# sfft_bin_magnitude_reader

===== src/rtl/sfft_pkg.sv =====
// rtl/sfft_pkg.sv - shared state type and saturating helpers for the SFFT bin magnitude reader
package sfft_pkg;

  typedef enum logic [1:0] {IDLE, READ, EMIT} state_t;

  localparam int MAX_W = 64;

  // x is a w-bit two's complement value sign-extended to MAX_W bits
  function automatic logic [MAX_W-1:0] sat_abs(input logic [MAX_W-1:0] x, input int w);
    logic [MAX_W-1:0] lim;
    logic [MAX_W-1:0] a;
    lim = (MAX_W'(1) << (w - 1)) - MAX_W'(1);
    a = x[MAX_W-1] ? (~x + MAX_W'(1)) : x;
    return (a > lim) ? lim : a;
  endfunction

  function automatic logic [MAX_W-1:0] sat_add(input logic [MAX_W-1:0] a, input logic [MAX_W-1:0] b,
                                               input int w);
    logic [MAX_W-1:0] lim;
    logic [MAX_W-1:0] s;
    lim = (MAX_W'(1) << w) - MAX_W'(1);
    s = a + b;
    return (s > lim) ? lim : s;
  endfunction

endpackage


===== src/rtl/sfft_mag_l1.sv =====
// rtl/sfft_mag_l1.sv - combinational saturating L1 magnitude |re| + |im| of one complex bin
module sfft_mag_l1
  import sfft_pkg::*;
#(
  parameter int IN_W  = 32,
  parameter int MAG_W = 32
) (
  input  logic [IN_W-1:0]  re,
  input  logic [IN_W-1:0]  im,
  output logic [MAG_W-1:0] mag
);

  logic [MAX_W-1:0] re_x;
  logic [MAX_W-1:0] im_x;
  logic [MAX_W-1:0] sum;
  logic             unused_hi;

  assign re_x = {{(MAX_W-IN_W){re[IN_W-1]}}, re};
  assign im_x = {{(MAX_W-IN_W){im[IN_W-1]}}, im};
  assign sum  = sat_add(sat_abs(re_x, IN_W), sat_abs(im_x, IN_W), MAG_W);
  assign mag  = sum[MAG_W-1:0];
  assign unused_hi = ^sum[MAX_W-1:MAG_W];

endmodule


===== src/rtl/sfft_bin_magnitude_reader.sv =====
// rtl/sfft_bin_magnitude_reader.sv - reads one SFFT frame per trigger, buffers L1 magnitudes
// and streams them with bin index and frame time.
module sfft_bin_magnitude_reader
  import sfft_pkg::*;
#(
  parameter int IN_W     = 32,
  parameter int MAG_W    = 32,
  parameter int ADDR_W   = 5,
  parameter int BINS     = 16,
  parameter int BIN_W    = 4,
  parameter int TIME_W   = 16,
  parameter int READ_LAT = 1
) (
  input  logic              clk,
  input  logic              reset,
  input  logic              OutputValid,
  input  logic              outputReadError,
  input  logic [IN_W-1:0]   SFFT_OutReal,
  input  logic [IN_W-1:0]   Output_Why,
  output logic [ADDR_W-1:0] output_address,
  output logic              OutputBeingRead,
  output logic [MAG_W-1:0]  mag_out,
  output logic [BIN_W-1:0]  bin_out,
  output logic [TIME_W-1:0] time_out,
  output logic              out_valid,
  output logic              out_last,
  input  logic              out_ready,
  output logic [15:0]       dropped_frames,
  output logic              busy
);

  localparam int RD_CYC = BINS + READ_LAT;
  localparam int CNT_W  = $clog2(RD_CYC + 1);
  localparam int IDX_W  = $clog2(BINS);

  state_t            state;
  logic              ov_q;
  logic              trig;
  logic              pending;
  logic [CNT_W-1:0]  rd_cnt;
  logic [CNT_W-1:0]  cap_idx;
  logic [TIME_W-1:0] frame_time;
  logic [MAG_W-1:0]  mag;
  logic [MAG_W-1:0]  mag_buf [BINS];

  logic abort, rd_done, last_hs, restart, drop_trig, cap_en;

  sfft_mag_l1 #(.IN_W(IN_W), .MAG_W(MAG_W)) u_mag (
    .re  (SFFT_OutReal),
    .im  (Output_Why),
    .mag (mag)
  );

  assign abort     = (state == READ) && outputReadError;
  assign rd_done   = (state == READ) && (rd_cnt == CNT_W'(RD_CYC - 1));
  assign last_hs   = (state == EMIT) && out_valid && out_ready && out_last;
  // A frame end consumes either the pending trigger or one arriving in the same cycle
  assign restart   = (abort || last_hs) && (pending || trig);
  assign drop_trig = trig && pending && !(abort || last_hs);
  assign cap_en    = (state == READ) && !outputReadError && (rd_cnt >= CNT_W'(READ_LAT));
  assign cap_idx   = rd_cnt - CNT_W'(READ_LAT);
  assign busy      = (state != IDLE);

  always_ff @(posedge clk) begin
    if (cap_en) mag_buf[IDX_W'(cap_idx)] <= mag;
  end

  always_ff @(posedge clk or negedge reset) begin
    if (!reset) begin
      state           <= IDLE;
      ov_q            <= 1'b0;
      trig            <= 1'b0;
      pending         <= 1'b0;
      rd_cnt          <= '0;
      frame_time      <= '0;
      output_address  <= '0;
      OutputBeingRead <= 1'b0;
      mag_out         <= '0;
      bin_out         <= '0;
      time_out        <= '0;
      out_valid       <= 1'b0;
      out_last        <= 1'b0;
      dropped_frames  <= '0;
    end else begin
      ov_q <= OutputValid;
      trig <= OutputValid && !ov_q;
      if ((abort || drop_trig) && dropped_frames != 16'hFFFF) dropped_frames <= dropped_frames + 16'd1;
      if (state != IDLE) begin
        if (abort || last_hs) pending <= pending && trig;
        else if (trig)        pending <= 1'b1;
      end
      case (state)
        IDLE: if (trig) begin
          state           <= READ;
          rd_cnt          <= '0;
          output_address  <= '0;
          OutputBeingRead <= 1'b1;
        end
        READ: begin
          if (abort) begin
            state           <= restart ? READ : IDLE;
            rd_cnt          <= '0;
            output_address  <= '0;
            OutputBeingRead <= restart;
          end else begin
            rd_cnt <= rd_cnt + 1'b1;
            if (output_address != ADDR_W'(BINS - 1)) output_address <= output_address + 1'b1;
            if (rd_done) begin
              state           <= EMIT;
              OutputBeingRead <= 1'b0;
              out_valid       <= 1'b1;
              out_last        <= 1'b0;
              bin_out         <= '0;
              mag_out         <= mag_buf[0];
              time_out        <= frame_time;
            end
          end
        end
        EMIT: if (out_valid && out_ready) begin
          if (out_last) begin
            out_valid       <= 1'b0;
            out_last        <= 1'b0;
            frame_time      <= frame_time + 1'b1;
            state           <= restart ? READ : IDLE;
            rd_cnt          <= '0;
            output_address  <= '0;
            OutputBeingRead <= restart;
          end else begin
            bin_out  <= bin_out + 1'b1;
            mag_out  <= mag_buf[IDX_W'(bin_out + 1'b1)];
            out_last <= (bin_out == BIN_W'(BINS - 2));
          end
        end
        default: state <= IDLE;
      endcase
    end
  end

endmodule


===== config.mk =====
export PLATFORM = sky130hd
export DESIGN_NAME = sfft_bin_magnitude_reader
export DESIGN_NICKNAME = d
export VERILOG_FILES = /design/src/rtl/sfft_pkg.sv /design/src/rtl/sfft_mag_l1.sv /design/src/rtl/sfft_bin_magnitude_reader.sv
export SDC_FILE = /design/constraint.sdc
export NUM_CORES = 1
export LEC_CHECK = 0
export CELL_PAD_IN_SITES_DETAIL_PLACEMENT = 1
export CELL_PAD_IN_SITES_GLOBAL_PLACEMENT = 2
export CORE_MARGIN = 2
export CORE_UTILIZATION = 47
export DETAILED_ROUTE_END_ITERATION = 16
export PLACE_DENSITY = 0.82
export SYNTH_ARGS = -nofsm -noshare
export SYNTH_HDL_FRONTEND = slang
export SYNTH_SLANG_ARGS = --single-unit

===== constraint.sdc =====
create_clock -name clk -period 4.89 [get_ports clk]
set_clock_uncertainty 0.1 [all_clocks]
set_input_delay 1.2225 -clock clk [delete_from_list [all_inputs] [get_ports clk]]
set_output_delay 1.2225 -clock clk [all_outputs]
set_load 0.02 [all_outputs]

Figure 1. Signal wires on met2 (sfft_bin_magnitude_reader).
Scale: 1.5 px per um.
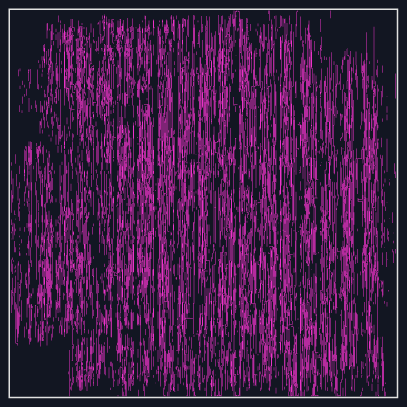
The wires run mostly vertical. The longest straight run is 70.7 um. The layer carries 46.4 mm of wire. The layer holds 50% of the routed length. 2587 nets have wire on it.
routed via count: 21258
M2 GR Usage: 0.4740
Post-Route WL: 92450 um

-- report_power, final --
part           total, uW  internal (uW)  switching, uW  leakage [uW]
clock network       4710           2730           1980      0.000953
registers           6050           5910            139       0.00731
logic               2640           1070           1580       0.00666
-- worst reg2reg max path, cell delays in order (launching register included) --
cell,delay (ns)
dfrtp_4,0.71
inv_1,0.16
ha_4,0.51
buf_4,0.56
mux4_2,0.42
mux4_2,0.49
mux2i_1,0.38
o21ai_0,0.14
==> results_tabular.tex <==
% Generated from flow reports
\begin{tabular}{lr}
\hline
Metric & Value \\
\hline
\multicolumn{2}{l}{\textbf{Worst setup path}} \\
Count of buffering cells on the critical path with inverters included & 16 \\
Delay of the slowest cell on the worst path & 0.58 ns \\
Start of the worst register-to-register path & bin\_out[0] \\
\multicolumn{2}{l}{\textbf{Routing}} \\
Average via count per standard cell & 5.973 \\
Highest metal layer used by the detailed router & met5 \\
\multicolumn{2}{l}{\textbf{Floorplanning}} \\
Area inside the core boundary & 64120 um\^{}2 \\
\multicolumn{2}{l}{\textbf{Cells and area}} \\
Signed area change from the synthesized netlist to the final layout & 25.08\% \\
Top flop regs & mag\_buf (512), mag\_out (32) \\
Register share of the cell area & 0.4734 \\
Clock buf/inv share & 0.05213 \\
Number of filler cells placed in the layout & 6259 \\
Max FFs per register & 512 \\
Final instance area & 37880 um\^{}2 \\
\multicolumn{2}{l}{\textbf{Hold path}} \\
Type of the tightest min-delay check & flip-flop to flip-flop \\
\multicolumn{2}{l}{\textbf{Global route}} \\
Busiest metal layer after global routing & met2 \\
Met1 track utilization from global routing & 0.3777 \\
\multicolumn{2}{l}{\textbf{Power}} \\
Lkg Pwr & 0.01492 uW \\
\multicolumn{2}{l}{\textbf{Timing}} \\
Final worst-path setup slack & -1.454 ns \\
Post-layout period usage of the worst path & 1.297 \\
Final-report setup violation count & 496 \\
Least-Margin Pin Slew & 1.021 ns \\
\multicolumn{2}{l}{\textbf{Clock network}} \\
Resized Gates After CTS & 76 \\
Clock tree from TritonCTS & done \\
\multicolumn{2}{l}{\textbf{Synth}} \\
Post-synth tally of flip-flops with integrated enable & 512 \\
Synth Register Bits & 614 \\
\multicolumn{2}{l}{\textbf{Run status}} \\
Result of the run & finished with violations \\
Failing checks & setup timing \\
\multicolumn{2}{l}{\textbf{Flow run}} \\
OpenROAD warning count & 37 \\
\hline
\end{tabular}

# paralelo_serial_tx

$ cat src/rtl/serdes_pkg.sv
// Shared serdes definitions: COM symbol, preamble length, link state.
// Also imported by the serial-to-parallel receiver.
package serdes_pkg;

  localparam logic [7:0] COM_CHAR_DEF = 8'hBC;
  localparam int SYNC_FRAMES_DEF = 4;

  typedef enum logic {
    SYNC,
    ACTIVE
  } tx_state_t;

endpackage

$ cat src/rtl/fifo_byte.sv
// Small synchronous byte FIFO, power-of-two depth.
// Head is always visible; pop and push may share an edge.
module fifo_byte #(
  parameter int DEPTH = 2,
  parameter int AW = $clog2(DEPTH)
) (
  input  logic       clk,
  input  logic       rst_n,
  input  logic       push,
  input  logic       pop,
  input  logic [7:0] din,
  output logic [7:0] head,
  output logic       full,
  output logic       empty
);

  logic [7:0]  mem [DEPTH];
  logic [AW-1:0] wptr;
  logic [AW-1:0] rptr;
  logic [AW:0]   count;
  logic do_push;
  logic do_pop;

  assign full    = (count == (AW+1)'(DEPTH));
  assign empty   = (count == '0);
  assign do_push = push & ~full;
  assign do_pop  = pop & ~empty;
  assign head    = mem[rptr];

  always_ff @(posedge clk) begin
    if (do_push) mem[wptr] <= din;
  end

  always_ff @(posedge clk or negedge rst_n) begin
    if (!rst_n) begin
      wptr  <= '0;
      rptr  <= '0;
      count <= '0;
    end else begin
      if (do_push) wptr <= wptr + 1'b1;
      if (do_pop)  rptr <= rptr + 1'b1;
      unique case ({do_push, do_pop})
        2'b10:   count <= count + 1'b1;
        2'b01:   count <= count - 1'b1;
        default: count <= count;
      endcase
    end
  end

endmodule

$ cat src/rtl/paralelo_serial_tx.sv
// Byte-to-bit serializer, MSB first, with COM idle frames
// and a post-reset COM alignment preamble.
module paralelo_serial_tx
  import serdes_pkg::*;
#(
  parameter logic [7:0] COM_CHAR = COM_CHAR_DEF,
  parameter int SYNC_FRAMES = SYNC_FRAMES_DEF,
  parameter int FIFO_DEPTH = 2
) (
  input  logic       clk_32f,
  input  logic       reset,
  input  logic [7:0] data_in,
  input  logic       valid_in,
  output logic       ready_out,
  output logic       serial_out,
  output logic       frame_start,
  output logic       data_frame,
  output logic       sync_done
);

  tx_state_t state;
  tx_state_t state_nxt;

  logic [2:0] bit_cnt;
  logic [7:0] shreg;
  logic [7:0] sync_cnt;
  logic       fs_q;
  logic       df_q;

  logic       boundary;
  logic       sync_last;
  logic       use_active;
  logic       push_ok;
  logic       pop;
  logic       bypass;
  logic       fifo_push;
  logic       fifo_full;
  logic       fifo_empty;
  logic [7:0] head;
  logic [7:0] ld_byte;

  assign boundary  = (bit_cnt == 3'd7);
  assign push_ok   = valid_in & ready_out;
  assign sync_last = (state == SYNC) &&
                     (sync_cnt == 8'(SYNC_FRAMES - 1));

  fifo_byte #(
    .DEPTH(FIFO_DEPTH)
  ) u_fifo (
    .clk   (clk_32f),
    .rst_n (reset),
    .push  (fifo_push),
    .pop   (pop),
    .din   (data_in),
    .head  (head),
    .full  (fifo_full),
    .empty (fifo_empty)
  );

  always_ff @(posedge clk_32f or negedge reset) begin
    if (!reset) state <= SYNC;
    else        state <= state_nxt;
  end

  always_comb begin
    state_nxt = state;
    if (boundary && sync_last) state_nxt = ACTIVE;
  end

  // Last preamble boundary already follows the ACTIVE load rule.
  // An empty FIFO pushed on a boundary hands data_in straight over.
  always_comb begin
    use_active = (state == ACTIVE) || sync_last;
    pop        = boundary & use_active & ~fifo_empty;
    bypass     = boundary & use_active & fifo_empty & push_ok;
    fifo_push  = push_ok & ~bypass;
    ld_byte    = COM_CHAR;
    unique case (1'b1)
      pop:     ld_byte = head;
      bypass:  ld_byte = data_in;
      default: ld_byte = COM_CHAR;
    endcase
  end

  always_ff @(posedge clk_32f or negedge reset) begin
    if (!reset) begin
      bit_cnt  <= 3'd0;
      shreg    <= COM_CHAR;
      sync_cnt <= 8'd0;
      fs_q     <= 1'b1;
      df_q     <= 1'b0;
    end else begin
      bit_cnt <= bit_cnt + 3'd1;
      fs_q    <= boundary;
      if (boundary) begin
        shreg <= ld_byte;
        df_q  <= pop | bypass;
        if (state == SYNC) sync_cnt <= sync_cnt + 8'd1;
      end else begin
        shreg <= {shreg[6:0], 1'b0};
      end
    end
  end

  assign ready_out   = ~fifo_full;
  assign serial_out  = shreg[7];
  assign frame_start = fs_q;
  assign data_frame  = df_q;
  assign sync_done   = (state == ACTIVE);

endmodule

$ cat config.mk
export PLATFORM = sky130hd
export DESIGN_NAME = paralelo_serial_tx
export DESIGN_NICKNAME = d
export VERILOG_FILES = /design/src/rtl/serdes_pkg.sv /design/src/rtl/fifo_byte.sv /design/src/rtl/paralelo_serial_tx.sv
export SDC_FILE = /design/constraint.sdc
export NUM_CORES = 1
export LEC_CHECK = 0
export CAP_MARGIN = 0
export CORE_AREA = 3 3 67 57
export CTS_BUF_LIST = sky130_fd_sc_hd__clkbuf_4 sky130_fd_sc_hd__clkbuf_8 sky130_fd_sc_hd__clkbuf_16
export DETAILED_ROUTE_END_ITERATION = 10
export DIE_AREA = 0 0 70 60
export PLACE_DENSITY = 0.83
export RECOVER_POWER = 100
export SETUP_SLACK_MARGIN = 0.15
export SKIP_CTS_REPAIR_TIMING = 1
export SYNTH_ARGS = -nofsm -noshare
export SYNTH_HDL_FRONTEND = slang
export SYNTH_SLANG_ARGS = --single-unit
$ cat constraint.sdc
create_clock -name clk_32f -period 2.7 [get_ports clk_32f]
set_input_delay 0.27 -clock clk_32f [delete_from_list [all_inputs] [get_ports clk_32f]]
set_output_delay 0.27 -clock clk_32f [all_outputs]
set_load 0.05 [all_outputs]
Figure 2. Clock nets (paralelo_serial_tx).
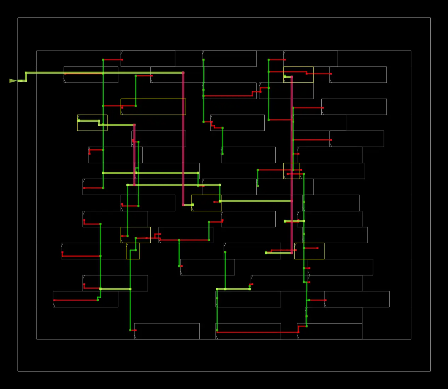
power attributed to the clock group: 503 uW
final worst clock skew: 0.002195 ns
number of clock buffers in the layout: 6
registers: 42
clock sink count: 42

Figure 3. Register map, names as in the netlist (paralelo_serial_tx).
Scale: 6 px per um.
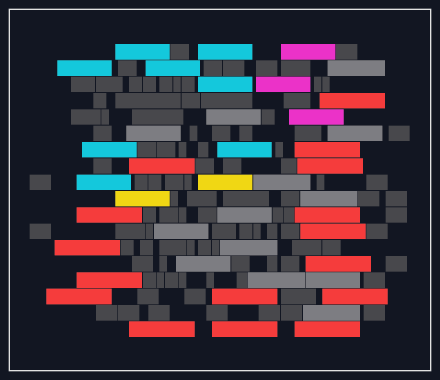
Magenta is bit_cnt, placed flops 3. Yellow is u_fifo.count, placed flops 2. Cyan is sync_cnt, placed flops 8. Red is u_fifo.mem, placed flops 16.
Another 13 sequential cells are not colored.
register share of the cell area: 0.5552
sequential group power: 943 uW
post-layout util: 0.6598

layout by cell type (no fill, tap or decap), drive strengths merged, types with 3 or more instances in the layout:
cell type,Yosys,layout
dfrtp,20,20
edfxtp,16,16
dlygate4sd3,0,14
clkbuf,1,10
xnor2,9,9
nor2,9,9
mux2i,8,8
dfstp,6,6
inv,5,6
o32ai,5,5
a21oi,5,5
nand4,4,4
ha,4,4
a31oi,3,3
o22ai,3,3
nand2,3,3
xor2,3,3
==> results_tabular.tex <==
% Generated from flow reports
\begin{tabular}{lr}
\hline
Metric & Value \\
\hline
\multicolumn{2}{l}{\textbf{Placement}} \\
Post-detailed-placement half-perimeter wirelength & 2111 um \\
Post-placement worst setup slack & 0.4589 ns \\
\multicolumn{2}{l}{\textbf{Cells and area}} \\
Fraction of area in multi-input gates & 0.2758 \\
Layout net count & 156 \\
\multicolumn{2}{l}{\textbf{Run status}} \\
Result of the run & finished, final reports clean \\
\multicolumn{2}{l}{\textbf{Worst setup path}} \\
Capturing element of the worst setup path & u\_fifo.mem[0][0] \\
Dominant cell type by count on the critical path & ha\_1 \\
Critical path data required time & 2.64 ns \\
\multicolumn{2}{l}{\textbf{Clock network}} \\
Htree depth & 2 \\
Clk Tree Root Cell & clkbuf\_8 \\
\multicolumn{2}{l}{\textbf{Synth}} \\
Post-synthesis share of cell area spent on and, or, nand and nor gates & 0.09045 \\
Cells after synthesis & 118 \\
\multicolumn{2}{l}{\textbf{Routing}} \\
Met1 routed wirelength after detailed routing & 1355 um \\
Detail Route met2 WL & 1480 um \\
Initial DRT Pass Iterations & 4 \\
\multicolumn{2}{l}{\textbf{Floorplanning}} \\
Tapcell Cnt & 40 \\
Die span in x & 70 um \\
\multicolumn{2}{l}{\textbf{Global route}} \\
Number of antenna violations at the first check in global routing & 0 \\
\multicolumn{2}{l}{\textbf{Power}} \\
Sequential Power Share & 0.502 \\
\hline
\end{tabular}

# decoder_str

[config.mk]
export PLATFORM = sky130hd
export DESIGN_NAME = decoder_str
export DESIGN_NICKNAME = d
export VERILOG_FILES = /design/src/rtl/decoder_str.sv
export SDC_FILE = /design/constraint.sdc
export NUM_CORES = 1
export LEC_CHECK = 0
export CAP_MARGIN = 20
export CORE_AREA = 8 8 45 47
export CTS_CLUSTER_SIZE = 10
export DETAILED_ROUTE_END_ITERATION = 8
export DIE_AREA = 0 0 53 55
export PLACE_DENSITY = 0.39
export SYNTH_ARGS = -nofsm -noshare
export SYNTH_HDL_FRONTEND = slang
export SYNTH_SLANG_ARGS = --single-unit
[constraint.sdc]
create_clock -name clk -period 1 [get_ports clk]
set_input_delay 0.1 -clock clk [delete_from_list [all_inputs] [get_ports clk]]
set_output_delay 0.1 -clock clk [all_outputs]
set_load 0.02 [all_outputs]
[src/rtl/decoder_str.sv]
// decoder_str: registered 2-to-4 one-hot decoder with enable.
// Outputs and valid update one cycle after the sampling edge.
module decoder_str (
    input  logic clk,
    input  logic rst,
    input  logic en,
    input  logic I1,
    input  logic I0,
    output logic D3,
    output logic D2,
    output logic D1,
    output logic D0,
    output logic valid
);

    logic [1:0] sel;
    logic [3:0] dec_d;
    logic [3:0] dec_q;
    logic       valid_d;
    logic       valid_q;

    assign sel = {I1, I0};

    // Next-state decode: one-hot on sel when enabled, all low otherwise.
    always_comb begin
        dec_d   = 4'b0000;
        valid_d = 1'b0;
        if (en) begin
            valid_d = 1'b1;
            unique case (1'b1)
                (sel == 2'b00): dec_d = 4'b0001;
                (sel == 2'b01): dec_d = 4'b0010;
                (sel == 2'b10): dec_d = 4'b0100;
                (sel == 2'b11): dec_d = 4'b1000;
                default:        dec_d = 4'b0000;
            endcase
        end
    end

    // Output registers; reset wins over any decode sampled on the same edge.
    always_ff @(posedge clk) begin
        if (rst) begin
            dec_q   <= 4'b0000;
            valid_q <= 1'b0;
        end else begin
            dec_q   <= dec_d;
            valid_q <= valid_d;
        end
    end

    assign D3    = dec_q[3];
    assign D2    = dec_q[2];
    assign D1    = dec_q[1];
    assign D0    = dec_q[0];
    assign valid = valid_q;

endmodule

Figure 4. Power grid (decoder_str).
Scale: 6 px per um. Pins as bars on the die edge.
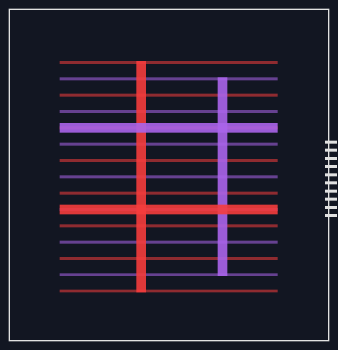
Purple is VDD. Red is VSS.
2 straps on met4. 10 signal pins sit on the boundary. The core has 14 rows.

==> results_tabular.tex <==
% Generated from flow reports
\begin{tabular}{lr}
\hline
Metric & Value \\
\hline
\multicolumn{2}{l}{\textbf{Routing}} \\
Post-route antenna net violation count & 0 \\
Highest metal layer used by the detailed router & met3 \\
Wirelength per Cell & 9.923 um \\
Met1 routed wirelength after detailed routing & 137 um \\
\multicolumn{2}{l}{\textbf{Cells and area}} \\
Signed area change from the synthesized netlist to the final layout & 87.50\% \\
Most flop-heavy register & dec\_q \\
Fraction of cell area in non-clock buffers & 0.3022 \\
Multi-input comb cells & 5 \\
Layout net count & 29 \\
\multicolumn{2}{l}{\textbf{Clock network}} \\
Longest Clk Path Bufs & 2 \\
Clock-pin transition on the worst setup and hold timing paths & 0.04 ns \\
\multicolumn{2}{l}{\textbf{Power}} \\
Largest power group & clock \\
Combinational group share of total power & 0.096 \\
\multicolumn{2}{l}{\textbf{Synth}} \\
Most instantiated library cell after synthesis & dfxtp\_1 \\
Area of the synthesized netlist per yosys stat & 150.1 um\^{}2 \\
Sequential element share of the synthesized area & 0.6667 \\
Netlist cell types & 5 \\
\multicolumn{2}{l}{\textbf{Timing}} \\
Relative slew slack & 0.8488 \\
Final-report setup violation count & 0 \\
Number of hold violations in the final report & 0 \\
\multicolumn{2}{l}{\textbf{Worst setup path}} \\
Critical-path maximum fanout & 1 \\
Path type of the worst setup path & flip-flop to primary output \\
Cell type of the slowest stage on the worst timing path & dlygate4sd2\_1 \\
Critical path cell sequence & dlygate4sd2\_1 \\
\multicolumn{2}{l}{\textbf{Global route}} \\
Met1 track utilization from global routing & 0.01976 \\
Maximum number of pins on one net before global-route repair & 6 \\
\multicolumn{2}{l}{\textbf{Run status}} \\
Result of the run & finished, final reports clean \\
\hline
\end{tabular}
stage by stage:
step	power [uW]	cell area [um^2]	util	setup slack [ns]
6_report	476.7	281.5	0.2034	0.03865
5_1_grt	502.2	281.5	0.2034	0.002370
4_1_cts	489.3	280.3	0.2025	0.01467
3_5_place_dp	262.2	260.3	0.1881	-0.01676
3_3_place_gp	261.8	260.3	0.1881	0.001810
2_1_floorplan	227.3	150.1	-	0.5049
cell usage in the layout (no fill, tap or decap), drive strengths merged:
cell,n
dfxtp,5
clkdlybuf4s50,4
dlygate4sd2,4
clkbuf,4
and4bb,2
nor2b,1
nor4b,1
and4b,1
clkdlybuf4s15,1

# pipe_stage_reg

[config.mk]
export PLATFORM = sky130hd
export DESIGN_NAME = pipe_stage_reg
export DESIGN_NICKNAME = d
export VERILOG_FILES = /design/src/rtl/pipe_stage_reg.sv
export SDC_FILE = /design/constraint.sdc
export NUM_CORES = 1
export LEC_CHECK = 0
export ABC_AREA = 1
export CAP_MARGIN = 15
export CORE_ASPECT_RATIO = 0.8
export CORE_MARGIN = 3
export CORE_UTILIZATION = 37
export CTS_BUF_LIST = sky130_fd_sc_hd__clkbuf_4 sky130_fd_sc_hd__clkbuf_8
export DETAILED_ROUTE_END_ITERATION = 8
export MAX_ROUTING_LAYER = met4
export PLACE_DENSITY = 0.79
export SLEW_MARGIN = 20
export SYNTH_ARGS = -nofsm -noshare
export SYNTH_HDL_FRONTEND = slang
export SYNTH_SLANG_ARGS = --single-unit
[constraint.sdc]
create_clock -name clk -period 1 [get_ports clk]
set_input_delay 0.15 -clock clk [delete_from_list [all_inputs] [get_ports clk]]
set_output_delay 0.15 -clock clk [all_outputs]
set_load 0.02 [all_outputs]
[src/rtl/pipe_stage_reg.sv]
// Elastic pipeline register with valid/ready handshake and synchronous flush.
// Define PIPE_STAGE_REG_SKID_EN to add a 2nd (skid) entry and register in_ready.
module pipe_stage_reg #(
  parameter int unsigned       WIDTH     = 32,
  parameter logic [WIDTH-1:0]  RESET_VAL = '0
) (
  input  logic             clk,
  input  logic             rst_n,
  input  logic             flush,
  input  logic             in_valid,
  output logic             in_ready,
  input  logic [WIDTH-1:0] in_data,
  output logic             out_valid,
  input  logic             out_ready,
  output logic [WIDTH-1:0] out_data
);

  logic             main_vld_q, main_vld_d;
  logic [WIDTH-1:0] main_dat_q, main_dat_d;
  logic             accept;

  assign accept    = in_valid & in_ready;
  assign out_valid = main_vld_q;
  assign out_data  = main_dat_q;

`ifdef PIPE_STAGE_REG_SKID_EN
  logic             skid_vld_q, skid_vld_d;
  logic [WIDTH-1:0] skid_dat_q, skid_dat_d;

  // in_ready depends only on stored state; rst_n gating keeps it low during reset.
  assign in_ready = rst_n & ~skid_vld_q;

  always_comb begin
    main_vld_d = main_vld_q;
    main_dat_d = main_dat_q;
    skid_vld_d = skid_vld_q;
    skid_dat_d = skid_dat_q;
    if (flush) begin
      main_vld_d = 1'b0;
      skid_vld_d = 1'b0;
    end else if (skid_vld_q) begin
      if (out_ready) begin
        main_dat_d = skid_dat_q;
        main_vld_d = 1'b1;
        skid_vld_d = 1'b0;
      end
    end else if (accept) begin
      if (!main_vld_q || out_ready) begin
        main_dat_d = in_data;
        main_vld_d = 1'b1;
      end else begin
        skid_dat_d = in_data;
        skid_vld_d = 1'b1;
      end
    end else if (out_ready) begin
      main_vld_d = 1'b0;
    end
  end

  always_ff @(posedge clk or negedge rst_n) begin
    if (!rst_n) begin
      skid_vld_q <= 1'b0;
      skid_dat_q <= RESET_VAL;
    end else begin
      skid_vld_q <= skid_vld_d;
      skid_dat_q <= skid_dat_d;
    end
  end
`else
  logic issue;

  assign issue    = main_vld_q & out_ready;
  assign in_ready = rst_n & (~main_vld_q | out_ready);

  always_comb begin
    main_vld_d = main_vld_q;
    main_dat_d = main_dat_q;
    if (flush) begin
      main_vld_d = 1'b0;
    end else if (accept) begin
      main_dat_d = in_data;
      main_vld_d = 1'b1;
    end else if (issue) begin
      main_vld_d = 1'b0;
    end
  end
`endif

  always_ff @(posedge clk or negedge rst_n) begin
    if (!rst_n) begin
      main_vld_q <= 1'b0;
      main_dat_q <= RESET_VAL;
    end else begin
      main_vld_q <= main_vld_d;
      main_dat_q <= main_dat_d;
    end
  end

endmodule

Figure 5. Clock nets (pipe_stage_reg).
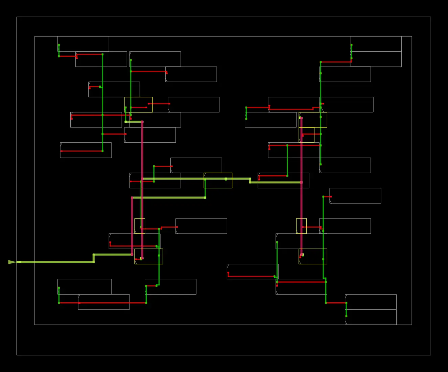
power attributed to the clock group: 978 uW
Worst-Skew Late Latency: 0.28 ns
CTS buffer count: 5
number of clock buffers in the layout: 6

==> results_tabular.tex <==
% Generated from flow reports
\begin{tabular}{lr}
\hline
Metric & Value \\
\hline
\multicolumn{2}{l}{\textbf{Placement}} \\
Number of I/O port buffers & 70 \\
Placed Area & 2213 um\^{}2 \\
\multicolumn{2}{l}{\textbf{Routing}} \\
Met1 routed wirelength after detailed routing & 1676 um \\
\multicolumn{2}{l}{\textbf{Floorplanning}} \\
Tapcell Cnt & 42 \\
\multicolumn{2}{l}{\textbf{Power}} \\
Power Density & 1711 nW/um\^{}2 \\
Internal power summed over all cells & 2726 uW \\
\multicolumn{2}{l}{\textbf{Timing}} \\
Worst hold slack & -0.02363 ns \\
Number of hold violations in the final report & 12 \\
Final worst-path setup slack & -0.1307 ns \\
Least-Margin Pin Slew & 0.4145 ns \\
Final-report setup violation count & 35 \\
\multicolumn{2}{l}{\textbf{Worst setup path}} \\
Critical path data arrival time & 0.98 ns \\
Capturing element of the worst setup path & in\_ready \\
Setup slack of the most critical reg-to-reg path & -0.11 ns \\
\multicolumn{2}{l}{\textbf{Run status}} \\
Failing checks & hold timing, setup timing \\
Result of the run & finished with violations \\
\multicolumn{2}{l}{\textbf{Flow run}} \\
\# Max-Cap Violations & 0 \\
OpenROAD warning count & 31 \\
\multicolumn{2}{l}{\textbf{Synth}} \\
Post-Syn Nets & 186 \\
Post-synth tally of flip-flops with integrated enable & 0 \\
\multicolumn{2}{l}{\textbf{Clock network}} \\
Clock-pin transition on the worst setup and hold timing paths & 0.07 ns \\
Longest Clk Path Bufs & 2 \\
Setup fix buffers added after clock tree synthesis & 0 \\
\multicolumn{2}{l}{\textbf{Cells and area}} \\
Post-layout util & 0.6667 \\
\hline
\end{tabular}
Figure 6. Signal wires on met2 (pipe_stage_reg).
Scale: 4 px per um.
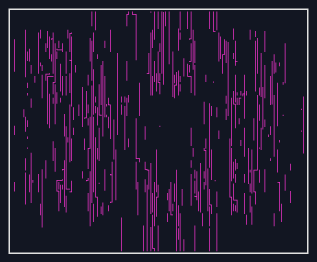
The layer holds 45% of the routed length. The longest straight run is 29.2 um. The layer carries 1750 um of wire.
routed via count: 1379
Post-Route WL: 3847 um
M2 GR Usage: 0.2677

-- per-stage QoR --
step	total power (uW)	setup TNS, ns	setup slack, ns
global placement	2971	-14.33	-0.5174
CTS	3783	-4.165	-0.1424
global route	4205	-5.289	-0.1891
detailed placement	2996	-14.73	-0.5600
floorplan	2234	-0.7405	-0.03911
finish	3987	-3.170	-0.1307
-- flip-flops by register name, summed over array words and instances, names as in the netlist --
register   count
out_valid      1
out_data      32
-- routing by layer --
layer  GRT usage  vias to the layer above
met2      0.2677                       52
met1      0.2248                      640
met4     0.07614                        0
li1            -                      679
met5           -                        -
met3     0.06291                        8

# program_counting_system_flat

## config.mk

```make
export PLATFORM = sky130hd
export DESIGN_NAME = program_counting_system_flat
export DESIGN_NICKNAME = d
export VERILOG_FILES = /design/src/rtl/program_counting_system_if.sv /design/src/rtl/program_counting_system.sv /design/src/flat_wrapper.sv
export SDC_FILE = /design/constraint.sdc
export NUM_CORES = 1
export LEC_CHECK = 0
export ABC_CLOCK_PERIOD_IN_PS = 4700
export CAP_MARGIN = 0
export CELL_PAD_IN_SITES_DETAIL_PLACEMENT = 1
export CELL_PAD_IN_SITES_GLOBAL_PLACEMENT = 1
export CORE_ASPECT_RATIO = 1.25
export CORE_MARGIN = 3
export CORE_UTILIZATION = 38
export DETAILED_ROUTE_END_ITERATION = 10
export PLACE_DENSITY = 0.88
export SLEW_MARGIN = 40
export SYNTH_ARGS = -nofsm -noshare
export SYNTH_HDL_FRONTEND = slang
export SYNTH_SLANG_ARGS = --single-unit
```

## constraint.sdc

```tcl
create_clock -name clk -period 4.7 [get_ports clk]
set_input_delay 1.175 -clock clk [delete_from_list [all_inputs] [get_ports clk]]
set_output_delay 1.175 -clock clk [all_outputs]
set_load 0.02 [all_outputs]
```

## src/rtl/program_counting_system_if.sv

```systemverilog
// Control-unit to program-counter bus: select/write strobes in, PC/PC_1/RA out.
interface program_counting_system_if;
   logic        restore;
   logic        writePC;
   logic        writeRA;
   logic        PCsrc;
   logic        ImRPC;
   logic        conditionalBop;
   logic [15:0] ImR;
   logic [15:0] PC;
   logic [15:0] PC_1;
   logic [15:0] RA;

   modport master (
      output restore, writePC, writeRA, PCsrc, ImRPC, conditionalBop, ImR,
      input  PC, PC_1, RA
   );

   modport slave (
      input  restore, writePC, writeRA, PCsrc, ImRPC, conditionalBop, ImR,
      output PC, PC_1, RA
   );
endinterface

```

## src/rtl/program_counting_system.sv

```systemverilog
// Program counter with return-address register and next-PC selection.
// Optional PREV shadow register and restore path enabled by PCS_RESTORE_EN.
module program_counting_system (
   input  logic                            clk,
   input  logic                            rst_n,
   program_counting_system_if.slave        bus
);
   logic        [15:0] pc;
   logic        [15:0] ra;
   logic        [15:0] pc_1;
   logic        [15:0] pc_next;
   logic signed [15:0] offset;

   // Two's-complement offset add; the carry out of bit 15 is dropped.
   function automatic logic [15:0] add_wrap(input logic [15:0] base,
                                            input logic signed [15:0] delta);
      add_wrap = base + $unsigned(delta);
   endfunction

   assign offset = bus.ImR;
   assign pc_1   = add_wrap(pc, 16'sd1);

   always_comb begin
      pc_next = pc_1;
      if (bus.PCsrc)
         pc_next = ra;
      else if (bus.ImRPC)
         pc_next = bus.ImR;
      else if (bus.conditionalBop)
         pc_next = add_wrap(pc, offset);
   end

   always_ff @(posedge clk or negedge rst_n) begin
      if (!rst_n)
         ra <= 16'h0000;
      else if (bus.writeRA)
         ra <= pc_1;
   end

`ifdef PCS_RESTORE_EN
   logic [15:0] prev;

   // restore wins over writePC and leaves the shadow copy intact.
   always_ff @(posedge clk or negedge rst_n) begin
      if (!rst_n) begin
         pc   <= 16'h0000;
         prev <= 16'h0000;
      end else if (bus.restore) begin
         pc   <= prev;
      end else if (bus.writePC) begin
         pc   <= pc_next;
         prev <= pc;
      end
   end
`else
   logic unused_restore;
   assign unused_restore = bus.restore;

   always_ff @(posedge clk or negedge rst_n) begin
      if (!rst_n)
         pc <= 16'h0000;
      else if (bus.writePC)
         pc <= pc_next;
   end
`endif

   assign bus.PC   = pc;
   assign bus.PC_1 = pc_1;
   assign bus.RA   = ra;
endmodule

```

## src/flat_wrapper.sv

```systemverilog
// flat-port wrapper written by rule: the top's interface ports become plain ports
module program_counting_system_flat 
  (clk, rst_n, bus_restore, bus_writePC, bus_writeRA, bus_PCsrc, bus_ImRPC, bus_conditionalBop, bus_ImR, bus_PC, bus_PC_1, bus_RA);
  program_counting_system_if bus_i ();
  input  logic clk;
  input  logic rst_n;
  input wire logic [$bits(bus_i.restore)-1:0] bus_restore;
  input wire logic [$bits(bus_i.writePC)-1:0] bus_writePC;
  input wire logic [$bits(bus_i.writeRA)-1:0] bus_writeRA;
  input wire logic [$bits(bus_i.PCsrc)-1:0] bus_PCsrc;
  input wire logic [$bits(bus_i.ImRPC)-1:0] bus_ImRPC;
  input wire logic [$bits(bus_i.conditionalBop)-1:0] bus_conditionalBop;
  input wire logic [$bits(bus_i.ImR)-1:0] bus_ImR;
  output wire logic [$bits(bus_i.PC)-1:0] bus_PC;
  output wire logic [$bits(bus_i.PC_1)-1:0] bus_PC_1;
  output wire logic [$bits(bus_i.RA)-1:0] bus_RA;
  assign bus_i.restore = bus_restore;
  assign bus_i.writePC = bus_writePC;
  assign bus_i.writeRA = bus_writeRA;
  assign bus_i.PCsrc = bus_PCsrc;
  assign bus_i.ImRPC = bus_ImRPC;
  assign bus_i.conditionalBop = bus_conditionalBop;
  assign bus_i.ImR = bus_ImR;
  assign bus_PC = bus_i.PC;
  assign bus_PC_1 = bus_i.PC_1;
  assign bus_RA = bus_i.RA;
  program_counting_system u_core (.clk(clk), .rst_n(rst_n), .bus(bus_i));
endmodule
```

Figure 7. Signal wires on met2 (program_counting_system_flat).
Scale: 4 px per um.
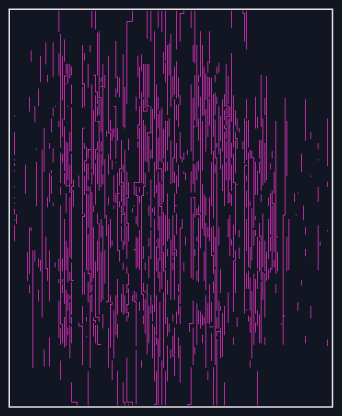
The layer carries 4560 um of wire. The layer holds 53% of the routed length. The longest straight run is 41.8 um. The wires run mostly vertical.

==> results_tabular.tex <==
% Generated from flow reports
\begin{tabular}{lr}
\hline
Metric & Value \\
\hline
\multicolumn{2}{l}{\textbf{Run status}} \\
Result of the run & finished, final reports clean \\
\multicolumn{2}{l}{\textbf{Synth}} \\
Post-synth top area cell & dfrtp\_1 \\
Top cell types by occurrence after synthesis & nor2\_1 (45), a21oi\_1 (34), dfrtp\_1 (32), nand2\_1 (26), inv\_1 (19) \\
Synthesized-area fraction occupied by adder cells & 0.08361 \\
Synth Register Bits & 32 \\
Post-Syn Nets & 370 \\
\multicolumn{2}{l}{\textbf{Cells and area}} \\
Inverter count & 20 \\
Sequential cell area & 800.8 um\^{}2 \\
\multicolumn{2}{l}{\textbf{Global route}} \\
Global-route wire length before repair & 14580 um \\
Total routing resource utilization after global routing & 0.2320 \\
Via count of the first global-routing pass & 3093 \\
\multicolumn{2}{l}{\textbf{Power}} \\
Internal power summed over all cells & 814.7 uW \\
Lkg Pwr & 0.001434 uW \\
\multicolumn{2}{l}{\textbf{Floorplanning}} \\
I/O pin count & 72 \\
\multicolumn{2}{l}{\textbf{Flow run}} \\
OpenROAD warning count & 27 \\
\multicolumn{2}{l}{\textbf{Timing}} \\
Final-report setup violation count & 0 \\
Least-Margin Pin Slew & 0.6751 ns \\
\hline
\end{tabular}
Figure 8. Clock nets (program_counting_system_flat).
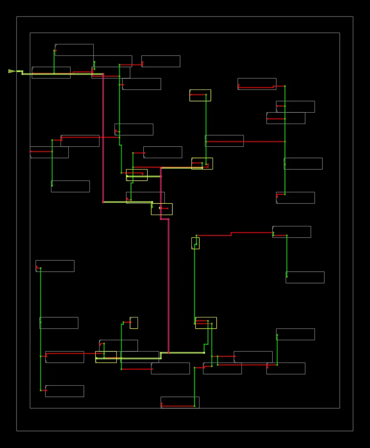
power attributed to the clock group: 237 uW
Worst-Skew Late Latency: 0.30 ns
registers: 32
clock sink count: 32

-- critical path, stage by stage, from the launching register on --
cell	delay, ns
dfrtp_1	0.50
ha_1	0.30
inv_1	0.08
nor3_1	0.50
nand2_1	0.15
xor2_1	0.26
inv_1	0.09
clkdlybuf4s50_1	0.55
-- state kept, by name, summed over array words and instances, names as in the netlist --
signal,cells
u_core.bus.PC,16
u_core.bus.RA,16
-- cells by family after synthesis --
logic type,Yosys count
XOR/XNOR,24
AND/OR/NAND/NOR,122
buffers and inverters,34
multiplexers,9
flip-flops,32
AND-OR/OR-AND,91
adder cells (fa/ha/maj),17

# ad7606_reader

===== src/rtl/daq_pkg.sv =====
// Shared types and constants for the AD7606 acquisition path.
// Latency: n/a (declarations only).
// Backpressure: n/a.
package daq_pkg;

   // Reader FSM states
   typedef enum logic [1:0] {
      ST_IDLE,
      ST_RD_L,
      ST_RD_H,
      ST_STREAM
   } state_t;

   localparam int         NCH         = 8;
   localparam int         FRAME_BYTES = 18;
   localparam logic [7:0] HDR_DEFAULT = 8'hA5;

endpackage


===== src/rtl/sync2.sv =====
// Two-flop synchronizer for a single asynchronous level signal.
// Latency: 2 clk_i cycles from input change to dout.
// Backpressure: none.
module sync2 #(
   parameter logic RST_VAL = 1'b1
) (
   input  logic clk_i,
   input  logic reset_ni,
   input  logic din,
   output logic dout
);

   logic meta;

   // Two-stage capture; both stages reset to the idle level of the input
   always_ff @(posedge clk_i or negedge reset_ni) begin
      if (!reset_ni) begin
         meta <= RST_VAL;
         dout <= RST_VAL;
      end else begin
         meta <= din;
         dout <= meta;
      end
   end

endmodule


===== src/rtl/ad7606_reader.sv =====
// Reads 8 AD7606 channels after each BUSY fall and streams an 18-byte frame to a byte FIFO.
// Latency: cs_no falls on the 3rd clk_i edge after BUSY is first sampled low.
// Backpressure: wrfull_i stalls the byte stream in place; BUSY falls outside IDLE count as overruns.
module ad7606_reader #(
   parameter int         RD_LOW  = 2,
   parameter int         RD_HIGH = 2,
   parameter logic [7:0] HDR     = daq_pkg::HDR_DEFAULT
) (
   input  logic        clk_i,
   input  logic        reset_ni,
   input  logic        en_i,
   input  logic        busy_i,
   input  logic        frstdata_i,
   input  logic [15:0] db_i,
   input  logic        wrfull_i,
   input  logic        clr_i,
   output logic        cs_no,
   output logic        rd_no,
   output logic        wrreq_o,
   output logic [7:0]  data_o,
   output logic [7:0]  seq_o,
   output logic [7:0]  ovr_cnt_o,
   output logic        frame_err_o
);

   import daq_pkg::*;

   localparam logic [3:0] RD_L_LAST = 4'(RD_LOW - 1);
   localparam logic [3:0] RD_H_LAST = 4'(RD_HIGH - 1);
   localparam logic [4:0] LAST_BYTE = 5'(FRAME_BYTES - 1);
   localparam logic [2:0] LAST_CH   = 3'(NCH - 1);

   state_t      state, state_nxt;
   logic [2:0]  ch;
   logic [3:0]  cnt;
   logic [4:0]  byte_idx;
   logic [3:0]  w_off;
   logic [15:0] word_buf [NCH];
   logic        busy_s, busy_d, busy_fall;
   logic [7:0]  seq, ovr_cnt, cur_byte;
   logic        frame_err;
   logic        start, capture, frame_bad, frame_done;

   sync2 #(.RST_VAL(1'b1)) u_busy_sync (
      .clk_i    (clk_i),
      .reset_ni (reset_ni),
      .din      (busy_i),
      .dout     (busy_s)
   );

   // Delay the synchronized BUSY by one cycle to find its falling edge
   always_ff @(posedge clk_i or negedge reset_ni) begin
      if (!reset_ni) busy_d <= 1'b1;
      else           busy_d <= busy_s;
   end

   assign busy_fall = busy_d & ~busy_s;

   // Select the frame byte: header, sequence, then each word high byte first
   always_comb begin
      w_off    = 4'(byte_idx - 5'd2);
      cur_byte = 8'h00;
      if (byte_idx == 5'd0)      cur_byte = HDR;
      else if (byte_idx == 5'd1) cur_byte = seq;
      else if (w_off[0])         cur_byte = word_buf[w_off[3:1]][7:0];
      else                       cur_byte = word_buf[w_off[3:1]][15:8];
   end

   // Next-state and strobe decode; wrreq_o follows wrfull_i in the same cycle
   always_comb begin
      state_nxt  = state;
      cs_no      = 1'b1;
      rd_no      = 1'b1;
      wrreq_o    = 1'b0;
      data_o     = 8'h00;
      start      = 1'b0;
      capture    = 1'b0;
      frame_bad  = 1'b0;
      frame_done = 1'b0;
      case (state)
         ST_IDLE: begin
            if (busy_fall && en_i) begin
               start     = 1'b1;
               state_nxt = ST_RD_L;
            end
         end
         ST_RD_L: begin
            cs_no = 1'b0;
            rd_no = 1'b0;
            if (cnt == RD_L_LAST) begin
               if (ch == 3'd0 && !frstdata_i) begin
                  frame_bad = 1'b1;
                  state_nxt = ST_IDLE;
               end else begin
                  capture   = 1'b1;
                  state_nxt = (ch == LAST_CH) ? ST_STREAM : ST_RD_H;
               end
            end
         end
         ST_RD_H: begin
            cs_no = 1'b0;
            if (cnt == RD_H_LAST) state_nxt = ST_RD_L;
         end
         ST_STREAM: begin
            wrreq_o = ~wrfull_i;
            data_o  = cur_byte;
            if (!wrfull_i && byte_idx == LAST_BYTE) begin
               frame_done = 1'b1;
               state_nxt  = ST_IDLE;
            end
         end
         default: state_nxt = ST_IDLE;
      endcase
   end

   // State register
   always_ff @(posedge clk_i or negedge reset_ni) begin
      if (!reset_ni) state <= ST_IDLE;
      else           state <= state_nxt;
   end

   // Phase counter restarts on every state change; channel and byte indices
   always_ff @(posedge clk_i or negedge reset_ni) begin
      if (!reset_ni) begin
         cnt      <= 4'd0;
         ch       <= 3'd0;
         byte_idx <= 5'd0;
      end else begin
         cnt <= (state_nxt != state) ? 4'd0 : cnt + 4'd1;
         if (start)
            ch <= 3'd0;
         else if (state == ST_RD_H && state_nxt == ST_RD_L)
            ch <= ch + 3'd1;
         if (state != ST_STREAM || frame_done)
            byte_idx <= 5'd0;
         else if (wrreq_o)
            byte_idx <= byte_idx + 5'd1;
      end
   end

   // Capture the data bus at the end of each read-low phase
   always_ff @(posedge clk_i or negedge reset_ni) begin
      if (!reset_ni) begin
         for (int i = 0; i < NCH; i++) word_buf[i] <= 16'h0000;
      end else if (capture) begin
         word_buf[ch] <= db_i;
      end
   end

   // Sequence number, saturating overrun count and sticky alignment error
   always_ff @(posedge clk_i or negedge reset_ni) begin
      if (!reset_ni) begin
         seq       <= 8'h00;
         ovr_cnt   <= 8'h00;
         frame_err <= 1'b0;
      end else begin
         if (frame_done) seq <= seq + 8'd1;
         if (busy_fall && state != ST_IDLE) begin
            if (ovr_cnt != 8'hFF) ovr_cnt <= ovr_cnt + 8'd1;
         end else if (clr_i) begin
            ovr_cnt <= 8'h00;
         end
         if (frame_bad)  frame_err <= 1'b1;
         else if (clr_i) frame_err <= 1'b0;
      end
   end

   assign seq_o       = seq;
   assign ovr_cnt_o   = ovr_cnt;
   assign frame_err_o = frame_err;

endmodule


===== config.mk =====
export PLATFORM = sky130hd
export DESIGN_NAME = ad7606_reader
export DESIGN_NICKNAME = d
export VERILOG_FILES = /design/src/rtl/daq_pkg.sv /design/src/rtl/sync2.sv /design/src/rtl/ad7606_reader.sv
export SDC_FILE = /design/constraint.sdc
export NUM_CORES = 1
export LEC_CHECK = 0
export ABC_AREA = 1
export CORE_MARGIN = 5
export CORE_UTILIZATION = 50
export CTS_BUF_LIST = sky130_fd_sc_hd__clkbuf_16
export CTS_CLUSTER_DIAMETER = 40
export DETAILED_ROUTE_END_ITERATION = 8
export GPL_TIMING_DRIVEN = 0
export PLACE_DENSITY = 0.69
export SYNTH_ARGS = -nofsm -noshare
export SYNTH_HDL_FRONTEND = slang
export SYNTH_SLANG_ARGS = --single-unit
export TNS_END_PERCENT = 5

===== constraint.sdc =====
create_clock -name clk_i -period 3.8 [get_ports clk_i]
set_input_delay 0.76 -clock clk_i [delete_from_list [all_inputs] [get_ports clk_i]]
set_output_delay 0.76 -clock clk_i [all_outputs]
set_load 0.005 [all_outputs]

Figure 9. Register map, names as in the netlist (ad7606_reader).
Scale: 3 px per um.
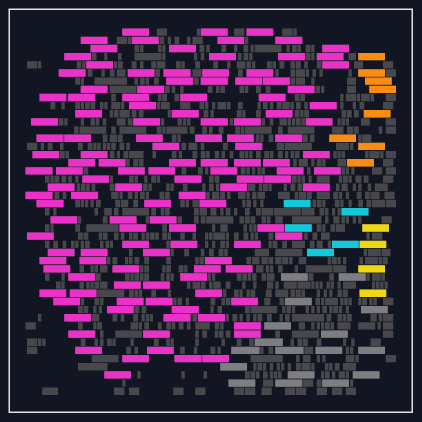
Orange is seq_o, placed flops 8, where top right. Yellow is cnt, placed flops 4, where right middle. Cyan is byte_idx, placed flops 5, where right middle. Magenta is word_buf, placed flops 128.
sequential group power: 2100 uW
post-layout util: 0.6079
Sequential cell area: 4058 um^2
register share of the cell area: 0.4407

==> results_tabular.tex <==
% Generated from flow reports
\begin{tabular}{lr}
\hline
Metric & Value \\
\hline
\multicolumn{2}{l}{\textbf{Worst setup path}} \\
Top cell family by delay on the critical path & buffers and inverters \\
Path type of the worst setup path & flip-flop to primary output \\
Delay of the slowest cell on the worst path & 0.48 ns \\
Critical path cell sequence & buf\_6 -> inv\_1 -> buf\_6 -> buf\_12 -> ha\_4 -> buf\_6 -> clkbuf\_4 -> o21ai\_0 -> o221ai\_1 -> nand3\_1 -> nand3\_2 -> nand2\_1 -> inv\_1 -> clkdlybuf4s50\_1 \\
\multicolumn{2}{l}{\textbf{Synth}} \\
Portion of synthesized cell area occupied by the leading cell type & 0.5186 \\
Ys flop type & dfrtp\_1 \\
\multicolumn{2}{l}{\textbf{Timing}} \\
Final worst-path setup slack & -0.1549 ns \\
Final-report setup violation count & 5 \\
Number of max-slew violations in the final report & 0 \\
Shortest period the worst path allows & 3.955 ns \\
Worst hold slack & 0.2116 ns \\
\multicolumn{2}{l}{\textbf{Routing}} \\
Post-route antenna net violation count & 0 \\
Routed via count & 6956 \\
\multicolumn{2}{l}{\textbf{Run status}} \\
Failing checks & setup timing \\
Result of the run & finished with violations \\
\multicolumn{2}{l}{\textbf{Cells and area}} \\
Max FFs per register & 128 \\
Registers & 162 \\
Clock buf/inv share & 0.06482 \\
Layout net count & 1037 \\
Total of plain and repair buffers excluding clock buffers & 106 \\
Fraction of cell area in non-clock buffers & 0.09431 \\
Non-filler cells in the finished layout & 1198 \\
\multicolumn{2}{l}{\textbf{Placement}} \\
Placed Area & 8441 um\^{}2 \\
\multicolumn{2}{l}{\textbf{Power}} \\
Power Density & 521.2 nW/um\^{}2 \\
Sequential Power Share & 0.438 \\
\multicolumn{2}{l}{\textbf{Clock network}} \\
Clk Tree Root Cell & clkbuf\_16 \\
\hline
\end{tabular}
Figure 10. Power grid (ad7606_reader).
Scale: 3 px per um. Pins as bars on the die edge.
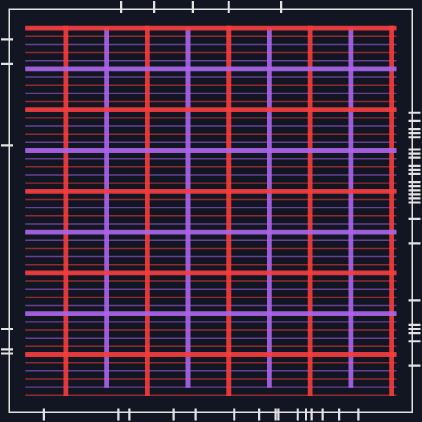
Purple is VDD. Red is VSS.
The core has 45 rows. 46 met1 rails follow the rows. 9 straps on met5. 9 straps on met4. 51 signal pins sit on the boundary.
area inside the core boundary: 15150 um^2
Peak supply drop: 0.3528 mV
die span in x: 133.9 um

[cell families (layout without fill, tap and decap cells)]
group | count (synthesis) | after routing | synth area share
buffers and inverters | 111 | 198 | 0.05789
DFF | 162 | 162 | 0.5289
and+or+nand+nor | 376 | 376 | 0.1996
xor gates and xnor gates | 14 | 14 | 0.01598
AOI/OAI and AO/OA | 243 | 243 | 0.1701
muxes | 1 | 1 | 0.001468
adders and majority gates | 16 | 16 | 0.02609
[what timing repair did]
action                                  4_1_cts  5_1_grt
endpoints found under the setup margin        8        8
pin swaps                                     5        2
hold endpoints to repair                      0        0
gates resized                                34        7
buffers inserted                              5        0

# shift_sequencer

### config.mk
export PLATFORM = sky130hd
export DESIGN_NAME = shift_sequencer
export DESIGN_NICKNAME = d
export VERILOG_FILES = /design/src/rtl/shifter_pkg.sv /design/src/rtl/shift_step.sv /design/src/rtl/shift_sequencer.sv
export SDC_FILE = /design/constraint.sdc
export NUM_CORES = 1
export LEC_CHECK = 0
export CAP_MARGIN = 20
export CORE_ASPECT_RATIO = 1.1
export CORE_MARGIN = 5
export CORE_UTILIZATION = 50
export CTS_CLUSTER_DIAMETER = 120
export CTS_CLUSTER_SIZE = 24
export DETAILED_ROUTE_END_ITERATION = 8
export PLACE_DENSITY = 0.82
export SLEW_MARGIN = 0
export SYNTH_ARGS = -nofsm -noshare
export SYNTH_HDL_FRONTEND = slang
export SYNTH_SLANG_ARGS = --single-unit
### constraint.sdc
create_clock -name Clk -period 2.71 [get_ports Clk]
set_input_delay 0.542 -clock Clk [delete_from_list [all_inputs] [get_ports Clk]]
set_output_delay 0.542 -clock Clk [all_outputs]
set_load 0.01 [all_outputs]
### src/rtl/shifter_pkg.sv
// Shared types and helpers for the shift sequencer.
package shifter_pkg;

    typedef enum logic [2:0] {
        OP_HOLD = 3'd0,
        OP_LOAD = 3'd1,
        OP_SHL  = 3'd2,
        OP_SHR  = 3'd3,
        OP_ROL  = 3'd4,
        OP_ROR  = 3'd5,
        OP_ASR  = 3'd6
    } shift_op_t;

    typedef enum logic {
        ST_IDLE  = 1'b0,
        ST_SHIFT = 1'b1
    } seq_state_t;

    // Amount width that can express counts up to 2*width-1.
    function automatic int amt_width(input int width);
        return $clog2(width) + 1;
    endfunction

    // True for op codes that move bits one position per step.
    function automatic logic is_step_op(input logic [2:0] op);
        return (op >= 3'd2) && (op <= 3'd6);
    endfunction

endpackage

### src/rtl/shift_step.sv
// Combinational single-bit step of the universal shifter.
module shift_step
    import shifter_pkg::*;
#(
    parameter int WIDTH = 8
) (
    input  logic [WIDTH-1:0] y_i,
    input  logic [2:0]       op_i,
    input  logic             data_l,
    input  logic             data_r,
    output logic [WIDTH-1:0] y_o,
    output logic             out_o
);

    // One step of the selected shift/rotate; non-stepping ops pass Y through.
    always_comb begin
        y_o   = y_i;
        out_o = 1'b0;
        case (op_i)
            OP_SHL: begin
                y_o   = {y_i[WIDTH-2:0], data_r};
                out_o = y_i[WIDTH-1];
            end
            OP_SHR: begin
                y_o   = {data_l, y_i[WIDTH-1:1]};
                out_o = y_i[0];
            end
            OP_ROL: begin
                y_o   = {y_i[WIDTH-2:0], y_i[WIDTH-1]};
                out_o = y_i[WIDTH-1];
            end
            OP_ROR: begin
                y_o   = {y_i[0], y_i[WIDTH-1:1]};
                out_o = y_i[0];
            end
            OP_ASR: begin
                y_o   = {y_i[WIDTH-1], y_i[WIDTH-1:1]};
                out_o = y_i[0];
            end
            default: ;
        endcase
    end

endmodule

### src/rtl/shift_sequencer.sv
// Multi-step universal shift register with start/busy/done handshake.
// The first step happens on the accept edge; remaining steps run in SHIFT.
module shift_sequencer
    import shifter_pkg::*;
#(
    parameter int WIDTH = 8,
    parameter int AMT_W = amt_width(WIDTH)
) (
    input  logic             Clk,
    input  logic             Rst_n,
    input  logic             Start_i,
    input  logic [2:0]       Op_i,
    input  logic [AMT_W-1:0] Amt_i,
    input  logic [WIDTH-1:0] data_i,
    input  logic             data_L,
    input  logic             data_R,
    output logic [WIDTH-1:0] Y_o,
    output logic             Sout_o,
    output logic             Busy_o,
    output logic             Done_o
);

    seq_state_t       state_q, state_d;
    logic [2:0]       op_q, op_d;
    logic [AMT_W-1:0] rem_q, rem_d;
    logic [WIDTH-1:0] y_q, y_d;
    logic             sout_q, sout_d;
    logic             busy_q, busy_d;
    logic             done_q, done_d;

    logic [2:0]       step_op;
    logic [WIDTH-1:0] step_y;
    logic             step_out;

    // The shared step unit sees the live op when idle and the latched op while shifting.
    always_comb begin
        step_op = (state_q == ST_IDLE) ? Op_i : op_q;
    end

    shift_step #(.WIDTH(WIDTH)) u_step (
        .y_i    (y_q),
        .op_i   (step_op),
        .data_l (data_L),
        .data_r (data_R),
        .y_o    (step_y),
        .out_o  (step_out)
    );

    // Next-state logic: accept in IDLE, one step per edge in SHIFT.
    always_comb begin
        state_d = state_q;
        op_d    = op_q;
        rem_d   = rem_q;
        y_d     = y_q;
        sout_d  = sout_q;
        busy_d  = busy_q;
        done_d  = 1'b0;
        case (state_q)
            ST_IDLE: begin
                if (Start_i) begin
                    op_d = Op_i;
                    if (Op_i == OP_LOAD) begin
                        y_d    = data_i;
                        done_d = 1'b1;
                    end else if (is_step_op(Op_i) && (Amt_i != '0)) begin
                        y_d    = step_y;
                        sout_d = step_out;
                        if (Amt_i >= AMT_W'(2)) begin
                            state_d = ST_SHIFT;
                            busy_d  = 1'b1;
                            rem_d   = Amt_i - AMT_W'(1);
                        end else begin
                            done_d = 1'b1;
                        end
                    end else begin
                        // HOLD, reserved and zero-count shifts complete without touching Y.
                        done_d = 1'b1;
                    end
                end
            end
            ST_SHIFT: begin
                y_d    = step_y;
                sout_d = step_out;
                rem_d  = rem_q - AMT_W'(1);
                if (rem_q == AMT_W'(1)) begin
                    state_d = ST_IDLE;
                    busy_d  = 1'b0;
                    done_d  = 1'b1;
                end
            end
            default: state_d = ST_IDLE;
        endcase
    end

    // State and output registers; reset aborts any operation silently.
    always_ff @(posedge Clk or negedge Rst_n) begin
        if (!Rst_n) begin
            state_q <= ST_IDLE;
            op_q    <= '0;
            rem_q   <= '0;
            y_q     <= '0;
            sout_q  <= 1'b0;
            busy_q  <= 1'b0;
            done_q  <= 1'b0;
        end else begin
            state_q <= state_d;
            op_q    <= op_d;
            rem_q   <= rem_d;
            y_q     <= y_d;
            sout_q  <= sout_d;
            busy_q  <= busy_d;
            done_q  <= done_d;
        end
    end

    assign Y_o    = y_q;
    assign Sout_o = sout_q;
    assign Busy_o = busy_q;
    assign Done_o = done_q;

endmodule
==> results_tabular.tex <==
% Generated from flow reports
\begin{tabular}{lr}
\hline
Metric & Value \\
\hline
\multicolumn{2}{l}{\textbf{Routing}} \\
Met3 routed wirelength & 223 um \\
Wirelength per Cell & 16.16 um \\
\multicolumn{2}{l}{\textbf{Cells and area}} \\
Sequential cell area & 475.5 um\^{}2 \\
Number of filler cells placed in the layout & 216 \\
Non-filler cells in the finished layout & 200 \\
\multicolumn{2}{l}{\textbf{Global route}} \\
Via count of the first global-routing pass & 1257 \\
Number of antenna violations at the first check in global routing & 0 \\
Total global routing overflow & 0 \\
Met3 track demand over resource in global routing & 0.02976 \\
\multicolumn{2}{l}{\textbf{Synth}} \\
Main area contributors & dfrtp\_1 (35\%), mux2i\_1 (5.2\%), a221o\_1 (4.4\%) \\
Top cell types by occurrence after synthesis & dfrtp\_1 (19), nor2\_1 (11), nand2\_1 (8), o21ai\_0 (8), mux2i\_1 (7) \\
\multicolumn{2}{l}{\textbf{Run status}} \\
Result of the run & finished, final reports clean \\
\multicolumn{2}{l}{\textbf{Timing}} \\
Shortest period the worst path allows & 2.397 ns \\
Worst hold slack & 0.5195 ns \\
Final worst clock skew & 0.01203 ns \\
\multicolumn{2}{l}{\textbf{Worst setup path}} \\
Cell type of the slowest stage on the worst timing path & a31oi\_4 \\
Critical path data arrival time & 2.58 ns \\
Critical Path Sink Type & flip-flop \\
Count of buffering cells on the critical path with inverters included & 2 \\
\multicolumn{2}{l}{\textbf{Power}} \\
Internal power summed over all cells & 1035 uW \\
Sw Pwr & 783.3 uW \\
\multicolumn{2}{l}{\textbf{Hold path}} \\
Type of the tightest min-delay check & flip-flop to flip-flop \\
\multicolumn{2}{l}{\textbf{Placement}} \\
Placed Cells & 196 \\
\multicolumn{2}{l}{\textbf{Clock network}} \\
Clock sink count & 19 \\
\hline
\end{tabular}
[layout by cell type, fill, tap and decap left out, drive strengths merged]
master,n
nor3,5
clkbuf,3
nand3,6
buf,4
o21ai,14
clkdlybuf4s50,30
inv,6
mux2i,9
clkinv,1
nor2b,2
nand2,9
a2bb2oi,1
nor4,2
a32oi,1
and2b,1
mux2,6
a31oi,1
a22o,1
a21o,1
a31o,1
nor3b,2
o22ai,1
xor2,5
a22oi,1
a221o,6
and3,1
a221oi,1
nor2,11
and2,2
o211a,1
a311oi,6
a21oi,5
dfrtp,19
ha,4
Figure 11. Cell density map (shift_sequencer).
Scale: 6 px per um. 6 x 6 tiles, from black (low) to pale yellow (high), 0 to 100% covered.
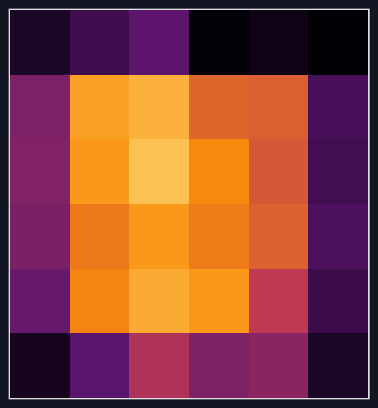
19% of the tiles are over 75% full. The mean over all tiles is 44%. The densest ninth of the die: middle. 5.6% of the tiles are nearly empty.
starting utilization of the core area: 0.5337
post-layout util: 0.6763
area inside the core boundary: 2544 um^2

Figure 12. Signal wires on met2 (shift_sequencer).
Scale: 6 px per um.
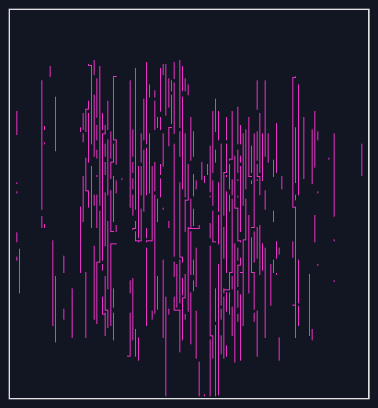
The longest straight run is 26.9 um. The wires run mostly vertical. 160 nets have wire on it.


# fir_decim_buffer_flat

`config.mk`:
```
export PLATFORM = sky130hd
export DESIGN_NAME = fir_decim_buffer_flat
export DESIGN_NICKNAME = d
export VERILOG_FILES = /design/src/rtl/fir_decim_buffer_if.sv /design/src/rtl/fir_decim_buffer.sv /design/src/flat_wrapper.sv
export SDC_FILE = /design/constraint.sdc
export NUM_CORES = 1
export LEC_CHECK = 0
export ABC_AREA = 1
export CORE_ASPECT_RATIO = 0.7
export CORE_UTILIZATION = 53
export DETAILED_ROUTE_END_ITERATION = 12
export PLACE_DENSITY = 0.83
export SLEW_MARGIN = 20
export SYNTH_ARGS = -nofsm -noshare
export SYNTH_HDL_FRONTEND = slang
export SYNTH_SLANG_ARGS = --single-unit
```
`constraint.sdc`:
```
create_clock -name clk -period 4.4 [get_ports clk]
set_input_delay 0.66 -clock clk [delete_from_list [all_inputs] [get_ports clk]]
set_output_delay 0.66 -clock clk [all_outputs]
set_load 0.02 [all_outputs]
```
`src/rtl/fir_decim_buffer_if.sv`:
```
// Valid/ready output stream of the FIR decimation buffer.
// The buffer drives it through the master modport; the next stage uses the slave modport.
interface fir_decim_buffer_if #(
  parameter int WIDTH = 9
);
  logic                    out_valid;
  logic                    out_ready;
  logic signed [WIDTH-1:0] out_data;

  modport master (
    output out_valid,
    output out_data,
    input  out_ready
  );

  modport slave (
    input  out_valid,
    input  out_data,
    output out_ready
  );
endinterface

```
`src/rtl/fir_decim_buffer.sv`:
```
// Captures the FIR output one cycle after each enable and drops the pipeline-fill samples.
// It then decimates by DECIM and queues the kept samples in a small FIFO for a valid/ready consumer.
module fir_decim_buffer #(
  parameter int WIDTH = 9,
  parameter int DECIM = 4,
  parameter int FILL  = 3,
  parameter int DEPTH = 4
) (
  input  logic                      clk,
  input  logic                      rst_b,
  input  logic                      en,
  input  logic                      clr,
  input  logic signed [WIDTH-1:0]   data_in,
  fir_decim_buffer_if.master        out_if,
  output logic [$clog2(DEPTH):0]    level,
  output logic                      overflow
);

  localparam int AW  = $clog2(DEPTH);
  localparam int CW  = AW + 1;
  localparam int FCW = (FILL > 1) ? $clog2(FILL) : 1;
  localparam int PW  = (DECIM > 1) ? $clog2(DECIM) : 1;

  typedef enum logic {
    ST_FILL,
    ST_RUN
  } state_t;

  localparam state_t START_STATE = (FILL == 0) ? ST_RUN : ST_FILL;

  logic                    en_d;
  state_t                  state_q, state_d;
  logic [FCW-1:0]          fill_q, fill_d;
  logic [PW-1:0]           phase_q, phase_d;
  logic                    push, pop, push_ok;
  logic signed [WIDTH-1:0] mem [DEPTH];
  logic [AW-1:0]           wr_ptr, rd_ptr;
  logic [CW-1:0]           count;
  logic signed [WIDTH-1:0] last_q;

  // FIR data_out changes on the en edge, so the sample is valid in the cycle after en.
  always_comb begin
    state_d = state_q;
    fill_d  = fill_q;
    phase_d = phase_q;
    push    = 1'b0;
    if (en_d) begin
      unique case (state_q)
        ST_FILL: begin
          if (int'(fill_q) == FILL - 1) begin
            state_d = ST_RUN;
            fill_d  = '0;
            phase_d = '0;
          end else begin
            fill_d = fill_q + 1'b1;
          end
        end
        ST_RUN: begin
          push    = (phase_q == '0);
          phase_d = (phase_q == PW'(DECIM - 1)) ? '0 : phase_q + 1'b1;
        end
        default: ;
      endcase
    end
  end

  assign pop     = out_if.out_valid && out_if.out_ready;
  assign push_ok = push && ((count < CW'(DEPTH)) || pop);

  always_ff @(posedge clk) begin
    if (!rst_b) begin
      en_d     <= 1'b0;
      state_q  <= START_STATE;
      fill_q   <= '0;
      phase_q  <= '0;
      wr_ptr   <= '0;
      rd_ptr   <= '0;
      count    <= '0;
      overflow <= 1'b0;
      last_q   <= '0;
    end else begin
      en_d <= en;
      // A flush wins over any push or pop presented in the same cycle.
      if (clr) begin
        state_q  <= START_STATE;
        fill_q   <= '0;
        phase_q  <= '0;
        wr_ptr   <= '0;
        rd_ptr   <= '0;
        count    <= '0;
        overflow <= 1'b0;
        last_q   <= '0;
      end else begin
        state_q <= state_d;
        fill_q  <= fill_d;
        phase_q <= phase_d;
        if (push_ok) begin
          wr_ptr <= wr_ptr + 1'b1;
        end
        if (pop) begin
          rd_ptr <= rd_ptr + 1'b1;
          last_q <= mem[rd_ptr];
        end
        if (push_ok && !pop) begin
          count <= count + 1'b1;
        end else if (pop && !push_ok) begin
          count <= count - 1'b1;
        end
        if (push && !push_ok) begin
          overflow <= 1'b1;
        end
      end
    end
  end

  always_ff @(posedge clk) begin
    if (rst_b && !clr && push_ok) begin
      mem[wr_ptr] <= data_in;
    end
  end

  // An empty FIFO keeps showing the last value handed downstream.
  assign out_if.out_valid = (count != '0);
  assign out_if.out_data  = out_if.out_valid ? mem[rd_ptr] : last_q;
  assign level            = count;

endmodule

```
`src/flat_wrapper.sv`:
```
// flat-port wrapper written by rule: the top's interface ports become plain ports
module fir_decim_buffer_flat 
#(
  parameter int WIDTH = 9,
  parameter int DECIM = 4,
  parameter int FILL  = 3,
  parameter int DEPTH = 4
)
  (clk, rst_b, en, clr, data_in, level, overflow, out_if_out_valid, out_if_out_data, out_if_out_ready);
  fir_decim_buffer_if #(.WIDTH(WIDTH)) out_if_i ();
  input  logic clk;
  input  logic rst_b;
  input  logic en;
  input  logic clr;
  input  logic signed [WIDTH-1:0] data_in;
  output logic [$clog2(DEPTH):0] level;
  output logic overflow;
  output wire logic [$bits(out_if_i.out_valid)-1:0] out_if_out_valid;
  output wire logic [$bits(out_if_i.out_data)-1:0] out_if_out_data;
  input wire logic [$bits(out_if_i.out_ready)-1:0] out_if_out_ready;
  assign out_if_out_valid = out_if_i.out_valid;
  assign out_if_out_data = out_if_i.out_data;
  assign out_if_i.out_ready = out_if_out_ready;
  fir_decim_buffer #(.WIDTH(WIDTH), .DECIM(DECIM), .FILL(FILL), .DEPTH(DEPTH)) u_core (.clk(clk), .rst_b(rst_b), .en(en), .clr(clr), .data_in(data_in), .out_if(out_if_i), .level(level), .overflow(overflow));
endmodule
```
Figure 13. Cell density map (fir_decim_buffer_flat).
Scale: 4 px per um. 9 x 7 tiles, from black (low) to pale yellow (high), 0 to 100% covered.
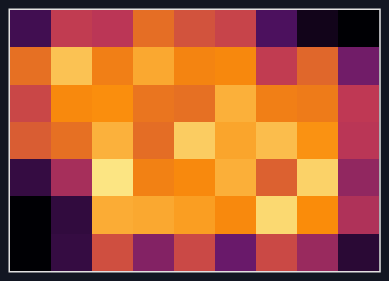
The mean over all tiles is 57%. The densest ninth of the die: middle. 25% of the tiles are over 75% full. 4.8% of the tiles are nearly empty. The fullest tile reaches 95%.

Figure 14. Register map, names as in the netlist (fir_decim_buffer_flat).
Scale: 4 px per um.
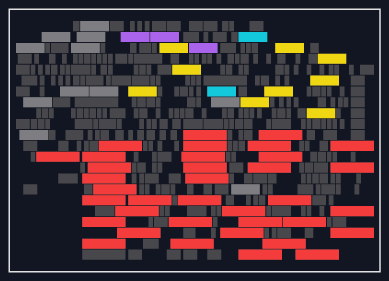
Cyan is u_core.rd_ptr, placed flops 2. Purple is u_core.level, placed flops 3. Yellow is u_core.last_q, placed flops 9. Red is u_core.mem, placed flops 36.
Another 11 sequential cells are not colored.

Figure 15. Power grid (fir_decim_buffer_flat).
Scale: 4 px per um. Pins as bars on the die edge.
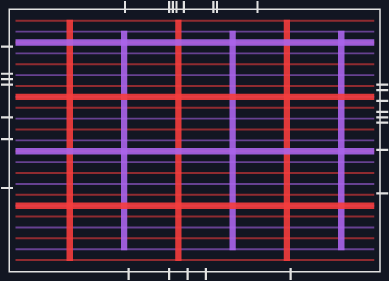
Red is VSS. Purple is VDD.
23 met1 rails follow the rows. The core has 22 rows. 28 signal pins sit on the boundary.
die span in y: 65.24 um
die span in x: 92.34 um

==> results_tabular.tex <==
% Generated from flow reports
\begin{tabular}{lr}
\hline
Metric & Value \\
\hline
\multicolumn{2}{l}{\textbf{Synth}} \\
Most instantiated library cell after synthesis & nand2\_1 \\
Top cell types by occurrence after synthesis & nand2\_1 (91), inv\_1 (67), edfxtp\_1 (36), dfxtp\_1 (25), nor2\_2 (23) \\
Share of synthesized area spent on multiplexers & 0 \\
Area of the synthesized netlist per yosys stat & 3028 um\^{}2 \\
\multicolumn{2}{l}{\textbf{Timing}} \\
Unrepaired setup endpoints after global routing & no \\
Post-layout period usage of the worst path & 0.6886 \\
\multicolumn{2}{l}{\textbf{Worst setup path}} \\
Critical path data arrival time & 2.37 ns \\
Cell type of the slowest stage on the worst timing path & dfxtp\_1 \\
Total stage count of the critical path & 7 \\
\multicolumn{2}{l}{\textbf{Cells and area}} \\
Diode insertion count for antenna repair & 0 \\
\multicolumn{2}{l}{\textbf{Run status}} \\
Result of the run & finished, final reports clean \\
\multicolumn{2}{l}{\textbf{Clock network}} \\
Setup fix buffers added after clock tree synthesis & 0 \\
Clock sink count & 61 \\
Hold-fix buffer count after cts & 0 \\
\multicolumn{2}{l}{\textbf{Power}} \\
Lkg Pwr & 0.001525 uW \\
\hline
\end{tabular}
[power groups by stage]
stage	clock, uW	combinational (uW)	sequential, uW
final	590	27.0	606
after global routing	627	30.1	606
after CTS	603	27.4	606
after detailed placement	0	27.3	618
after global placement	0	26.4	618
after floorplan	0	9.49	618
[cell type report]
type,instances,area (um^2),share of cell area
Sequential cell,61,1582,0.4470
Multi-Input combinational cell,200,1077,0.3045
Inverter,72,280.3,0.07921
Timing Repair Buffer,27,270.3,0.07638
Clock buffer,10,127.6,0.03607
Clock inverter,6,111.4,0.03147
Tap cell,72,90.09,0.02546

# spi_master_gen

Figure 16. Clock nets (spi_master_gen).
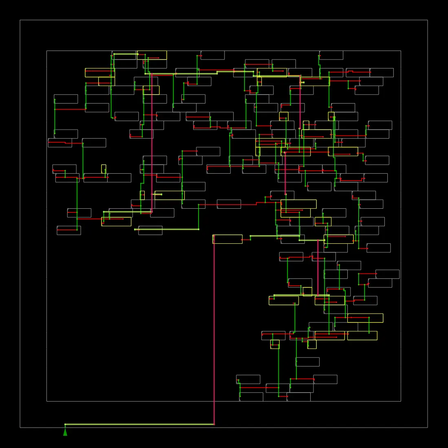
`config.mk`:
```
export PLATFORM = sky130hd
export DESIGN_NAME = spi_master_gen
export DESIGN_NICKNAME = d
export VERILOG_FILES = /design/src/rtl/spi_master_pkg.sv /design/src/rtl/spi_clk_gen.sv /design/src/rtl/spi_master_gen.sv
export SDC_FILE = /design/constraint.sdc
export NUM_CORES = 1
export LEC_CHECK = 0
export ABC_AREA = 0
export CORE_MARGIN = 8
export CORE_UTILIZATION = 54
export CTS_CLUSTER_SIZE = 28
export DETAILED_ROUTE_END_ITERATION = 6
export PLACE_DENSITY = 0.78
export SYNTH_ARGS = -nofsm -noshare
export SYNTH_HDL_FRONTEND = slang
export SYNTH_SLANG_ARGS = --single-unit
export TNS_END_PERCENT = 30
```
`constraint.sdc`:
```
create_clock -name FSCLK -period 7.2 [get_ports FSCLK]
set_input_delay 2.16 -clock FSCLK [delete_from_list [all_inputs] [get_ports FSCLK]]
set_output_delay 2.16 -clock FSCLK [all_outputs]
set_load 0.005 [all_outputs]
```
`src/rtl/spi_master_pkg.sv`:
```
// Shared types and constants for the generic SPI master (spi_master_gen).
package spi_master_pkg;

  typedef enum logic [2:0] {
    IDLE,
    SETUP,
    XFER,
    HOLD,
    RESP
  } state_t;

  // CMD_MODE encoding is {CPOL, CPHA}.
  localparam logic [1:0] MODE0 = 2'b00;
  localparam logic [1:0] MODE1 = 2'b01;
  localparam logic [1:0] MODE2 = 2'b10;
  localparam logic [1:0] MODE3 = 2'b11;

  localparam int CPOL_BIT = 1;
  localparam int CPHA_BIT = 0;

endpackage

```
`src/rtl/spi_clk_gen.sv`:
```
// SCLK generator: owns the SCLK register, the half-period counter and the
// edge counter. After start it waits one half-period (SETUP), produces
// edge_cnt_init+1 alternating lead/trail strobes one half-period apart,
// then one more half-period (HOLD) before the done strobe.
module spi_clk_gen #(
  parameter int CLK_DIV = 2,
  parameter int EDGE_W  = 6
) (
  input  logic              FSCLK,
  input  logic              ARESET,
  input  logic              start,
  input  logic              cpol,
  input  logic [EDGE_W-1:0] edge_cnt_init,
  output logic              sclk,
  output logic              lead_stb,
  output logic              trail_stb,
  output logic              last_edge,
  output logic              done
);

  localparam int CNT_W = $clog2(CLK_DIV + 1);

  logic [CNT_W-1:0]  half_cnt;
  logic [EDGE_W-1:0] edge_cnt;
  logic              run;
  logic              hold;
  logic              period_end;

  // edge_cnt counts edges remaining minus one, starting odd, so an odd
  // value marks a leading edge and an even value a trailing edge.
  assign period_end = (run || hold) && (half_cnt == CNT_W'(CLK_DIV - 1));
  assign lead_stb   = run && period_end && edge_cnt[0];
  assign trail_stb  = run && period_end && !edge_cnt[0];
  assign last_edge  = (edge_cnt == '0);
  assign done       = hold && period_end;

  // Half-period timing, edge sequencing and the SCLK register.
  always_ff @(posedge FSCLK) begin
    // NOTE: sequential state uses non-blocking assignments so every register
    // sees the pre-edge values of the others, exactly like the hardware.
    if (ARESET) begin
      half_cnt <= '0;
      edge_cnt <= '0;
      run      <= 1'b0;
      hold     <= 1'b0;
      sclk     <= 1'b0;
    end else if (start) begin
      half_cnt <= '0;
      edge_cnt <= edge_cnt_init;
      run      <= 1'b1;
      hold     <= 1'b0;
      sclk     <= cpol;
    end else if (run || hold) begin
      if (period_end) begin
        half_cnt <= '0;
        if (run) begin
          sclk <= ~sclk;
          if (last_edge) begin
            run  <= 1'b0;
            hold <= 1'b1;
          end else begin
            edge_cnt <= edge_cnt - 1'b1;
          end
        end else begin
          hold <= 1'b0;
        end
      end else begin
        half_cnt <= half_cnt + 1'b1;
      end
    end
  end

endmodule

```
`src/rtl/spi_master_gen.sv`:
```
// Generic multi-slave SPI master: one command per transfer over valid/ready,
// 1..DATA_W bits, any SPI mode, response strobe with the captured MISO word.
// Optional macro SPI_LSB_FIRST_EN adds CMD_LSBF for LSB-first transfers.
module spi_master_gen
  import spi_master_pkg::*;
#(
  parameter int  DATA_W  = 32,
  parameter int  NUM_SS  = 4,
  parameter int  CLK_DIV = 2,
  localparam int LEN_W   = $clog2(DATA_W),
  localparam int SS_IW   = (NUM_SS > 1) ? $clog2(NUM_SS) : 1
) (
  input  logic              FSCLK,
  input  logic              ARESET,
  input  logic              CMD_VALID,
  output logic              CMD_READY,
  input  logic [DATA_W-1:0] CMD_DATA,
  input  logic [LEN_W-1:0]  CMD_LEN,
  input  logic [SS_IW-1:0]  CMD_SS,
  input  logic [1:0]        CMD_MODE,
`ifdef SPI_LSB_FIRST_EN
  input  logic              CMD_LSBF,
`endif
  output logic              RSP_VALID,
  output logic [DATA_W-1:0] RSP_DATA,
  output logic              RSP_ERR,
  output logic              BUSY,
  output logic [NUM_SS-1:0] SS_N,
  output logic              SCLK,
  output logic              MOSI,
  input  logic              MISO
);

  state_t             state, state_nxt;
  logic               accept;
  logic               lsbf_in;
  logic [LEN_W-1:0]   len_c;
  logic [DATA_W-1:0]  tx_init;
  logic [NUM_SS-1:0]  ss_dec;
  logic               ss_err;

  logic [DATA_W-1:0]  tx_sr;
  logic [DATA_W-1:0]  rx_sr;
  logic [LEN_W-1:0]   len_q;
  logic               cpha_q;
  logic               lsbf_q;
  logic               err_q;
  logic               drive_stb;
  logic               sample_stb;

  logic               lead_stb;
  logic               trail_stb;
  logic               last_edge;
  logic               done;

`ifdef SPI_LSB_FIRST_EN
  assign lsbf_in = CMD_LSBF;
`else
  assign lsbf_in = 1'b0;
`endif

  assign CMD_READY = (state == IDLE) && !ARESET;
  assign accept    = CMD_VALID && CMD_READY;
  assign BUSY      = (state != IDLE);
  assign RSP_VALID = (state == RESP);

  // Drive and sample edges swap roles with CPHA; with CPHA=0 the first bit is
  // already on MOSI before the first edge, so the final trailing edge is idle.
  assign drive_stb  = cpha_q ? lead_stb : (trail_stb && !last_edge);
  assign sample_stb = cpha_q ? trail_stb : lead_stb;

  // Command decode: clamp the length, MSB-align the word to shift out, and
  // decode the slave select.
  always_comb begin
    // NOTE: every variable gets a default first so no path infers a latch.
    len_c   = CMD_LEN;
    tx_init = '0;
    ss_dec  = '1;
    if (int'(CMD_LEN) > DATA_W - 1) len_c = LEN_W'(DATA_W - 1);
    if (lsbf_in) begin
      for (int i = 0; i < DATA_W; i++) tx_init[i] = CMD_DATA[DATA_W-1-i];
    end else begin
      tx_init = CMD_DATA << (DATA_W - 1 - int'(len_c));
    end
    for (int i = 0; i < NUM_SS; i++) begin
      if (int'(CMD_SS) == i) ss_dec[i] = 1'b0;
    end
    ss_err = (int'(CMD_SS) >= NUM_SS);
  end

  // State register.
  always_ff @(posedge FSCLK) begin
    if (ARESET) state <= IDLE;
    else        state <= state_nxt;
  end

  // Next-state logic, advanced by the clock generator's strobes.
  always_comb begin
    state_nxt = state;
    unique case (state)
      IDLE:  if (accept)                  state_nxt = SETUP;
      SETUP: if (lead_stb)                state_nxt = XFER;
      XFER:  if (trail_stb && last_edge)  state_nxt = HOLD;
      HOLD:  if (done)                    state_nxt = RESP;
      RESP:                               state_nxt = IDLE;
      default:                            state_nxt = IDLE;
    endcase
  end

  // Datapath: command latch, TX/RX shift registers, slave select, response.
  always_ff @(posedge FSCLK) begin
    if (ARESET) begin
      // NOTE: the shift registers are reset along with the outputs so a
      // response can never expose stale data from an aborted transfer.
      tx_sr    <= '0;
      rx_sr    <= '0;
      len_q    <= '0;
      cpha_q   <= 1'b0;
      lsbf_q   <= 1'b0;
      err_q    <= 1'b0;
      SS_N     <= '1;
      MOSI     <= 1'b0;
      RSP_DATA <= '0;
      RSP_ERR  <= 1'b0;
    end else begin
      if (accept) begin
        len_q  <= len_c;
        cpha_q <= CMD_MODE[CPHA_BIT];
        lsbf_q <= lsbf_in;
        err_q  <= ss_err;
        SS_N   <= ss_dec;
        rx_sr  <= '0;
        if (!CMD_MODE[CPHA_BIT]) begin
          MOSI  <= tx_init[DATA_W-1];
          tx_sr <= tx_init << 1;
        end else begin
          tx_sr <= tx_init;
        end
      end
      if (drive_stb) begin
        MOSI  <= tx_sr[DATA_W-1];
        tx_sr <= tx_sr << 1;
      end
      if (sample_stb) begin
        if (lsbf_q) rx_sr <= {MISO, rx_sr[DATA_W-1:1]};
        else        rx_sr <= {rx_sr[DATA_W-2:0], MISO};
      end
      if (done) begin
        SS_N    <= '1;
        RSP_ERR <= err_q;
        if (lsbf_q) RSP_DATA <= rx_sr >> (DATA_W - 1 - int'(len_q));
        else        RSP_DATA <= rx_sr;
      end
    end
  end

  spi_clk_gen #(
    .CLK_DIV (CLK_DIV),
    .EDGE_W  (LEN_W + 1)
  ) u_clk_gen (
    .FSCLK         (FSCLK),
    .ARESET        (ARESET),
    .start         (accept),
    .cpol          (CMD_MODE[CPOL_BIT]),
    .edge_cnt_init ({len_c, 1'b1}),
    .sclk          (SCLK),
    .lead_stb      (lead_stb),
    .trail_stb     (trail_stb),
    .last_edge     (last_edge),
    .done          (done)
  );

endmodule
```
==> results_tabular.tex <==
% Generated from flow reports
\begin{tabular}{lr}
\hline
Metric & Value \\
\hline
\multicolumn{2}{l}{\textbf{Cells and area}} \\
Fraction of cell area in non-clock buffers & 0.1113 \\
Most frequent logic cells in the routed design & dfxtp\_1 (116), nand2\_1 (94), clkdlybuf4s50\_1 (81), nor2\_1 (67), a21oi\_1 (51) \\
\multicolumn{2}{l}{\textbf{Timing}} \\
Unrepaired setup endpoints after global routing & no \\
Least-Margin Pin Slew & 1.248 ns \\
Maximum clock frequency & 183.4 MHz \\
\multicolumn{2}{l}{\textbf{Synth}} \\
Post-synth tally of flip-flops with integrated enable & 0 \\
Area of the synthesized netlist per yosys stat & 6595 um\^{}2 \\
Post-synthesis instance area & 6595 um\^{}2 \\
Post-synthesis share of cell area spent on and, or, nand and nor gates & 0.1983 \\
\multicolumn{2}{l}{\textbf{Run status}} \\
Result of the run & finished, final reports clean \\
\multicolumn{2}{l}{\textbf{Worst setup path}} \\
Critical path data required time & 5.04 ns \\
Critical Path Sink Type & primary output \\
\multicolumn{2}{l}{\textbf{Placement}} \\
Routability cong. & 0.9119 \\
Placed Cells & 926 \\
Number of I/O port buffers & 85 \\
\multicolumn{2}{l}{\textbf{Power}} \\
Combinational group share of total power & 0.150 \\
Power Density & 221.2 nW/um\^{}2 \\
\multicolumn{2}{l}{\textbf{Floorplanning}} \\
I/O pin count & 87 \\
Die span in y & 126.5 um \\
\multicolumn{2}{l}{\textbf{Routing}} \\
Post-route antenna net violation count & 0 \\
\multicolumn{2}{l}{\textbf{Hold path}} \\
Startpoint of the worst hold path & RSP\_DATA[26] \\
\multicolumn{2}{l}{\textbf{Clock network}} \\
Setup fix buffers added after clock tree synthesis & 0 \\
Resized Gates After CTS & 0 \\
\hline
\end{tabular}
## Picture notes: Figure 16
CTS buffer count: 17
number of clock buffers in the layout: 24
registers: 116

[routing by layer]
| metal | wire, um | vias to the layer above | global-route usage | part of all wire |
|---|---|---|---|---|
| li1 | - | 2935 | - | - |
| met1 | 7832 | 3022 | 0.2821 | 0.43 |
| met2 | 8832 | 262 | 0.3613 | 0.48 |
| met3 | 1258 | 32 | 0.05907 | 0.069 |
| met4 | 327 | 0 | 0.08068 | 0.018 |
| met5 | 0 | - | 0 | 0 |
[worst max-delay path: stages]
cell and delay [ns]:
buf_4 0.26, nor4_2 0.27, clkdlybuf4s50_1 0.58

# pwm_capture

**config.mk**
```make
export PLATFORM = sky130hd
export DESIGN_NAME = pwm_capture
export DESIGN_NICKNAME = d
export VERILOG_FILES = /design/src/rtl/pwm_capture_pkg.sv /design/src/rtl/pwm_input_conditioner.sv /design/src/rtl/pwm_capture.sv
export SDC_FILE = /design/constraint.sdc
export NUM_CORES = 1
export LEC_CHECK = 0
export CAP_MARGIN = 10
export CORE_MARGIN = 3
export CORE_UTILIZATION = 30
export CTS_CLUSTER_SIZE = 40
export DETAILED_ROUTE_END_ITERATION = 10
export SLEW_MARGIN = 25
export SYNTH_ARGS = -nofsm -noshare
export SYNTH_HDL_FRONTEND = slang
export SYNTH_SLANG_ARGS = --single-unit
```
**constraint.sdc**
```tcl
create_clock -name clock -period 4 [get_ports clock]
set_input_delay 0.6 -clock clock [delete_from_list [all_inputs] [get_ports clock]]
set_output_delay 0.6 -clock clock [all_outputs]
set_load 0.005 [all_outputs]
```
**src/rtl/pwm_capture_pkg.sv**
```systemverilog
// pwm_capture_pkg: shared state encoding and constants for the PWM capture block
package pwm_capture_pkg;
  typedef enum logic [1:0] {IDLE, ARM, HIGH, LOW} state_t;
  localparam int SYNC_STAGES = 2;
endpackage

```
**src/rtl/pwm_input_conditioner.sv**
```systemverilog
// pwm_input_conditioner: resynchronises pwm_in, applies polarity and detects active edges
module pwm_input_conditioner
  import pwm_capture_pkg::*;
(
  input  logic clock,
  input  logic reset,
  input  logic polarity,
  input  logic pwm_in,
  output logic rise,
  output logic fall
);
  logic [SYNC_STAGES-1:0] sync;
  logic s3;
  logic level;
  assign level = sync[SYNC_STAGES-1] ^ polarity;
  assign rise = level & ~s3;
  assign fall = ~level & s3;
  // synchroniser chain plus one history flop of the polarity-corrected level
  always_ff @(posedge clock or posedge reset)
    if (reset) begin
      sync <= '0;
      s3 <= 1'b0;
    end else begin
      sync <= {sync[SYNC_STAGES-2:0], pwm_in};
      s3 <= level;
    end
endmodule

```
**src/rtl/pwm_capture.sv**
```systemverilog
// pwm_capture: measures period and high time of an external PWM signal in timebase ticks
module pwm_capture
  import pwm_capture_pkg::*;
#(
  parameter int COUNTER_WIDTH = 16
) (
  input  logic                     clock,
  input  logic                     reset,
  input  logic                     timebase,
  input  logic                     enable,
  input  logic                     polarity,
  input  logic                     pwm_in,
  input  logic [COUNTER_WIDTH-1:0] timeout_value,
  output logic [COUNTER_WIDTH-1:0] period_out,
  output logic [COUNTER_WIDTH-1:0] high_time_out,
  output logic                     data_valid,
  output logic                     timeout,
  output logic                     saturated
);
  state_t state;
  logic [COUNTER_WIDTH-1:0] counter, high_reg, count_next, count_start;
  logic pol, rise, fall, expired;
  assign count_start = COUNTER_WIDTH'(timebase);
  assign count_next = &counter ? counter : counter + count_start;
  assign expired = (timeout_value != '0) && (counter == timeout_value);
  pwm_input_conditioner u_cond (
    .clock    (clock),
    .reset    (reset),
    .polarity (pol),
    .pwm_in   (pwm_in),
    .rise     (rise),
    .fall     (fall)
  );
  // measurement FSM: enable dominates, then timeout, then edges; captures use the pre-increment count
  always_ff @(posedge clock or posedge reset)
    if (reset) begin
      state <= IDLE;
      counter <= '0;
      high_reg <= '0;
      period_out <= '0;
      high_time_out <= '0;
      data_valid <= 1'b0;
      timeout <= 1'b0;
      saturated <= 1'b0;
      pol <= 1'b0;
    end else begin
      data_valid <= 1'b0;
      timeout <= 1'b0;
      if (!enable) begin
        state <= IDLE;
        counter <= '0;
      end else
        case (state)
          IDLE: begin
            counter <= '0;
            pol <= polarity;
            saturated <= 1'b0;
            state <= ARM;
          end
          ARM: begin
            counter <= rise ? count_start : '0;
            state <= rise ? HIGH : ARM;
          end
          default:
            if (expired) begin
              timeout <= 1'b1;
              saturated <= 1'b0;
              counter <= '0;
              state <= ARM;
            end else if (state == HIGH) begin
              counter <= count_next;
              saturated <= saturated | (&count_next);
              if (fall) begin
                high_reg <= counter;
                state <= LOW;
              end
            end else if (rise) begin
              period_out <= counter;
              high_time_out <= high_reg;
              data_valid <= 1'b1;
              counter <= count_start;
              state <= HIGH;
            end else begin
              counter <= count_next;
              saturated <= saturated | (&count_next);
            end
        endcase
    end
endmodule

```
Figure 17. Clock nets (pwm_capture).
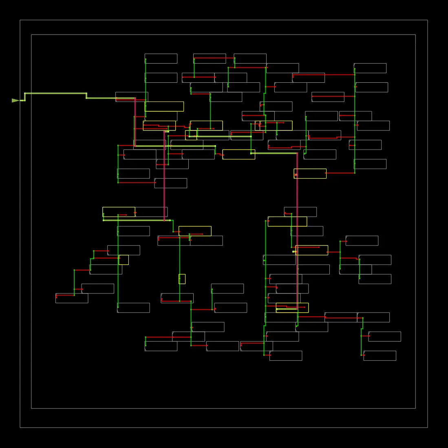
final worst clock skew: 0.007093 ns
power attributed to the clock group: 830 uW
registers: 73
clock sink count: 73

==> results_tabular.tex <==
% Generated from flow reports
\begin{tabular}{lr}
\hline
Metric & Value \\
\hline
\multicolumn{2}{l}{\textbf{Run status}} \\
Result of the run & finished, final reports clean \\
\multicolumn{2}{l}{\textbf{Synth}} \\
Post-synth top area cell & dfrtp\_1 \\
Post-synthesis instance area & 3608 um\^{}2 \\
Post-Syn Nets & 301 \\
Netlist cell types & 48 \\
Sequential element share of the synthesized area & 0.5062 \\
Area of the synthesized netlist per yosys stat & 3608 um\^{}2 \\
\multicolumn{2}{l}{\textbf{Worst setup path}} \\
Count of buffering cells on the critical path with inverters included & 2 \\
Top cell family by delay on the critical path & simple AND/OR/NAND/NOR gates \\
Critical Path Sink Type & flip-flop \\
\multicolumn{2}{l}{\textbf{Clock network}} \\
CTS buffer count & 9 \\
\multicolumn{2}{l}{\textbf{Power}} \\
Sequential Power Share & 0.446 \\
Combinational power & 135 uW \\
\multicolumn{2}{l}{\textbf{Floorplanning}} \\
Starting utilization of the core area & 0.3120 \\
Die span in y & 115.7 um \\
\multicolumn{2}{l}{\textbf{Global route}} \\
Global-route wire length before repair & 12990 um \\
\multicolumn{2}{l}{\textbf{Timing}} \\
Maximum clock frequency & 346.8 MHz \\
Shortest period the worst path allows & 2.883 ns \\
\multicolumn{2}{l}{\textbf{Routing}} \\
Post-Route WL & 7938 um \\
\multicolumn{2}{l}{\textbf{Cells and area}} \\
Layout net count & 353 \\
\hline
\end{tabular}
[cells by family after synthesis]
logic type	count (synthesis)	share of synthesized area
fa+ha+maj	3	0.009708
flops	73	0.5062
mux	49	0.1831
simple gates	80	0.1460
compound gates	17	0.03155
buf+inv	26	0.05305
xor+xnor	29	0.07039
[metal layers]
layer / wire, um / vias to the layer above / share of wire / track usage
li1: - / 1084 / - / -
met1: 3794 / 1163 / 0.48 / 0.1715
met2: 3533 / 70 / 0.45 / 0.1910
met3: 496 / 12 / 0.062 / 0.03655
met4: 114 / 0 / 0.014 / 0.03790
met5: 0 / - / 0 / 0

# echo_request_input

[config.mk]
export PLATFORM = sky130hd
export DESIGN_NAME = echo_request_input
export DESIGN_NICKNAME = d
export VERILOG_FILES = /design/src/rtl/echo_request_input.sv
export SDC_FILE = /design/constraint.sdc
export NUM_CORES = 1
export LEC_CHECK = 0
export ABC_AREA = 1
export CAP_MARGIN = 0
export CORE_ASPECT_RATIO = 0.8
export CORE_MARGIN = 3
export CORE_UTILIZATION = 31
export CTS_BUF_LIST = sky130_fd_sc_hd__clkbuf_2 sky130_fd_sc_hd__clkbuf_4 sky130_fd_sc_hd__clkbuf_8
export DETAILED_ROUTE_END_ITERATION = 6
export PLACE_DENSITY = 0.54
export SYNTH_ARGS = -nofsm -noshare
export SYNTH_HDL_FRONTEND = slang
export SYNTH_SLANG_ARGS = --single-unit
[constraint.sdc]
create_clock -name CLK -period 5.6 [get_ports CLK]
set_input_delay 0.84 -clock CLK [delete_from_list [all_inputs] [get_ports CLK]]
set_output_delay 0.84 -clock CLK [all_outputs]
set_load 0.01 [all_outputs]
[src/rtl/echo_request_input.sv]
// Receive side of the echo request path: buffers 96-bit indications, drops non-SAY tags, replays say(meth, v).
// Optional build macro ECHO_REQUEST_INPUT_BAD_TAG_COUNT_EN adds a saturating bad_tag_count output.
module echo_request_input #(
    parameter int unsigned DEPTH   = 4,
    parameter logic [31:0] SAY_TAG = 32'd1
) (
    input  logic        CLK,
    input  logic        RST,
    input  logic        enq__ENA,
    input  logic [95:0] enq_v,
    output logic        enq__RDY,
    output logic        say__ENA,
    output logic [31:0] say_meth,
    output logic [31:0] say_v,
    input  logic        say__RDY
`ifdef ECHO_REQUEST_INPUT_BAD_TAG_COUNT_EN
    ,
    output logic [15:0] bad_tag_count
`endif
);

    localparam int unsigned AW       = (DEPTH > 1) ? $clog2(DEPTH) : 1;
    localparam logic [AW:0]   FULL_CNT = (AW+1)'(DEPTH);
    localparam logic [AW:0]   CNT_ONE  = (AW+1)'(1);
    localparam logic [AW-1:0] PTR_ONE  = AW'(1);

    logic [63:0]   r_mem [DEPTH];
    logic [AW-1:0] r_wptr;
    logic [AW-1:0] r_rptr;
    logic [AW:0]   r_count;

    logic w_not_full;
    logic w_not_empty;
    logic w_tag_ok;
    logic w_accept;
    logic w_wr;
    logic w_rd;

    assign w_not_full  = (r_count != FULL_CNT);
    assign w_not_empty = (r_count != '0);
    assign w_tag_ok    = (enq_v[95:64] == SAY_TAG);
    assign w_accept    = enq__ENA && w_not_full;
    assign w_wr        = w_accept && w_tag_ok;
    assign w_rd        = w_not_empty && say__RDY;

    assign enq__RDY = w_not_full;
    assign say__ENA = w_rd;

    // Head data is gated to zero when empty so the consumer never sees stale entries.
    always_comb begin
        say_meth = '0;
        say_v    = '0;
        if (w_not_empty) begin
            say_meth = r_mem[r_rptr][63:32];
            say_v    = r_mem[r_rptr][31:0];
        end
    end

    always_ff @(posedge CLK) begin
        if (!RST && w_wr) begin
            r_mem[r_wptr] <= enq_v[63:0];
        end
    end

    always_ff @(posedge CLK) begin
        if (RST) begin
            r_wptr  <= '0;
            r_rptr  <= '0;
            r_count <= '0;
        end else begin
            if (w_wr) begin
                r_wptr <= r_wptr + PTR_ONE;
            end
            if (w_rd) begin
                r_rptr <= r_rptr + PTR_ONE;
            end
            case ({w_wr, w_rd})
                2'b10:   r_count <= r_count + CNT_ONE;
                2'b01:   r_count <= r_count - CNT_ONE;
                default: r_count <= r_count;
            endcase
        end
    end

`ifdef ECHO_REQUEST_INPUT_BAD_TAG_COUNT_EN
    logic [15:0] r_bad_cnt;

    always_ff @(posedge CLK) begin
        if (RST) begin
            r_bad_cnt <= '0;
        end else if (w_accept && !w_tag_ok && (r_bad_cnt != '1)) begin
            r_bad_cnt <= r_bad_cnt + 16'd1;
        end
    end

    assign bad_tag_count = r_bad_cnt;
`endif

    always_ff @(posedge CLK) begin
        if (!RST) begin
            a_count_range: assert (r_count <= FULL_CNT)
                else $error("count exceeds DEPTH");
            a_no_write_full: assert (!(w_wr && (r_count == FULL_CNT)))
                else $error("write while full");
            a_no_read_empty: assert (!(w_rd && (r_count == '0)))
                else $error("read while empty");
        end
    end

endmodule

==> results_tabular.tex <==
% Generated from flow reports
\begin{tabular}{lr}
\hline
Metric & Value \\
\hline
\multicolumn{2}{l}{\textbf{Run status}} \\
Result of the run & finished, final reports clean \\
\multicolumn{2}{l}{\textbf{Cells and area}} \\
Diode insertion count for antenna repair & 0 \\
Final instance area & 13460 um\^{}2 \\
Most frequent logic cells in the routed design & nor2\_1 (295), edfxtp\_1 (256), clkdlybuf4s50\_1 (165), o21ai\_0 (120), a21oi\_1 (71) \\
Post-layout util & 0.4070 \\
Cell class with the largest area share & registers \\
Number of clock buffers in the layout & 67 \\
\multicolumn{2}{l}{\textbf{Global route}} \\
Global-route wire length before repair & 38950 um \\
\multicolumn{2}{l}{\textbf{Routing}} \\
Detail Route met2 WL & 11850 um \\
Detailed router's first-iteration violation count & 372 \\
Average via count per standard cell & 4.586 \\
\multicolumn{2}{l}{\textbf{Placement}} \\
Placed Cells & 1428 \\
\multicolumn{2}{l}{\textbf{Flow run}} \\
OpenROAD warning count & 29 \\
\multicolumn{2}{l}{\textbf{Clock network}} \\
Worst-Skew Late Latency & 0.54 ns \\
CTS buffer count & 43 \\
\multicolumn{2}{l}{\textbf{Power}} \\
Power Density & 287.1 nW/um\^{}2 \\
\multicolumn{2}{l}{\textbf{Floorplanning}} \\
Core Rows & 59 \\
\multicolumn{2}{l}{\textbf{Worst setup path}} \\
Delay of the slowest cell on the worst path & 0.59 ns \\
Nature of the critical path startpoint & flip-flop \\
\multicolumn{2}{l}{\textbf{Synth}} \\
XORs/XNORs by Area & 0 \\
Most instantiated library cell after synthesis & nor2\_1 \\
\multicolumn{2}{l}{\textbf{Timing}} \\
Number of max-slew violations in the final report & 0 \\
\hline
\end{tabular}
==> where the power goes <==
part / internal [uW] / switching [uW]
clock network: 870 / 723
logic: 64.0 / 36.1
registers: 2170 / 0.000451
total: 3110 / 759
==> flip-flops by register name, summed over array words and instances, names as in the netlist, named ones only <==
register / flops
r_count: 3
r_rptr: 2
r_wptr: 2
r_mem: 256
==> path summary, 6_finish.rpt <==
| path | from | to | depth (start not counted) |
|---|---|---|---|
| max | flip-flop | say_meth[9] | 6 |
| min | r_rptr[1] | flip-flop | 2 |
| max reg2reg | r_count[1] | r_mem[0][0] | 9 |
| min reg2reg | r_rptr[1] | flip-flop | 2 |
Figure 18. Register map, names as in the netlist (echo_request_input).
Scale: 2 px per um.
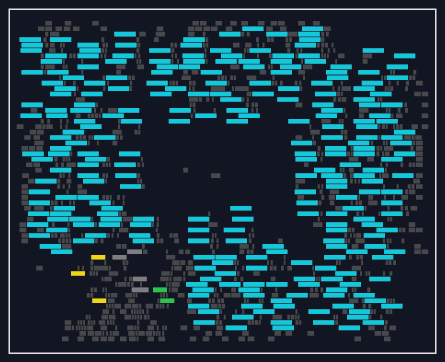
Yellow is r_count, placed flops 3. Cyan is r_mem, placed flops 256, where all over the die. Green is r_wptr, placed flops 2.

Figure 19. Power grid (echo_request_input).
Scale: 2 px per um. Pins as bars on the die edge.
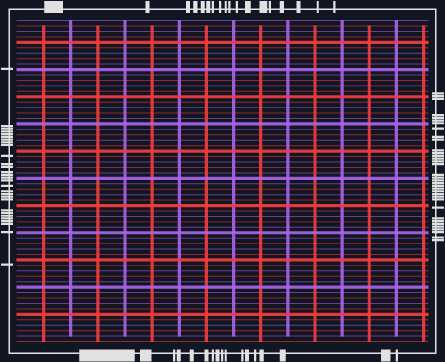
Purple is VDD. Red is VSS.
166 signal pins sit on the boundary. 11 straps on met5. 60 met1 rails follow the rows. The core has 59 rows.
area inside the core boundary: 33070 um^2
Peak supply drop: 0.1375 mV
die span in y: 171.2 um
die span in x: 212.5 um


# mcycle_controller

Figure 20. Clock nets (mcycle_controller).
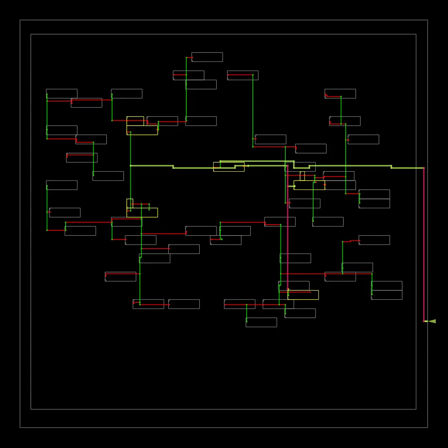
Figure 21. Cell density map (mcycle_controller).
Scale: 3 px per um. 12 x 12 tiles, from black (low) to pale yellow (high), 0 to 100% covered.
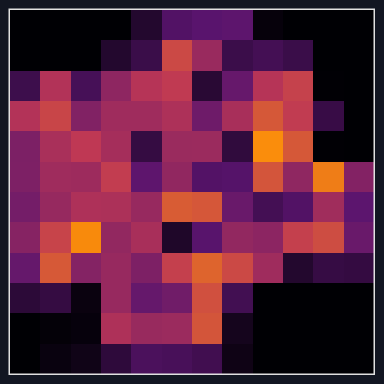
--- src/rtl/mcycle_controller.sv ---
// mcycle_controller: multi-cycle fetch/decode/execute controller sharing one
// single-port memory for instruction fetch and load/store data.
// Optional feature: define STEP_MODE_EN to add a single-step HOLD state and
// the step input; without it, retire returns straight to FETCH.
// Handshake: mem_req stays high with stable mem_addr/mem_we until a cycle with
// mem_ready=1; that cycle completes the access. mem_ready is ignored while
// mem_req=0 and outside FETCH/MEM.
module mcycle_controller #(
  parameter int          TIMEOUT  = 15,
  parameter logic [7:0]  PC_RESET = 8'h00
) (
  input  logic       clock,
  input  logic       reset,
  input  logic [7:0] mem_rdata,
  input  logic       mem_ready,
  input  logic [7:0] base_data,
`ifdef STEP_MODE_EN
  input  logic       step,
`endif
  output logic       mem_req,
  output logic       mem_we,
  output logic [7:0] mem_addr,
  output logic [7:0] pc,
  output logic [7:0] ir,
  output logic       reg_write,
  output logic [1:0] reg_wsel,
  output logic       reg_wdata_sel,
  output logic [2:0] state,
  output logic       fault,
  output logic [7:0] retired
);

  typedef enum logic [2:0] {
    S_FETCH  = 3'd0,
    S_DECODE = 3'd1,
    S_EXEC   = 3'd2,
    S_MEM    = 3'd3,
    S_WB     = 3'd4,
    S_FAULT  = 3'd5
`ifdef STEP_MODE_EN
    , S_HOLD = 3'd6
`endif
  } state_t;

  localparam logic [7:0] TIMEOUT_CNT = 8'(TIMEOUT);

  state_t     cur;
  logic [7:0] wait_cnt;
  logic [1:0] op;
  logic [7:0] imm;
  logic [7:0] pc_inc;
  logic [7:0] pc_br;
  logic [7:0] pc_ret;
  logic       mem_done;
  logic       wait_hit;
  logic       retire;

  assign state    = cur;
  assign op       = ir[7:6];
  assign imm      = {{6{ir[1]}}, ir[1:0]};
  assign pc_inc   = pc + 8'd1;
  assign pc_br    = pc + 8'd1 + imm;
  assign pc_ret   = (op == 2'b11) ? pc_br : pc_inc;
  assign mem_done = mem_req & mem_ready;
  // The cycle whose miss would bring the wait count up to TIMEOUT faults,
  // unless mem_ready arrives in that same cycle.
  assign wait_hit = mem_req & ~mem_ready & ((wait_cnt + 8'd1) == TIMEOUT_CNT);
  assign retire   = ((cur == S_EXEC) && ((op == 2'b00) || (op == 2'b11))) ||
                    ((cur == S_MEM) && mem_done && (op == 2'b10)) ||
                    (cur == S_WB);

  // Controller FSM; every output is registered and set for the state being entered.
  always_ff @(posedge clock or negedge reset) begin
    if (!reset) begin
      cur           <= S_FETCH;
      pc            <= PC_RESET;
      ir            <= 8'h00;
      retired       <= 8'h00;
      fault         <= 1'b0;
      wait_cnt      <= 8'h00;
      mem_req       <= 1'b0;
      mem_we        <= 1'b0;
      mem_addr      <= PC_RESET;
      reg_write     <= 1'b0;
      reg_wsel      <= 2'b00;
      reg_wdata_sel <= 1'b0;
    end else begin
      reg_write <= 1'b0;
      case (cur)
        S_FETCH: begin
          if (mem_done) begin
            ir      <= mem_rdata;
            mem_req <= 1'b0;
            cur     <= S_DECODE;
          end else if (wait_hit) begin
            mem_req <= 1'b0;
            mem_we  <= 1'b0;
            fault   <= 1'b1;
            cur     <= S_FAULT;
          end else if (mem_req) begin
            wait_cnt <= wait_cnt + 8'd1;
          end else begin
            // First cycle out of reset: raise the fetch request.
            mem_req  <= 1'b1;
            mem_we   <= 1'b0;
            mem_addr <= pc;
            wait_cnt <= 8'h00;
          end
        end
        S_DECODE: begin
          cur <= S_EXEC;
          if (op == 2'b00) begin
            reg_write     <= 1'b1;
            reg_wsel      <= ir[1:0];
            reg_wdata_sel <= 1'b0;
          end
        end
        S_EXEC: begin
          if ((op == 2'b01) || (op == 2'b10)) begin
            mem_req  <= 1'b1;
            mem_we   <= (op == 2'b10);
            mem_addr <= base_data + imm;
            wait_cnt <= 8'h00;
            cur      <= S_MEM;
          end
        end
        S_MEM: begin
          if (mem_done) begin
            mem_req <= 1'b0;
            mem_we  <= 1'b0;
            if (op == 2'b01) begin
              reg_write     <= 1'b1;
              reg_wsel      <= ir[3:2];
              reg_wdata_sel <= 1'b1;
              cur           <= S_WB;
            end
          end else if (wait_hit) begin
            mem_req <= 1'b0;
            mem_we  <= 1'b0;
            fault   <= 1'b1;
            cur     <= S_FAULT;
          end else begin
            wait_cnt <= wait_cnt + 8'd1;
          end
        end
        S_WB: begin
          cur <= S_WB;
        end
        S_FAULT: begin
          cur <= S_FAULT;
        end
`ifdef STEP_MODE_EN
        S_HOLD: begin
          if (step) begin
            mem_req  <= 1'b1;
            mem_we   <= 1'b0;
            mem_addr <= pc;
            wait_cnt <= 8'h00;
            cur      <= S_FETCH;
          end
        end
`endif
        default: begin
          cur <= S_FETCH;
        end
      endcase

      // Retire overrides the per-state updates above.
      if (retire) begin
        pc       <= pc_ret;
        retired  <= retired + 8'd1;
        mem_addr <= pc_ret;
        mem_we   <= 1'b0;
        wait_cnt <= 8'h00;
`ifdef STEP_MODE_EN
        mem_req  <= 1'b0;
        cur      <= S_HOLD;
`else
        mem_req  <= 1'b1;
        cur      <= S_FETCH;
`endif
      end
    end
  end

endmodule

--- config.mk ---
export PLATFORM = sky130hd
export DESIGN_NAME = mcycle_controller
export DESIGN_NICKNAME = d
export VERILOG_FILES = /design/src/rtl/mcycle_controller.sv
export SDC_FILE = /design/constraint.sdc
export NUM_CORES = 1
export LEC_CHECK = 0
export CAP_MARGIN = 10
export CELL_PAD_IN_SITES_DETAIL_PLACEMENT = 0
export CELL_PAD_IN_SITES_GLOBAL_PLACEMENT = 1
export CORE_MARGIN = 3
export CORE_UTILIZATION = 25
export DETAILED_ROUTE_END_ITERATION = 8
export PLACE_DENSITY = 0.57
export RECOVER_POWER = 100
export SYNTH_ARGS = -nofsm -noshare
export SYNTH_HDL_FRONTEND = slang
export SYNTH_SLANG_ARGS = --single-unit
--- constraint.sdc ---
create_clock -name clock -period 7.73 [get_ports clock]
set_input_delay 1.9325 -clock clock [delete_from_list [all_inputs] [get_ports clock]]
set_output_delay 1.9325 -clock clock [all_outputs]
set_load 0.01 [all_outputs]
==> results_tabular.tex <==
% Generated from flow reports
\begin{tabular}{lr}
\hline
Metric & Value \\
\hline
\multicolumn{2}{l}{\textbf{Run status}} \\
Result of the run & finished with violations \\
Failing checks & capacitance limit, slew limit \\
\multicolumn{2}{l}{\textbf{Clock network}} \\
Clk Tree Root Cell & clkbuf\_16 \\
\multicolumn{2}{l}{\textbf{Placement}} \\
Placed Area & 4070 um\^{}2 \\
\multicolumn{2}{l}{\textbf{Synth}} \\
Logic family by area & AND-OR/OR-AND gates \\
Average cell area after synthesis & 9.013 um\^{}2 \\
Sequential element share of the synthesized area & 0.3772 \\
Post-Syn Nets & 411 \\
Netlist cell types & 55 \\
\multicolumn{2}{l}{\textbf{Timing}} \\
Number of max-slew violations in the final report & 58 \\
Final worst clock skew & 0.003128 ns \\
Least-Margin Pin Slew & 2.765 ns \\
\multicolumn{2}{l}{\textbf{Routing}} \\
Routed via count & 2785 \\
Met1 routed wirelength after detailed routing & 4467 um \\
Detailed router's first-iteration violation count & 206 \\
Initial DRT Pass Iterations & 4 \\
Post-route antenna net violation count & 0 \\
\multicolumn{2}{l}{\textbf{Cells and area}} \\
Most numerous logic cell after layout & dfrtp\_1 \\
Layout net count & 464 \\
Multi-input comb cells & 286 \\
Clock buf/inv share & 0.03540 \\
Cell class with the largest area share & multi-input combinational cells \\
Layout cells sized above 1 & 0.04739 \\
\multicolumn{2}{l}{\textbf{Hold path}} \\
Hold Path Stages & 1 \\
\multicolumn{2}{l}{\textbf{Global route}} \\
Via count of the first global-routing pass & 2770 \\
\multicolumn{2}{l}{\textbf{Power}} \\
Share of total power in the clock network & 0.121 \\
\multicolumn{2}{l}{\textbf{Flow run}} \\
\# Max-Cap Violations & 2 \\
\multicolumn{2}{l}{\textbf{Floorplanning}} \\
Tapcell Cnt & 172 \\
\hline
\end{tabular}
About Figure 20:
power attributed to the clock group: 224 uW
Worst-Skew Late Latency: 0.29 ns
CTS buffer count: 5
registers: 50
number of clock buffers in the layout: 7

About Figure 21:
The mean over all tiles is 27%. The emptiest ninth of the die: bottom right. 0.70% of the tiles are over 75% full. The fullest tile reaches 75%.
post-layout util: 0.3265
starting utilization of the core area: 0.2597
area inside the core boundary: 12770 um^2

-- power by group through the flow --
stage / combinational (uW) / clock, uW / sequential [uW]
floorplan: 764 / 0 / 510
global placement: 1160 / 0 / 527
detailed placement: 1170 / 0 / 526
CTS: 1170 / 234 / 523
global route: 1250 / 245 / 540
finish: 1110 / 224 / 516
-- worst max-delay path: stages --
cell and delay, ns:
dlygate4sd3_1 0.58, nand4b_1 0.18, a2111oi_0 1.47, a211oi_2 0
nor4_1 1.23, or2_1 0.34, o31ai_1 0.10

# bit_serial_alu_ctrl

### config.mk
export PLATFORM = sky130hd
export DESIGN_NAME = bit_serial_alu_ctrl
export DESIGN_NICKNAME = d
export VERILOG_FILES = /design/src/rtl/bit_serial_alu_ctrl.sv
export SDC_FILE = /design/constraint.sdc
export NUM_CORES = 1
export LEC_CHECK = 0
export CORE_ASPECT_RATIO = 0.75
export CORE_MARGIN = 2
export CORE_UTILIZATION = 45
export CTS_CLUSTER_DIAMETER = 60
export CTS_CLUSTER_SIZE = 30
export DETAILED_ROUTE_END_ITERATION = 16
export DONT_BUFFER_PORTS = 1
export PLACE_DENSITY = 0.57
export SYNTH_ARGS = -nofsm -noshare
export SYNTH_HDL_FRONTEND = slang
export SYNTH_SLANG_ARGS = --single-unit
### constraint.sdc
create_clock -name i_clk -period 2.8 [get_ports i_clk]
set_input_delay 0.56 -clock i_clk [delete_from_list [all_inputs] [get_ports i_clk]]
set_output_delay 0.56 -clock i_clk [all_outputs]
set_load 0.02 [all_outputs]
### src/rtl/bit_serial_alu_ctrl.sv
// Bit-serial sequencer driving a one-bit ALU slice LSB first, WIDTH cycles per operation.
// Optional `SERIAL_OVF_EN adds o_ovf (two's-complement overflow of the MSB step).
module bit_serial_alu_ctrl #(
    parameter int unsigned WIDTH = 8
) (
    input  logic             i_clk,
    input  logic             i_rst_n,
    input  logic             i_start,
    input  logic             i_abort,
    input  logic [3:0]       i_op,
    input  logic [WIDTH-1:0] i_a,
    input  logic [WIDTH-1:0] i_b,
    input  logic             i_cin,
    output logic [3:0]       o_sl_op,
    output logic             o_sl_a,
    output logic             o_sl_b,
    output logic             o_sl_cin,
    input  logic             i_sl_res,
    input  logic             i_sl_cout,
    output logic             o_busy,
    output logic             o_done,
    output logic [WIDTH-1:0] o_result,
    output logic             o_cout,
`ifdef SERIAL_OVF_EN
    output logic             o_ovf,
`endif
    output logic             o_zero
);

    localparam int unsigned CNT_W = (WIDTH > 1) ? $clog2(WIDTH) : 1;
    localparam logic [CNT_W-1:0] CNT_LAST = CNT_W'(WIDTH - 1);

    typedef enum logic [1:0] {
        S_IDLE = 2'd0,
        S_RUN  = 2'd1,
        S_FIN  = 2'd2
    } state_t;

    state_t           r_state;
    state_t           w_state_nxt;
    logic             w_load;
    logic             w_step;
    logic             w_last;
    logic [WIDTH-1:0] r_a_sh;
    logic [WIDTH-1:0] r_b_sh;
    logic [WIDTH-2:0] r_res_sh;
    logic [3:0]       r_op;
    logic             r_carry;
    logic [CNT_W-1:0] r_cnt;
    logic [WIDTH-1:0] w_res_full;

    assign w_res_full = {i_sl_res, r_res_sh};

    always_ff @(posedge i_clk or negedge i_rst_n) begin
        if (!i_rst_n) r_state <= S_IDLE;
        else          r_state <= w_state_nxt;
    end

    // Abort wins over the final step, so an aborted op never completes.
    always_comb begin
        w_state_nxt = r_state;
        w_load      = 1'b0;
        w_step      = 1'b0;
        w_last      = 1'b0;
        case (r_state)
            S_IDLE: begin
                if (i_start) begin
                    w_load      = 1'b1;
                    w_state_nxt = S_RUN;
                end
            end
            S_RUN: begin
                if (i_abort) begin
                    w_state_nxt = S_IDLE;
                end else begin
                    w_step = 1'b1;
                    if (r_cnt == CNT_LAST) begin
                        w_last      = 1'b1;
                        w_state_nxt = S_FIN;
                    end
                end
            end
            S_FIN:   w_state_nxt = S_IDLE;
            default: w_state_nxt = S_IDLE;
        endcase
    end

    always_ff @(posedge i_clk or negedge i_rst_n) begin
        if (!i_rst_n) begin
            r_a_sh   <= '0;
            r_b_sh   <= '0;
            r_res_sh <= '0;
            r_op     <= '0;
            r_carry  <= 1'b0;
            r_cnt    <= '0;
            o_busy   <= 1'b0;
            o_done   <= 1'b0;
            o_result <= '0;
            o_cout   <= 1'b0;
            o_zero   <= 1'b0;
`ifdef SERIAL_OVF_EN
            o_ovf    <= 1'b0;
`endif
        end else begin
            o_busy <= (w_state_nxt != S_IDLE);
            o_done <= w_last;
            if (w_load) begin
                r_a_sh   <= i_a;
                r_b_sh   <= i_b;
                r_res_sh <= '0;
                r_op     <= i_op;
                r_carry  <= i_cin;
                r_cnt    <= '0;
            end else if (w_step) begin
                r_a_sh   <= {1'b0, r_a_sh[WIDTH-1:1]};
                r_b_sh   <= {1'b0, r_b_sh[WIDTH-1:1]};
                r_res_sh <= w_res_full[WIDTH-1:1];
                r_carry  <= i_sl_cout;
                r_cnt    <= r_cnt + CNT_W'(1);
            end
            if (w_last) begin
                o_result <= w_res_full;
                o_cout   <= i_sl_cout;
                o_zero   <= (w_res_full == '0);
`ifdef SERIAL_OVF_EN
                o_ovf    <= r_carry ^ i_sl_cout;
`endif
            end
        end
    end

    assign o_sl_op  = r_op;
    assign o_sl_a   = r_a_sh[0];
    assign o_sl_b   = r_b_sh[0];
    assign o_sl_cin = r_carry;

endmodule
==> results_tabular.tex <==
% Generated from flow reports
\begin{tabular}{lr}
\hline
Metric & Value \\
\hline
\multicolumn{2}{l}{\textbf{Cells and area}} \\
Clock buf/inv share & 0.04825 \\
Diode insertion count for antenna repair & 0 \\
Register share of the cell area & 0.5639 \\
\multicolumn{2}{l}{\textbf{Floorplanning}} \\
Die span in x & 78.35 um \\
I/O pin count & 46 \\
\multicolumn{2}{l}{\textbf{Global route}} \\
Via count of the first global-routing pass & 1122 \\
Total global routing overflow & 0 \\
\multicolumn{2}{l}{\textbf{Run status}} \\
Result of the run & finished, final reports clean \\
\multicolumn{2}{l}{\textbf{Power}} \\
Power attributed to the clock group & 411 uW \\
Power Density & 746.5 nW/um\^{}2 \\
Final Power & 1491 uW \\
\multicolumn{2}{l}{\textbf{Synth}} \\
Post-synth top area cell & dfrtp\_1 \\
Most instantiated library cell after synthesis & dfrtp\_1 \\
Post-Syn Nets & 179 \\
Ys flop type & dfrtp\_1 \\
Top cell types by occurrence after synthesis & dfrtp\_1 (45), nand2\_1 (24), a21oi\_1 (16), mux2\_2 (13), a2bb2oi\_1 (11) \\
\multicolumn{2}{l}{\textbf{Routing}} \\
Post-Route WL & 3502 um \\
Met3 routed wirelength & 234 um \\
Average via count per standard cell & 5.558 \\
\multicolumn{2}{l}{\textbf{Timing}} \\
Final total negative setup slack & 0 ns \\
Final worst clock skew & 0.007436 ns \\
Unrepaired setup endpoints after global routing & no \\
Worst hold slack & 0.1011 ns \\
\multicolumn{2}{l}{\textbf{Worst setup path}} \\
Nature of the critical path startpoint & flip-flop \\
Dominant cell type by count on the critical path & ha\_1 \\
\multicolumn{2}{l}{\textbf{Clock network}} \\
Hold-fix buffer count after cts & 1 \\
\multicolumn{2}{l}{\textbf{Placement}} \\
Placed Cells & 197 \\
\hline
\end{tabular}
cells by family after synthesis:
family          share of synthesized area
flops                              0.6036
compound gates                     0.1630
mux                               0.07847
simple gates                      0.08720
fa+ha+maj                         0.01341
buf+inv                           0.04963
xor+xnor                         0.004696
flip-flops by register name (all words and copies together), names as in the netlist, 2 cells and up:
name / count
o_result: 8
o_sl_op: 4
r_a_sh: 8
r_b_sh: 8
r_cnt: 3
r_res_sh: 7
r_state: 2
worst register-to-register path, cell delays in order (launching register included):
cell       delay (ns)
dfrtp_1          0.37
ha_1             0.16
ha_1             0.16
nand4bb_1        0.53
mux2_2           0.49
Figure 22. Register map, names as in the netlist (bit_serial_alu_ctrl).
Scale: 4 px per um.
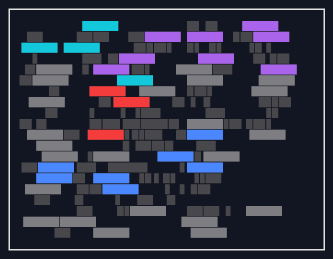
Blue is r_res_sh, placed flops 7. Cyan is o_sl_op, placed flops 4, where top left. Purple is r_b_sh, placed flops 8. Red is r_cnt, placed flops 3.
Another 23 sequential cells are not colored.

Figure 23. Power grid (bit_serial_alu_ctrl).
Scale: 4 px per um. Pins as bars on the die edge.
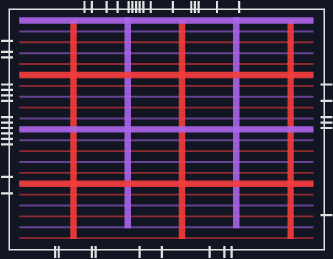
Purple is VDD. Red is VSS.
The core has 20 rows. 46 signal pins sit on the boundary.
die span in y: 59.76 um
Peak supply drop: 0.3559 mV


# barrett_reduce_pipe

Figure 24. Power grid (barrett_reduce_pipe).
Scale: 2 px per um. Pins as bars on the die edge.
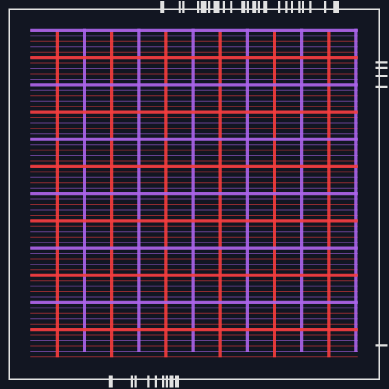
Figure 25. Register map, names as in the netlist (barrett_reduce_pipe).
Scale: 2 px per um.
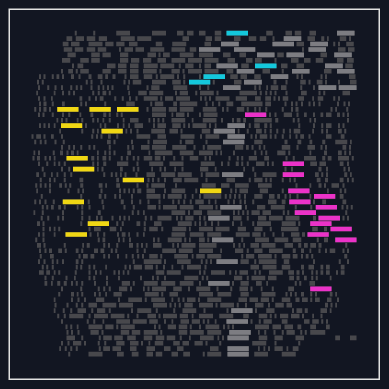
$ cat src/rtl/barrett_pkg.sv
// Shared constants and elaboration-time helpers for the Barrett reducer.
package barrett_pkg;

    localparam int K_GUARD = 1;  // K = IN_W + K_GUARD keeps qhat within 2 of the true quotient
    localparam int R_GUARD = 2;  // stage-2 width W + R_GUARD holds any r0 < 3Q

    function automatic int clog2(input longint v);
        int r;
        r = 0;
        for (int i = 0; i < 62; i++) begin
            if ((longint'(1) << i) < v) r = i + 1;
        end
        return r;
    endfunction

    function automatic int barrett_k(input int in_w);
        return in_w + K_GUARD;
    endfunction

    function automatic int barrett_rw(input int w);
        return w + R_GUARD;
    endfunction

    function automatic longint barrett_m(input longint q, input int k);
        return (longint'(1) << k) / q;
    endfunction

endpackage

$ cat src/rtl/barrett_corr.sv
// Final Barrett correction: folds r0 in [0, 3Q) down to [0, Q).
module barrett_corr
    import barrett_pkg::*;
#(
    parameter int Q = 2273,
    parameter int W = clog2(Q)
) (
    input  logic [W+1:0] r0,
    output logic [W-1:0] r
);

    localparam logic [W+1:0] Q1 = (W+2)'(Q);
    localparam logic [W+1:0] Q2 = (W+2)'(2 * Q);

    always_comb begin
        r = W'(r0);
        if (r0 >= Q2) begin
            r = W'(r0 - Q2);
        end else if (r0 >= Q1) begin
            r = W'(r0 - Q1);
        end
    end

endmodule

$ cat src/rtl/barrett_reduce_pipe.sv
// Three-stage pipelined Barrett reducer (dout_r = din_a mod Q) with valid/ready and tag.
// Optional range flag dout_ovf (din_a >= Q*Q) when BARRETT_RANGE_CHK_EN is defined.
module barrett_reduce_pipe
    import barrett_pkg::*;
#(
    parameter int Q     = 2273,
    parameter int W     = clog2(Q),
    parameter int IN_W  = 2 * W - 1,
    parameter int TAG_W = 4
) (
    input  logic             clk,
    input  logic             rst,
    input  logic             din_valid,
    output logic             din_ready,
    input  logic [IN_W-1:0]  din_a,
    input  logic [TAG_W-1:0] din_tag,
    output logic             dout_valid,
    input  logic             dout_ready,
    output logic [W-1:0]     dout_r,
    output logic [TAG_W-1:0] dout_tag
`ifdef BARRETT_RANGE_CHK_EN
    ,
    output logic             dout_ovf
`endif
);

    localparam int K  = barrett_k(IN_W);
    localparam int RW = barrett_rw(W);
    localparam int PW = IN_W + K;
    localparam logic [PW-1:0] M_C  = PW'(barrett_m(Q, K));
    localparam logic [RW-1:0] Q_RW = RW'(Q);

    logic             en;
    logic             vld_p0, vld_p1, vld_p2;
    logic [RW-1:0]    qhat_c;
    logic [RW-1:0]    qhat_p0, a_p0;
    logic [RW-1:0]    r0_p1;
    logic [TAG_W-1:0] tag_p0, tag_p1;
    logic [W-1:0]     r_corr;

    assign en         = !vld_p2 || dout_ready;
    assign din_ready  = en;
    assign dout_valid = vld_p2;

    // r0 is only ever < 3Q, so the low RW bits of qhat and din_a are all stage 2 needs
    assign qhat_c = RW'((PW'(din_a) * M_C) >> K);

`ifdef BARRETT_RANGE_CHK_EN
    localparam longint QQ = longint'(Q) * longint'(Q);
    logic ovf_p0, ovf_p1;
`endif

    always_ff @(posedge clk or posedge rst) begin
        if (rst) begin
            vld_p0   <= 1'b0;
            vld_p1   <= 1'b0;
            vld_p2   <= 1'b0;
            dout_r   <= '0;
            dout_tag <= '0;
`ifdef BARRETT_RANGE_CHK_EN
            dout_ovf <= 1'b0;
`endif
        end else if (en) begin
            vld_p0   <= din_valid;
            vld_p1   <= vld_p0;
            vld_p2   <= vld_p1;
            // stage 3: corrected residue registered at the output
            dout_r   <= r_corr;
            dout_tag <= tag_p1;
`ifdef BARRETT_RANGE_CHK_EN
            dout_ovf <= ovf_p1;
`endif
        end
    end

    always_ff @(posedge clk) begin
        if (en) begin
            // stage 1: quotient estimate
            qhat_p0 <= qhat_c;
            a_p0    <= din_a[RW-1:0];
            tag_p0  <= din_tag;
            // stage 2: partial remainder modulo 2**RW
            r0_p1   <= a_p0 - qhat_p0 * Q_RW;
            tag_p1  <= tag_p0;
`ifdef BARRETT_RANGE_CHK_EN
            ovf_p0  <= (longint'(din_a) >= QQ);
            ovf_p1  <= ovf_p0;
`endif
        end
    end

    barrett_corr #(
        .Q (Q),
        .W (W)
    ) u_corr (
        .r0 (r0_p1),
        .r  (r_corr)
    );

endmodule
$ cat config.mk
export PLATFORM = sky130hd
export DESIGN_NAME = barrett_reduce_pipe
export DESIGN_NICKNAME = d
export VERILOG_FILES = /design/src/rtl/barrett_pkg.sv /design/src/rtl/barrett_corr.sv /design/src/rtl/barrett_reduce_pipe.sv
export SDC_FILE = /design/constraint.sdc
export NUM_CORES = 1
export LEC_CHECK = 0
export ABC_AREA = 1
export CAP_MARGIN = 20
export CELL_PAD_IN_SITES_DETAIL_PLACEMENT = 1
export CELL_PAD_IN_SITES_GLOBAL_PLACEMENT = 2
export CORE_MARGIN = 10
export CORE_UTILIZATION = 42
export CTS_CLUSTER_SIZE = 24
export DETAILED_ROUTE_END_ITERATION = 10
export PLACE_DENSITY_LB_ADDON = 0.1
export SKIP_LAST_GASP = 1
export SYNTH_ARGS = -nofsm -noshare
export SYNTH_HDL_FRONTEND = slang
export SYNTH_HIERARCHICAL = 1
export SYNTH_SLANG_ARGS = --single-unit
$ cat constraint.sdc
create_clock -name clk -period 10.7 [get_ports clk]
set_input_delay 2.14 -clock clk [delete_from_list [all_inputs] [get_ports clk]]
set_output_delay 2.14 -clock clk [all_outputs]
set_load 0.01 [all_outputs]
==> results_tabular.tex <==
% Generated from flow reports
\begin{tabular}{lr}
\hline
Metric & Value \\
\hline
\multicolumn{2}{l}{\textbf{Run status}} \\
Result of the run & finished, final reports clean \\
\multicolumn{2}{l}{\textbf{Worst setup path}} \\
Delay of the slowest cell on the worst path & 0.67 ns \\
Capturing element of the worst setup path & qhat\_p0[10] \\
Critical path data required time & 10.82 ns \\
\multicolumn{2}{l}{\textbf{Cells and area}} \\
Most frequent logic cells in the routed design & inv\_1 (392), nand2\_1 (347), ha\_1 (167), fa\_1 (138), nor2\_1 (62) \\
Layout net count & 1784 \\
\multicolumn{2}{l}{\textbf{Synth}} \\
Post-synth top area cell & fa\_1 \\
Logic family by area & adder cells \\
Ys flop type & edfxtp\_1 \\
Cells after synthesis & 1394 \\
Share of synthesized area spent on multiplexers & 0.01688 \\
\multicolumn{2}{l}{\textbf{Routing}} \\
Highest metal layer used by the detailed router & met4 \\
\multicolumn{2}{l}{\textbf{Timing}} \\
Shortest period the worst path allows & 7.030 ns \\
\multicolumn{2}{l}{\textbf{Clock network}} \\
Clock tree from TritonCTS & done \\
Resized Gates After CTS & 0 \\
Setup fix buffers added after clock tree synthesis & 0 \\
\multicolumn{2}{l}{\textbf{Floorplanning}} \\
Core Rows & 60 \\
\hline
\end{tabular}
Notes on Figure 24 above:
Red is VSS. Purple is VDD.
61 met1 rails follow the rows. 49 signal pins sit on the boundary.

Notes on Figure 25 above:
Cyan is tag_p0, placed flops 4, where top middle. Magenta is r0_p1, placed flops 14, where right middle. Yellow is qhat_p0, placed flops 12, where left middle.
Sequential cell area: 1917 um^2
register share of the cell area: 0.1532
post-layout util: 0.4682

per-stage QoR:
stage	worst slack [ns]	util
after floorplan	4.391	-
after global placement	3.338	0.4567
after detailed placement	3.263	0.4567
after CTS	3.646	0.4682
after global routing	3.357	0.4682
final	3.670	0.4682
flip-flops by register name, summed over array words and instances, names as in the netlist:
signal and flops:
qhat_p0 12, dout_r 12, vld_p0 1, r0_p1 14, vld_p1 1, a_p0 14, dout_valid 1, tag_p0 4
dout_tag 4, tag_p1 4

# lcg_stim_gen

Figure 26. Clock nets (lcg_stim_gen).
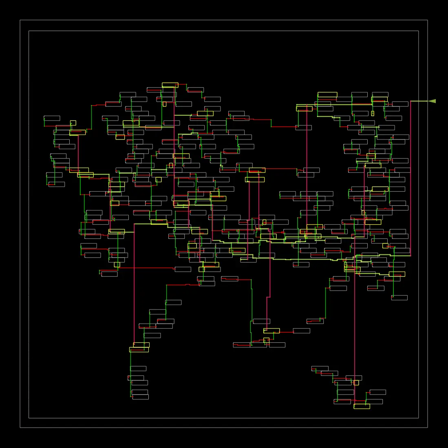
===== config.mk =====
export PLATFORM = sky130hd
export DESIGN_NAME = lcg_stim_gen
export DESIGN_NICKNAME = d
export VERILOG_FILES = /design/src/rtl/lcg_stim_pkg.sv /design/src/rtl/lcg_step.sv /design/src/rtl/lcg_stim_gen.sv
export SDC_FILE = /design/constraint.sdc
export NUM_CORES = 1
export LEC_CHECK = 0
export ABC_AREA = 1
export CAP_MARGIN = 0
export CORE_MARGIN = 5
export CORE_UTILIZATION = 55
export DETAILED_ROUTE_END_ITERATION = 16
export PLACE_DENSITY = 0.81
export SYNTH_ARGS = -nofsm -noshare
export SYNTH_HDL_FRONTEND = slang
export SYNTH_SLANG_ARGS = --single-unit
export TNS_END_PERCENT = 10

===== constraint.sdc =====
create_clock -name clk -period 12.9 [get_ports clk]
set_clock_uncertainty 0.15 [all_clocks]
set_input_delay 2.58 -clock clk [delete_from_list [all_inputs] [get_ports clk]]
set_output_delay 2.58 -clock clk [all_outputs]
set_load 0.005 [all_outputs]

===== src/rtl/lcg_stim_pkg.sv =====
`default_nettype none
// ============================================================================
// Module      : lcg_stim_pkg
// Description : Shared LCG constants, mode/state enums and the LCG step
//               function for the stimulus generator.
// Revision    : 1.0 - initial release
// ============================================================================
package lcg_stim_pkg;

    localparam logic [31:0] LCG_MUL = 32'h41C64E6D;
    localparam logic [31:0] LCG_INC = 32'h3039;

    typedef enum logic [1:0] {
        MODE_LCG     = 2'd0,
        MODE_COUNTER = 2'd1,
        MODE_WALK1   = 2'd2,
        MODE_HOLD    = 2'd3
    } stim_mode_e;

    typedef enum logic [1:0] {
        ST_IDLE    = 2'd0,
        ST_FILL    = 2'd1,
        ST_PRESENT = 2'd2,
        ST_DONE    = 2'd3
    } lcg_state_e;

    function automatic logic [31:0] lcg_next(input logic [31:0] x);
        return x * LCG_MUL + LCG_INC;
    endfunction

endpackage
`default_nettype wire


===== src/rtl/lcg_step.sv =====
`default_nettype none
// ============================================================================
// Module      : lcg_step
// Description : Registered 32-bit LCG with synchronous load and step enable.
// Revision    : 1.0 - initial release
// ============================================================================
module lcg_step
    import lcg_stim_pkg::*;
#(
    parameter logic [31:0] RESET_VAL = 32'd0
) (
    input  logic        clk,
    input  logic        rst_n,
    input  logic        i_load,
    input  logic [31:0] i_load_val,
    input  logic        i_en,
    output logic [31:0] o_state
);

    logic [31:0] r_state;

    // Load wins over step so a new run always starts from its seed.
    always_ff @(posedge clk or negedge rst_n) begin
        if (!rst_n) begin
            r_state <= RESET_VAL;
        end else if (i_load) begin
            r_state <= i_load_val;
        end else if (i_en) begin
            r_state <= lcg_next(r_state);
        end
    end

    assign o_state = r_state;

endmodule
`default_nettype wire


===== src/rtl/lcg_stim_gen.sv =====
`default_nettype none
// ============================================================================
// Module      : lcg_stim_gen
// Description : Valid/ready stimulus source producing LCG, counter, walking-one
//               or held words of OUT_W bits, a programmable number per run.
// Revision    : 1.0 - initial release
// ============================================================================
module lcg_stim_gen
    import lcg_stim_pkg::*;
#(
    parameter int          OUT_W        = 140,
    parameter logic [31:0] SEED_DEFAULT = 32'd131530635,
    parameter int          CNT_W        = 32
) (
    input  logic             clk,
    input  logic             rst_n,
    input  logic             start,
    input  logic             abort,
    input  logic [1:0]       mode,
    input  logic [31:0]      seed_in,
    input  logic             seed_valid,
    input  logic [CNT_W-1:0] num_words,
    output logic [OUT_W-1:0] out_data,
    output logic             out_valid,
    input  logic             out_ready,
    output logic             busy,
    output logic             done,
    output logic [CNT_W-1:0] word_cnt
);

    localparam int                 c_CHUNKS   = (OUT_W + 31) / 32;
    localparam int                 c_IDX_W    = (c_CHUNKS > 1) ? $clog2(c_CHUNKS) : 1;
    localparam logic [c_IDX_W-1:0] c_LAST_IDX = c_IDX_W'(c_CHUNKS - 1);
    localparam logic [OUT_W-1:0]   c_ONE      = OUT_W'(1);

    lcg_state_e         r_state;
    lcg_state_e         w_state_nxt;
    stim_mode_e         r_mode;
    logic [CNT_W-1:0]   r_num_words;
    logic [CNT_W-1:0]   r_word_cnt;
    logic [c_IDX_W-1:0] r_chunk_idx;
    logic               r_have_word;
    logic [OUT_W-1:0]   r_word;

    logic [31:0]        w_rng;
    logic [31:0]        w_rng_next;
    logic               w_rng_load;
    logic               w_rng_en;
    logic               w_lcg_fill;
    logic               w_fill_last;
    logic               w_handshake;
    logic               w_run_end;
    logic [CNT_W-1:0]   w_new_cnt;
    logic [CNT_W-1:0]   w_walk_pos;
    logic [OUT_W-1:0]   w_det_word;
    logic [OUT_W-1:0]   w_fill_word;

    lcg_step #(
        .RESET_VAL (SEED_DEFAULT)
    ) u_rng (
        .clk        (clk),
        .rst_n      (rst_n),
        .i_load     (w_rng_load),
        .i_load_val (seed_valid ? seed_in : SEED_DEFAULT),
        .i_en       (w_rng_en),
        .o_state    (w_rng)
    );

    assign w_rng_next  = lcg_next(w_rng);
    // HOLD draws its single word from the LCG, then repeats it.
    assign w_lcg_fill  = (r_mode == MODE_LCG) || ((r_mode == MODE_HOLD) && !r_have_word);
    assign w_fill_last = !w_lcg_fill || (r_chunk_idx == c_LAST_IDX);
    assign w_handshake = (r_state == ST_PRESENT) && out_ready;
    assign w_new_cnt   = r_word_cnt + 1'b1;
    assign w_run_end   = (r_num_words != '0) && (w_new_cnt == r_num_words);
    assign w_walk_pos  = r_word_cnt % CNT_W'(OUT_W);

    // Splice the fresh LCG value into the chunk being filled; the last chunk
    // keeps only the low bits it has room for.
    for (genvar k = 0; k < c_CHUNKS; k++) begin : g_chunk
        localparam int c_LO = 32 * k;
        localparam int c_HI = (32 * k + 31 < OUT_W) ? (32 * k + 31) : (OUT_W - 1);
        assign w_fill_word[c_HI:c_LO] = (r_chunk_idx == c_IDX_W'(k))
                                        ? w_rng_next[c_HI-c_LO:0]
                                        : r_word[c_HI:c_LO];
    end

    always_comb begin
        w_det_word = r_word;
        case (r_mode)
            MODE_COUNTER: w_det_word = OUT_W'(r_word_cnt);
            MODE_WALK1:   w_det_word = c_ONE << w_walk_pos;
            default:      w_det_word = r_word;
        endcase
    end

    always_ff @(posedge clk or negedge rst_n) begin
        if (!rst_n) begin
            r_state <= ST_IDLE;
        end else begin
            r_state <= w_state_nxt;
        end
    end

    always_comb begin
        w_state_nxt = r_state;
        w_rng_load  = 1'b0;
        w_rng_en    = 1'b0;
        case (r_state)
            ST_IDLE: begin
                if (start) begin
                    w_state_nxt = ST_FILL;
                    w_rng_load  = 1'b1;
                end
            end
            ST_FILL: begin
                w_rng_en = w_lcg_fill;
                if (w_fill_last) begin
                    w_state_nxt = ST_PRESENT;
                end
            end
            ST_PRESENT: begin
                if (out_ready) begin
                    w_state_nxt = w_run_end ? ST_DONE : ST_FILL;
                end
            end
            ST_DONE:  w_state_nxt = ST_IDLE;
            default:  w_state_nxt = ST_IDLE;
        endcase
        if (abort) begin
            w_state_nxt = ST_IDLE;
            w_rng_load  = 1'b0;
            w_rng_en    = 1'b0;
        end
    end

    always_ff @(posedge clk or negedge rst_n) begin
        if (!rst_n) begin
            r_mode      <= MODE_LCG;
            r_num_words <= '0;
            r_word_cnt  <= '0;
            r_chunk_idx <= '0;
            r_have_word <= 1'b0;
            r_word      <= '0;
        end else if (!abort) begin
            case (r_state)
                ST_IDLE: begin
                    if (start) begin
                        r_mode      <= stim_mode_e'(mode);
                        r_num_words <= num_words;
                        r_word_cnt  <= '0;
                        r_chunk_idx <= '0;
                        r_have_word <= 1'b0;
                    end
                end
                ST_FILL: begin
                    if (w_lcg_fill) begin
                        r_word      <= w_fill_word;
                        r_chunk_idx <= w_fill_last ? '0 : (r_chunk_idx + 1'b1);
                    end else begin
                        r_word      <= w_det_word;
                    end
                    if (w_fill_last) begin
                        r_have_word <= 1'b1;
                    end
                end
                ST_PRESENT: begin
                    if (w_handshake) begin
                        r_word_cnt <= w_new_cnt;
                    end
                end
                default: ;
            endcase
        end
    end

    assign out_data  = r_word;
    assign out_valid = (r_state == ST_PRESENT);
    assign busy      = (r_state != ST_IDLE);
    assign done      = (r_state == ST_DONE);
    assign word_cnt  = r_word_cnt;

endmodule
`default_nettype wire


==> results_tabular.tex <==
% Generated from flow reports
\begin{tabular}{lr}
\hline
Metric & Value \\
\hline
\multicolumn{2}{l}{\textbf{Run status}} \\
Result of the run & finished with violations \\
Failing checks & setup timing \\
\multicolumn{2}{l}{\textbf{Synth}} \\
Cell count in the Yosys report & 3363 \\
Cells after synthesis & 3363 \\
Synth Warn \# & 0 \\
Share of synthesized area spent on multiplexers & 0 \\
Most instantiated library cell after synthesis & nand2\_1 \\
\multicolumn{2}{l}{\textbf{Routing}} \\
Wirelength per Cell & 21.99 um \\
Detail Route met2 WL & 44480 um \\
\multicolumn{2}{l}{\textbf{Timing}} \\
Final-report setup violation count & 140 \\
Final worst-path setup slack & -3.480 ns \\
\multicolumn{2}{l}{\textbf{Worst setup path}} \\
Delay of the slowest cell on the worst path & 0.43 ns \\
Path depth of the worst reg2reg path & 134 \\
\multicolumn{2}{l}{\textbf{Cells and area}} \\
Sequential cell area & 6133 um\^{}2 \\
Number of filler cells placed in the layout & 3343 \\
\multicolumn{2}{l}{\textbf{Global route}} \\
Via count of the first global-routing pass & 26812 \\
\hline
\end{tabular}
## Picture notes: Figure 26
clock sink count: 244
CTS buffer count: 28
Worst-Skew Late Latency: 0.59 ns

-- worst max path at each step --
stage                          to    startpoint  cells past startpoint  slack, ns
floorplan            out_data[86]  word_cnt[29]                    146      -0.90
global placement     out_data[76]  word_cnt[29]                    138      -1.72
detailed placement   out_data[53]  word_cnt[29]                    139      -2.26
CTS                  out_data[55]  word_cnt[27]                    140      -2.01
global route        out_data[125]  word_cnt[27]                    130      -4.50
finish              out_data[125]  word_cnt[28]                    134      -3.48

# time_cnt_prog

Figure 27. Register map, names as in the netlist (time_cnt_prog).
Scale: 6 px per um.
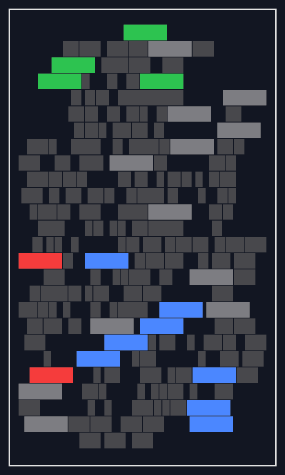
Figure 28. Clock nets (time_cnt_prog).
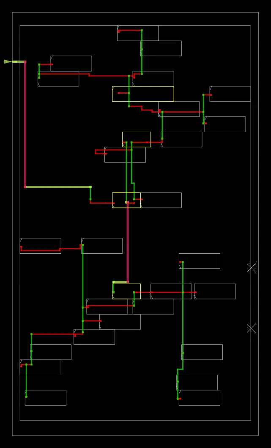
### src/rtl/time_cnt_prog.sv
// time_cnt_prog
//   Programmable-limit timer counter. It counts clock cycles from 0 up to a
//   limit that is captured at restart. It runs either periodically (wrap to 0)
//   or as a one-shot (stop in DONE). A small IDLE/RUN/PAUSE/DONE FSM controls
//   it, and it emits a one-cycle terminal-count pulse plus a saturating tally
//   of terminal counts.
//
// Optional feature macro: TIME_CNT_DOWN_EN
//   When defined, the count_down input is added. It is captured at restart
//   into the direction flag. Down-counting loads limit_q, reaches terminal
//   at 0, reloads limit_q when periodic and holds 0 when one-shot.
//
// Parameters
//   WIDTH          counter / limit width
//   WRAP_W         wrap_count tally width (saturating)
//   DEFAULT_LIMIT  limit_q value after reset
//
// Ports
//   clock         in   single clock, posedge
//   reset_start   in   synchronous active-high reset
//   enable        in   count qualifier while running
//   start         in   restart from IDLE/DONE, resume from PAUSE
//   stop          in   RUN -> PAUSE
//   oneshot       in   mode captured on restart (1 = one-shot)
//   limit         in   terminal value captured on restart
//   count_down    in   (TIME_CNT_DOWN_EN only) direction captured on restart
//   time_counter  out  current count
//   tc_pulse      out  one-cycle terminal-count pulse
//   wrap_count    out  terminal counts since restart, saturating
//   running       out  state == RUN
//   done          out  state == DONE
module time_cnt_prog #(
  parameter int                WIDTH         = 8,
  parameter int                WRAP_W        = 4,
  parameter logic [WIDTH-1:0]  DEFAULT_LIMIT = {WIDTH{1'b1}}
) (
  input  logic              clock,
  input  logic              reset_start,
  input  logic              enable,
  input  logic              start,
  input  logic              stop,
  input  logic              oneshot,
  input  logic [WIDTH-1:0]  limit,
`ifdef TIME_CNT_DOWN_EN
  input  logic              count_down,
`endif
  output logic [WIDTH-1:0]  time_counter,
  output logic              tc_pulse,
  output logic [WRAP_W-1:0] wrap_count,
  output logic              running,
  output logic              done
);

  typedef enum logic [1:0] {
    ST_IDLE  = 2'd0,
    ST_RUN   = 2'd1,
    ST_PAUSE = 2'd2,
    ST_DONE  = 2'd3
  } state_t;

  localparam logic [WIDTH-1:0]  CNT_ZERO  = {WIDTH{1'b0}};
  localparam logic [WIDTH-1:0]  CNT_ONE   = {{(WIDTH-1){1'b0}}, 1'b1};
  localparam logic [WRAP_W-1:0] WRAP_ZERO = {WRAP_W{1'b0}};
  localparam logic [WRAP_W-1:0] WRAP_ONE  = {{(WRAP_W-1){1'b0}}, 1'b1};
  localparam logic [WRAP_W-1:0] WRAP_MAX  = {WRAP_W{1'b1}};

  state_t            state_r;
  state_t            state_nxt_s;
  logic [WIDTH-1:0]  cnt_r;
  logic [WIDTH-1:0]  cnt_nxt_s;
  logic [WIDTH-1:0]  lim_r;
  logic [WIDTH-1:0]  lim_nxt_s;
  logic              mode_r;
  logic              mode_nxt_s;
  logic              dir_r;
  logic              dir_nxt_s;
  logic [WRAP_W-1:0] wrap_r;
  logic [WRAP_W-1:0] wrap_nxt_s;
  logic              tc_r;
  logic              tc_nxt_s;
  logic              running_r;
  logic              done_r;
  logic              count_down_s;
  logic              terminal_s;
  logic              start_ok_s;

`ifdef TIME_CNT_DOWN_EN
  assign count_down_s = count_down;
`else
  assign count_down_s = 1'b0;
`endif

  // A stop in the same cycle always blocks start (stop has priority).
  assign start_ok_s = start & ~stop;
  // Terminal value depends on direction: limit_q when up, 0 when down.
  assign terminal_s = dir_r ? (cnt_r == CNT_ZERO) : (cnt_r == lim_r);

  // State register.
  always_ff @(posedge clock) begin
    if (reset_start) begin
      state_r <= ST_IDLE;
    end else begin
      state_r <= state_nxt_s;
    end
  end

  // Next-state and datapath next-value logic.
  always_comb begin
    state_nxt_s = state_r;
    cnt_nxt_s   = cnt_r;
    lim_nxt_s   = lim_r;
    mode_nxt_s  = mode_r;
    dir_nxt_s   = dir_r;
    wrap_nxt_s  = wrap_r;
    tc_nxt_s    = 1'b0;
    case (state_r)
      ST_IDLE, ST_DONE: begin
        if (start_ok_s) begin
          state_nxt_s = ST_RUN;
          lim_nxt_s   = limit;
          mode_nxt_s  = oneshot;
          dir_nxt_s   = count_down_s;
          cnt_nxt_s   = count_down_s ? limit : CNT_ZERO;
          wrap_nxt_s  = WRAP_ZERO;
        end else begin
          state_nxt_s = state_r;
        end
      end
      ST_RUN: begin
        if (stop) begin
          state_nxt_s = ST_PAUSE;
        end else if (enable) begin
          if (terminal_s) begin
            tc_nxt_s   = 1'b1;
            wrap_nxt_s = (wrap_r == WRAP_MAX) ? WRAP_MAX : (wrap_r + WRAP_ONE);
            if (mode_r) begin
              // One-shot: counter already sits on its terminal value; hold it.
              state_nxt_s = ST_DONE;
            end else begin
              cnt_nxt_s = dir_r ? lim_r : CNT_ZERO;
            end
          end else begin
            cnt_nxt_s = dir_r ? (cnt_r - CNT_ONE) : (cnt_r + CNT_ONE);
          end
        end else begin
          cnt_nxt_s = cnt_r;
        end
      end
      ST_PAUSE: begin
        if (start_ok_s) begin
          state_nxt_s = ST_RUN;
        end else begin
          state_nxt_s = ST_PAUSE;
        end
      end
      default: begin
        state_nxt_s = ST_IDLE;
      end
    endcase
  end

  // Datapath and registered status outputs.
  always_ff @(posedge clock) begin
    if (reset_start) begin
      cnt_r     <= CNT_ZERO;
      lim_r     <= DEFAULT_LIMIT;
      mode_r    <= 1'b0;
      dir_r     <= 1'b0;
      wrap_r    <= WRAP_ZERO;
      tc_r      <= 1'b0;
      running_r <= 1'b0;
      done_r    <= 1'b0;
    end else begin
      cnt_r     <= cnt_nxt_s;
      lim_r     <= lim_nxt_s;
      mode_r    <= mode_nxt_s;
      dir_r     <= dir_nxt_s;
      wrap_r    <= wrap_nxt_s;
      tc_r      <= tc_nxt_s;
      running_r <= (state_nxt_s == ST_RUN);
      done_r    <= (state_nxt_s == ST_DONE);
    end
  end

  assign time_counter = cnt_r;
  assign tc_pulse     = tc_r;
  assign wrap_count   = wrap_r;
  assign running      = running_r;
  assign done         = done_r;

endmodule

### config.mk
export PLATFORM = sky130hd
export DESIGN_NAME = time_cnt_prog
export DESIGN_NICKNAME = d
export VERILOG_FILES = /design/src/rtl/time_cnt_prog.sv
export SDC_FILE = /design/constraint.sdc
export NUM_CORES = 1
export LEC_CHECK = 0
export CORE_ASPECT_RATIO = 1.75
export CORE_UTILIZATION = 45
export CTS_CLUSTER_SIZE = 12
export DETAILED_ROUTE_END_ITERATION = 16
export PLACE_DENSITY = 0.73
export SLEW_MARGIN = 20
export SYNTH_ARGS = -nofsm -noshare
export SYNTH_HDL_FRONTEND = slang
export SYNTH_SLANG_ARGS = --single-unit
### constraint.sdc
create_clock -name clock -period 3.8 [get_ports clock]
set_input_delay 0.95 -clock clock [delete_from_list [all_inputs] [get_ports clock]]
set_output_delay 0.95 -clock clock [all_outputs]
set_load 0.02 [all_outputs]
==> results_tabular.tex <==
% Generated from flow reports
\begin{tabular}{lr}
\hline
Metric & Value \\
\hline
\multicolumn{2}{l}{\textbf{Cells and area}} \\
Layout cells sized above 1 & 0.04124 \\
Inverter count & 2 \\
\multicolumn{2}{l}{\textbf{Flow run}} \\
\# Max-Cap Violations & 0 \\
\multicolumn{2}{l}{\textbf{Floorplanning}} \\
Total Die Area & 3350 um\^{}2 \\
Die span in y & 75.82 um \\
\multicolumn{2}{l}{\textbf{Timing}} \\
Post-layout period usage of the worst path & 0.6898 \\
Least-Margin Pin Slew & 0.7151 ns \\
Final worst-path setup slack & 1.179 ns \\
\multicolumn{2}{l}{\textbf{Clock network}} \\
Clock-pin transition on the worst setup and hold timing paths & 0.09 ns \\
Hold-fix buffer count after cts & 0 \\
Clk Tree Root Cell & clkbuf\_8 \\
\multicolumn{2}{l}{\textbf{Routing}} \\
Post-route DRC violation count & 2 \\
Post-route antenna net violation count & 0 \\
\multicolumn{2}{l}{\textbf{Worst setup path}} \\
Nature of the critical path startpoint & input pin \\
Critical path cell sequence & clkdlybuf4s50\_1 -> nor2b\_4 -> nor3\_1 -> nand3\_1 -> or3\_1 -> a21oi\_1 \\
\multicolumn{2}{l}{\textbf{Synth}} \\
Synth Register Bits & 26 \\
Average cell area after synthesis & 8.292 um\^{}2 \\
XORs/XNORs by Area & 0.05000 \\
Most instantiated library cell after synthesis & nand2\_1 \\
\multicolumn{2}{l}{\textbf{Global route}} \\
Total global routing overflow & 0 \\
\multicolumn{2}{l}{\textbf{Power}} \\
Power Density & 345.2 nW/um\^{}2 \\
\multicolumn{2}{l}{\textbf{Run status}} \\
Result of the run & finished with violations \\
Failing checks & DRC \\
\hline
\end{tabular}
Notes on Figure 27 above:
Red is state_r, placed flops 2. Blue is lim_r, placed flops 8. Green is wrap_count, placed flops 4.
Another 12 sequential cells are not colored.

Notes on Figure 28 above:
number of clock buffers in the layout: 3
final worst clock skew: 0.001823 ns

==> layer usage <==
layer	share of wire	GRT usage	routed length, um
met5	0	0	0
met1	0.40	0.2126	1254
met3	0.021	0.02370	66
met2	0.57	0.3938	1790
met4	0.016	0.08081	51
==> logic make-up after synthesis <==
family,count (synthesis)
compound gates,39
xor+xnor,8
fa+ha+maj,4
buf+inv,9
flops,26
mux,1
simple gates,82
==> report_power, final <==
part	internal, uW	leakage, uW	switching, uW	total [uW]
Clock	141	0.0000357	84.5	225
Sequential	283	0.000212	8.32	291
Combinational	43.1	0.000385	44.9	88.0
Total	467	0.000632	138	604

# eq_i2s_sample_feeder_flat

Figure 29. Signal wires on met2 (eq_i2s_sample_feeder_flat).
Scale: 2 px per um.
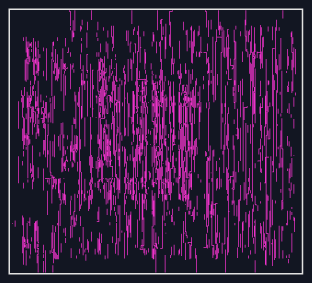
Figure 30. Register map, names as in the netlist (eq_i2s_sample_feeder_flat).
Scale: 2 px per um.
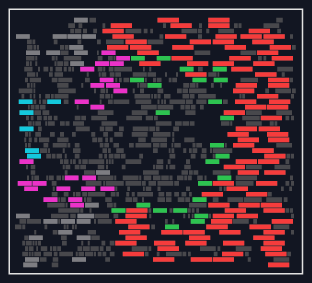
File: src/rtl/eq_i2s_sample_feeder_if.sv
// EQ-side sample handshake for the I2S feeder.
// The feeder is the master; the EQ is the slave.
interface eq_i2s_sample_feeder_if #(
  parameter int DATA_W     = 24,
  parameter int FIFO_DEPTH = 4
);
  localparam int LW = $clog2(FIFO_DEPTH) + 1;

  logic              send_next_sample;
  logic              clear_overflow;
  logic [DATA_W-1:0] sample_out;
  logic              sample_is_right;
  logic              sample_valid;
  logic [LW-1:0]     fifo_level;
  logic              overflow;

  modport master (
    input  send_next_sample,
    input  clear_overflow,
    output sample_out,
    output sample_is_right,
    output sample_valid,
    output fifo_level,
    output overflow
  );

  modport slave (
    output send_next_sample,
    output clear_overflow,
    input  sample_out,
    input  sample_is_right,
    input  sample_valid,
    input  fifo_level,
    input  overflow
  );
endinterface

File: src/rtl/eq_i2s_sample_feeder.sv
// I2S receiver feeding the parametric EQ.
// Oversampled deserializer plus a small FWFT sample FIFO.
module eq_i2s_sample_feeder #(
  parameter int DATA_W      = 24,
  parameter int FIFO_DEPTH  = 4,
  parameter int SYNC_STAGES = 2
) (
  input  logic alg_clk,
  input  logic resetn,
  input  logic i2s_bclk,
  input  logic i2s_lrclk,
  input  logic i2s_sdata,
  eq_i2s_sample_feeder_if.master eq
);

  localparam int AW = $clog2(FIFO_DEPTH);
  localparam int LW = AW + 1;
  localparam int CW = $clog2(DATA_W) + 1;

  typedef enum logic [1:0] {
    IDLE, ARM, SHIFT, HOLD
  } state_t;

  typedef struct packed {
    logic              right;
    logic [DATA_W-1:0] data;
  } entry_t;

  logic [SYNC_STAGES-1:0] bclk_sy;
  logic [SYNC_STAGES-1:0] lr_sy;
  logic [SYNC_STAGES-1:0] sd_sy;
  logic bclk_s, lr_s, sd_s;
  logic bclk_prev, lrclk_prev;
  logic bit_tick, frame_edge;

  assign bclk_s = bclk_sy[SYNC_STAGES-1];
  assign lr_s   = lr_sy[SYNC_STAGES-1];
  assign sd_s   = sd_sy[SYNC_STAGES-1];

  assign bit_tick   = bclk_s & ~bclk_prev;
  assign frame_edge = bit_tick & (lr_s ^ lrclk_prev);

  always_ff @(posedge alg_clk) begin
    if (resetn) begin
      bclk_sy    <= '0;
      lr_sy      <= '0;
      sd_sy      <= '0;
      bclk_prev  <= 1'b0;
      lrclk_prev <= 1'b0;
    end else begin
      bclk_sy   <= SYNC_STAGES'({bclk_sy, i2s_bclk});
      lr_sy     <= SYNC_STAGES'({lr_sy, i2s_lrclk});
      sd_sy     <= SYNC_STAGES'({sd_sy, i2s_sdata});
      bclk_prev <= bclk_s;
      if (bit_tick)
        lrclk_prev <= lr_s;
    end
  end

  state_t            state;
  logic [DATA_W-1:0] shreg;
  logic [CW-1:0]     bit_cnt;
  logic              chan;
  logic              push_q;
  logic [DATA_W-1:0] push_word;
  logic              push_chan;
  logic [DATA_W-1:0] shifted;
  logic [CW-1:0]     cnt_nxt;

  assign shifted = {shreg[DATA_W-2:0], sd_s};
  assign cnt_nxt = bit_cnt + 1'b1;

  // The bit on a frame-edge tick is the LSB of the word being closed.
  always_ff @(posedge alg_clk) begin
    if (resetn) begin
      state     <= IDLE;
      shreg     <= '0;
      bit_cnt   <= '0;
      chan      <= 1'b0;
      push_q    <= 1'b0;
      push_word <= '0;
      push_chan <= 1'b0;
    end else begin
      push_q <= 1'b0;
      if (bit_tick) begin
        unique case (state)
          IDLE: begin
            if (frame_edge) begin
              chan  <= lr_s;
              state <= ARM;
            end
          end
          ARM: begin
            if (frame_edge) begin
              chan <= lr_s;
            end else begin
              shreg   <= {{(DATA_W-1){1'b0}}, sd_s};
              bit_cnt <= CW'(1);
              state   <= SHIFT;
            end
          end
          SHIFT: begin
            shreg   <= shifted;
            bit_cnt <= cnt_nxt;
            if (cnt_nxt == CW'(DATA_W)) begin
              push_q    <= 1'b1;
              push_word <= shifted;
              push_chan <= chan;
              if (frame_edge) begin
                chan  <= lr_s;
                state <= ARM;
              end else begin
                state <= HOLD;
              end
            end else if (frame_edge) begin
              push_q    <= 1'b1;
              push_word <= shifted << (DATA_W - int'(cnt_nxt));
              push_chan <= chan;
              chan      <= lr_s;
              state     <= ARM;
            end
          end
          HOLD: begin
            if (frame_edge) begin
              chan  <= lr_s;
              state <= ARM;
            end
          end
          default: state <= IDLE;
        endcase
      end
    end
  end

  entry_t        mem [FIFO_DEPTH];
  logic [AW-1:0] wr_ptr, rd_ptr;
  logic [LW-1:0] level;
  logic          ovf;
  logic          empty, full;
  logic          do_pop, do_push, drop;

  assign empty   = (level == '0);
  assign full    = (level == LW'(FIFO_DEPTH));
  assign do_pop  = eq.send_next_sample & ~empty;
  assign do_push = push_q & (~full | do_pop);
  assign drop    = push_q & full & ~do_pop;

  always_ff @(posedge alg_clk) begin
    if (do_push)
      mem[wr_ptr] <= '{right: push_chan, data: push_word};
  end

  always_ff @(posedge alg_clk) begin
    if (resetn) begin
      wr_ptr <= '0;
      rd_ptr <= '0;
      level  <= '0;
      ovf    <= 1'b0;
    end else begin
      if (do_push)
        wr_ptr <= wr_ptr + 1'b1;
      if (do_pop)
        rd_ptr <= rd_ptr + 1'b1;
      unique case ({do_push, do_pop})
        2'b10:   level <= level + 1'b1;
        2'b01:   level <= level - 1'b1;
        default: level <= level;
      endcase
      if (eq.clear_overflow)
        ovf <= 1'b0;
      else if (drop)
        ovf <= 1'b1;
    end
  end

  assign eq.sample_out      = empty ? '0 : mem[rd_ptr].data;
  assign eq.sample_is_right = empty ? 1'b0 : mem[rd_ptr].right;
  assign eq.sample_valid    = ~empty;
  assign eq.fifo_level      = level;
  assign eq.overflow        = ovf;

endmodule

File: src/flat_wrapper.sv
// flat-port wrapper written by rule: the top's interface ports become plain ports
module eq_i2s_sample_feeder_flat 
#(
  parameter int DATA_W      = 24,
  parameter int FIFO_DEPTH  = 4,
  parameter int SYNC_STAGES = 2
)
  (alg_clk, resetn, i2s_bclk, i2s_lrclk, i2s_sdata, eq_send_next_sample, eq_clear_overflow, eq_sample_out, eq_sample_is_right, eq_sample_valid, eq_fifo_level, eq_overflow);
  eq_i2s_sample_feeder_if #(.DATA_W(DATA_W), .FIFO_DEPTH(FIFO_DEPTH)) eq_i ();
  input  logic alg_clk;
  input  logic resetn;
  input  logic i2s_bclk;
  input  logic i2s_lrclk;
  input  logic i2s_sdata;
  input wire logic [$bits(eq_i.send_next_sample)-1:0] eq_send_next_sample;
  input wire logic [$bits(eq_i.clear_overflow)-1:0] eq_clear_overflow;
  output wire logic [$bits(eq_i.sample_out)-1:0] eq_sample_out;
  output wire logic [$bits(eq_i.sample_is_right)-1:0] eq_sample_is_right;
  output wire logic [$bits(eq_i.sample_valid)-1:0] eq_sample_valid;
  output wire logic [$bits(eq_i.fifo_level)-1:0] eq_fifo_level;
  output wire logic [$bits(eq_i.overflow)-1:0] eq_overflow;
  assign eq_i.send_next_sample = eq_send_next_sample;
  assign eq_i.clear_overflow = eq_clear_overflow;
  assign eq_sample_out = eq_i.sample_out;
  assign eq_sample_is_right = eq_i.sample_is_right;
  assign eq_sample_valid = eq_i.sample_valid;
  assign eq_fifo_level = eq_i.fifo_level;
  assign eq_overflow = eq_i.overflow;
  eq_i2s_sample_feeder #(.DATA_W(DATA_W), .FIFO_DEPTH(FIFO_DEPTH), .SYNC_STAGES(SYNC_STAGES)) u_core (.alg_clk(alg_clk), .resetn(resetn), .i2s_bclk(i2s_bclk), .i2s_lrclk(i2s_lrclk), .i2s_sdata(i2s_sdata), .eq(eq_i));
endmodule
File: config.mk
export PLATFORM = sky130hd
export DESIGN_NAME = eq_i2s_sample_feeder_flat
export DESIGN_NICKNAME = d
export VERILOG_FILES = /design/src/rtl/eq_i2s_sample_feeder_if.sv /design/src/rtl/eq_i2s_sample_feeder.sv /design/src/flat_wrapper.sv
export SDC_FILE = /design/constraint.sdc
export NUM_CORES = 1
export LEC_CHECK = 0
export CORE_ASPECT_RATIO = 0.9
export CORE_MARGIN = 1.5
export CORE_UTILIZATION = 45
export CTS_BUF_LIST = sky130_fd_sc_hd__clkbuf_16
export DETAILED_ROUTE_END_ITERATION = 8
export PLACE_DENSITY_LB_ADDON = 0.05
export RECOVER_POWER = 25
export SLEW_MARGIN = 30
export SYNTH_ARGS = -nofsm -noshare
export SYNTH_HDL_FRONTEND = slang
export SYNTH_SLANG_ARGS = --single-unit
export TNS_END_PERCENT = 1
File: constraint.sdc
create_clock -name alg_clk -period 2.7 [get_ports alg_clk]
set_input_delay 0.675 -clock alg_clk [delete_from_list [all_inputs] [get_ports alg_clk]]
set_output_delay 0.675 -clock alg_clk [all_outputs]
set_load 0.02 [all_outputs]
==> results_tabular.tex <==
% Generated from flow reports
\begin{tabular}{lr}
\hline
Metric & Value \\
\hline
\multicolumn{2}{l}{\textbf{Run status}} \\
Result of the run & finished, final reports clean \\
\multicolumn{2}{l}{\textbf{Power}} \\
Sequential Power Share & 0.527 \\
Power attributed to the clock group & 2470 uW \\
\multicolumn{2}{l}{\textbf{Placement}} \\
Placed Area & 9074 um\^{}2 \\
Post-detailed-placement half-perimeter wirelength & 12240 um \\
Number of I/O port buffers & 36 \\
\multicolumn{2}{l}{\textbf{Synth}} \\
Post-synth tally of flip-flops with integrated enable & 100 \\
Post-Syn Nets & 663 \\
Synth Warn \# & 0 \\
Post-synth top area cell & edfxtp\_1 \\
\multicolumn{2}{l}{\textbf{Floorplanning}} \\
Total Die Area & 19180 um\^{}2 \\
\multicolumn{2}{l}{\textbf{Clock network}} \\
Clock tree from TritonCTS & done \\
Setup fix buffers added after clock tree synthesis & 0 \\
Clk Tree Root Cell & clkbuf\_16 \\
\multicolumn{2}{l}{\textbf{Timing}} \\
Shortest period the worst path allows & 2.615 ns \\
Number of hold violations in the final report & 0 \\
Final worst clock skew & 0.01069 ns \\
Number of max-slew violations in the final report & 0 \\
Final worst-path setup slack & 0.08481 ns \\
Unrepaired setup endpoints after global routing & yes \\
\multicolumn{2}{l}{\textbf{Global route}} \\
M2 GR Usage & 0.3103 \\
Met3 track demand over resource in global routing & 0.04688 \\
\multicolumn{2}{l}{\textbf{Worst setup path}} \\
Path depth of the worst reg2reg path & 6 \\
Nature of the critical path startpoint & flip-flop \\
Start of the worst register-to-register path & u\_core.bit\_cnt[0] \\
Critical path data arrival time & 1.94 ns \\
\multicolumn{2}{l}{\textbf{Flow run}} \\
OpenROAD warning count & 33 \\
\multicolumn{2}{l}{\textbf{Cells and area}} \\
Non-filler cells in the finished layout & 944 \\
\multicolumn{2}{l}{\textbf{Hold path}} \\
Type of the tightest min-delay check & flip-flop to flip-flop \\
\multicolumn{2}{l}{\textbf{Routing}} \\
Initial DRT Pass Iterations & 5 \\
\hline
\end{tabular}
Notes on Figure 29 above:
603 nets have wire on it. The layer carries 8770 um of wire.
routed via count: 5485
Post-Route WL: 18670 um

Notes on Figure 30 above:
Green is u_core.push_word, placed flops 24. Red is u_core.mem, placed flops 100. Magenta is u_core.shreg, placed flops 23. Cyan is u_core.bit_cnt, placed flops 6, where left middle.
Another 23 sequential cells are not colored.
Sequential cell area: 4528 um^2
register share of the cell area: 0.4710
sequential group power: 2810 uW
post-layout util: 0.5405

timing repair:
item | 4_1_cts | 5_1_grt
endpoints found under the setup margin | 25 | 39
resized | 59 | 32
gates cloned | 1 | 0
worst reg2reg max path, cell delays in order, from the launching register on:
cell	delay [ns]
dfxtp_1	0.32
ha_2	0.41
buf_12	0.24
mux4_2	0.59
mux4_2	0.48
a211o_1	0.30
and3_1	0.15
metal layers:
metal | vias to the layer above | share of wire | routed length (um)
met5 | - | 0 | 0
met4 | 0 | 0.015 | 282
met3 | 16 | 0.051 | 957
met2 | 147 | 0.47 | 8765
met1 | 2774 | 0.46 | 8661
li1 | 2548 | - | -

# pc_ir_fetch

Figure 31. Power grid (pc_ir_fetch).
Scale: 3 px per um. Pins as bars on the die edge.
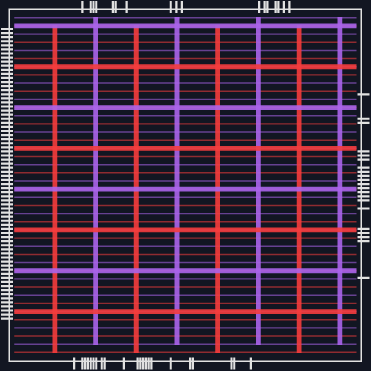
Figure 32. Clock nets (pc_ir_fetch).
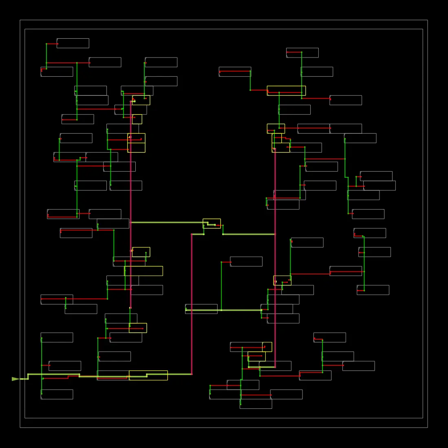
Figure 33. Cell density map (pc_ir_fetch).
Scale: 3 px per um. 12 x 12 tiles, from black (low) to pale yellow (high), 0 to 100% covered.
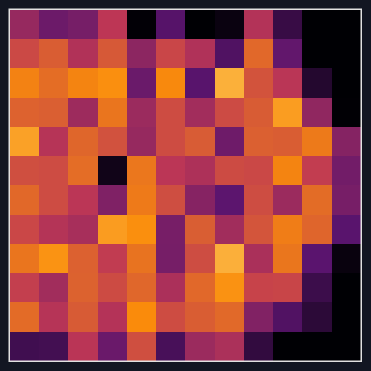
## src/rtl/sisc_pkg.sv

```systemverilog
// Shared SISC definitions: instruction field layout, datapath widths, opcodes
// and the fetch-unit state encoding.
package sisc_pkg;

  localparam int unsigned SISC_PC_W    = 16;
  localparam int unsigned SISC_INSTR_W = 32;
  localparam int unsigned SISC_IMM_W   = 16;

  localparam int unsigned OPC_MSB = 31;
  localparam int unsigned OPC_LSB = 28;
  localparam int unsigned MM_MSB  = 27;
  localparam int unsigned MM_LSB  = 24;
  localparam int unsigned IMM_MSB = 15;
  localparam int unsigned IMM_LSB = 0;

  typedef enum logic [3:0] {
    NOOP   = 4'h0,
    LOD    = 4'h1,
    STR    = 4'h2,
    SWP    = 4'h3,
    BRA    = 4'h4,
    BRR    = 4'h5,
    BNE    = 4'h6,
    BNR    = 4'h7,
    ALU_OP = 4'h8,
    HLT    = 4'hF
  } opcode_e;

  typedef enum logic {
    ST_IDLE = 1'b0,
    ST_WAIT = 1'b1
  } fetch_state_e;

endpackage

```

## src/rtl/branch_target.sv

```systemverilog
// Branch target: absolute (zero-extended imm) or PC-relative (sign-extended imm),
// both wrapping modulo 2^PC_W.
module branch_target
  import sisc_pkg::*;
#(
  parameter int unsigned PC_W = SISC_PC_W
) (
  input  logic [PC_W-1:0]       pc,
  input  logic [SISC_IMM_W-1:0] imm,
  input  logic                  br_sel,
  output logic [PC_W-1:0]       target
);

  logic [PC_W-1:0] imm_zx;
  logic [PC_W-1:0] imm_sx;

  assign imm_zx = PC_W'(imm);
  assign imm_sx = PC_W'($signed(imm));
  assign target = br_sel ? imm_zx : (pc + imm_sx);

endmodule

```

## src/rtl/pc_ir_fetch.sv

```systemverilog
// PC / IR responder for the SISC control FSM: runs the instruction-memory read
// handshake with timeout, latches the IR and applies PC increments and branches.
module pc_ir_fetch
  import sisc_pkg::*;
#(
  parameter int unsigned PC_W     = SISC_PC_W,
  parameter int unsigned INSTR_W  = SISC_INSTR_W,
  parameter int unsigned MAX_WAIT = 15
) (
  input  logic                  clk,
  input  logic                  rst,
  input  logic                  pc_rst,
  input  logic                  ir_load,
  input  logic                  pc_write,
  input  logic                  pc_sel,
  input  logic                  br_sel,
  input  logic [INSTR_W-1:0]    mem_rdata,
  input  logic                  mem_valid,
  output logic                  mem_req,
  output logic [PC_W-1:0]       mem_addr,
  output logic [PC_W-1:0]       pc,
  output logic [INSTR_W-1:0]    ir,
  output logic [3:0]            opcode,
  output logic [3:0]            mm,
  output logic [SISC_IMM_W-1:0] imm,
  output logic                  busy,
  output logic                  ir_valid,
  output logic                  fetch_err
);

  localparam int unsigned CNT_W = $clog2(MAX_WAIT + 1);
  localparam logic [CNT_W-1:0] LAST_MISS = CNT_W'(MAX_WAIT - 1);

  fetch_state_e       state_q, state_d;
  logic [PC_W-1:0]    pc_q, pc_d;
  logic [PC_W-1:0]    addr_q, addr_d;
  logic [INSTR_W-1:0] ir_q, ir_d;
  logic [CNT_W-1:0]   cnt_q, cnt_d;
  logic               req_q, req_d;
  logic               irv_q, irv_d;
  logic               err_q, err_d;
  logic [PC_W-1:0]    br_target;

  branch_target #(.PC_W(PC_W)) u_branch_target (
    .pc     (pc_q),
    .imm    (ir_q[IMM_MSB:IMM_LSB]),
    .br_sel (br_sel),
    .target (br_target)
  );

  always_ff @(posedge clk or posedge rst) begin
    if (rst) state_q <= ST_IDLE;
    else     state_q <= state_d;
  end

  // Timeout exit fires on the miss that brings the count to MAX_WAIT.
  always_comb begin
    state_d = state_q;
    if (pc_rst) begin
      state_d = ST_IDLE;
    end else begin
      case (state_q)
        ST_IDLE: if (ir_load) state_d = ST_WAIT;
        ST_WAIT: if (mem_valid || (cnt_q == LAST_MISS)) state_d = ST_IDLE;
        default: state_d = ST_IDLE;
      endcase
    end
  end

  always_comb begin
    pc_d   = pc_q;
    ir_d   = ir_q;
    addr_d = addr_q;
    cnt_d  = cnt_q;
    err_d  = err_q;
    irv_d  = 1'b0;
    req_d  = (state_d == ST_WAIT);
    if (pc_rst) begin
      pc_d  = '0;
      ir_d  = '0;
      cnt_d = '0;
      err_d = 1'b0;
    end else begin
      case (state_q)
        // A fetch owns the PC increment, so a same-cycle pc_write loses.
        ST_IDLE: begin
          if (ir_load) begin
            addr_d = pc_q;
            cnt_d  = '0;
          end else if (pc_write) begin
            pc_d = pc_sel ? br_target : (pc_q + PC_W'(1));
          end
        end
        ST_WAIT: begin
          if (mem_valid) begin
            ir_d  = mem_rdata;
            pc_d  = addr_q + PC_W'(1);
            irv_d = 1'b1;
          end else begin
            cnt_d = cnt_q + CNT_W'(1);
            if (cnt_q == LAST_MISS) err_d = 1'b1;
          end
        end
        default: ;
      endcase
    end
  end

  always_ff @(posedge clk or posedge rst) begin
    if (rst) begin
      pc_q   <= '0;
      ir_q   <= '0;
      addr_q <= '0;
      cnt_q  <= '0;
      req_q  <= 1'b0;
      irv_q  <= 1'b0;
      err_q  <= 1'b0;
    end else begin
      pc_q   <= pc_d;
      ir_q   <= ir_d;
      addr_q <= addr_d;
      cnt_q  <= cnt_d;
      req_q  <= req_d;
      irv_q  <= irv_d;
      err_q  <= err_d;
    end
  end

  assign pc        = pc_q;
  assign ir        = ir_q;
  assign mem_addr  = addr_q;
  assign mem_req   = req_q;
  assign ir_valid  = irv_q;
  assign fetch_err = err_q;
  assign busy      = (state_q == ST_WAIT);
  assign opcode    = ir_q[OPC_MSB:OPC_LSB];
  assign mm        = ir_q[MM_MSB:MM_LSB];
  assign imm       = ir_q[IMM_MSB:IMM_LSB];

endmodule

```

## config.mk

```make
export PLATFORM = sky130hd
export DESIGN_NAME = pc_ir_fetch
export DESIGN_NICKNAME = d
export VERILOG_FILES = /design/src/rtl/sisc_pkg.sv /design/src/rtl/branch_target.sv /design/src/rtl/pc_ir_fetch.sv
export SDC_FILE = /design/constraint.sdc
export NUM_CORES = 1
export LEC_CHECK = 0
export CORE_UTILIZATION = 35
export CTS_BUF_LIST = sky130_fd_sc_hd__clkbuf_2 sky130_fd_sc_hd__clkbuf_4 sky130_fd_sc_hd__clkbuf_8
export DETAILED_ROUTE_END_ITERATION = 8
export GPL_TIMING_DRIVEN = 0
export SLEW_MARGIN = 25
export SYNTH_ARGS = -nofsm -noshare
export SYNTH_HDL_FRONTEND = slang
export SYNTH_SLANG_ARGS = --single-unit
```

## constraint.sdc

```tcl
create_clock -name clk -period 3.6 [get_ports clk]
set_input_delay 0.72 -clock clk [delete_from_list [all_inputs] [get_ports clk]]
set_output_delay 0.72 -clock clk [all_outputs]
set_load 0.005 [all_outputs]
```

==> results_tabular.tex <==
% Generated from flow reports
\begin{tabular}{lr}
\hline
Metric & Value \\
\hline
\multicolumn{2}{l}{\textbf{Routing}} \\
Post-Route WL & 13660 um \\
Initial DRT Pass Iterations & 4 \\
\multicolumn{2}{l}{\textbf{Cells and area}} \\
Final instance area & 6402 um\^{}2 \\
Max FFs per register & 32 \\
\multicolumn{2}{l}{\textbf{Synth}} \\
Top cell types by occurrence after synthesis & dfrtp\_1 (71), nand2\_1 (55), a22o\_1 (32), nor2\_1 (31), o21ai\_0 (31) \\
Synth Register Bits & 71 \\
Netlist cell types & 58 \\
Post-synthesis instance area & 4616 um\^{}2 \\
Post-synthesis share of cell area spent on and, or, nand and nor gates & 0.1529 \\
\multicolumn{2}{l}{\textbf{Timing}} \\
Final worst-path setup slack & 0.7299 ns \\
\multicolumn{2}{l}{\textbf{Floorplanning}} \\
I/O pin count & 132 \\
\multicolumn{2}{l}{\textbf{Global route}} \\
Number of antenna violations at the first check in global routing & 0 \\
\multicolumn{2}{l}{\textbf{Power}} \\
Peak supply drop & 0.1456 mV \\
Power Density & 329.9 nW/um\^{}2 \\
\multicolumn{2}{l}{\textbf{Worst setup path}} \\
Path depth of the worst reg2reg path & 10 \\
Nature of the critical path startpoint & flip-flop \\
\multicolumn{2}{l}{\textbf{Clock network}} \\
Resized Gates After CTS & 0 \\
Clock sink count & 71 \\
Longest Clk Path Bufs & 2 \\
\multicolumn{2}{l}{\textbf{Run status}} \\
Result of the run & finished, final reports clean \\
\multicolumn{2}{l}{\textbf{Placement}} \\
Number of I/O port buffers & 129 \\
\hline
\end{tabular}
About Figure 31:
Red is VSS. Purple is VDD.
8 straps on met5. 42 met1 rails follow the rows. 132 signal pins sit on the boundary.
die span in x: 116.8 um
die span in y: 116.8 um

About Figure 32:
Worst-Skew Late Latency: 0.35 ns
final worst clock skew: 0.009675 ns
registers: 71
number of clock buffers in the layout: 13

About Figure 33:
The mean over all tiles is 45%. 9.0% of the tiles are nearly empty. 6.2% of the tiles are over 75% full.
post-layout util: 0.5032
area inside the core boundary: 12720 um^2
starting utilization of the core area: 0.3628

[area by class of cell]
class	count	area, um^2
Multi-Input combinational cell	367	2512
Sequential cell	71	1777
Clock inverter	3	90.09
Fill cell	1207	6320
Timing Repair Buffer	130	1319
Clock buffer	13	160.2
Tap cell	172	215.2
Buffer	48	277.8
Inverter	13	51.30
[layer usage]
metal | part of all wire | up-vias | global-route usage
met5 | 0 | - | 0
met1 | 0.46 | 2048 | 0.2795
met3 | 0.070 | 17 | 0.04325
li1 | - | 2093 | -
met2 | 0.45 | 149 | 0.3400
met4 | 0.021 | 0 | 0.07764

# seg_scan

`src/rtl/seg_scan.sv`:
```
// Stopwatch display stage: snapshots MM.SS.CC once per scan frame, converts to BCD
// serially and scans a 6-digit 7-segment display. Optional: SEG_SCAN_LEAD_ZERO_BLANK_EN.
module seg_scan #(
    parameter int SCAN_DIV       = 50000,
    parameter bit SEG_ACTIVE_LOW = 1'b1
) (
    input  logic       clk_core,
    input  logic       rst,
    input  logic [5:0] min_i,
    input  logic [5:0] sec_i,
    input  logic [6:0] ms_10_i,
    input  logic       freeze,
    output logic [5:0] an_o,
    output logic [6:0] seg_o,
    output logic       dp_o
);
    // state    | meaning
    // IDLE     | waiting for a frame boundary
    // CONV_MIN | 7 double-dabble steps on clamped minutes
    // CONV_SEC | 7 double-dabble steps on clamped seconds
    // CONV_MS  | 7 double-dabble steps on clamped hundredths
    // COMMIT   | copy all six BCD digits to the display register at once
    typedef enum logic [2:0] {IDLE, CONV_MIN, CONV_SEC, CONV_MS, COMMIT} state_t;

    localparam int            PW      = (SCAN_DIV > 1) ? $clog2(SCAN_DIV) : 1;
    localparam logic [PW-1:0] PRE_MAX = PW'(SCAN_DIV - 1);
    localparam logic          OFF     = SEG_ACTIVE_LOW;

    logic [PW-1:0] presc_q, presc_d;
    logic [2:0]    idx_q, idx_d;
    logic          frame_end;

    state_t      state_q;
    logic [2:0]  cnt_q;
    logic [6:0]  sh_q, snap_sec_q, snap_ms_q;
    logic [7:0]  acc_q, acc_step;
    logic [7:0]  bcd_min_q, bcd_sec_q, bcd_ms_q;
    logic [23:0] disp_q;
    logic [6:0]  min_c, sec_c, ms_c;

    logic [5:0] an_q, an_d;
    logic [6:0] seg_q, seg_d;
    logic       dp_q, dp_d;

    always_comb begin
        presc_d   = presc_q + 1'b1;
        idx_d     = idx_q;
        frame_end = 1'b0;
        if (presc_q == PRE_MAX) begin
            presc_d   = '0;
            idx_d     = (idx_q == 3'd5) ? 3'd0 : idx_q + 3'd1;
            frame_end = (idx_q == 3'd5);
        end
    end

    always_comb begin
        min_c = (min_i > 6'd59)    ? 7'd59 : {1'b0, min_i};
        sec_c = (sec_i > 6'd59)    ? 7'd59 : {1'b0, sec_i};
        ms_c  = (ms_10_i > 7'd99)  ? 7'd99 : ms_10_i;
    end

    // One shift/add-3 step: adjust nibbles >= 5, then shift in the next binary MSB.
    always_comb begin
        logic [7:0] adj;
        adj        = acc_q;
        if (acc_q[3:0] >= 4'd5) adj[3:0] = acc_q[3:0] + 4'd3;
        if (acc_q[7:4] >= 4'd5) adj[7:4] = acc_q[7:4] + 4'd3;
        acc_step   = {adj[6:0], sh_q[6]};
    end

    always_ff @(posedge clk_core or posedge rst) begin
        if (rst) begin
            state_q    <= IDLE;
            cnt_q      <= '0;
            sh_q       <= '0;
            acc_q      <= '0;
            snap_sec_q <= '0;
            snap_ms_q  <= '0;
            bcd_min_q  <= '0;
            bcd_sec_q  <= '0;
            bcd_ms_q   <= '0;
            disp_q     <= '0;
        end else begin
            case (state_q)
                IDLE: begin
                    if (frame_end && !freeze) begin
                        sh_q       <= min_c;
                        snap_sec_q <= sec_c;
                        snap_ms_q  <= ms_c;
                        acc_q      <= '0;
                        cnt_q      <= '0;
                        state_q    <= CONV_MIN;
                    end
                end
                CONV_MIN, CONV_SEC, CONV_MS: begin
                    acc_q <= acc_step;
                    sh_q  <= {sh_q[5:0], 1'b0};
                    cnt_q <= cnt_q + 3'd1;
                    if (cnt_q == 3'd6) begin
                        cnt_q <= '0;
                        acc_q <= '0;
                        case (state_q)
                            CONV_MIN: begin
                                bcd_min_q <= acc_step;
                                sh_q      <= snap_sec_q;
                                state_q   <= CONV_SEC;
                            end
                            CONV_SEC: begin
                                bcd_sec_q <= acc_step;
                                sh_q      <= snap_ms_q;
                                state_q   <= CONV_MS;
                            end
                            default: begin
                                bcd_ms_q  <= acc_step;
                                state_q   <= COMMIT;
                            end
                        endcase
                    end
                end
                COMMIT: begin
                    disp_q  <= {bcd_min_q, bcd_sec_q, bcd_ms_q};
                    state_q <= IDLE;
                end
                default: state_q <= IDLE;
            endcase
        end
    end

    always_comb begin
        logic [3:0] digit;
        logic [6:0] seg_hi;
        logic       dp_hi;
        case (idx_q)
            3'd0:    digit = disp_q[3:0];
            3'd1:    digit = disp_q[7:4];
            3'd2:    digit = disp_q[11:8];
            3'd3:    digit = disp_q[15:12];
            3'd4:    digit = disp_q[19:16];
            default: digit = disp_q[23:20];
        endcase
        case (digit)
            4'd0:    seg_hi = 7'b0111111;
            4'd1:    seg_hi = 7'b0000110;
            4'd2:    seg_hi = 7'b1011011;
            4'd3:    seg_hi = 7'b1001111;
            4'd4:    seg_hi = 7'b1100110;
            4'd5:    seg_hi = 7'b1101101;
            4'd6:    seg_hi = 7'b1111101;
            4'd7:    seg_hi = 7'b0000111;
            4'd8:    seg_hi = 7'b1111111;
            4'd9:    seg_hi = 7'b1101111;
            default: seg_hi = 7'b0000000;
        endcase
        dp_hi = (idx_q == 3'd2) || (idx_q == 3'd4);
`ifdef SEG_SCAN_LEAD_ZERO_BLANK_EN
        if (idx_q == 3'd5 && digit == 4'd0) begin
            seg_hi = 7'b0000000;
            dp_hi  = 1'b0;
        end
`endif
        an_d  = (6'b000001 << idx_q) ^ {6{OFF}};
        seg_d = seg_hi ^ {7{OFF}};
        dp_d  = dp_hi ^ OFF;
    end

    always_ff @(posedge clk_core or posedge rst) begin
        if (rst) begin
            presc_q <= '0;
            idx_q   <= '0;
            an_q    <= {6{OFF}};
            seg_q   <= {7{OFF}};
            dp_q    <= OFF;
        end else begin
            presc_q <= presc_d;
            idx_q   <= idx_d;
            an_q    <= an_d;
            seg_q   <= seg_d;
            dp_q    <= dp_d;
        end
    end

    assign an_o  = an_q;
    assign seg_o = seg_q;
    assign dp_o  = dp_q;
endmodule

```
`config.mk`:
```
export PLATFORM = sky130hd
export DESIGN_NAME = seg_scan
export DESIGN_NICKNAME = d
export VERILOG_FILES = /design/src/rtl/seg_scan.sv
export SDC_FILE = /design/constraint.sdc
export NUM_CORES = 1
export LEC_CHECK = 0
export CORE_ASPECT_RATIO = 2
export CORE_MARGIN = 2
export CORE_UTILIZATION = 45
export DETAILED_ROUTE_END_ITERATION = 7
export HOLD_SLACK_MARGIN = 0.1
export PLACE_DENSITY_LB_ADDON = 0.1
export SLEW_MARGIN = 10
export SYNTH_ARGS = -nofsm -noshare
export SYNTH_HDL_FRONTEND = slang
export SYNTH_SLANG_ARGS = --single-unit
```
`constraint.sdc`:
```
create_clock -name clk_core -period 4.97 [get_ports clk_core]
set_clock_uncertainty 0.15 [all_clocks]
set_input_delay 0.994 -clock clk_core [delete_from_list [all_inputs] [get_ports clk_core]]
set_output_delay 0.994 -clock clk_core [all_outputs]
set_load 0.05 [all_outputs]
```
Figure 34. Register map, names as in the netlist (seg_scan).
Scale: 3 px per um.
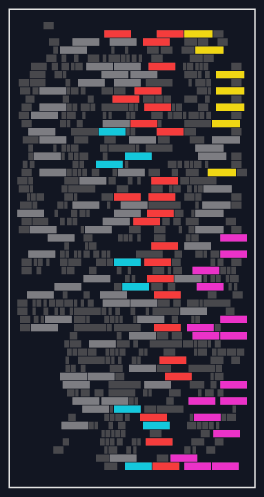
Cyan is bcd_ms_q, placed flops 8. Magenta is presc_q, placed flops 16. Yellow is seg_o, placed flops 7, where top right. Red is disp_q, placed flops 24.
Another 60 sequential cells are not colored.
sequential group power: 938 uW
post-layout util: 0.5510
register share of the cell area: 0.4491
Sequential cell area: 2895 um^2

==> results_tabular.tex <==
% Generated from flow reports
\begin{tabular}{lr}
\hline
Metric & Value \\
\hline
\multicolumn{2}{l}{\textbf{Clock network}} \\
Longest Clk Path Bufs & 2 \\
Clock-pin transition on the worst setup and hold timing paths & 0.05 ns \\
\multicolumn{2}{l}{\textbf{Routing}} \\
Post-Route WL & 11300 um \\
Post-route antenna net violation count & 0 \\
\multicolumn{2}{l}{\textbf{Power}} \\
Combinational power & 42.3 uW \\
Net Sw Frac & 0.1909 \\
\multicolumn{2}{l}{\textbf{Cells and area}} \\
Number of clock buffers in the layout & 22 \\
Diode insertion count for antenna repair & 0 \\
\multicolumn{2}{l}{\textbf{Run status}} \\
Result of the run & finished, final reports clean \\
\multicolumn{2}{l}{\textbf{Flow run}} \\
\# Max-Cap Violations & 0 \\
\multicolumn{2}{l}{\textbf{Synth}} \\
Post-synthesis instance area & 5399 um\^{}2 \\
\multicolumn{2}{l}{\textbf{Global route}} \\
Number of antenna violations at the first check in global routing & 0 \\
Met3 track demand over resource in global routing & 0.04432 \\
\multicolumn{2}{l}{\textbf{Worst setup path}} \\
Capturing element of the worst setup path & snap\_ms\_q[6] \\
Critical path data required time & 5.12 ns \\
\multicolumn{2}{l}{\textbf{Floorplanning}} \\
I/O pin count & 36 \\
\multicolumn{2}{l}{\textbf{Hold path}} \\
Hold Path Stages & 2 \\
\hline
\end{tabular}
-- registers in the layout, indices dropped and copies added, names as in the netlist --
name	count
idx_q	3
bcd_sec_q	8
snap_sec_q	6
bcd_ms_q	8
acc_q	8
an_o	6
seg_o	7
bcd_min_q	8
snap_ms_q	7
disp_q	24
dp_o	1
sh_q	7
state_q	3
presc_q	16
cnt_q	3
-- logic make-up after synthesis --
kind of cell / Yosys count
DFF: 115
buffers and inverters: 48
and+or+nand+nor: 157
adders and majority gates: 12
xor gates and xnor gates: 17
AOI/OAI and AO/OA: 116
muxes: 42

# io_responder

`src/rtl/io_responder.sv`:
```
// io_responder: peripheral end of the CPU IO port (button-gated input capture, BCD output display)
//
// Ports:
//   clock, reset          single clock, asynchronous active-high reset
//   ioControl[1:0]        01 = input request, 10 = output request, 00/11 = none
//   dadosEscrita[31:0]    value to display on an output request
//   botaoIN               one-cycle button pulse that completes an input request
//   entradaDeDados        board switches, captured on the button pulse
//   dadosLidos[31:0]      last captured switch value, zero-extended
//   pausa                 high while waiting for the button (halts the CPU)
//   busy                  high while a BCD conversion is running
//   inValid / outDone     one-cycle completion pulses for input / output
//   overflow              last output value was saturated to 999
//   unidade/dezena/centena BCD digits for the seven-segment decoders
module io_responder #(
  parameter int IN_WIDTH = 4,
  parameter int OUT_BITS = 10
) (
  input  logic                clock,
  input  logic                reset,
  input  logic [1:0]          ioControl,
  input  logic [31:0]         dadosEscrita,
  input  logic                botaoIN,
  input  logic [IN_WIDTH-1:0] entradaDeDados,
  output logic [31:0]         dadosLidos,
  output logic                pausa,
  output logic                busy,
  output logic                inValid,
  output logic                outDone,
  output logic                overflow,
  output logic [3:0]          unidade,
  output logic [3:0]          dezena,
  output logic [3:0]          centena
);
  localparam logic [1:0] IDLE    = 2'd0;
  localparam logic [1:0] WAIT_IN = 2'd1;
  localparam logic [1:0] CONVERT = 2'd2;
  localparam int CW = $clog2(OUT_BITS + 1);
  localparam logic [OUT_BITS-1:0] MAX_V = OUT_BITS'(999);

  logic [1:0]          state_q, state_d;
  logic [CW-1:0]       cnt_q, cnt_d;
  logic [11:0]         bcd_q, bcd_d;
  logic [OUT_BITS-1:0] v_q, v_d;
  logic [31:0]         dl_q, dl_d;
  logic                inv_q, inv_d;
  logic                od_q, od_d;
  logic                ov_q, ov_d;
  logic [11:0]         dig_q, dig_d;
  logic [OUT_BITS-1:0] raw;
  logic [11+OUT_BITS:0] sh;
  logic                unused_hi;

  function automatic logic [11:0] add3(input logic [11:0] b);
    logic [11:0] r;
    for (int i = 0; i < 3; i++)
      r[4*i+:4] = b[4*i+:4] >= 4'd5 ? b[4*i+:4] + 4'd3 : b[4*i+:4];
    return r;
  endfunction

  assign raw       = dadosEscrita[OUT_BITS-1:0];
  assign unused_hi = ^dadosEscrita[31:OUT_BITS];
  // one double-dabble step: correct every nibble, then shift the whole {bcd, v} pair
  assign sh        = {add3(bcd_q), v_q} << 1;

  always_comb begin
    state_d = state_q;
    cnt_d   = cnt_q;
    bcd_d   = bcd_q;
    v_d     = v_q;
    dl_d    = dl_q;
    inv_d   = 1'b0;
    od_d    = 1'b0;
    ov_d    = ov_q;
    dig_d   = dig_q;
    case (state_q)
      IDLE: begin
        if (ioControl == 2'b01) begin
          state_d = WAIT_IN;
        end else if (ioControl == 2'b10) begin
          v_d     = raw > MAX_V ? MAX_V : raw;
          ov_d    = raw > MAX_V;
          bcd_d   = '0;
          cnt_d   = '0;
          state_d = CONVERT;
        end
      end
      WAIT_IN: begin
        if (botaoIN) begin
          dl_d    = 32'(entradaDeDados);
          inv_d   = 1'b1;
          state_d = IDLE;
        end
      end
      CONVERT: begin
        // counter past the last shift marks the commit cycle, so the digits
        // change in one step and never show a half-converted value
        if (cnt_q == CW'(OUT_BITS)) begin
          dig_d   = bcd_q;
          od_d    = 1'b1;
          state_d = IDLE;
        end else begin
          {bcd_d, v_d} = sh;
          cnt_d        = cnt_q + CW'(1);
        end
      end
      default: state_d = IDLE;
    endcase
  end

  always_ff @(posedge clock or posedge reset) begin
    if (reset) begin
      state_q <= IDLE;
      cnt_q   <= '0;
      bcd_q   <= '0;
      v_q     <= '0;
      dl_q    <= '0;
      inv_q   <= 1'b0;
      od_q    <= 1'b0;
      ov_q    <= 1'b0;
      dig_q   <= '0;
    end else begin
      state_q <= state_d;
      cnt_q   <= cnt_d;
      bcd_q   <= bcd_d;
      v_q     <= v_d;
      dl_q    <= dl_d;
      inv_q   <= inv_d;
      od_q    <= od_d;
      ov_q    <= ov_d;
      dig_q   <= dig_d;
    end
  end

  assign dadosLidos = dl_q;
  assign pausa      = state_q == WAIT_IN;
  assign busy       = state_q == CONVERT;
  assign inValid    = inv_q;
  assign outDone    = od_q;
  assign overflow   = ov_q;
  assign centena    = dig_q[11:8];
  assign dezena     = dig_q[7:4];
  assign unidade    = dig_q[3:0];
endmodule

```
`config.mk`:
```
export PLATFORM = sky130hd
export DESIGN_NAME = io_responder
export DESIGN_NICKNAME = d
export VERILOG_FILES = /design/src/rtl/io_responder.sv
export SDC_FILE = /design/constraint.sdc
export NUM_CORES = 1
export LEC_CHECK = 0
export ABC_AREA = 1
export CAP_MARGIN = 25
export CORE_MARGIN = 2
export CORE_UTILIZATION = 30
export DETAILED_ROUTE_END_ITERATION = 8
export PLACE_DENSITY = 0.56
export SLEW_MARGIN = 20
export SYNTH_ARGS = -nofsm -noshare
export SYNTH_HDL_FRONTEND = slang
export SYNTH_SLANG_ARGS = --single-unit
```
`constraint.sdc`:
```
create_clock -name clock -period 3.16 [get_ports clock]
set_input_delay 0.632 -clock clock [delete_from_list [all_inputs] [get_ports clock]]
set_output_delay 0.632 -clock clock [all_outputs]
set_load 0.005 [all_outputs]
```
Figure 35. Power grid (io_responder).
Scale: 4 px per um. Pins as bars on the die edge.
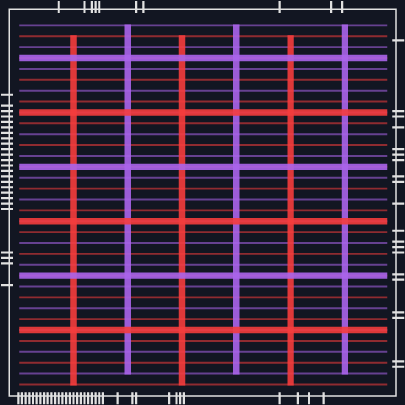
Purple is VDD. Red is VSS.
6 straps on met5. 90 signal pins sit on the boundary.

==> results_tabular.tex <==
% Generated from flow reports
\begin{tabular}{lr}
\hline
Metric & Value \\
\hline
\multicolumn{2}{l}{\textbf{Run status}} \\
Result of the run & finished, final reports clean \\
\multicolumn{2}{l}{\textbf{Worst setup path}} \\
Delay of the slowest cell on the worst path & 0.57 ns \\
Critical path cell sequence & inv\_2 -> nor2\_4 -> clkdlybuf4s50\_1 \\
Critical path data required time & 2.53 ns \\
\multicolumn{2}{l}{\textbf{Routing}} \\
Met1 routed wirelength after detailed routing & 2338 um \\
Average via count per standard cell & 4.317 \\
Detail Route met2 WL & 2106 um \\
Highest metal layer used by the detailed router & met4 \\
\multicolumn{2}{l}{\textbf{Power}} \\
Combinational power & 1230 uW \\
\multicolumn{2}{l}{\textbf{Synth}} \\
Post-synth top area cell & dfrtp\_1 \\
Average cell area after synthesis & 8.250 um\^{}2 \\
Area of the synthesized netlist per yosys stat & 2557 um\^{}2 \\
\multicolumn{2}{l}{\textbf{Clock network}} \\
Htree depth & 2 \\
Hold-fix buffer count after cts & 0 \\
\multicolumn{2}{l}{\textbf{Timing}} \\
Least-Margin Pin Slew & 0.8221 ns \\
Shortest period the worst path allows & 2.239 ns \\
\multicolumn{2}{l}{\textbf{Placement}} \\
Post-detailed-placement half-perimeter wirelength & 3535 um \\
Placed Cells & 450 \\
\multicolumn{2}{l}{\textbf{Floorplanning}} \\
I/O pin count & 90 \\
\hline
\end{tabular}
cell type report:
cell class	instances	area, um^2
clock buffers	7	86.33
clock inverters	1	8.758
fillers	855	5218
inverters	35	133.9
multi-input cells	222	1099
flip-flops and latches	47	1176
well taps	105	131.4
repair buffers	41	405.4
logic make-up after synthesis:
logic type / synth area share
AND/OR/NAND/NOR: 0.2505
buffers and inverters: 0.1502
flip-flops: 0.4599
AND-OR/OR-AND: 0.08072
adder cells (fa/ha/maj): 0.05382
XOR/XNOR: 0.003425
other: 0.001466

# facto_core

<file path="src/rtl/facto_core.sv">
// ---------------------------------------------------------------------------
// facto_core
//
// Register and compute stage of the factorial slave. It decodes bus writes,
// holds the control and operand registers, and computes operand! modulo
// 2^128. Each factor is applied with a 64-cycle shift-add multiplier. The
// status and result registers feed the slave's read-data output-select
// stage, and an interrupt is raised on completion.
//
// Ports:
//   clk        - single clock, all state updates on the rising edge
//   reset_n    - asynchronous active-low reset
//   s_sel      - slave select
//   s_wr       - write strobe (a write is s_sel & s_wr)
//   s_addr     - byte offset, decoded on s_addr[7:3]
//   s_din      - 64-bit write data
//   opdone     - status word: bit 1 = done, bit 0 = busy
//   result_h   - result[127:64]
//   result_l   - result[63:0]
//   interrupt  - intr_en & done
// ---------------------------------------------------------------------------
module facto_core (
    input  logic        clk,
    input  logic        reset_n,
    input  logic        s_sel,
    input  logic        s_wr,
    input  logic [7:0]  s_addr,
    input  logic [63:0] s_din,
    output logic [63:0] opdone,
    output logic [63:0] result_h,
    output logic [63:0] result_l,
    output logic        interrupt
);

    typedef enum logic [1:0] {
        IDLE = 2'd0,
        MUL  = 2'd1,
        DONE = 2'd2
    } state_t;

    state_t         state;
    logic [63:0]    operand;
    logic           intr_en;
    logic [127:0]   result;
    logic [63:0]    multiplier;
    logic [127:0]   acc;
    logic [127:0]   mcand;
    logic [5:0]     step_cnt;
    logic [63:0]    count;
    logic           done;
    logic           busy;

    logic           wr;
    logic [4:0]     reg_sel;
    logic           wr_start;
    logic           wr_clear;
    logic           wr_intr;
    logic           wr_operand;
    logic [127:0]   acc_sum;
    logic [63:0]    count_dec;
    logic           unused_addr_bits;

    // Byte-lane bits of the address carry no meaning for this register map.
    assign unused_addr_bits = ^s_addr[2:0];

    // Write decode. opstart and opclear only act when data bit 0 is set.
    assign wr         = s_sel & s_wr;
    assign reg_sel    = s_addr[7:3];
    assign wr_start   = wr && (reg_sel == 5'h00) && s_din[0];
    assign wr_clear   = wr && (reg_sel == 5'h01) && s_din[0];
    assign wr_intr    = wr && (reg_sel == 5'h03);
    assign wr_operand = wr && (reg_sel == 5'h04);

    // One shift-add iteration: add the shifted multiplicand when the current
    // multiplier LSB is set. The sum is also what lands in result at step end,
    // so the final cycle's add is included.
    assign acc_sum   = multiplier[0] ? (acc + mcand) : acc;
    assign count_dec = count - 64'd1;

    // Main control FSM and datapath. opclear has priority over everything
    // except intr_en, so an opclear in the last MUL cycle suppresses DONE.
    // Each step multiplies the running product by the current factor; the
    // multiplier register is a shifting copy of count reloaded every step.
    always_ff @(posedge clk or negedge reset_n) begin
        if (!reset_n) begin
            state      <= IDLE;
            operand    <= 64'd0;
            intr_en    <= 1'b0;
            result     <= 128'd0;
            multiplier <= 64'd0;
            acc        <= 128'd0;
            mcand      <= 128'd0;
            step_cnt   <= 6'd0;
            count      <= 64'd0;
            done       <= 1'b0;
            busy       <= 1'b0;
        end else begin
            if (wr_intr) begin
                intr_en <= s_din[0];
            end

            if (wr_clear) begin
                state    <= IDLE;
                done     <= 1'b0;
                busy     <= 1'b0;
                result   <= 128'd0;
                acc      <= 128'd0;
                mcand    <= 128'd0;
                count    <= 64'd0;
                step_cnt <= 6'd0;
            end else begin
                case (state)
                    IDLE: begin
                        busy <= 1'b0;
                        if (wr_operand) begin
                            operand <= s_din;
                        end
                        if (wr_start) begin
                            done   <= 1'b0;
                            result <= 128'd1;
                            if (operand <= 64'd1) begin
                                state <= DONE;
                            end else begin
                                multiplier <= operand;
                                count      <= operand;
                                acc        <= 128'd0;
                                mcand      <= 128'd1;
                                step_cnt   <= 6'd0;
                                busy       <= 1'b1;
                                state      <= MUL;
                            end
                        end
                    end

                    MUL: begin
                        acc        <= acc_sum;
                        mcand      <= mcand << 1;
                        multiplier <= multiplier >> 1;
                        step_cnt   <= step_cnt + 6'd1;
                        if (step_cnt == 6'd63) begin
                            result <= acc_sum;
                            count  <= count_dec;
                            if (count_dec == 64'd1) begin
                                busy  <= 1'b0;
                                state <= DONE;
                            end else begin
                                acc        <= 128'd0;
                                mcand      <= acc_sum;
                                multiplier <= count_dec;
                                step_cnt   <= 6'd0;
                            end
                        end
                    end

                    DONE: begin
                        done  <= 1'b1;
                        busy  <= 1'b0;
                        state <= IDLE;
                        if (wr_operand) begin
                            operand <= s_din;
                        end
                    end

                    default: begin
                        state <= IDLE;
                    end
                endcase
            end
        end
    end

    assign opdone    = {62'd0, done, busy};
    assign result_h  = result[127:64];
    assign result_l  = result[63:0];
    assign interrupt = intr_en & done;

endmodule
</file>
<file path="config.mk">
export PLATFORM = sky130hd
export DESIGN_NAME = facto_core
export DESIGN_NICKNAME = d
export VERILOG_FILES = /design/src/rtl/facto_core.sv
export SDC_FILE = /design/constraint.sdc
export NUM_CORES = 2
export LEC_CHECK = 0
export ABC_AREA = 1
export CORE_AREA = 2 2 349 351
export DETAILED_ROUTE_END_ITERATION = 10
export DIE_AREA = 0 0 351 353
export DONT_BUFFER_PORTS = 1
export PLACE_DENSITY = 0.48
export SLEW_MARGIN = 10
export SYNTH_ARGS = -nofsm -noshare
export SYNTH_HDL_FRONTEND = slang
export SYNTH_SLANG_ARGS = --single-unit
export TNS_END_PERCENT = 30
</file>
<file path="constraint.sdc">
create_clock -name clk -period 4.8 [get_ports clk]
set_input_delay 0.96 -clock clk [delete_from_list [all_inputs] [get_ports clk]]
set_output_delay 0.96 -clock clk [all_outputs]
set_load 0.02 [all_outputs]
</file>
Figure 36. Clock nets (facto_core).
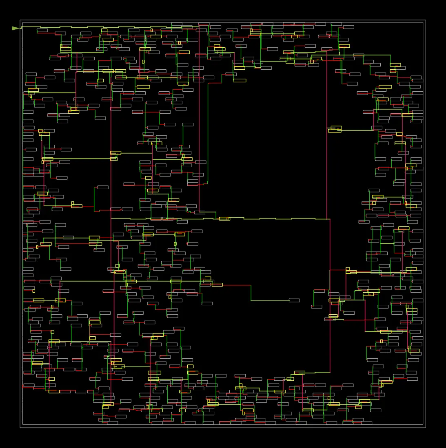
final worst clock skew: 0.03575 ns
Worst-Skew Late Latency: 0.71 ns
registers: 587
clock sink count: 587
number of clock buffers in the layout: 106

==> results_tabular.tex <==
% Generated from flow reports
\begin{tabular}{lr}
\hline
Metric & Value \\
\hline
\multicolumn{2}{l}{\textbf{Run status}} \\
Result of the run & finished with violations \\
Failing checks & slew limit, setup timing \\
\multicolumn{2}{l}{\textbf{Timing}} \\
Final worst-path setup slack & -0.3522 ns \\
Final-report setup violation count & 1 \\
Number of max-slew violations in the final report & 500 \\
\multicolumn{2}{l}{\textbf{Routing}} \\
Met3 routed wirelength & 7127 um \\
Post-route antenna net violation count & 0 \\
\multicolumn{2}{l}{\textbf{Clock network}} \\
Setup fix buffers added after clock tree synthesis & 0 \\
\multicolumn{2}{l}{\textbf{Cells and area}} \\
Sequential cell area & 14690 um\^{}2 \\
Final instance area & 46900 um\^{}2 \\
Combined area of the multi-input logic cells & 23470 um\^{}2 \\
Post-layout util & 0.3889 \\
\multicolumn{2}{l}{\textbf{Synth}} \\
Synth Register Bits & 587 \\
Post-synthesis share of cell area spent on and, or, nand and nor gates & 0.3757 \\
Top cell types by occurrence after synthesis & nand2\_1 (2603), inv\_1 (939), nor2\_1 (873), dfrtp\_1 (587), nand3\_1 (453) \\
\multicolumn{2}{l}{\textbf{Global route}} \\
Met1 track utilization from global routing & 0.3608 \\
M2 GR Usage & 0.4734 \\
\multicolumn{2}{l}{\textbf{Power}} \\
Final Power & 23600 uW \\
\multicolumn{2}{l}{\textbf{Worst setup path}} \\
Critical Path Sink Type & asynchronous set/reset pin \\
\multicolumn{2}{l}{\textbf{Floorplanning}} \\
Die span in y & 353 um \\
Starting utilization of the core area & 0.3565 \\
Total Die Area & 123900 um\^{}2 \\
\hline
\end{tabular}
power breakdown:
part	internal [uW]	total [uW]	switching, uW
combinational	2760	10200	7450
sequential	6150	7410	1260
clock	3510	5970	2460
total	12400	23600	11200
layout make-up:
cell class	count	share of cell area
tap	1625	0.04335
clock buffer	106	0.04637
sequential	587	0.3133
antenna	3	0.0001601
timing repair buffer	50	0.01158
clock inverter	30	0.008510
multi-input combinational	5200	0.5004
inverter	951	0.07638
sequential cells by signal (all words and copies together), names as in the netlist:
register,count
state,2
step_cnt,6
done,1
mcand,128
busy,1
result,128
multiplier,64
operand,64
count,64
intr_en,1
acc,128

# pll_seq

Figure 37. Cell density map (pll_seq).
Scale: 4 px per um. 7 x 9 tiles, from black (low) to pale yellow (high), 0 to 100% covered.
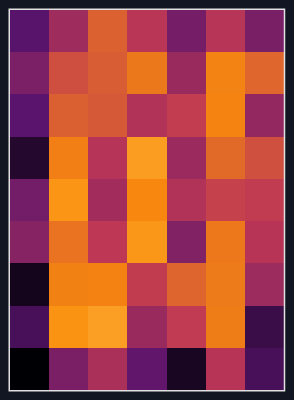
Figure 38. Register map, names as in the netlist (pll_seq).
Scale: 4 px per um.
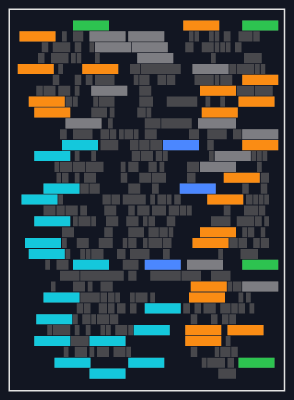
### config.mk
export PLATFORM = sky130hd
export DESIGN_NAME = pll_seq
export DESIGN_NICKNAME = d
export VERILOG_FILES = /design/src/rtl/pll_seq_pkg.sv /design/src/rtl/pll_ch_gate.sv /design/src/rtl/pll_seq.sv
export SDC_FILE = /design/constraint.sdc
export NUM_CORES = 1
export LEC_CHECK = 0
export CAP_MARGIN = 10
export CORE_ASPECT_RATIO = 1.4
export CORE_MARGIN = 1
export CORE_UTILIZATION = 50
export CTS_CLUSTER_SIZE = 8
export DETAILED_ROUTE_END_ITERATION = 8
export DONT_BUFFER_PORTS = 1
export GPL_ROUTABILITY_DRIVEN = 1
export PLACE_DENSITY = 0.63
export SKIP_LAST_GASP = 1
export SYNTH_ARGS = -nofsm -noshare
export SYNTH_HDL_FRONTEND = slang
export SYNTH_SLANG_ARGS = --single-unit
### constraint.sdc
create_clock -name ref_clk -period 5.5 [get_ports ref_clk]
set_input_delay 1.1 -clock ref_clk [delete_from_list [all_inputs] [get_ports ref_clk]]
set_output_delay 1.1 -clock ref_clk [all_outputs]
set_load 0.01 [all_outputs]
### src/rtl/pll_seq_pkg.sv
// pll_seq_pkg: shared state encoding and width helpers for the PLL supervisor.
package pll_seq_pkg;

    typedef enum logic [2:0] {PLL_RST, WAIT_LOCK, STABLE, ENABLE, RUN, FAULT} pll_state_e;

    // One bit of headroom over the longest interval the shared timer must count.
    function automatic int clog2_max(input int a, input int b, input int c, input int d);
        int m;
        m = a > b ? a : b;
        m = m > c ? m : c;
        m = m > d ? m : d;
        return $clog2(m) + 1;
    endfunction

    function automatic int width_of(input int v);
        return v < 3 ? 1 : $clog2(v);
    endfunction

endpackage

### src/rtl/pll_ch_gate.sv
// pll_ch_gate: one output channel's clock enable plus its delayed domain-reset release.
module pll_ch_gate
    import pll_seq_pkg::*;
#(
    parameter int STAGGER_CYCLES = 16
) (
    input  logic ref_clk,
    input  logic rst_n,
    input  logic en_i,
    input  logic force_off_i,
    output logic clk_en_o,
    output logic ch_rst_n_o
);
    localparam int CW = width_of(STAGGER_CYCLES + 1);
    localparam logic [CW-1:0] C_LOAD = CW'(STAGGER_CYCLES);

    logic          clk_en_q, clk_en_d, ch_rst_n_q, ch_rst_n_d;
    logic [CW-1:0] cnt_q, cnt_d;

    // The countdown reloads only on a rising enable, so a re-request restarts it in full.
    always_comb begin
        clk_en_d   = en_i && !force_off_i;
        ch_rst_n_d = clk_en_d && clk_en_q && (ch_rst_n_q || cnt_q == CW'(1));
        cnt_d      = !clk_en_d ? '0 : !clk_en_q ? C_LOAD : (cnt_q != '0) ? cnt_q - 1'b1 : '0;
    end

    always_ff @(posedge ref_clk or negedge rst_n) begin
        if (!rst_n) begin
            clk_en_q   <= 1'b0;
            ch_rst_n_q <= 1'b0;
            cnt_q      <= '0;
        end else begin
            clk_en_q   <= clk_en_d;
            ch_rst_n_q <= ch_rst_n_d;
            cnt_q      <= cnt_d;
        end
    end

    assign clk_en_o   = clk_en_q;
    assign ch_rst_n_o = ch_rst_n_q;

endmodule

### src/rtl/pll_seq.sv
// pll_seq: PLL reset/lock supervisor with staggered enable of N gated output clocks.
module pll_seq
    import pll_seq_pkg::*;
#(
    parameter int N_CLK               = 4,
    parameter int PLL_RST_CYCLES      = 32,
    parameter int LOCK_TIMEOUT_CYCLES = 65536,
    parameter int LOCK_STABLE_CYCLES  = 1024,
    parameter int STAGGER_CYCLES      = 16,
    parameter int MAX_RETRIES         = 3
) (
    input  logic                                   ref_clk,
    input  logic                                   rst_n,
    input  logic                                   pll_lock,
    input  logic [N_CLK-1:0]                       clk_req,
    input  logic                                   clear_fault,
    output logic                                   pll_reset,
    output logic [N_CLK-1:0]                       clk_en,
    output logic [N_CLK-1:0]                       ch_rst_n,
    output logic                                   ready,
    output logic                                   fault,
    output logic                                   lock_lost,
    output logic [width_of(MAX_RETRIES+1)-1:0]     retry_cnt
);
    localparam int TW = clog2_max(PLL_RST_CYCLES, LOCK_TIMEOUT_CYCLES, LOCK_STABLE_CYCLES, STAGGER_CYCLES);
    localparam int IW = width_of(N_CLK);
    localparam int RW = width_of(MAX_RETRIES + 1);
    localparam logic [TW-1:0] T_RST = TW'(PLL_RST_CYCLES - 1);
    localparam logic [TW-1:0] T_TO  = TW'(LOCK_TIMEOUT_CYCLES - 1);
    // The WAIT_LOCK cycle that first sees lock counts toward the stable window.
    localparam logic [TW-1:0] T_STB = TW'(LOCK_STABLE_CYCLES > 1 ? LOCK_STABLE_CYCLES - 2 : 0);
    localparam logic [TW-1:0] T_STG = TW'(STAGGER_CYCLES - 1);
    localparam logic [IW-1:0] I_LAST = IW'(N_CLK - 1);
    localparam logic [RW-1:0] R_MAX  = RW'(MAX_RETRIES);

    pll_state_e    state_q, state_d;
    logic [TW-1:0] timer_q, timer_d;
    logic [IW-1:0] idx_q, idx_d;
    logic [RW-1:0] retry_q, retry_d;
    logic [1:0]    sync_q;
    logic          pll_reset_q, ready_q, fault_q, lock_lost_q, lock_lost_d;
    logic          lock_s;
    logic [N_CLK-1:0] open;

    assign lock_s = sync_q[1];

    always_comb begin
        state_d     = state_q;
        timer_d     = timer_q + 1'b1;
        idx_d       = idx_q;
        retry_d     = retry_q;
        lock_lost_d = 1'b0;
        case (state_q)
            PLL_RST:   if (timer_q == T_RST) state_d = WAIT_LOCK;
            WAIT_LOCK: begin
                if (lock_s) state_d = STABLE;
                else if (timer_q == T_TO) begin
                    state_d = (retry_q == R_MAX) ? FAULT : PLL_RST;
                    retry_d = (retry_q == R_MAX) ? retry_q : retry_q + 1'b1;
                end
            end
            STABLE: begin
                if (!lock_s) state_d = WAIT_LOCK;
                else if (timer_q == T_STB) begin
                    state_d = ENABLE;
                    idx_d   = '0;
                end
            end
            ENABLE, RUN: begin
                if (!lock_s) begin
                    state_d     = WAIT_LOCK;
                    lock_lost_d = 1'b1;
                end else if (state_q == ENABLE && timer_q == T_STG) begin
                    if (idx_q == I_LAST) begin
                        state_d = RUN;
                        retry_d = '0;
                    end else begin
                        idx_d   = idx_q + 1'b1;
                        timer_d = '0;
                    end
                end
            end
            FAULT: begin
                if (clear_fault) begin
                    state_d = PLL_RST;
                    retry_d = '0;
                end
            end
            default: state_d = PLL_RST;
        endcase
        if (state_d != state_q) timer_d = '0;
        for (int i = 0; i < N_CLK; i++)
            open[i] = (state_d == RUN) || (state_d == ENABLE && i <= int'(idx_d));
    end

    always_ff @(posedge ref_clk or negedge rst_n) begin
        if (!rst_n) begin
            state_q     <= PLL_RST;
            timer_q     <= '0;
            idx_q       <= '0;
            retry_q     <= '0;
            sync_q      <= '0;
            pll_reset_q <= 1'b1;
            ready_q     <= 1'b0;
            fault_q     <= 1'b0;
            lock_lost_q <= 1'b0;
        end else begin
            state_q     <= state_d;
            timer_q     <= timer_d;
            idx_q       <= idx_d;
            retry_q     <= retry_d;
            sync_q      <= {sync_q[0], pll_lock};
            pll_reset_q <= (state_d == PLL_RST) || (state_d == FAULT);
            ready_q     <= state_d == RUN;
            fault_q     <= state_d == FAULT;
            lock_lost_q <= lock_lost_d;
        end
    end

    for (genvar i = 0; i < N_CLK; i++) begin : g_ch
        pll_ch_gate #(.STAGGER_CYCLES(STAGGER_CYCLES)) u_gate (
            .ref_clk     (ref_clk),
            .rst_n       (rst_n),
            .en_i        (clk_req[i] && open[i]),
            .force_off_i (!open[i]),
            .clk_en_o    (clk_en[i]),
            .ch_rst_n_o  (ch_rst_n[i])
        );
    end

    assign pll_reset = pll_reset_q;
    assign ready     = ready_q;
    assign fault     = fault_q;
    assign lock_lost = lock_lost_q;
    assign retry_cnt = retry_q;

endmodule

==> results_tabular.tex <==
% Generated from flow reports
\begin{tabular}{lr}
\hline
Metric & Value \\
\hline
\multicolumn{2}{l}{\textbf{Power}} \\
Final Power & 1022 uW \\
Peak supply drop & 0.2149 mV \\
\multicolumn{2}{l}{\textbf{Cells and area}} \\
Most numerous logic cell after layout & dfrtp\_1 \\
Max FFs per register & 20 \\
Signed area change from the synthesized netlist to the final layout & 5.916\% \\
Non-filler cells in the finished layout & 383 \\
Diode insertion count for antenna repair & 0 \\
\multicolumn{2}{l}{\textbf{Floorplanning}} \\
Total Die Area & 6499 um\^{}2 \\
Die span in y & 94.99 um \\
\multicolumn{2}{l}{\textbf{Synth}} \\
Post-Syn Nets & 332 \\
Synth Warn \# & 0 \\
Most instantiated library cell after synthesis & dfrtp\_1 \\
\multicolumn{2}{l}{\textbf{Hold path}} \\
Type of the tightest min-delay check & flip-flop to flip-flop \\
\multicolumn{2}{l}{\textbf{Placement}} \\
Post-detailed-placement half-perimeter wirelength & 3960 um \\
\multicolumn{2}{l}{\textbf{Run status}} \\
Result of the run & finished, final reports clean \\
\multicolumn{2}{l}{\textbf{Worst setup path}} \\
Setup slack of the most critical reg-to-reg path & 2.67 ns \\
Delay of the slowest cell on the worst path & 0.46 ns \\
Dominant cell type by count on the critical path & and4\_1 \\
\multicolumn{2}{l}{\textbf{Timing}} \\
Post-layout period usage of the worst path & 0.5148 \\
\multicolumn{2}{l}{\textbf{Clock network}} \\
Setup fix buffers added after clock tree synthesis & 0 \\
Clock tree from TritonCTS & done \\
\multicolumn{2}{l}{\textbf{Global route}} \\
Busiest metal layer after global routing & met2 \\
\hline
\end{tabular}
## Picture notes: Figure 37
1.6% of the tiles are nearly empty. The mean over all tiles is 49%. The fullest tile reaches 79%.

## Picture notes: Figure 38
Cyan is timer_q, placed flops 17. Green is g_ch.u_gate.ch_rst_n_o, placed flops 4. Orange is g_ch.u_gate.cnt_q, placed flops 20, where all over the die. Blue is state_q, placed flops 3.
Another 14 sequential cells are not colored.

==> final cells by class <==
type | instances | area [um^2]
inverter | 21 | 78.83
sequential | 58 | 1453
tap | 70 | 87.58
clock buffer | 11 | 141.4
clock inverter | 5 | 53.80
multi-input combinational | 218 | 1456
fill | 558 | 2634
==> power breakdown <==
| part | switching [uW] | internal (uW) | total (uW) |
|---|---|---|---|
| clock network | 159 | 220 | 379 |
| registers | 46.7 | 453 | 499 |
| logic | 93.7 | 49.4 | 143 |
| total | 300 | 722 | 1020 |

# arbitro_polinomio

## src/rtl/arbitro_polinomio_pkg.sv

```systemverilog
// Shared definitions for the polynomial-core arbiter: FSM states,
// default sizing and a small helper for index/counter widths.
package arbitro_polinomio_pkg;

    typedef enum logic [1:0] {
        OCIOSO  = 2'd0,
        DISPARA = 2'd1,
        AGUARDA = 2'd2,
        ENTREGA = 2'd3
    } estado_t;

    localparam int unsigned N_REQ_PADRAO   = 4;
    localparam int unsigned W_PADRAO       = 16;
    localparam int unsigned TIMEOUT_PADRAO = 64;

    // Bits needed to hold values 0..n-1, never less than one bit.
    function automatic int unsigned largura_indice(input int unsigned n);
        return (n > 1) ? $clog2(n) : 1;
    endfunction

endpackage

```

## src/rtl/rr_prioridade.sv

```systemverilog
// Combinational round-robin picker: returns the first requester at or
// after ponteiro+1 (wrapping), as a one-hot vector plus its index.
module rr_prioridade
    import arbitro_polinomio_pkg::*;
#(
    parameter int unsigned N  = N_REQ_PADRAO,
    parameter int unsigned IW = largura_indice(N)
) (
    input  logic [N-1:0]  req,
    input  logic [IW-1:0] ponteiro,
    output logic [N-1:0]  grant,
    output logic [IW-1:0] indice,
    output logic          valido
);

    logic [IW-1:0] j;

    // Scan N positions starting just past the last served requester.
    always_comb begin
        grant  = '0;
        indice = '0;
        valido = 1'b0;
        j      = '0;
        for (int unsigned d = 1; d <= N; d++) begin
            j = IW'((32'(ponteiro) + d) % N);
            if (!valido && req[j]) begin
                grant[j] = 1'b1;
                indice   = j;
                valido   = 1'b1;
            end
        end
    end

endmodule

```

## src/rtl/arbitro_polinomio.sv

```systemverilog
// Round-robin sequencer sharing one polynomial core among N_REQ clients:
// grants a requester, latches its operands, pulses the core start, waits
// (with timeout) for the core and hands the result back to that client.
module arbitro_polinomio
    import arbitro_polinomio_pkg::*;
#(
    parameter int unsigned N_REQ   = N_REQ_PADRAO,
    parameter int unsigned W       = W_PADRAO,
    parameter int unsigned TIMEOUT = TIMEOUT_PADRAO
) (
    input  logic               ck,
    input  logic               rst,
    input  logic [N_REQ-1:0]   req,
    input  logic [N_REQ*W-1:0] req_x,
    input  logic [N_REQ*W-1:0] req_a,
    input  logic [N_REQ*W-1:0] req_b,
    input  logic [N_REQ*W-1:0] req_c,
    output logic [N_REQ-1:0]   gnt,
    output logic [N_REQ-1:0]   done,
    output logic [W-1:0]       resultado,
    output logic               overflow,
    output logic               erro,
    output logic               core_inicio,
    output logic [W-1:0]       core_x,
    output logic [W-1:0]       core_a,
    output logic [W-1:0]       core_b,
    output logic [W-1:0]       core_c,
    input  logic [W-1:0]       core_resultado,
    input  logic               core_pronto,
    input  logic               core_overflow
);

    localparam int unsigned IW = largura_indice(N_REQ);
    localparam int unsigned CW = largura_indice(TIMEOUT);

    estado_t                  estado;
    logic [IW-1:0]            ponteiro;
    logic [IW-1:0]            idx_atual;
    logic [CW-1:0]            contador;

    logic [N_REQ-1:0]         escolha_oh;
    logic [IW-1:0]            escolha_idx;
    logic                     escolha_ok;

    logic [N_REQ-1:0][W-1:0]  vet_x;
    logic [N_REQ-1:0][W-1:0]  vet_a;
    logic [N_REQ-1:0][W-1:0]  vet_b;
    logic [N_REQ-1:0][W-1:0]  vet_c;

    assign vet_x = req_x;
    assign vet_a = req_a;
    assign vet_b = req_b;
    assign vet_c = req_c;

    rr_prioridade #(
        .N  (N_REQ),
        .IW (IW)
    ) u_rr (
        .req      (req),
        .ponteiro (ponteiro),
        .grant    (escolha_oh),
        .indice   (escolha_idx),
        .valido   (escolha_ok)
    );

    // Sequencer FSM with registered grant/done/start, operand and result latches.
    always_ff @(posedge ck or negedge rst) begin
        if (!rst) begin
            estado      <= OCIOSO;
            ponteiro    <= IW'(N_REQ - 1);
            idx_atual   <= '0;
            contador    <= '0;
            gnt         <= '0;
            done        <= '0;
            resultado   <= '0;
            overflow    <= 1'b0;
            erro        <= 1'b0;
            core_inicio <= 1'b0;
            core_x      <= '0;
            core_a      <= '0;
            core_b      <= '0;
            core_c      <= '0;
        end else begin
            core_inicio <= 1'b0;
            done        <= '0;
            case (estado)
                OCIOSO: begin
                    if (escolha_ok) begin
                        core_x      <= vet_x[escolha_idx];
                        core_a      <= vet_a[escolha_idx];
                        core_b      <= vet_b[escolha_idx];
                        core_c      <= vet_c[escolha_idx];
                        gnt         <= escolha_oh;
                        idx_atual   <= escolha_idx;
                        // registered so the pulse coincides with the DISPARA cycle
                        core_inicio <= 1'b1;
                        estado      <= DISPARA;
                    end
                end
                DISPARA: begin
                    contador <= '0;
                    estado   <= AGUARDA;
                end
                AGUARDA: begin
                    // contador==0 is the first waiting cycle: a pronto left
                    // over from the previous job is ignored there
                    if ((contador != '0) && core_pronto) begin
                        resultado <= core_resultado;
                        overflow  <= core_overflow;
                        erro      <= 1'b0;
                        done      <= gnt;
                        estado    <= ENTREGA;
                    end else if (contador == CW'(TIMEOUT - 1)) begin
                        resultado <= '0;
                        overflow  <= 1'b0;
                        erro      <= 1'b1;
                        done      <= gnt;
                        estado    <= ENTREGA;
                    end else begin
                        contador <= contador + 1'b1;
                    end
                end
                ENTREGA: begin
                    gnt      <= '0;
                    ponteiro <= idx_atual;
                    estado   <= OCIOSO;
                end
                default: estado <= OCIOSO;
            endcase
        end
    end

endmodule

```

## config.mk

```make
export PLATFORM = sky130hd
export DESIGN_NAME = arbitro_polinomio
export DESIGN_NICKNAME = d
export VERILOG_FILES = /design/src/rtl/arbitro_polinomio_pkg.sv /design/src/rtl/rr_prioridade.sv /design/src/rtl/arbitro_polinomio.sv
export SDC_FILE = /design/constraint.sdc
export NUM_CORES = 1
export LEC_CHECK = 0
export CAP_MARGIN = 20
export CORE_MARGIN = 1.5
export CORE_UTILIZATION = 30
export DETAILED_ROUTE_END_ITERATION = 6
export PLACE_DENSITY = 0.64
export SYNTH_ARGS = -nofsm -noshare
export SYNTH_HDL_FRONTEND = slang
export SYNTH_SLANG_ARGS = --single-unit
```

## constraint.sdc

```tcl
create_clock -name ck -period 3.9 [get_ports ck]
set_clock_uncertainty 0.2 [all_clocks]
set_input_delay 0.585 -clock ck [delete_from_list [all_inputs] [get_ports ck]]
set_output_delay 0.585 -clock ck [all_outputs]
set_load 0.005 [all_outputs]
```

Figure 39. Signal wires on met2 (arbitro_polinomio).
Scale: 2 px per um.
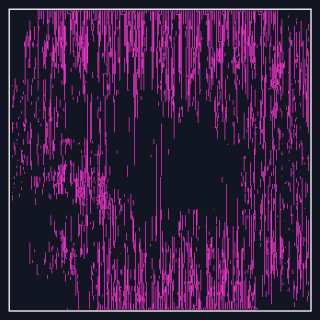
The wires run mostly vertical. The layer carries 11800 um of wire.
Post-Route WL: 23020 um
routed via count: 5848
M2 GR Usage: 0.3484

Figure 40. Register map, names as in the netlist (arbitro_polinomio).
Scale: 2 px per um.
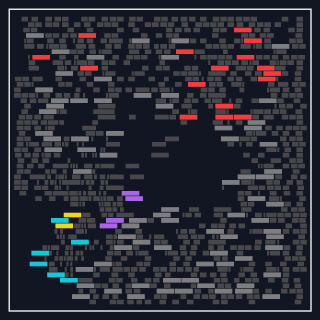
Red is core_a, placed flops 16. Yellow is estado, placed flops 2. Cyan is contador, placed flops 6, where bottom left. Purple is gnt, placed flops 4.
Another 75 sequential cells are not colored.
post-layout util: 0.5090
Sequential cell area: 2580 um^2
register share of the cell area: 0.2396

==> results_tabular.tex <==
% Generated from flow reports
\begin{tabular}{lr}
\hline
Metric & Value \\
\hline
\multicolumn{2}{l}{\textbf{Run status}} \\
Result of the run & finished, final reports clean \\
\multicolumn{2}{l}{\textbf{Synth}} \\
Ys async rst share & 1.000 \\
Portion of synthesized cell area occupied by the leading cell type & 0.3894 \\
Post-Syn Nets & 847 \\
\multicolumn{2}{l}{\textbf{Worst setup path}} \\
Worst setup path startpoint & ponteiro[1] \\
Critical Path Sink Type & flip-flop \\
\multicolumn{2}{l}{\textbf{Cells and area}} \\
Inverter count & 12 \\
Clock buf/inv share & 0.02789 \\
Layout cells sized above 1 & 0.1190 \\
Final instance area & 10770 um\^{}2 \\
\multicolumn{2}{l}{\textbf{Timing}} \\
Final total negative setup slack & 0 ns \\
Relative slew slack & 0.5302 \\
Number of hold violations in the final report & 0 \\
\multicolumn{2}{l}{\textbf{Power}} \\
Sw Pwr & 3395 uW \\
Lkg Pwr & 0.004592 uW \\
Internal power summed over all cells & 5021 uW \\
Sequential Power Share & 0.222 \\
Power attributed to the clock group & 941 uW \\
Power Density & 781.6 nW/um\^{}2 \\
Share of total power in the clock network & 0.112 \\
\multicolumn{2}{l}{\textbf{Clock network}} \\
Clock sink count & 103 \\
Htree depth & 3 \\
CTS buffer count & 9 \\
\multicolumn{2}{l}{\textbf{Floorplanning}} \\
Die span in x & 150.1 um \\
\multicolumn{2}{l}{\textbf{Placement}} \\
Number of I/O port buffers & 370 \\
\hline
\end{tabular}
[how the worst min path moves through the flow]
stage,from,end,slack [ns]
final,rst,contador[4],0.006
after global routing,rst,contador[4],0.05
after CTS,rst,contador[4],0.04
after detailed placement,idx_atual[1],idx_atual[1],0.26
after global placement,core_x[1],core_x[1],0.27
after floorplan,rst,contador[0],0.09
[flip-flops by register name, indices dropped and copies added (netlist names)]
register / cells
core_b: 16
done: 4
gnt: 4
estado: 2
erro: 1
core_c: 16
ponteiro: 2
resultado: 16
contador: 6
idx_atual: 2
overflow: 1
core_inicio: 1
core_a: 16
core_x: 16

# sysid_regfile

`config.mk`:
```
export PLATFORM = sky130hd
export DESIGN_NAME = sysid_regfile
export DESIGN_NICKNAME = d
export VERILOG_FILES = /design/src/rtl/sysid_pkg.sv /design/src/rtl/sysid_uptime_counter.sv /design/src/rtl/sysid_regfile.sv
export SDC_FILE = /design/constraint.sdc
export NUM_CORES = 1
export LEC_CHECK = 0
export CAP_MARGIN = 20
export CORE_UTILIZATION = 54
export CTS_BUF_LIST = sky130_fd_sc_hd__clkbuf_4
export DETAILED_ROUTE_END_ITERATION = 12
export PLACE_DENSITY_LB_ADDON = 0.25
export SKIP_CTS_REPAIR_TIMING = 1
export SYNTH_ARGS = -nofsm -noshare
export SYNTH_HDL_FRONTEND = slang
export SYNTH_SLANG_ARGS = --single-unit
```
`constraint.sdc`:
```
create_clock -name clock -period 2 [get_ports clock]
set_input_delay 0.3 -clock clock [delete_from_list [all_inputs] [get_ports clock]]
set_output_delay 0.3 -clock clock [all_outputs]
set_load 0.1 [all_outputs]
```
`src/rtl/sysid_pkg.sv`:
```
// Shared constants for the system-ID register file: the address map, CTRL bit
// positions and the default capability version.
package sysid_pkg;
  localparam logic [3:0] ADDR_ID           = 4'd0;
  localparam logic [3:0] ADDR_TIMESTAMP    = 4'd1;
  localparam logic [3:0] ADDR_UPTIME_LO    = 4'd2;
  localparam logic [3:0] ADDR_UPTIME_HI    = 4'd3;
  localparam logic [3:0] ADDR_CAP          = 4'd4;
  localparam logic [3:0] ADDR_CTRL         = 4'd5;
  localparam logic [3:0] ADDR_SCRATCH_BASE = 4'd8;

  localparam int CTRL_EN_BIT  = 0;
  localparam int CTRL_CLR_BIT = 1;

  localparam logic [7:0] CAP_VERSION_DEFAULT = 8'h02;

  function automatic logic [31:0] be_merge(input logic [31:0] old_val,
                                           input logic [31:0] wdata,
                                           input logic [3:0]  be);
    logic [31:0] r;
    r = old_val;
    for (int b = 0; b < 4; b++) begin
      if (be[b]) r[8*b +: 8] = wdata[8*b +: 8];
    end
    return r;
  endfunction
endpackage

```
`src/rtl/sysid_uptime_counter.sv`:
```
// Free-running 64-bit uptime counter with enable and clear, plus a snapshot of
// the upper word taken whenever the lower word is read.
module sysid_uptime_counter (
  input  logic        clock,
  input  logic        reset_n,
  input  logic        en,
  input  logic        clr,
  input  logic        snap,
  output logic [63:0] cnt,
  output logic [31:0] hi_snap
);
  logic [63:0] cnt_q, cnt_d;
  logic [31:0] snap_q, snap_d;

  always_comb begin
    cnt_d = cnt_q;
    if (clr)     cnt_d = '0;
    else if (en) cnt_d = cnt_q + 64'd1;
  end

  // The snapshot samples the current (pre-clear) value so LO/HI stay coherent.
  always_comb begin
    snap_d = snap_q;
    if (snap) snap_d = cnt_q[63:32];
  end

  always_ff @(posedge clock or negedge reset_n) begin
    if (!reset_n) begin
      cnt_q  <= '0;
      snap_q <= '0;
    end else begin
      cnt_q  <= cnt_d;
      snap_q <= snap_d;
    end
  end

  assign cnt     = cnt_q;
  assign hi_snap = snap_q;
endmodule

```
`src/rtl/sysid_regfile.sv`:
```
// Avalon-MM system-ID register file: constant ID/timestamp/capability words,
// uptime counter with control, and byte-writable scratch registers.
module sysid_regfile
  import sysid_pkg::*;
#(
  parameter logic [31:0] SYSID_ID        = 32'h0000_0000,
  parameter logic [31:0] SYSID_TIMESTAMP = 32'h0000_0000,
  parameter int          NUM_SCRATCH     = 2,
  parameter logic [7:0]  CAP_VERSION     = CAP_VERSION_DEFAULT
) (
  input  logic        clock,
  input  logic        reset_n,
  input  logic [3:0]  address,
  input  logic        read,
  input  logic        write,
  input  logic [31:0] writedata,
  input  logic [3:0]  byteenable,
  output logic [31:0] readdata,
  output logic        readdatavalid
);
  localparam logic [3:0]  NS4      = 4'(NUM_SCRATCH);
  localparam logic [31:0] CAP_WORD = {16'h0, 4'h0, NS4, CAP_VERSION};

  logic                             en_q, en_d;
  logic [NUM_SCRATCH-1:0][31:0]     scratch_q, scratch_d;
  logic [31:0]                      rdata_q, rdata_d;
  logic                             rdv_q, rdv_d;
  logic                             wr_ok, clr, snap;
  logic [63:0]                      cnt;
  logic [31:0]                      hi_snap;

  // A simultaneous read wins; the write is dropped.
  assign wr_ok = write && !read;
  assign snap  = read && (address == ADDR_UPTIME_LO);

  always_comb begin
    en_d = en_q;
    clr  = 1'b0;
    if (wr_ok && address == ADDR_CTRL && byteenable[0]) begin
      en_d = writedata[CTRL_EN_BIT];
      clr  = writedata[CTRL_CLR_BIT];
    end
  end

  always_comb begin
    scratch_d = scratch_q;
    for (int i = 0; i < NUM_SCRATCH; i++) begin
      if (wr_ok && address == ADDR_SCRATCH_BASE + i[3:0])
        scratch_d[i] = be_merge(scratch_q[i], writedata, byteenable);
    end
  end

  always_comb begin
    rdata_d = rdata_q;
    rdv_d   = read;
    if (read) begin
      rdata_d = '0;
      case (address)
        ADDR_ID:        rdata_d = SYSID_ID;
        ADDR_TIMESTAMP: rdata_d = SYSID_TIMESTAMP;
        ADDR_UPTIME_LO: rdata_d = cnt[31:0];
        ADDR_UPTIME_HI: rdata_d = hi_snap;
        ADDR_CAP:       rdata_d = CAP_WORD;
        ADDR_CTRL:      rdata_d = {31'h0, en_q};
        default: begin
          for (int i = 0; i < NUM_SCRATCH; i++) begin
            if (address == ADDR_SCRATCH_BASE + i[3:0]) rdata_d = scratch_q[i];
          end
        end
      endcase
    end
  end

  always_ff @(posedge clock or negedge reset_n) begin
    if (!reset_n) begin
      en_q      <= 1'b1;
      scratch_q <= '0;
      rdata_q   <= '0;
      rdv_q     <= 1'b0;
    end else begin
      en_q      <= en_d;
      scratch_q <= scratch_d;
      rdata_q   <= rdata_d;
      rdv_q     <= rdv_d;
    end
  end

  sysid_uptime_counter u_uptime (
    .clock   (clock),
    .reset_n (reset_n),
    .en      (en_q),
    .clr     (clr),
    .snap    (snap),
    .cnt     (cnt),
    .hi_snap (hi_snap)
  );

  assign readdata      = rdata_q;
  assign readdatavalid = rdv_q;
endmodule

```
Figure 41. Register map, names as in the netlist (sysid_regfile).
Scale: 3 px per um.
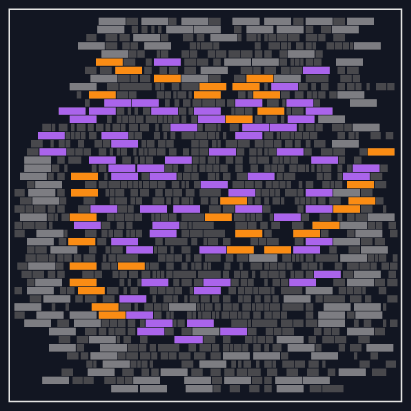
Purple is u_uptime.cnt, placed flops 64. Orange is u_uptime.hi_snap, placed flops 32.
Another 98 sequential cells are not colored.
post-layout util: 0.7077
register share of the cell area: 0.4289
sequential group power: 4560 uW
Sequential cell area: 4857 um^2

==> results_tabular.tex <==
% Generated from flow reports
\begin{tabular}{lr}
\hline
Metric & Value \\
\hline
\multicolumn{2}{l}{\textbf{Clock network}} \\
Clock sink count & 194 \\
Clock tree from TritonCTS & done \\
Worst-Skew Late Latency & 0.59 ns \\
\multicolumn{2}{l}{\textbf{Run status}} \\
Failing checks & setup timing \\
Result of the run & finished with violations \\
\multicolumn{2}{l}{\textbf{Routing}} \\
Post-route DRC violation count & 0 \\
\multicolumn{2}{l}{\textbf{Synth}} \\
Main area contributors & dfrtp\_1 (54\%), mux2\_2 (12\%), a22oi\_1 (4.9\%) \\
Post-synthesis share of cell area spent on and, or, nand and nor gates & 0.1455 \\
Logic family by area & simple AND/OR/NAND/NOR gates \\
Synth Register Bits & 194 \\
Ys async rst share & 1.000 \\
Post-Syn Nets & 849 \\
\multicolumn{2}{l}{\textbf{Timing}} \\
Final worst-path setup slack & -0.1740 ns \\
Final-report setup violation count & 35 \\
Relative slew slack & 0.5605 \\
Least-Margin Pin Slew & 0.6592 ns \\
Shortest period the worst path allows & 2.174 ns \\
\multicolumn{2}{l}{\textbf{Global route}} \\
Met3 track demand over resource in global routing & 0.05166 \\
Total global routing overflow & 0 \\
Maximum number of pins on one net before global-route repair & 66 \\
M2 GR Usage & 0.4743 \\
\multicolumn{2}{l}{\textbf{Cells and area}} \\
Clock buf/inv share & 0.02166 \\
Layout cells sized above 1 & 0.3644 \\
\multicolumn{2}{l}{\textbf{Floorplanning}} \\
I/O pin count & 77 \\
Core Rows & 46 \\
\multicolumn{2}{l}{\textbf{Worst setup path}} \\
Count of buffering cells on the critical path with inverters included & 1 \\
Start of the worst register-to-register path & u\_uptime.cnt[0] \\
Critical path data required time & 2.54 ns \\
Path type of the worst setup path & flip-flop to flip-flop \\
\multicolumn{2}{l}{\textbf{Power}} \\
Peak supply drop & 0.4635 mV \\
\hline
\end{tabular}
Figure 42. Cell density map (sysid_regfile).
Scale: 3 px per um. 13 x 13 tiles, from black (low) to pale yellow (high), 0 to 100% covered.
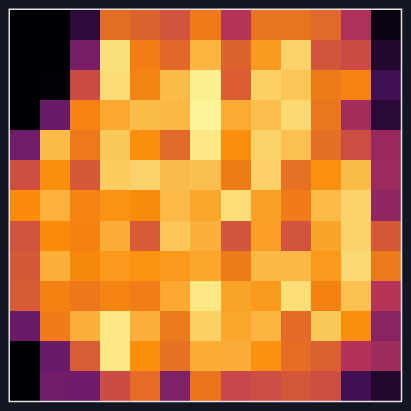
The mean over all tiles is 65%. The fullest tile reaches 98%. 43% of the tiles are over 75% full. 5.3% of the tiles are nearly empty. The emptiest ninth of the die: top left.

-- final timing paths --
check,end,slack (ns),cells past startpoint
max,u_uptime.cnt[38],-0.17,7
min,readdatavalid,0.18,2
max reg2reg,u_uptime.cnt[38],-0.17,7
min reg2reg,u_uptime.hi_snap[24],0.52,2
max in group asynchronous,scratch_q[55],1.10,3
min in group clock,readdatavalid,0.26,2
-- power by group --
part / internal [uW] / switching, uW / total, uW
logic: 839 / 1220 / 2060
registers: 4300 / 265 / 4560
clock network: 625 / 1340 / 1970
total: 5760 / 2830 / 8590

# calc_sequencer_flat

Figure 43. Register map, names as in the netlist (calc_sequencer_flat).
Scale: 6 px per um.
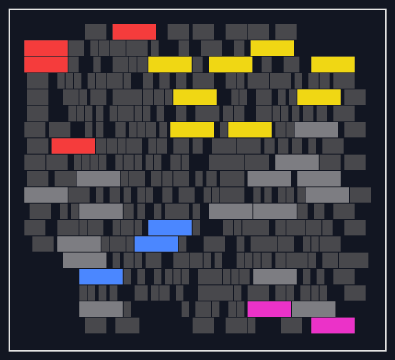
Figure 44. Clock nets (calc_sequencer_flat).
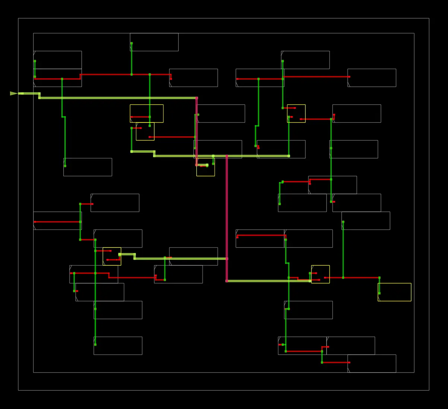
--- src/rtl/calc_sequencer_if.sv ---
// Bundles the operator inputs, the ALU response and the sequencer's ALU/display drive.
interface calc_sequencer_if;
    logic [3:0] sw;
    logic [1:0] op_sel;
    logic       btn_enter;
    logic       clear;
    logic [7:0] result;
    logic       done;
    logic       negative;
    logic       div_by_zero;
    logic [3:0] A;
    logic [3:0] B;
    logic [2:0] op_code;
    logic [1:0] compute_op;
    logic [7:0] disp_value;
    logic       disp_neg;
    logic       err;
    logic       busy;

    modport master (
        input  sw, op_sel, btn_enter, clear, result, done, negative, div_by_zero,
        output A, B, op_code, compute_op, disp_value, disp_neg, err, busy
    );

    modport slave (
        output sw, op_sel, btn_enter, clear, result, done, negative, div_by_zero,
        input  A, B, op_code, compute_op, disp_value, disp_neg, err, busy
    );
endinterface

--- src/rtl/calc_sequencer.sv ---
// Operand/operation entry sequencer for a 4-bit calculator ALU with registered drive and display.
module calc_sequencer #(
    parameter int DONE_TIMEOUT = 15
) (
    input  logic              clk,
    input  logic              reset,
    calc_sequencer_if.master  bus
);
    localparam int CNT_W = $clog2(DONE_TIMEOUT + 1);
    localparam logic [CNT_W-1:0] TIMEOUT_LAST = CNT_W'(DONE_TIMEOUT - 1);

    localparam logic [2:0] OP_NOOP    = 3'b000;
    localparam logic [2:0] OP_SHOW_A  = 3'b010;
    localparam logic [2:0] OP_SHOW_B  = 3'b100;
    localparam logic [2:0] OP_COMPUTE = 3'b101;
    localparam logic [2:0] OP_SHOW_R  = 3'b110;

    typedef enum logic [2:0] {
        GET_A, SHOW_A, SHOW_B, WAIT_DONE, SHOW_RES, ERR
    } state_t;

    state_t           state, next_state;
    logic             btn_q;
    logic             press;
    logic [CNT_W-1:0] cnt, cnt_d;
    logic [3:0]       a_q, a_d, b_q, b_d;
    logic [1:0]       cop_q, cop_d;
    logic [2:0]       opc_q, opc_d;
    logic [7:0]       disp_q, disp_d;
    logic             dneg_q, dneg_d;
    logic             err_q, err_d;
    logic             busy_q, busy_d;

    assign press = bus.btn_enter & ~btn_q;

    // State and every output are registered together so outputs track the state just entered.
    always_ff @(posedge clk) begin
        if (reset) begin
            state  <= GET_A;
            btn_q  <= 1'b0;
            cnt    <= '0;
            a_q    <= '0;
            b_q    <= '0;
            cop_q  <= '0;
            opc_q  <= OP_NOOP;
            disp_q <= '0;
            dneg_q <= 1'b0;
            err_q  <= 1'b0;
            busy_q <= 1'b0;
        end else begin
            state  <= next_state;
            btn_q  <= bus.btn_enter;
            cnt    <= cnt_d;
            a_q    <= a_d;
            b_q    <= b_d;
            cop_q  <= cop_d;
            opc_q  <= opc_d;
            disp_q <= disp_d;
            dneg_q <= dneg_d;
            err_q  <= err_d;
            busy_q <= busy_d;
        end
    end

    always_comb begin
        next_state = state;
        if (bus.clear) begin
            next_state = GET_A;
        end else begin
            case (state)
                GET_A:     if (press) next_state = SHOW_A;
                SHOW_A:    if (press) next_state = SHOW_B;
                SHOW_B:    if (press) next_state = WAIT_DONE;
                WAIT_DONE: begin
                    // A completing ALU beats the timeout on the same cycle.
                    if (bus.done)
                        next_state = bus.div_by_zero ? ERR : SHOW_RES;
                    else if (cnt == TIMEOUT_LAST)
                        next_state = ERR;
                end
                SHOW_RES:  if (press) next_state = GET_A;
                ERR:       if (press) next_state = GET_A;
                default:   next_state = GET_A;
            endcase
        end
    end

    always_comb begin
        a_d    = a_q;
        b_d    = b_q;
        cop_d  = cop_q;
        cnt_d  = cnt;
        opc_d  = OP_NOOP;
        disp_d = disp_q;
        dneg_d = dneg_q;
        err_d  = 1'b0;
        busy_d = 1'b0;

        if (!bus.clear) begin
            case (state)
                GET_A:     if (press) a_d = bus.sw;
                SHOW_A:    if (press) b_d = bus.sw;
                SHOW_B: begin
                    if (press) begin
                        cop_d = bus.op_sel;
                        cnt_d = '0;
                    end
                end
                WAIT_DONE: if (!bus.done && cnt != TIMEOUT_LAST) cnt_d = cnt + 1'b1;
                default:   ;
            endcase
        end

        case (next_state)
            GET_A: begin
                disp_d = '0;
                dneg_d = 1'b0;
            end
            SHOW_A: begin
                opc_d  = OP_SHOW_A;
                disp_d = {4'b0, a_d};
                dneg_d = 1'b0;
            end
            SHOW_B: begin
                opc_d  = OP_SHOW_B;
                disp_d = {4'b0, b_d};
                dneg_d = 1'b0;
            end
            WAIT_DONE: begin
                opc_d  = OP_COMPUTE;
                busy_d = 1'b1;
            end
            SHOW_RES: begin
                opc_d = OP_SHOW_R;
                if (state == WAIT_DONE) begin
                    disp_d = bus.result;
                    dneg_d = bus.negative;
                end
            end
            ERR: begin
                err_d  = 1'b1;
                disp_d = 8'hEE;
                dneg_d = 1'b0;
            end
            default: ;
        endcase
    end

    assign bus.A          = a_q;
    assign bus.B          = b_q;
    assign bus.compute_op = cop_q;
    assign bus.op_code    = opc_q;
    assign bus.disp_value = disp_q;
    assign bus.disp_neg   = dneg_q;
    assign bus.err        = err_q;
    assign bus.busy       = busy_q;
endmodule

--- src/flat_wrapper.sv ---
// flat-port wrapper written by rule: the top's interface ports become plain ports
module calc_sequencer_flat 
#(
    parameter int DONE_TIMEOUT = 15
)
  (clk, reset, bus_sw, bus_op_sel, bus_btn_enter, bus_clear, bus_result, bus_done, bus_negative, bus_div_by_zero, bus_A, bus_B, bus_op_code, bus_compute_op, bus_disp_value, bus_disp_neg, bus_err, bus_busy);
  calc_sequencer_if bus_i ();
  input  logic clk;
  input  logic reset;
  input wire logic [$bits(bus_i.sw)-1:0] bus_sw;
  input wire logic [$bits(bus_i.op_sel)-1:0] bus_op_sel;
  input wire logic [$bits(bus_i.btn_enter)-1:0] bus_btn_enter;
  input wire logic [$bits(bus_i.clear)-1:0] bus_clear;
  input wire logic [$bits(bus_i.result)-1:0] bus_result;
  input wire logic [$bits(bus_i.done)-1:0] bus_done;
  input wire logic [$bits(bus_i.negative)-1:0] bus_negative;
  input wire logic [$bits(bus_i.div_by_zero)-1:0] bus_div_by_zero;
  output wire logic [$bits(bus_i.A)-1:0] bus_A;
  output wire logic [$bits(bus_i.B)-1:0] bus_B;
  output wire logic [$bits(bus_i.op_code)-1:0] bus_op_code;
  output wire logic [$bits(bus_i.compute_op)-1:0] bus_compute_op;
  output wire logic [$bits(bus_i.disp_value)-1:0] bus_disp_value;
  output wire logic [$bits(bus_i.disp_neg)-1:0] bus_disp_neg;
  output wire logic [$bits(bus_i.err)-1:0] bus_err;
  output wire logic [$bits(bus_i.busy)-1:0] bus_busy;
  assign bus_i.sw = bus_sw;
  assign bus_i.op_sel = bus_op_sel;
  assign bus_i.btn_enter = bus_btn_enter;
  assign bus_i.clear = bus_clear;
  assign bus_i.result = bus_result;
  assign bus_i.done = bus_done;
  assign bus_i.negative = bus_negative;
  assign bus_i.div_by_zero = bus_div_by_zero;
  assign bus_A = bus_i.A;
  assign bus_B = bus_i.B;
  assign bus_op_code = bus_i.op_code;
  assign bus_compute_op = bus_i.compute_op;
  assign bus_disp_value = bus_i.disp_value;
  assign bus_disp_neg = bus_i.disp_neg;
  assign bus_err = bus_i.err;
  assign bus_busy = bus_i.busy;
  calc_sequencer #(.DONE_TIMEOUT(DONE_TIMEOUT)) u_core (.clk(clk), .reset(reset), .bus(bus_i));
endmodule
--- config.mk ---
export PLATFORM = sky130hd
export DESIGN_NAME = calc_sequencer_flat
export DESIGN_NICKNAME = d
export VERILOG_FILES = /design/src/rtl/calc_sequencer_if.sv /design/src/rtl/calc_sequencer.sv /design/src/flat_wrapper.sv
export SDC_FILE = /design/constraint.sdc
export NUM_CORES = 1
export LEC_CHECK = 0
export ABC_AREA = 1
export CORE_ASPECT_RATIO = 0.9
export CORE_MARGIN = 2
export CORE_UTILIZATION = 50
export CTS_CLUSTER_DIAMETER = 100
export CTS_CLUSTER_SIZE = 24
export DETAILED_ROUTE_END_ITERATION = 8
export PLACE_DENSITY = 0.84
export SLEW_MARGIN = 20
export SYNTH_ARGS = -nofsm -noshare
export SYNTH_HDL_FRONTEND = slang
export SYNTH_SLANG_ARGS = --single-unit
--- constraint.sdc ---
create_clock -name clk -period 2.3 [get_ports clk]
set_input_delay 0.69 -clock clk [delete_from_list [all_inputs] [get_ports clk]]
set_output_delay 0.69 -clock clk [all_outputs]
set_load 0.02 [all_outputs]
==> results_tabular.tex <==
% Generated from flow reports
\begin{tabular}{lr}
\hline
Metric & Value \\
\hline
\multicolumn{2}{l}{\textbf{Synth}} \\
Share of synthesized area spent on multiplexers & 0 \\
Synth Register Bits & 32 \\
Logic family by area & simple AND/OR/NAND/NOR gates \\
Top cell types by occurrence after synthesis & nand2\_1 (48), dfxtp\_1 (32), nor2\_1 (31), inv\_1 (29), nand3\_1 (25) \\
Ys flop type & dfxtp\_1 \\
\multicolumn{2}{l}{\textbf{Hold path}} \\
Startpoint of the worst hold path & u\_core.bus.disp\_neg \\
\multicolumn{2}{l}{\textbf{Power}} \\
Power Density & 487.6 nW/um\^{}2 \\
Largest power group & sequential cells \\
Sequential Power Share & 0.529 \\
Power attributed to the clock group & 359 uW \\
Peak supply drop & 0.3399 mV \\
\multicolumn{2}{l}{\textbf{Cells and area}} \\
Fraction of area in multi-input gates & 0.3428 \\
Combined area of the multi-input logic cells & 757.0 um\^{}2 \\
\multicolumn{2}{l}{\textbf{Floorplanning}} \\
Starting utilization of the core area & 0.5146 \\
Core Rows & 19 \\
\multicolumn{2}{l}{\textbf{Routing}} \\
Average via count per standard cell & 4.789 \\
Highest metal layer used by the detailed router & met4 \\
\multicolumn{2}{l}{\textbf{Timing}} \\
Shortest period the worst path allows & 2.043 ns \\
Least-Margin Pin Slew & 0.2749 ns \\
Final worst-path setup slack & 0.2573 ns \\
Number of hold violations in the final report & 0 \\
\multicolumn{2}{l}{\textbf{Worst setup path}} \\
Delay of the slowest cell on the worst path & 0.52 ns \\
\multicolumn{2}{l}{\textbf{Placement}} \\
Placed Cells & 316 \\
Number of I/O port buffers & 44 \\
\multicolumn{2}{l}{\textbf{Clock network}} \\
CTS buffer count & 5 \\
Setup fix buffers added after clock tree synthesis & 0 \\
\multicolumn{2}{l}{\textbf{Global route}} \\
Total global routing overflow & 0 \\
M2 GR Usage & 0.3349 \\
\multicolumn{2}{l}{\textbf{Run status}} \\
Result of the run & finished, final reports clean \\
\hline
\end{tabular}
## Picture notes: Figure 43
Yellow is u_core.bus.disp_value, placed flops 8. Red is u_core.bus.B, placed flops 4, where top left. Blue is u_core.state, placed flops 3. Magenta is u_core.bus.compute_op, placed flops 2.
Another 15 sequential cells are not colored.

## Picture notes: Figure 44
clock sink count: 32
final worst clock skew: 0.005836 ns
registers: 32
Worst-Skew Late Latency: 0.34 ns
number of clock buffers in the layout: 7

## layout by cell type (no fill, tap or decap), drive strengths merged, types with 7 or more instances in the layout
cell | synthesis | final
nor2 | 34 | 34
o21ai | 9 | 9
dfxtp | 32 | 32
inv | 31 | 31
a21oi | 14 | 14
nand2 | 57 | 57
nand3 | 27 | 27
clkdlybuf4s50 | 0 | 44
buf | 0 | 16
clkbuf | 3 | 7
## registers in the layout, summed over array words and instances (netlist names), 2 cells and up
register               cells
u_core.bus.A               4
u_core.bus.disp_value      8
u_core.bus.B               4
u_core.state               3
u_core.bus.compute_op      2
u_core.cnt                 4
u_core.bus.op_code         3

# score_display

Figure 45. Cell density map (score_display).
Scale: 4 px per um. 10 x 10 tiles, from black (low) to pale yellow (high), 0 to 100% covered.
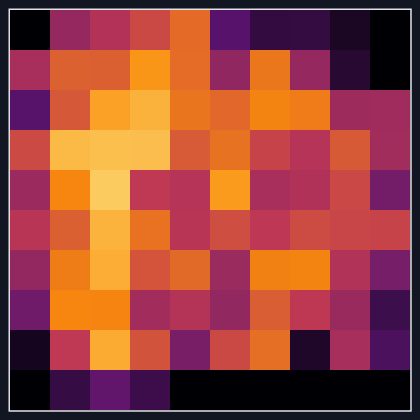
$ cat src/rtl/dino_pkg.sv
// Shared constants for the dino game renderers: seven-segment glyph geometry
// and the BCD-to-segment decode used by the score display.
package dino_pkg;

  localparam int DIGIT_W     = 8;
  localparam int DIGIT_H     = 14;
  localparam int DIGIT_PITCH = 12;
  localparam int SEG_T       = 2;

  // Segment bit order, MSB first: a b c d e f g
  localparam logic [6:0] SEG_0 = 7'b1111110;
  localparam logic [6:0] SEG_1 = 7'b0110000;
  localparam logic [6:0] SEG_2 = 7'b1101101;
  localparam logic [6:0] SEG_3 = 7'b1111001;
  localparam logic [6:0] SEG_4 = 7'b0110011;
  localparam logic [6:0] SEG_5 = 7'b1011011;
  localparam logic [6:0] SEG_6 = 7'b1011111;
  localparam logic [6:0] SEG_7 = 7'b1110000;
  localparam logic [6:0] SEG_8 = 7'b1111111;
  localparam logic [6:0] SEG_9 = 7'b1111011;

  function automatic logic [6:0] seg7_decode(input logic [3:0] digit);
    logic [6:0] segs;
    case (digit)
      4'd0:    segs = SEG_0;
      4'd1:    segs = SEG_1;
      4'd2:    segs = SEG_2;
      4'd3:    segs = SEG_3;
      4'd4:    segs = SEG_4;
      4'd5:    segs = SEG_5;
      4'd6:    segs = SEG_6;
      4'd7:    segs = SEG_7;
      4'd8:    segs = SEG_8;
      4'd9:    segs = SEG_9;
      default: segs = 7'b0000000;
    endcase
    return segs;
  endfunction

endpackage

$ cat src/rtl/seg7_pixel.sv
// Decides whether one pixel inside an 8x14 digit cell falls on a lit segment.
module seg7_pixel
  import dino_pkg::*;
(
  input  logic [3:0] i_digit,
  input  logic [2:0] i_lx,
  input  logic [3:0] i_ly,
  output logic       o_lit
);

  logic [6:0] segs;
  logic       col_l, col_r, row_top, row_mid, row_bot, half_up, half_lo;

  always_comb begin
    segs    = seg7_decode(i_digit);
    col_l   = (i_lx < 3'(SEG_T));
    col_r   = (i_lx >= 3'(DIGIT_W - SEG_T));
    row_top = (i_ly < 4'(SEG_T));
    row_mid = (i_ly >= 4'(DIGIT_H/2 - 1)) && (i_ly < 4'(DIGIT_H/2 + 1));
    row_bot = (i_ly >= 4'(DIGIT_H - SEG_T));
    // Verticals overlap the middle bar so the upper and lower halves join.
    half_up = (i_ly < 4'(DIGIT_H/2 + 1));
    half_lo = (i_ly >= 4'(DIGIT_H/2 - 1));
    o_lit   = (segs[6] & row_top)
            | (segs[5] & col_r & half_up)
            | (segs[4] & col_r & half_lo)
            | (segs[3] & row_bot)
            | (segs[2] & col_l & half_lo)
            | (segs[1] & col_l & half_up)
            | (segs[0] & row_mid);
  end

endmodule

$ cat src/rtl/score_display.sv
// BCD game score advanced every FRAMES_PER_POINT frames, rendered as
// seven-segment digits from a per-frame snapshot so digits never tear.
module score_display
  import dino_pkg::*;
#(
  parameter int CONV             = 0,
  parameter int DIGITS           = 4,
  parameter int FRAMES_PER_POINT = 6,
  parameter int X0               = 8,
  parameter int Y0               = 8
) (
  input  logic                  clk,
  input  logic                  reset,
  input  logic [9:CONV]         i_hpos,
  input  logic [9:CONV]         i_vpos,
  input  logic                  i_vsync,
  input  logic                  i_run,
  input  logic                  i_clear,
  output logic                  o_color_score,
  output logic [4*DIGITS-1:0]   o_score,
  output logic                  o_max
);

  localparam int          SW     = 4*DIGITS;
  localparam logic [10:0] CELL_Y = 11'(Y0);
  localparam logic [5:0]  PRE_TC = 6'(FRAMES_PER_POINT - 1);

  logic          vs_q, vs_d;
  logic [5:0]    pre_q, pre_d;
  logic [SW-1:0] score_q, score_d, snap_q, snap_d, score_inc;
  logic          shown_q, shown_d;
  logic          tick, at_max, carry;
  logic [10:0]   x_ext, y_ext;
  logic [DIGITS-1:0] hit;

  // Ripple BCD increment from the least significant nibble.
  always_comb begin
    score_inc = score_q;
    carry     = 1'b1;
    for (int j = 0; j < DIGITS; j++) begin
      if (carry) begin
        if (score_q[4*j +: 4] == 4'd9) begin
          score_inc[4*j +: 4] = 4'd0;
          carry               = 1'b1;
        end else begin
          score_inc[4*j +: 4] = score_q[4*j +: 4] + 4'd1;
          carry               = 1'b0;
        end
      end else begin
        carry = 1'b0;
      end
    end
  end

  assign at_max = (score_q == {DIGITS{4'h9}});
  assign tick   = i_vsync & ~vs_q;

  always_comb begin
    vs_d    = i_vsync;
    pre_d   = pre_q;
    score_d = score_q;
    snap_d  = snap_q;
    shown_d = shown_q | tick;
    // Clear wins over a coincident tick.
    if (i_clear) begin
      pre_d   = 6'd0;
      score_d = '0;
      snap_d  = '0;
    end else if (tick) begin
      snap_d = score_q;
      if (i_run) begin
        if (pre_q == PRE_TC) begin
          pre_d   = 6'd0;
          score_d = at_max ? score_q : score_inc;
        end else begin
          pre_d = pre_q + 6'd1;
        end
      end else begin
        pre_d = pre_q;
      end
    end else begin
      snap_d = snap_q;
    end
  end

  always_ff @(posedge clk or posedge reset) begin
    if (reset) begin
      vs_q    <= 1'b0;
      pre_q   <= 6'd0;
      score_q <= '0;
      snap_q  <= '0;
      shown_q <= 1'b0;
    end else begin
      vs_q    <= vs_d;
      pre_q   <= pre_d;
      score_q <= score_d;
      snap_q  <= snap_d;
      shown_q <= shown_d;
    end
  end

  // 11-bit math keeps cells near the right/bottom edge from wrapping to 0.
  assign x_ext = 11'(i_hpos);
  assign y_ext = 11'(i_vpos);

  for (genvar g = 0; g < DIGITS; g++) begin : g_digit
    localparam logic [10:0] CELL_X = 11'(X0 + DIGIT_PITCH*g);
    logic [10:0] dx, dy;
    logic        in_cell, lit;

    assign dx      = x_ext - CELL_X;
    assign dy      = y_ext - CELL_Y;
    assign in_cell = (x_ext >= CELL_X) && (dx < 11'(DIGIT_W))
                  && (y_ext >= CELL_Y) && (dy < 11'(DIGIT_H));

    seg7_pixel u_seg (
      .i_digit (snap_q[4*(DIGITS-1-g) +: 4]),
      .i_lx    (dx[2:0]),
      .i_ly    (dy[3:0]),
      .o_lit   (lit)
    );

    assign hit[g] = in_cell & lit;
  end

  assign o_color_score = shown_q & (|hit);
  assign o_score       = score_q;
  assign o_max         = at_max;

endmodule

$ cat config.mk
export PLATFORM = sky130hd
export DESIGN_NAME = score_display
export DESIGN_NICKNAME = d
export VERILOG_FILES = /design/src/rtl/dino_pkg.sv /design/src/rtl/seg7_pixel.sv /design/src/rtl/score_display.sv
export SDC_FILE = /design/constraint.sdc
export NUM_CORES = 1
export LEC_CHECK = 0
export CAP_MARGIN = 10
export CORE_MARGIN = 2
export CORE_UTILIZATION = 35
export CTS_BUF_LIST = sky130_fd_sc_hd__clkbuf_4
export CTS_CLUSTER_DIAMETER = 200
export DETAILED_ROUTE_END_ITERATION = 7
export PLACE_DENSITY = 0.56
export SETUP_SLACK_MARGIN = 0.4
export SLEW_MARGIN = 40
export SYNTH_ARGS = -nofsm -noshare
export SYNTH_HDL_FRONTEND = slang
export SYNTH_SLANG_ARGS = --single-unit
$ cat constraint.sdc
create_clock -name clk -period 2.31 [get_ports clk]
set_clock_uncertainty 0.1 [all_clocks]
set_input_delay 0.462 -clock clk [delete_from_list [all_inputs] [get_ports clk]]
set_output_delay 0.462 -clock clk [all_outputs]
set_load 0.005 [all_outputs]
==> results_tabular.tex <==
% Generated from flow reports
\begin{tabular}{lr}
\hline
Metric & Value \\
\hline
\multicolumn{2}{l}{\textbf{Global route}} \\
Via count of the first global-routing pass & 3294 \\
\multicolumn{2}{l}{\textbf{Floorplanning}} \\
Die span in y & 100.1 um \\
Total Die Area & 10020 um\^{}2 \\
\multicolumn{2}{l}{\textbf{Synth}} \\
Post-synth top area cell & dfrtp\_1 \\
Logic family by area & simple AND/OR/NAND/NOR gates \\
\multicolumn{2}{l}{\textbf{Worst setup path}} \\
Cell type of the slowest stage on the worst timing path & mux4\_2 \\
Dominant cell type by count on the critical path & inv\_2 \\
Critical path data arrival time & 2.22 ns \\
\multicolumn{2}{l}{\textbf{Timing}} \\
Final worst-path setup slack & -0.4700 ns \\
Least-Margin Pin Slew & 0.5355 ns \\
Number of max-slew violations in the final report & 0 \\
Final-report setup violation count & 2 \\
Post-layout period usage of the worst path & 1.203 \\
\multicolumn{2}{l}{\textbf{Cells and area}} \\
Registers & 40 \\
Cell class with the largest area share & multi-input combinational cells \\
\multicolumn{2}{l}{\textbf{Placement}} \\
Post-placement worst setup slack & -1.065 ns \\
\multicolumn{2}{l}{\textbf{Run status}} \\
Failing checks & setup timing \\
Result of the run & finished with violations \\
\multicolumn{2}{l}{\textbf{Power}} \\
Largest power group & sequential cells \\
Lkg Pwr & 0.002246 uW \\
\multicolumn{2}{l}{\textbf{Clock network}} \\
Htree depth & 2 \\
\multicolumn{2}{l}{\textbf{Routing}} \\
Routed via count & 3249 \\
\hline
\end{tabular}
Notes on Figure 45 above:
10% of the tiles are nearly empty. The emptiest ninth of the die: bottom right. The mean over all tiles is 47%. 11% of the tiles are over 75% full. The fullest tile reaches 89%.
post-layout util: 0.5280
starting utilization of the core area: 0.3548
area inside the core boundary: 9109 um^2

[per-layer routing]
| metal | GRT usage | share of wire | up-vias | wire length (um) |
|---|---|---|---|---|
| li1 | - | - | 1649 | - |
| met1 | 0.2356 | 0.47 | 1540 | 4152 |
| met2 | 0.3196 | 0.48 | 49 | 4235 |
| met3 | 0.02437 | 0.033 | 11 | 294 |
| met4 | 0.05374 | 0.014 | 0 | 123 |
| met5 | 0 | 0 | - | 0 |
[worst min-delay path: stages]
cell and delay (ns):
clkdlybuf4s50_1 0.39, inv_1 0.05, buf_4 0.44


## Gallery

Routed clock nets over the placement.
image #1
Scale: 2 px per um.
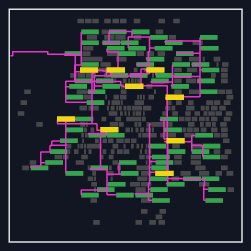
image #2
Scale: 4 px per um.
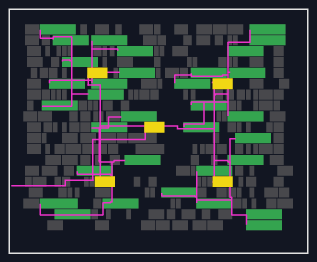
image #3
Scale: 4 px per um.
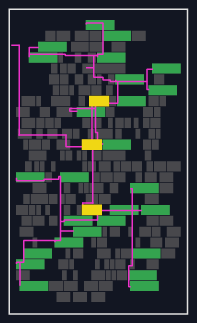
image #4
Scale: 4 px per um.
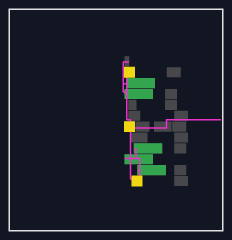
image #5
Scale: 3 px per um.
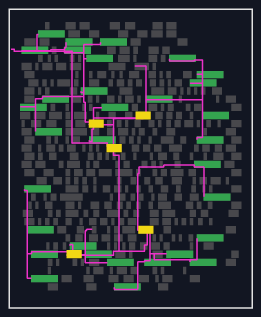
The one with the largest die is image #1.
The one with the fewest sequential cells is image #4.
- time_cnt_prog = image #3
- pipe_stage_reg = image #2
- program_counting_system_flat = image #5
- decoder_str = image #4
- pwm_capture = image #1

Key to image #3:
Green is flip-flops, count 26. Magenta is clock wires, length 276 um. Yellow is cells driving clock nets, count 3.
There are 4 routed clock nets.


## Gallery

Power grid.
Plate I
Scale: 6 px per um. Pins as bars on the die edge.
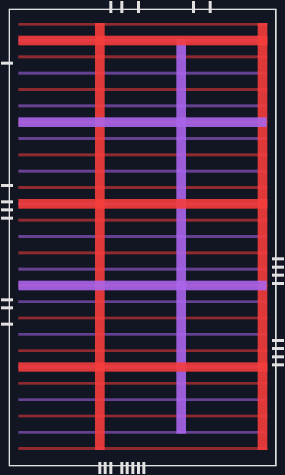
Plate II
Scale: 3 px per um. Pins as bars on the die edge.
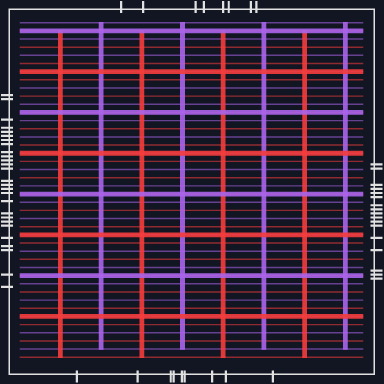
Plate III
Scale: 6 px per um. Pins as bars on the die edge.
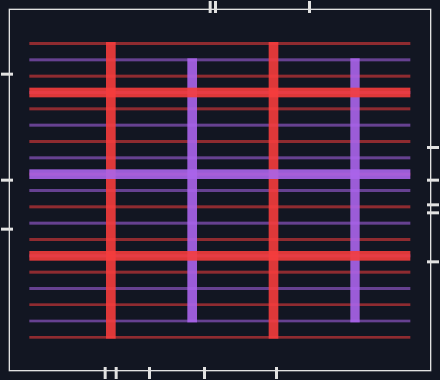
Plate IV
Scale: 6 px per um. Pins as bars on the die edge.
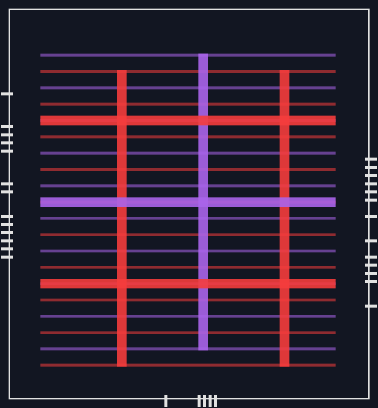
Plate V
Scale: 1.5 px per um. Pins as bars on the die edge.
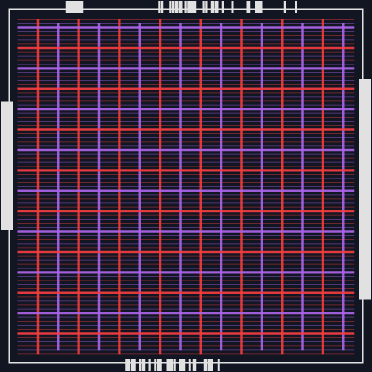
Plate VI
Scale: 3 px per um. Pins as bars on the die edge.
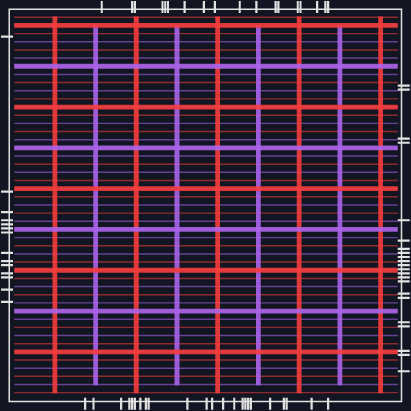
- most pins: Plate V
- smallest die: Plate I
- mcycle_controller = Plate II
- time_cnt_prog = Plate I
- sysid_regfile = Plate VI
- lcg_stim_gen = Plate V
- shift_sequencer = Plate IV
- paralelo_serial_tx = Plate III

Key to Plate III:
Red is VSS. Purple is VDD.
19 met1 rails follow the rows. 4 straps on met4. 16 signal pins sit on the boundary. 3 straps on met5.

No activity file was given, so power comes from the tool's default toggle rates.
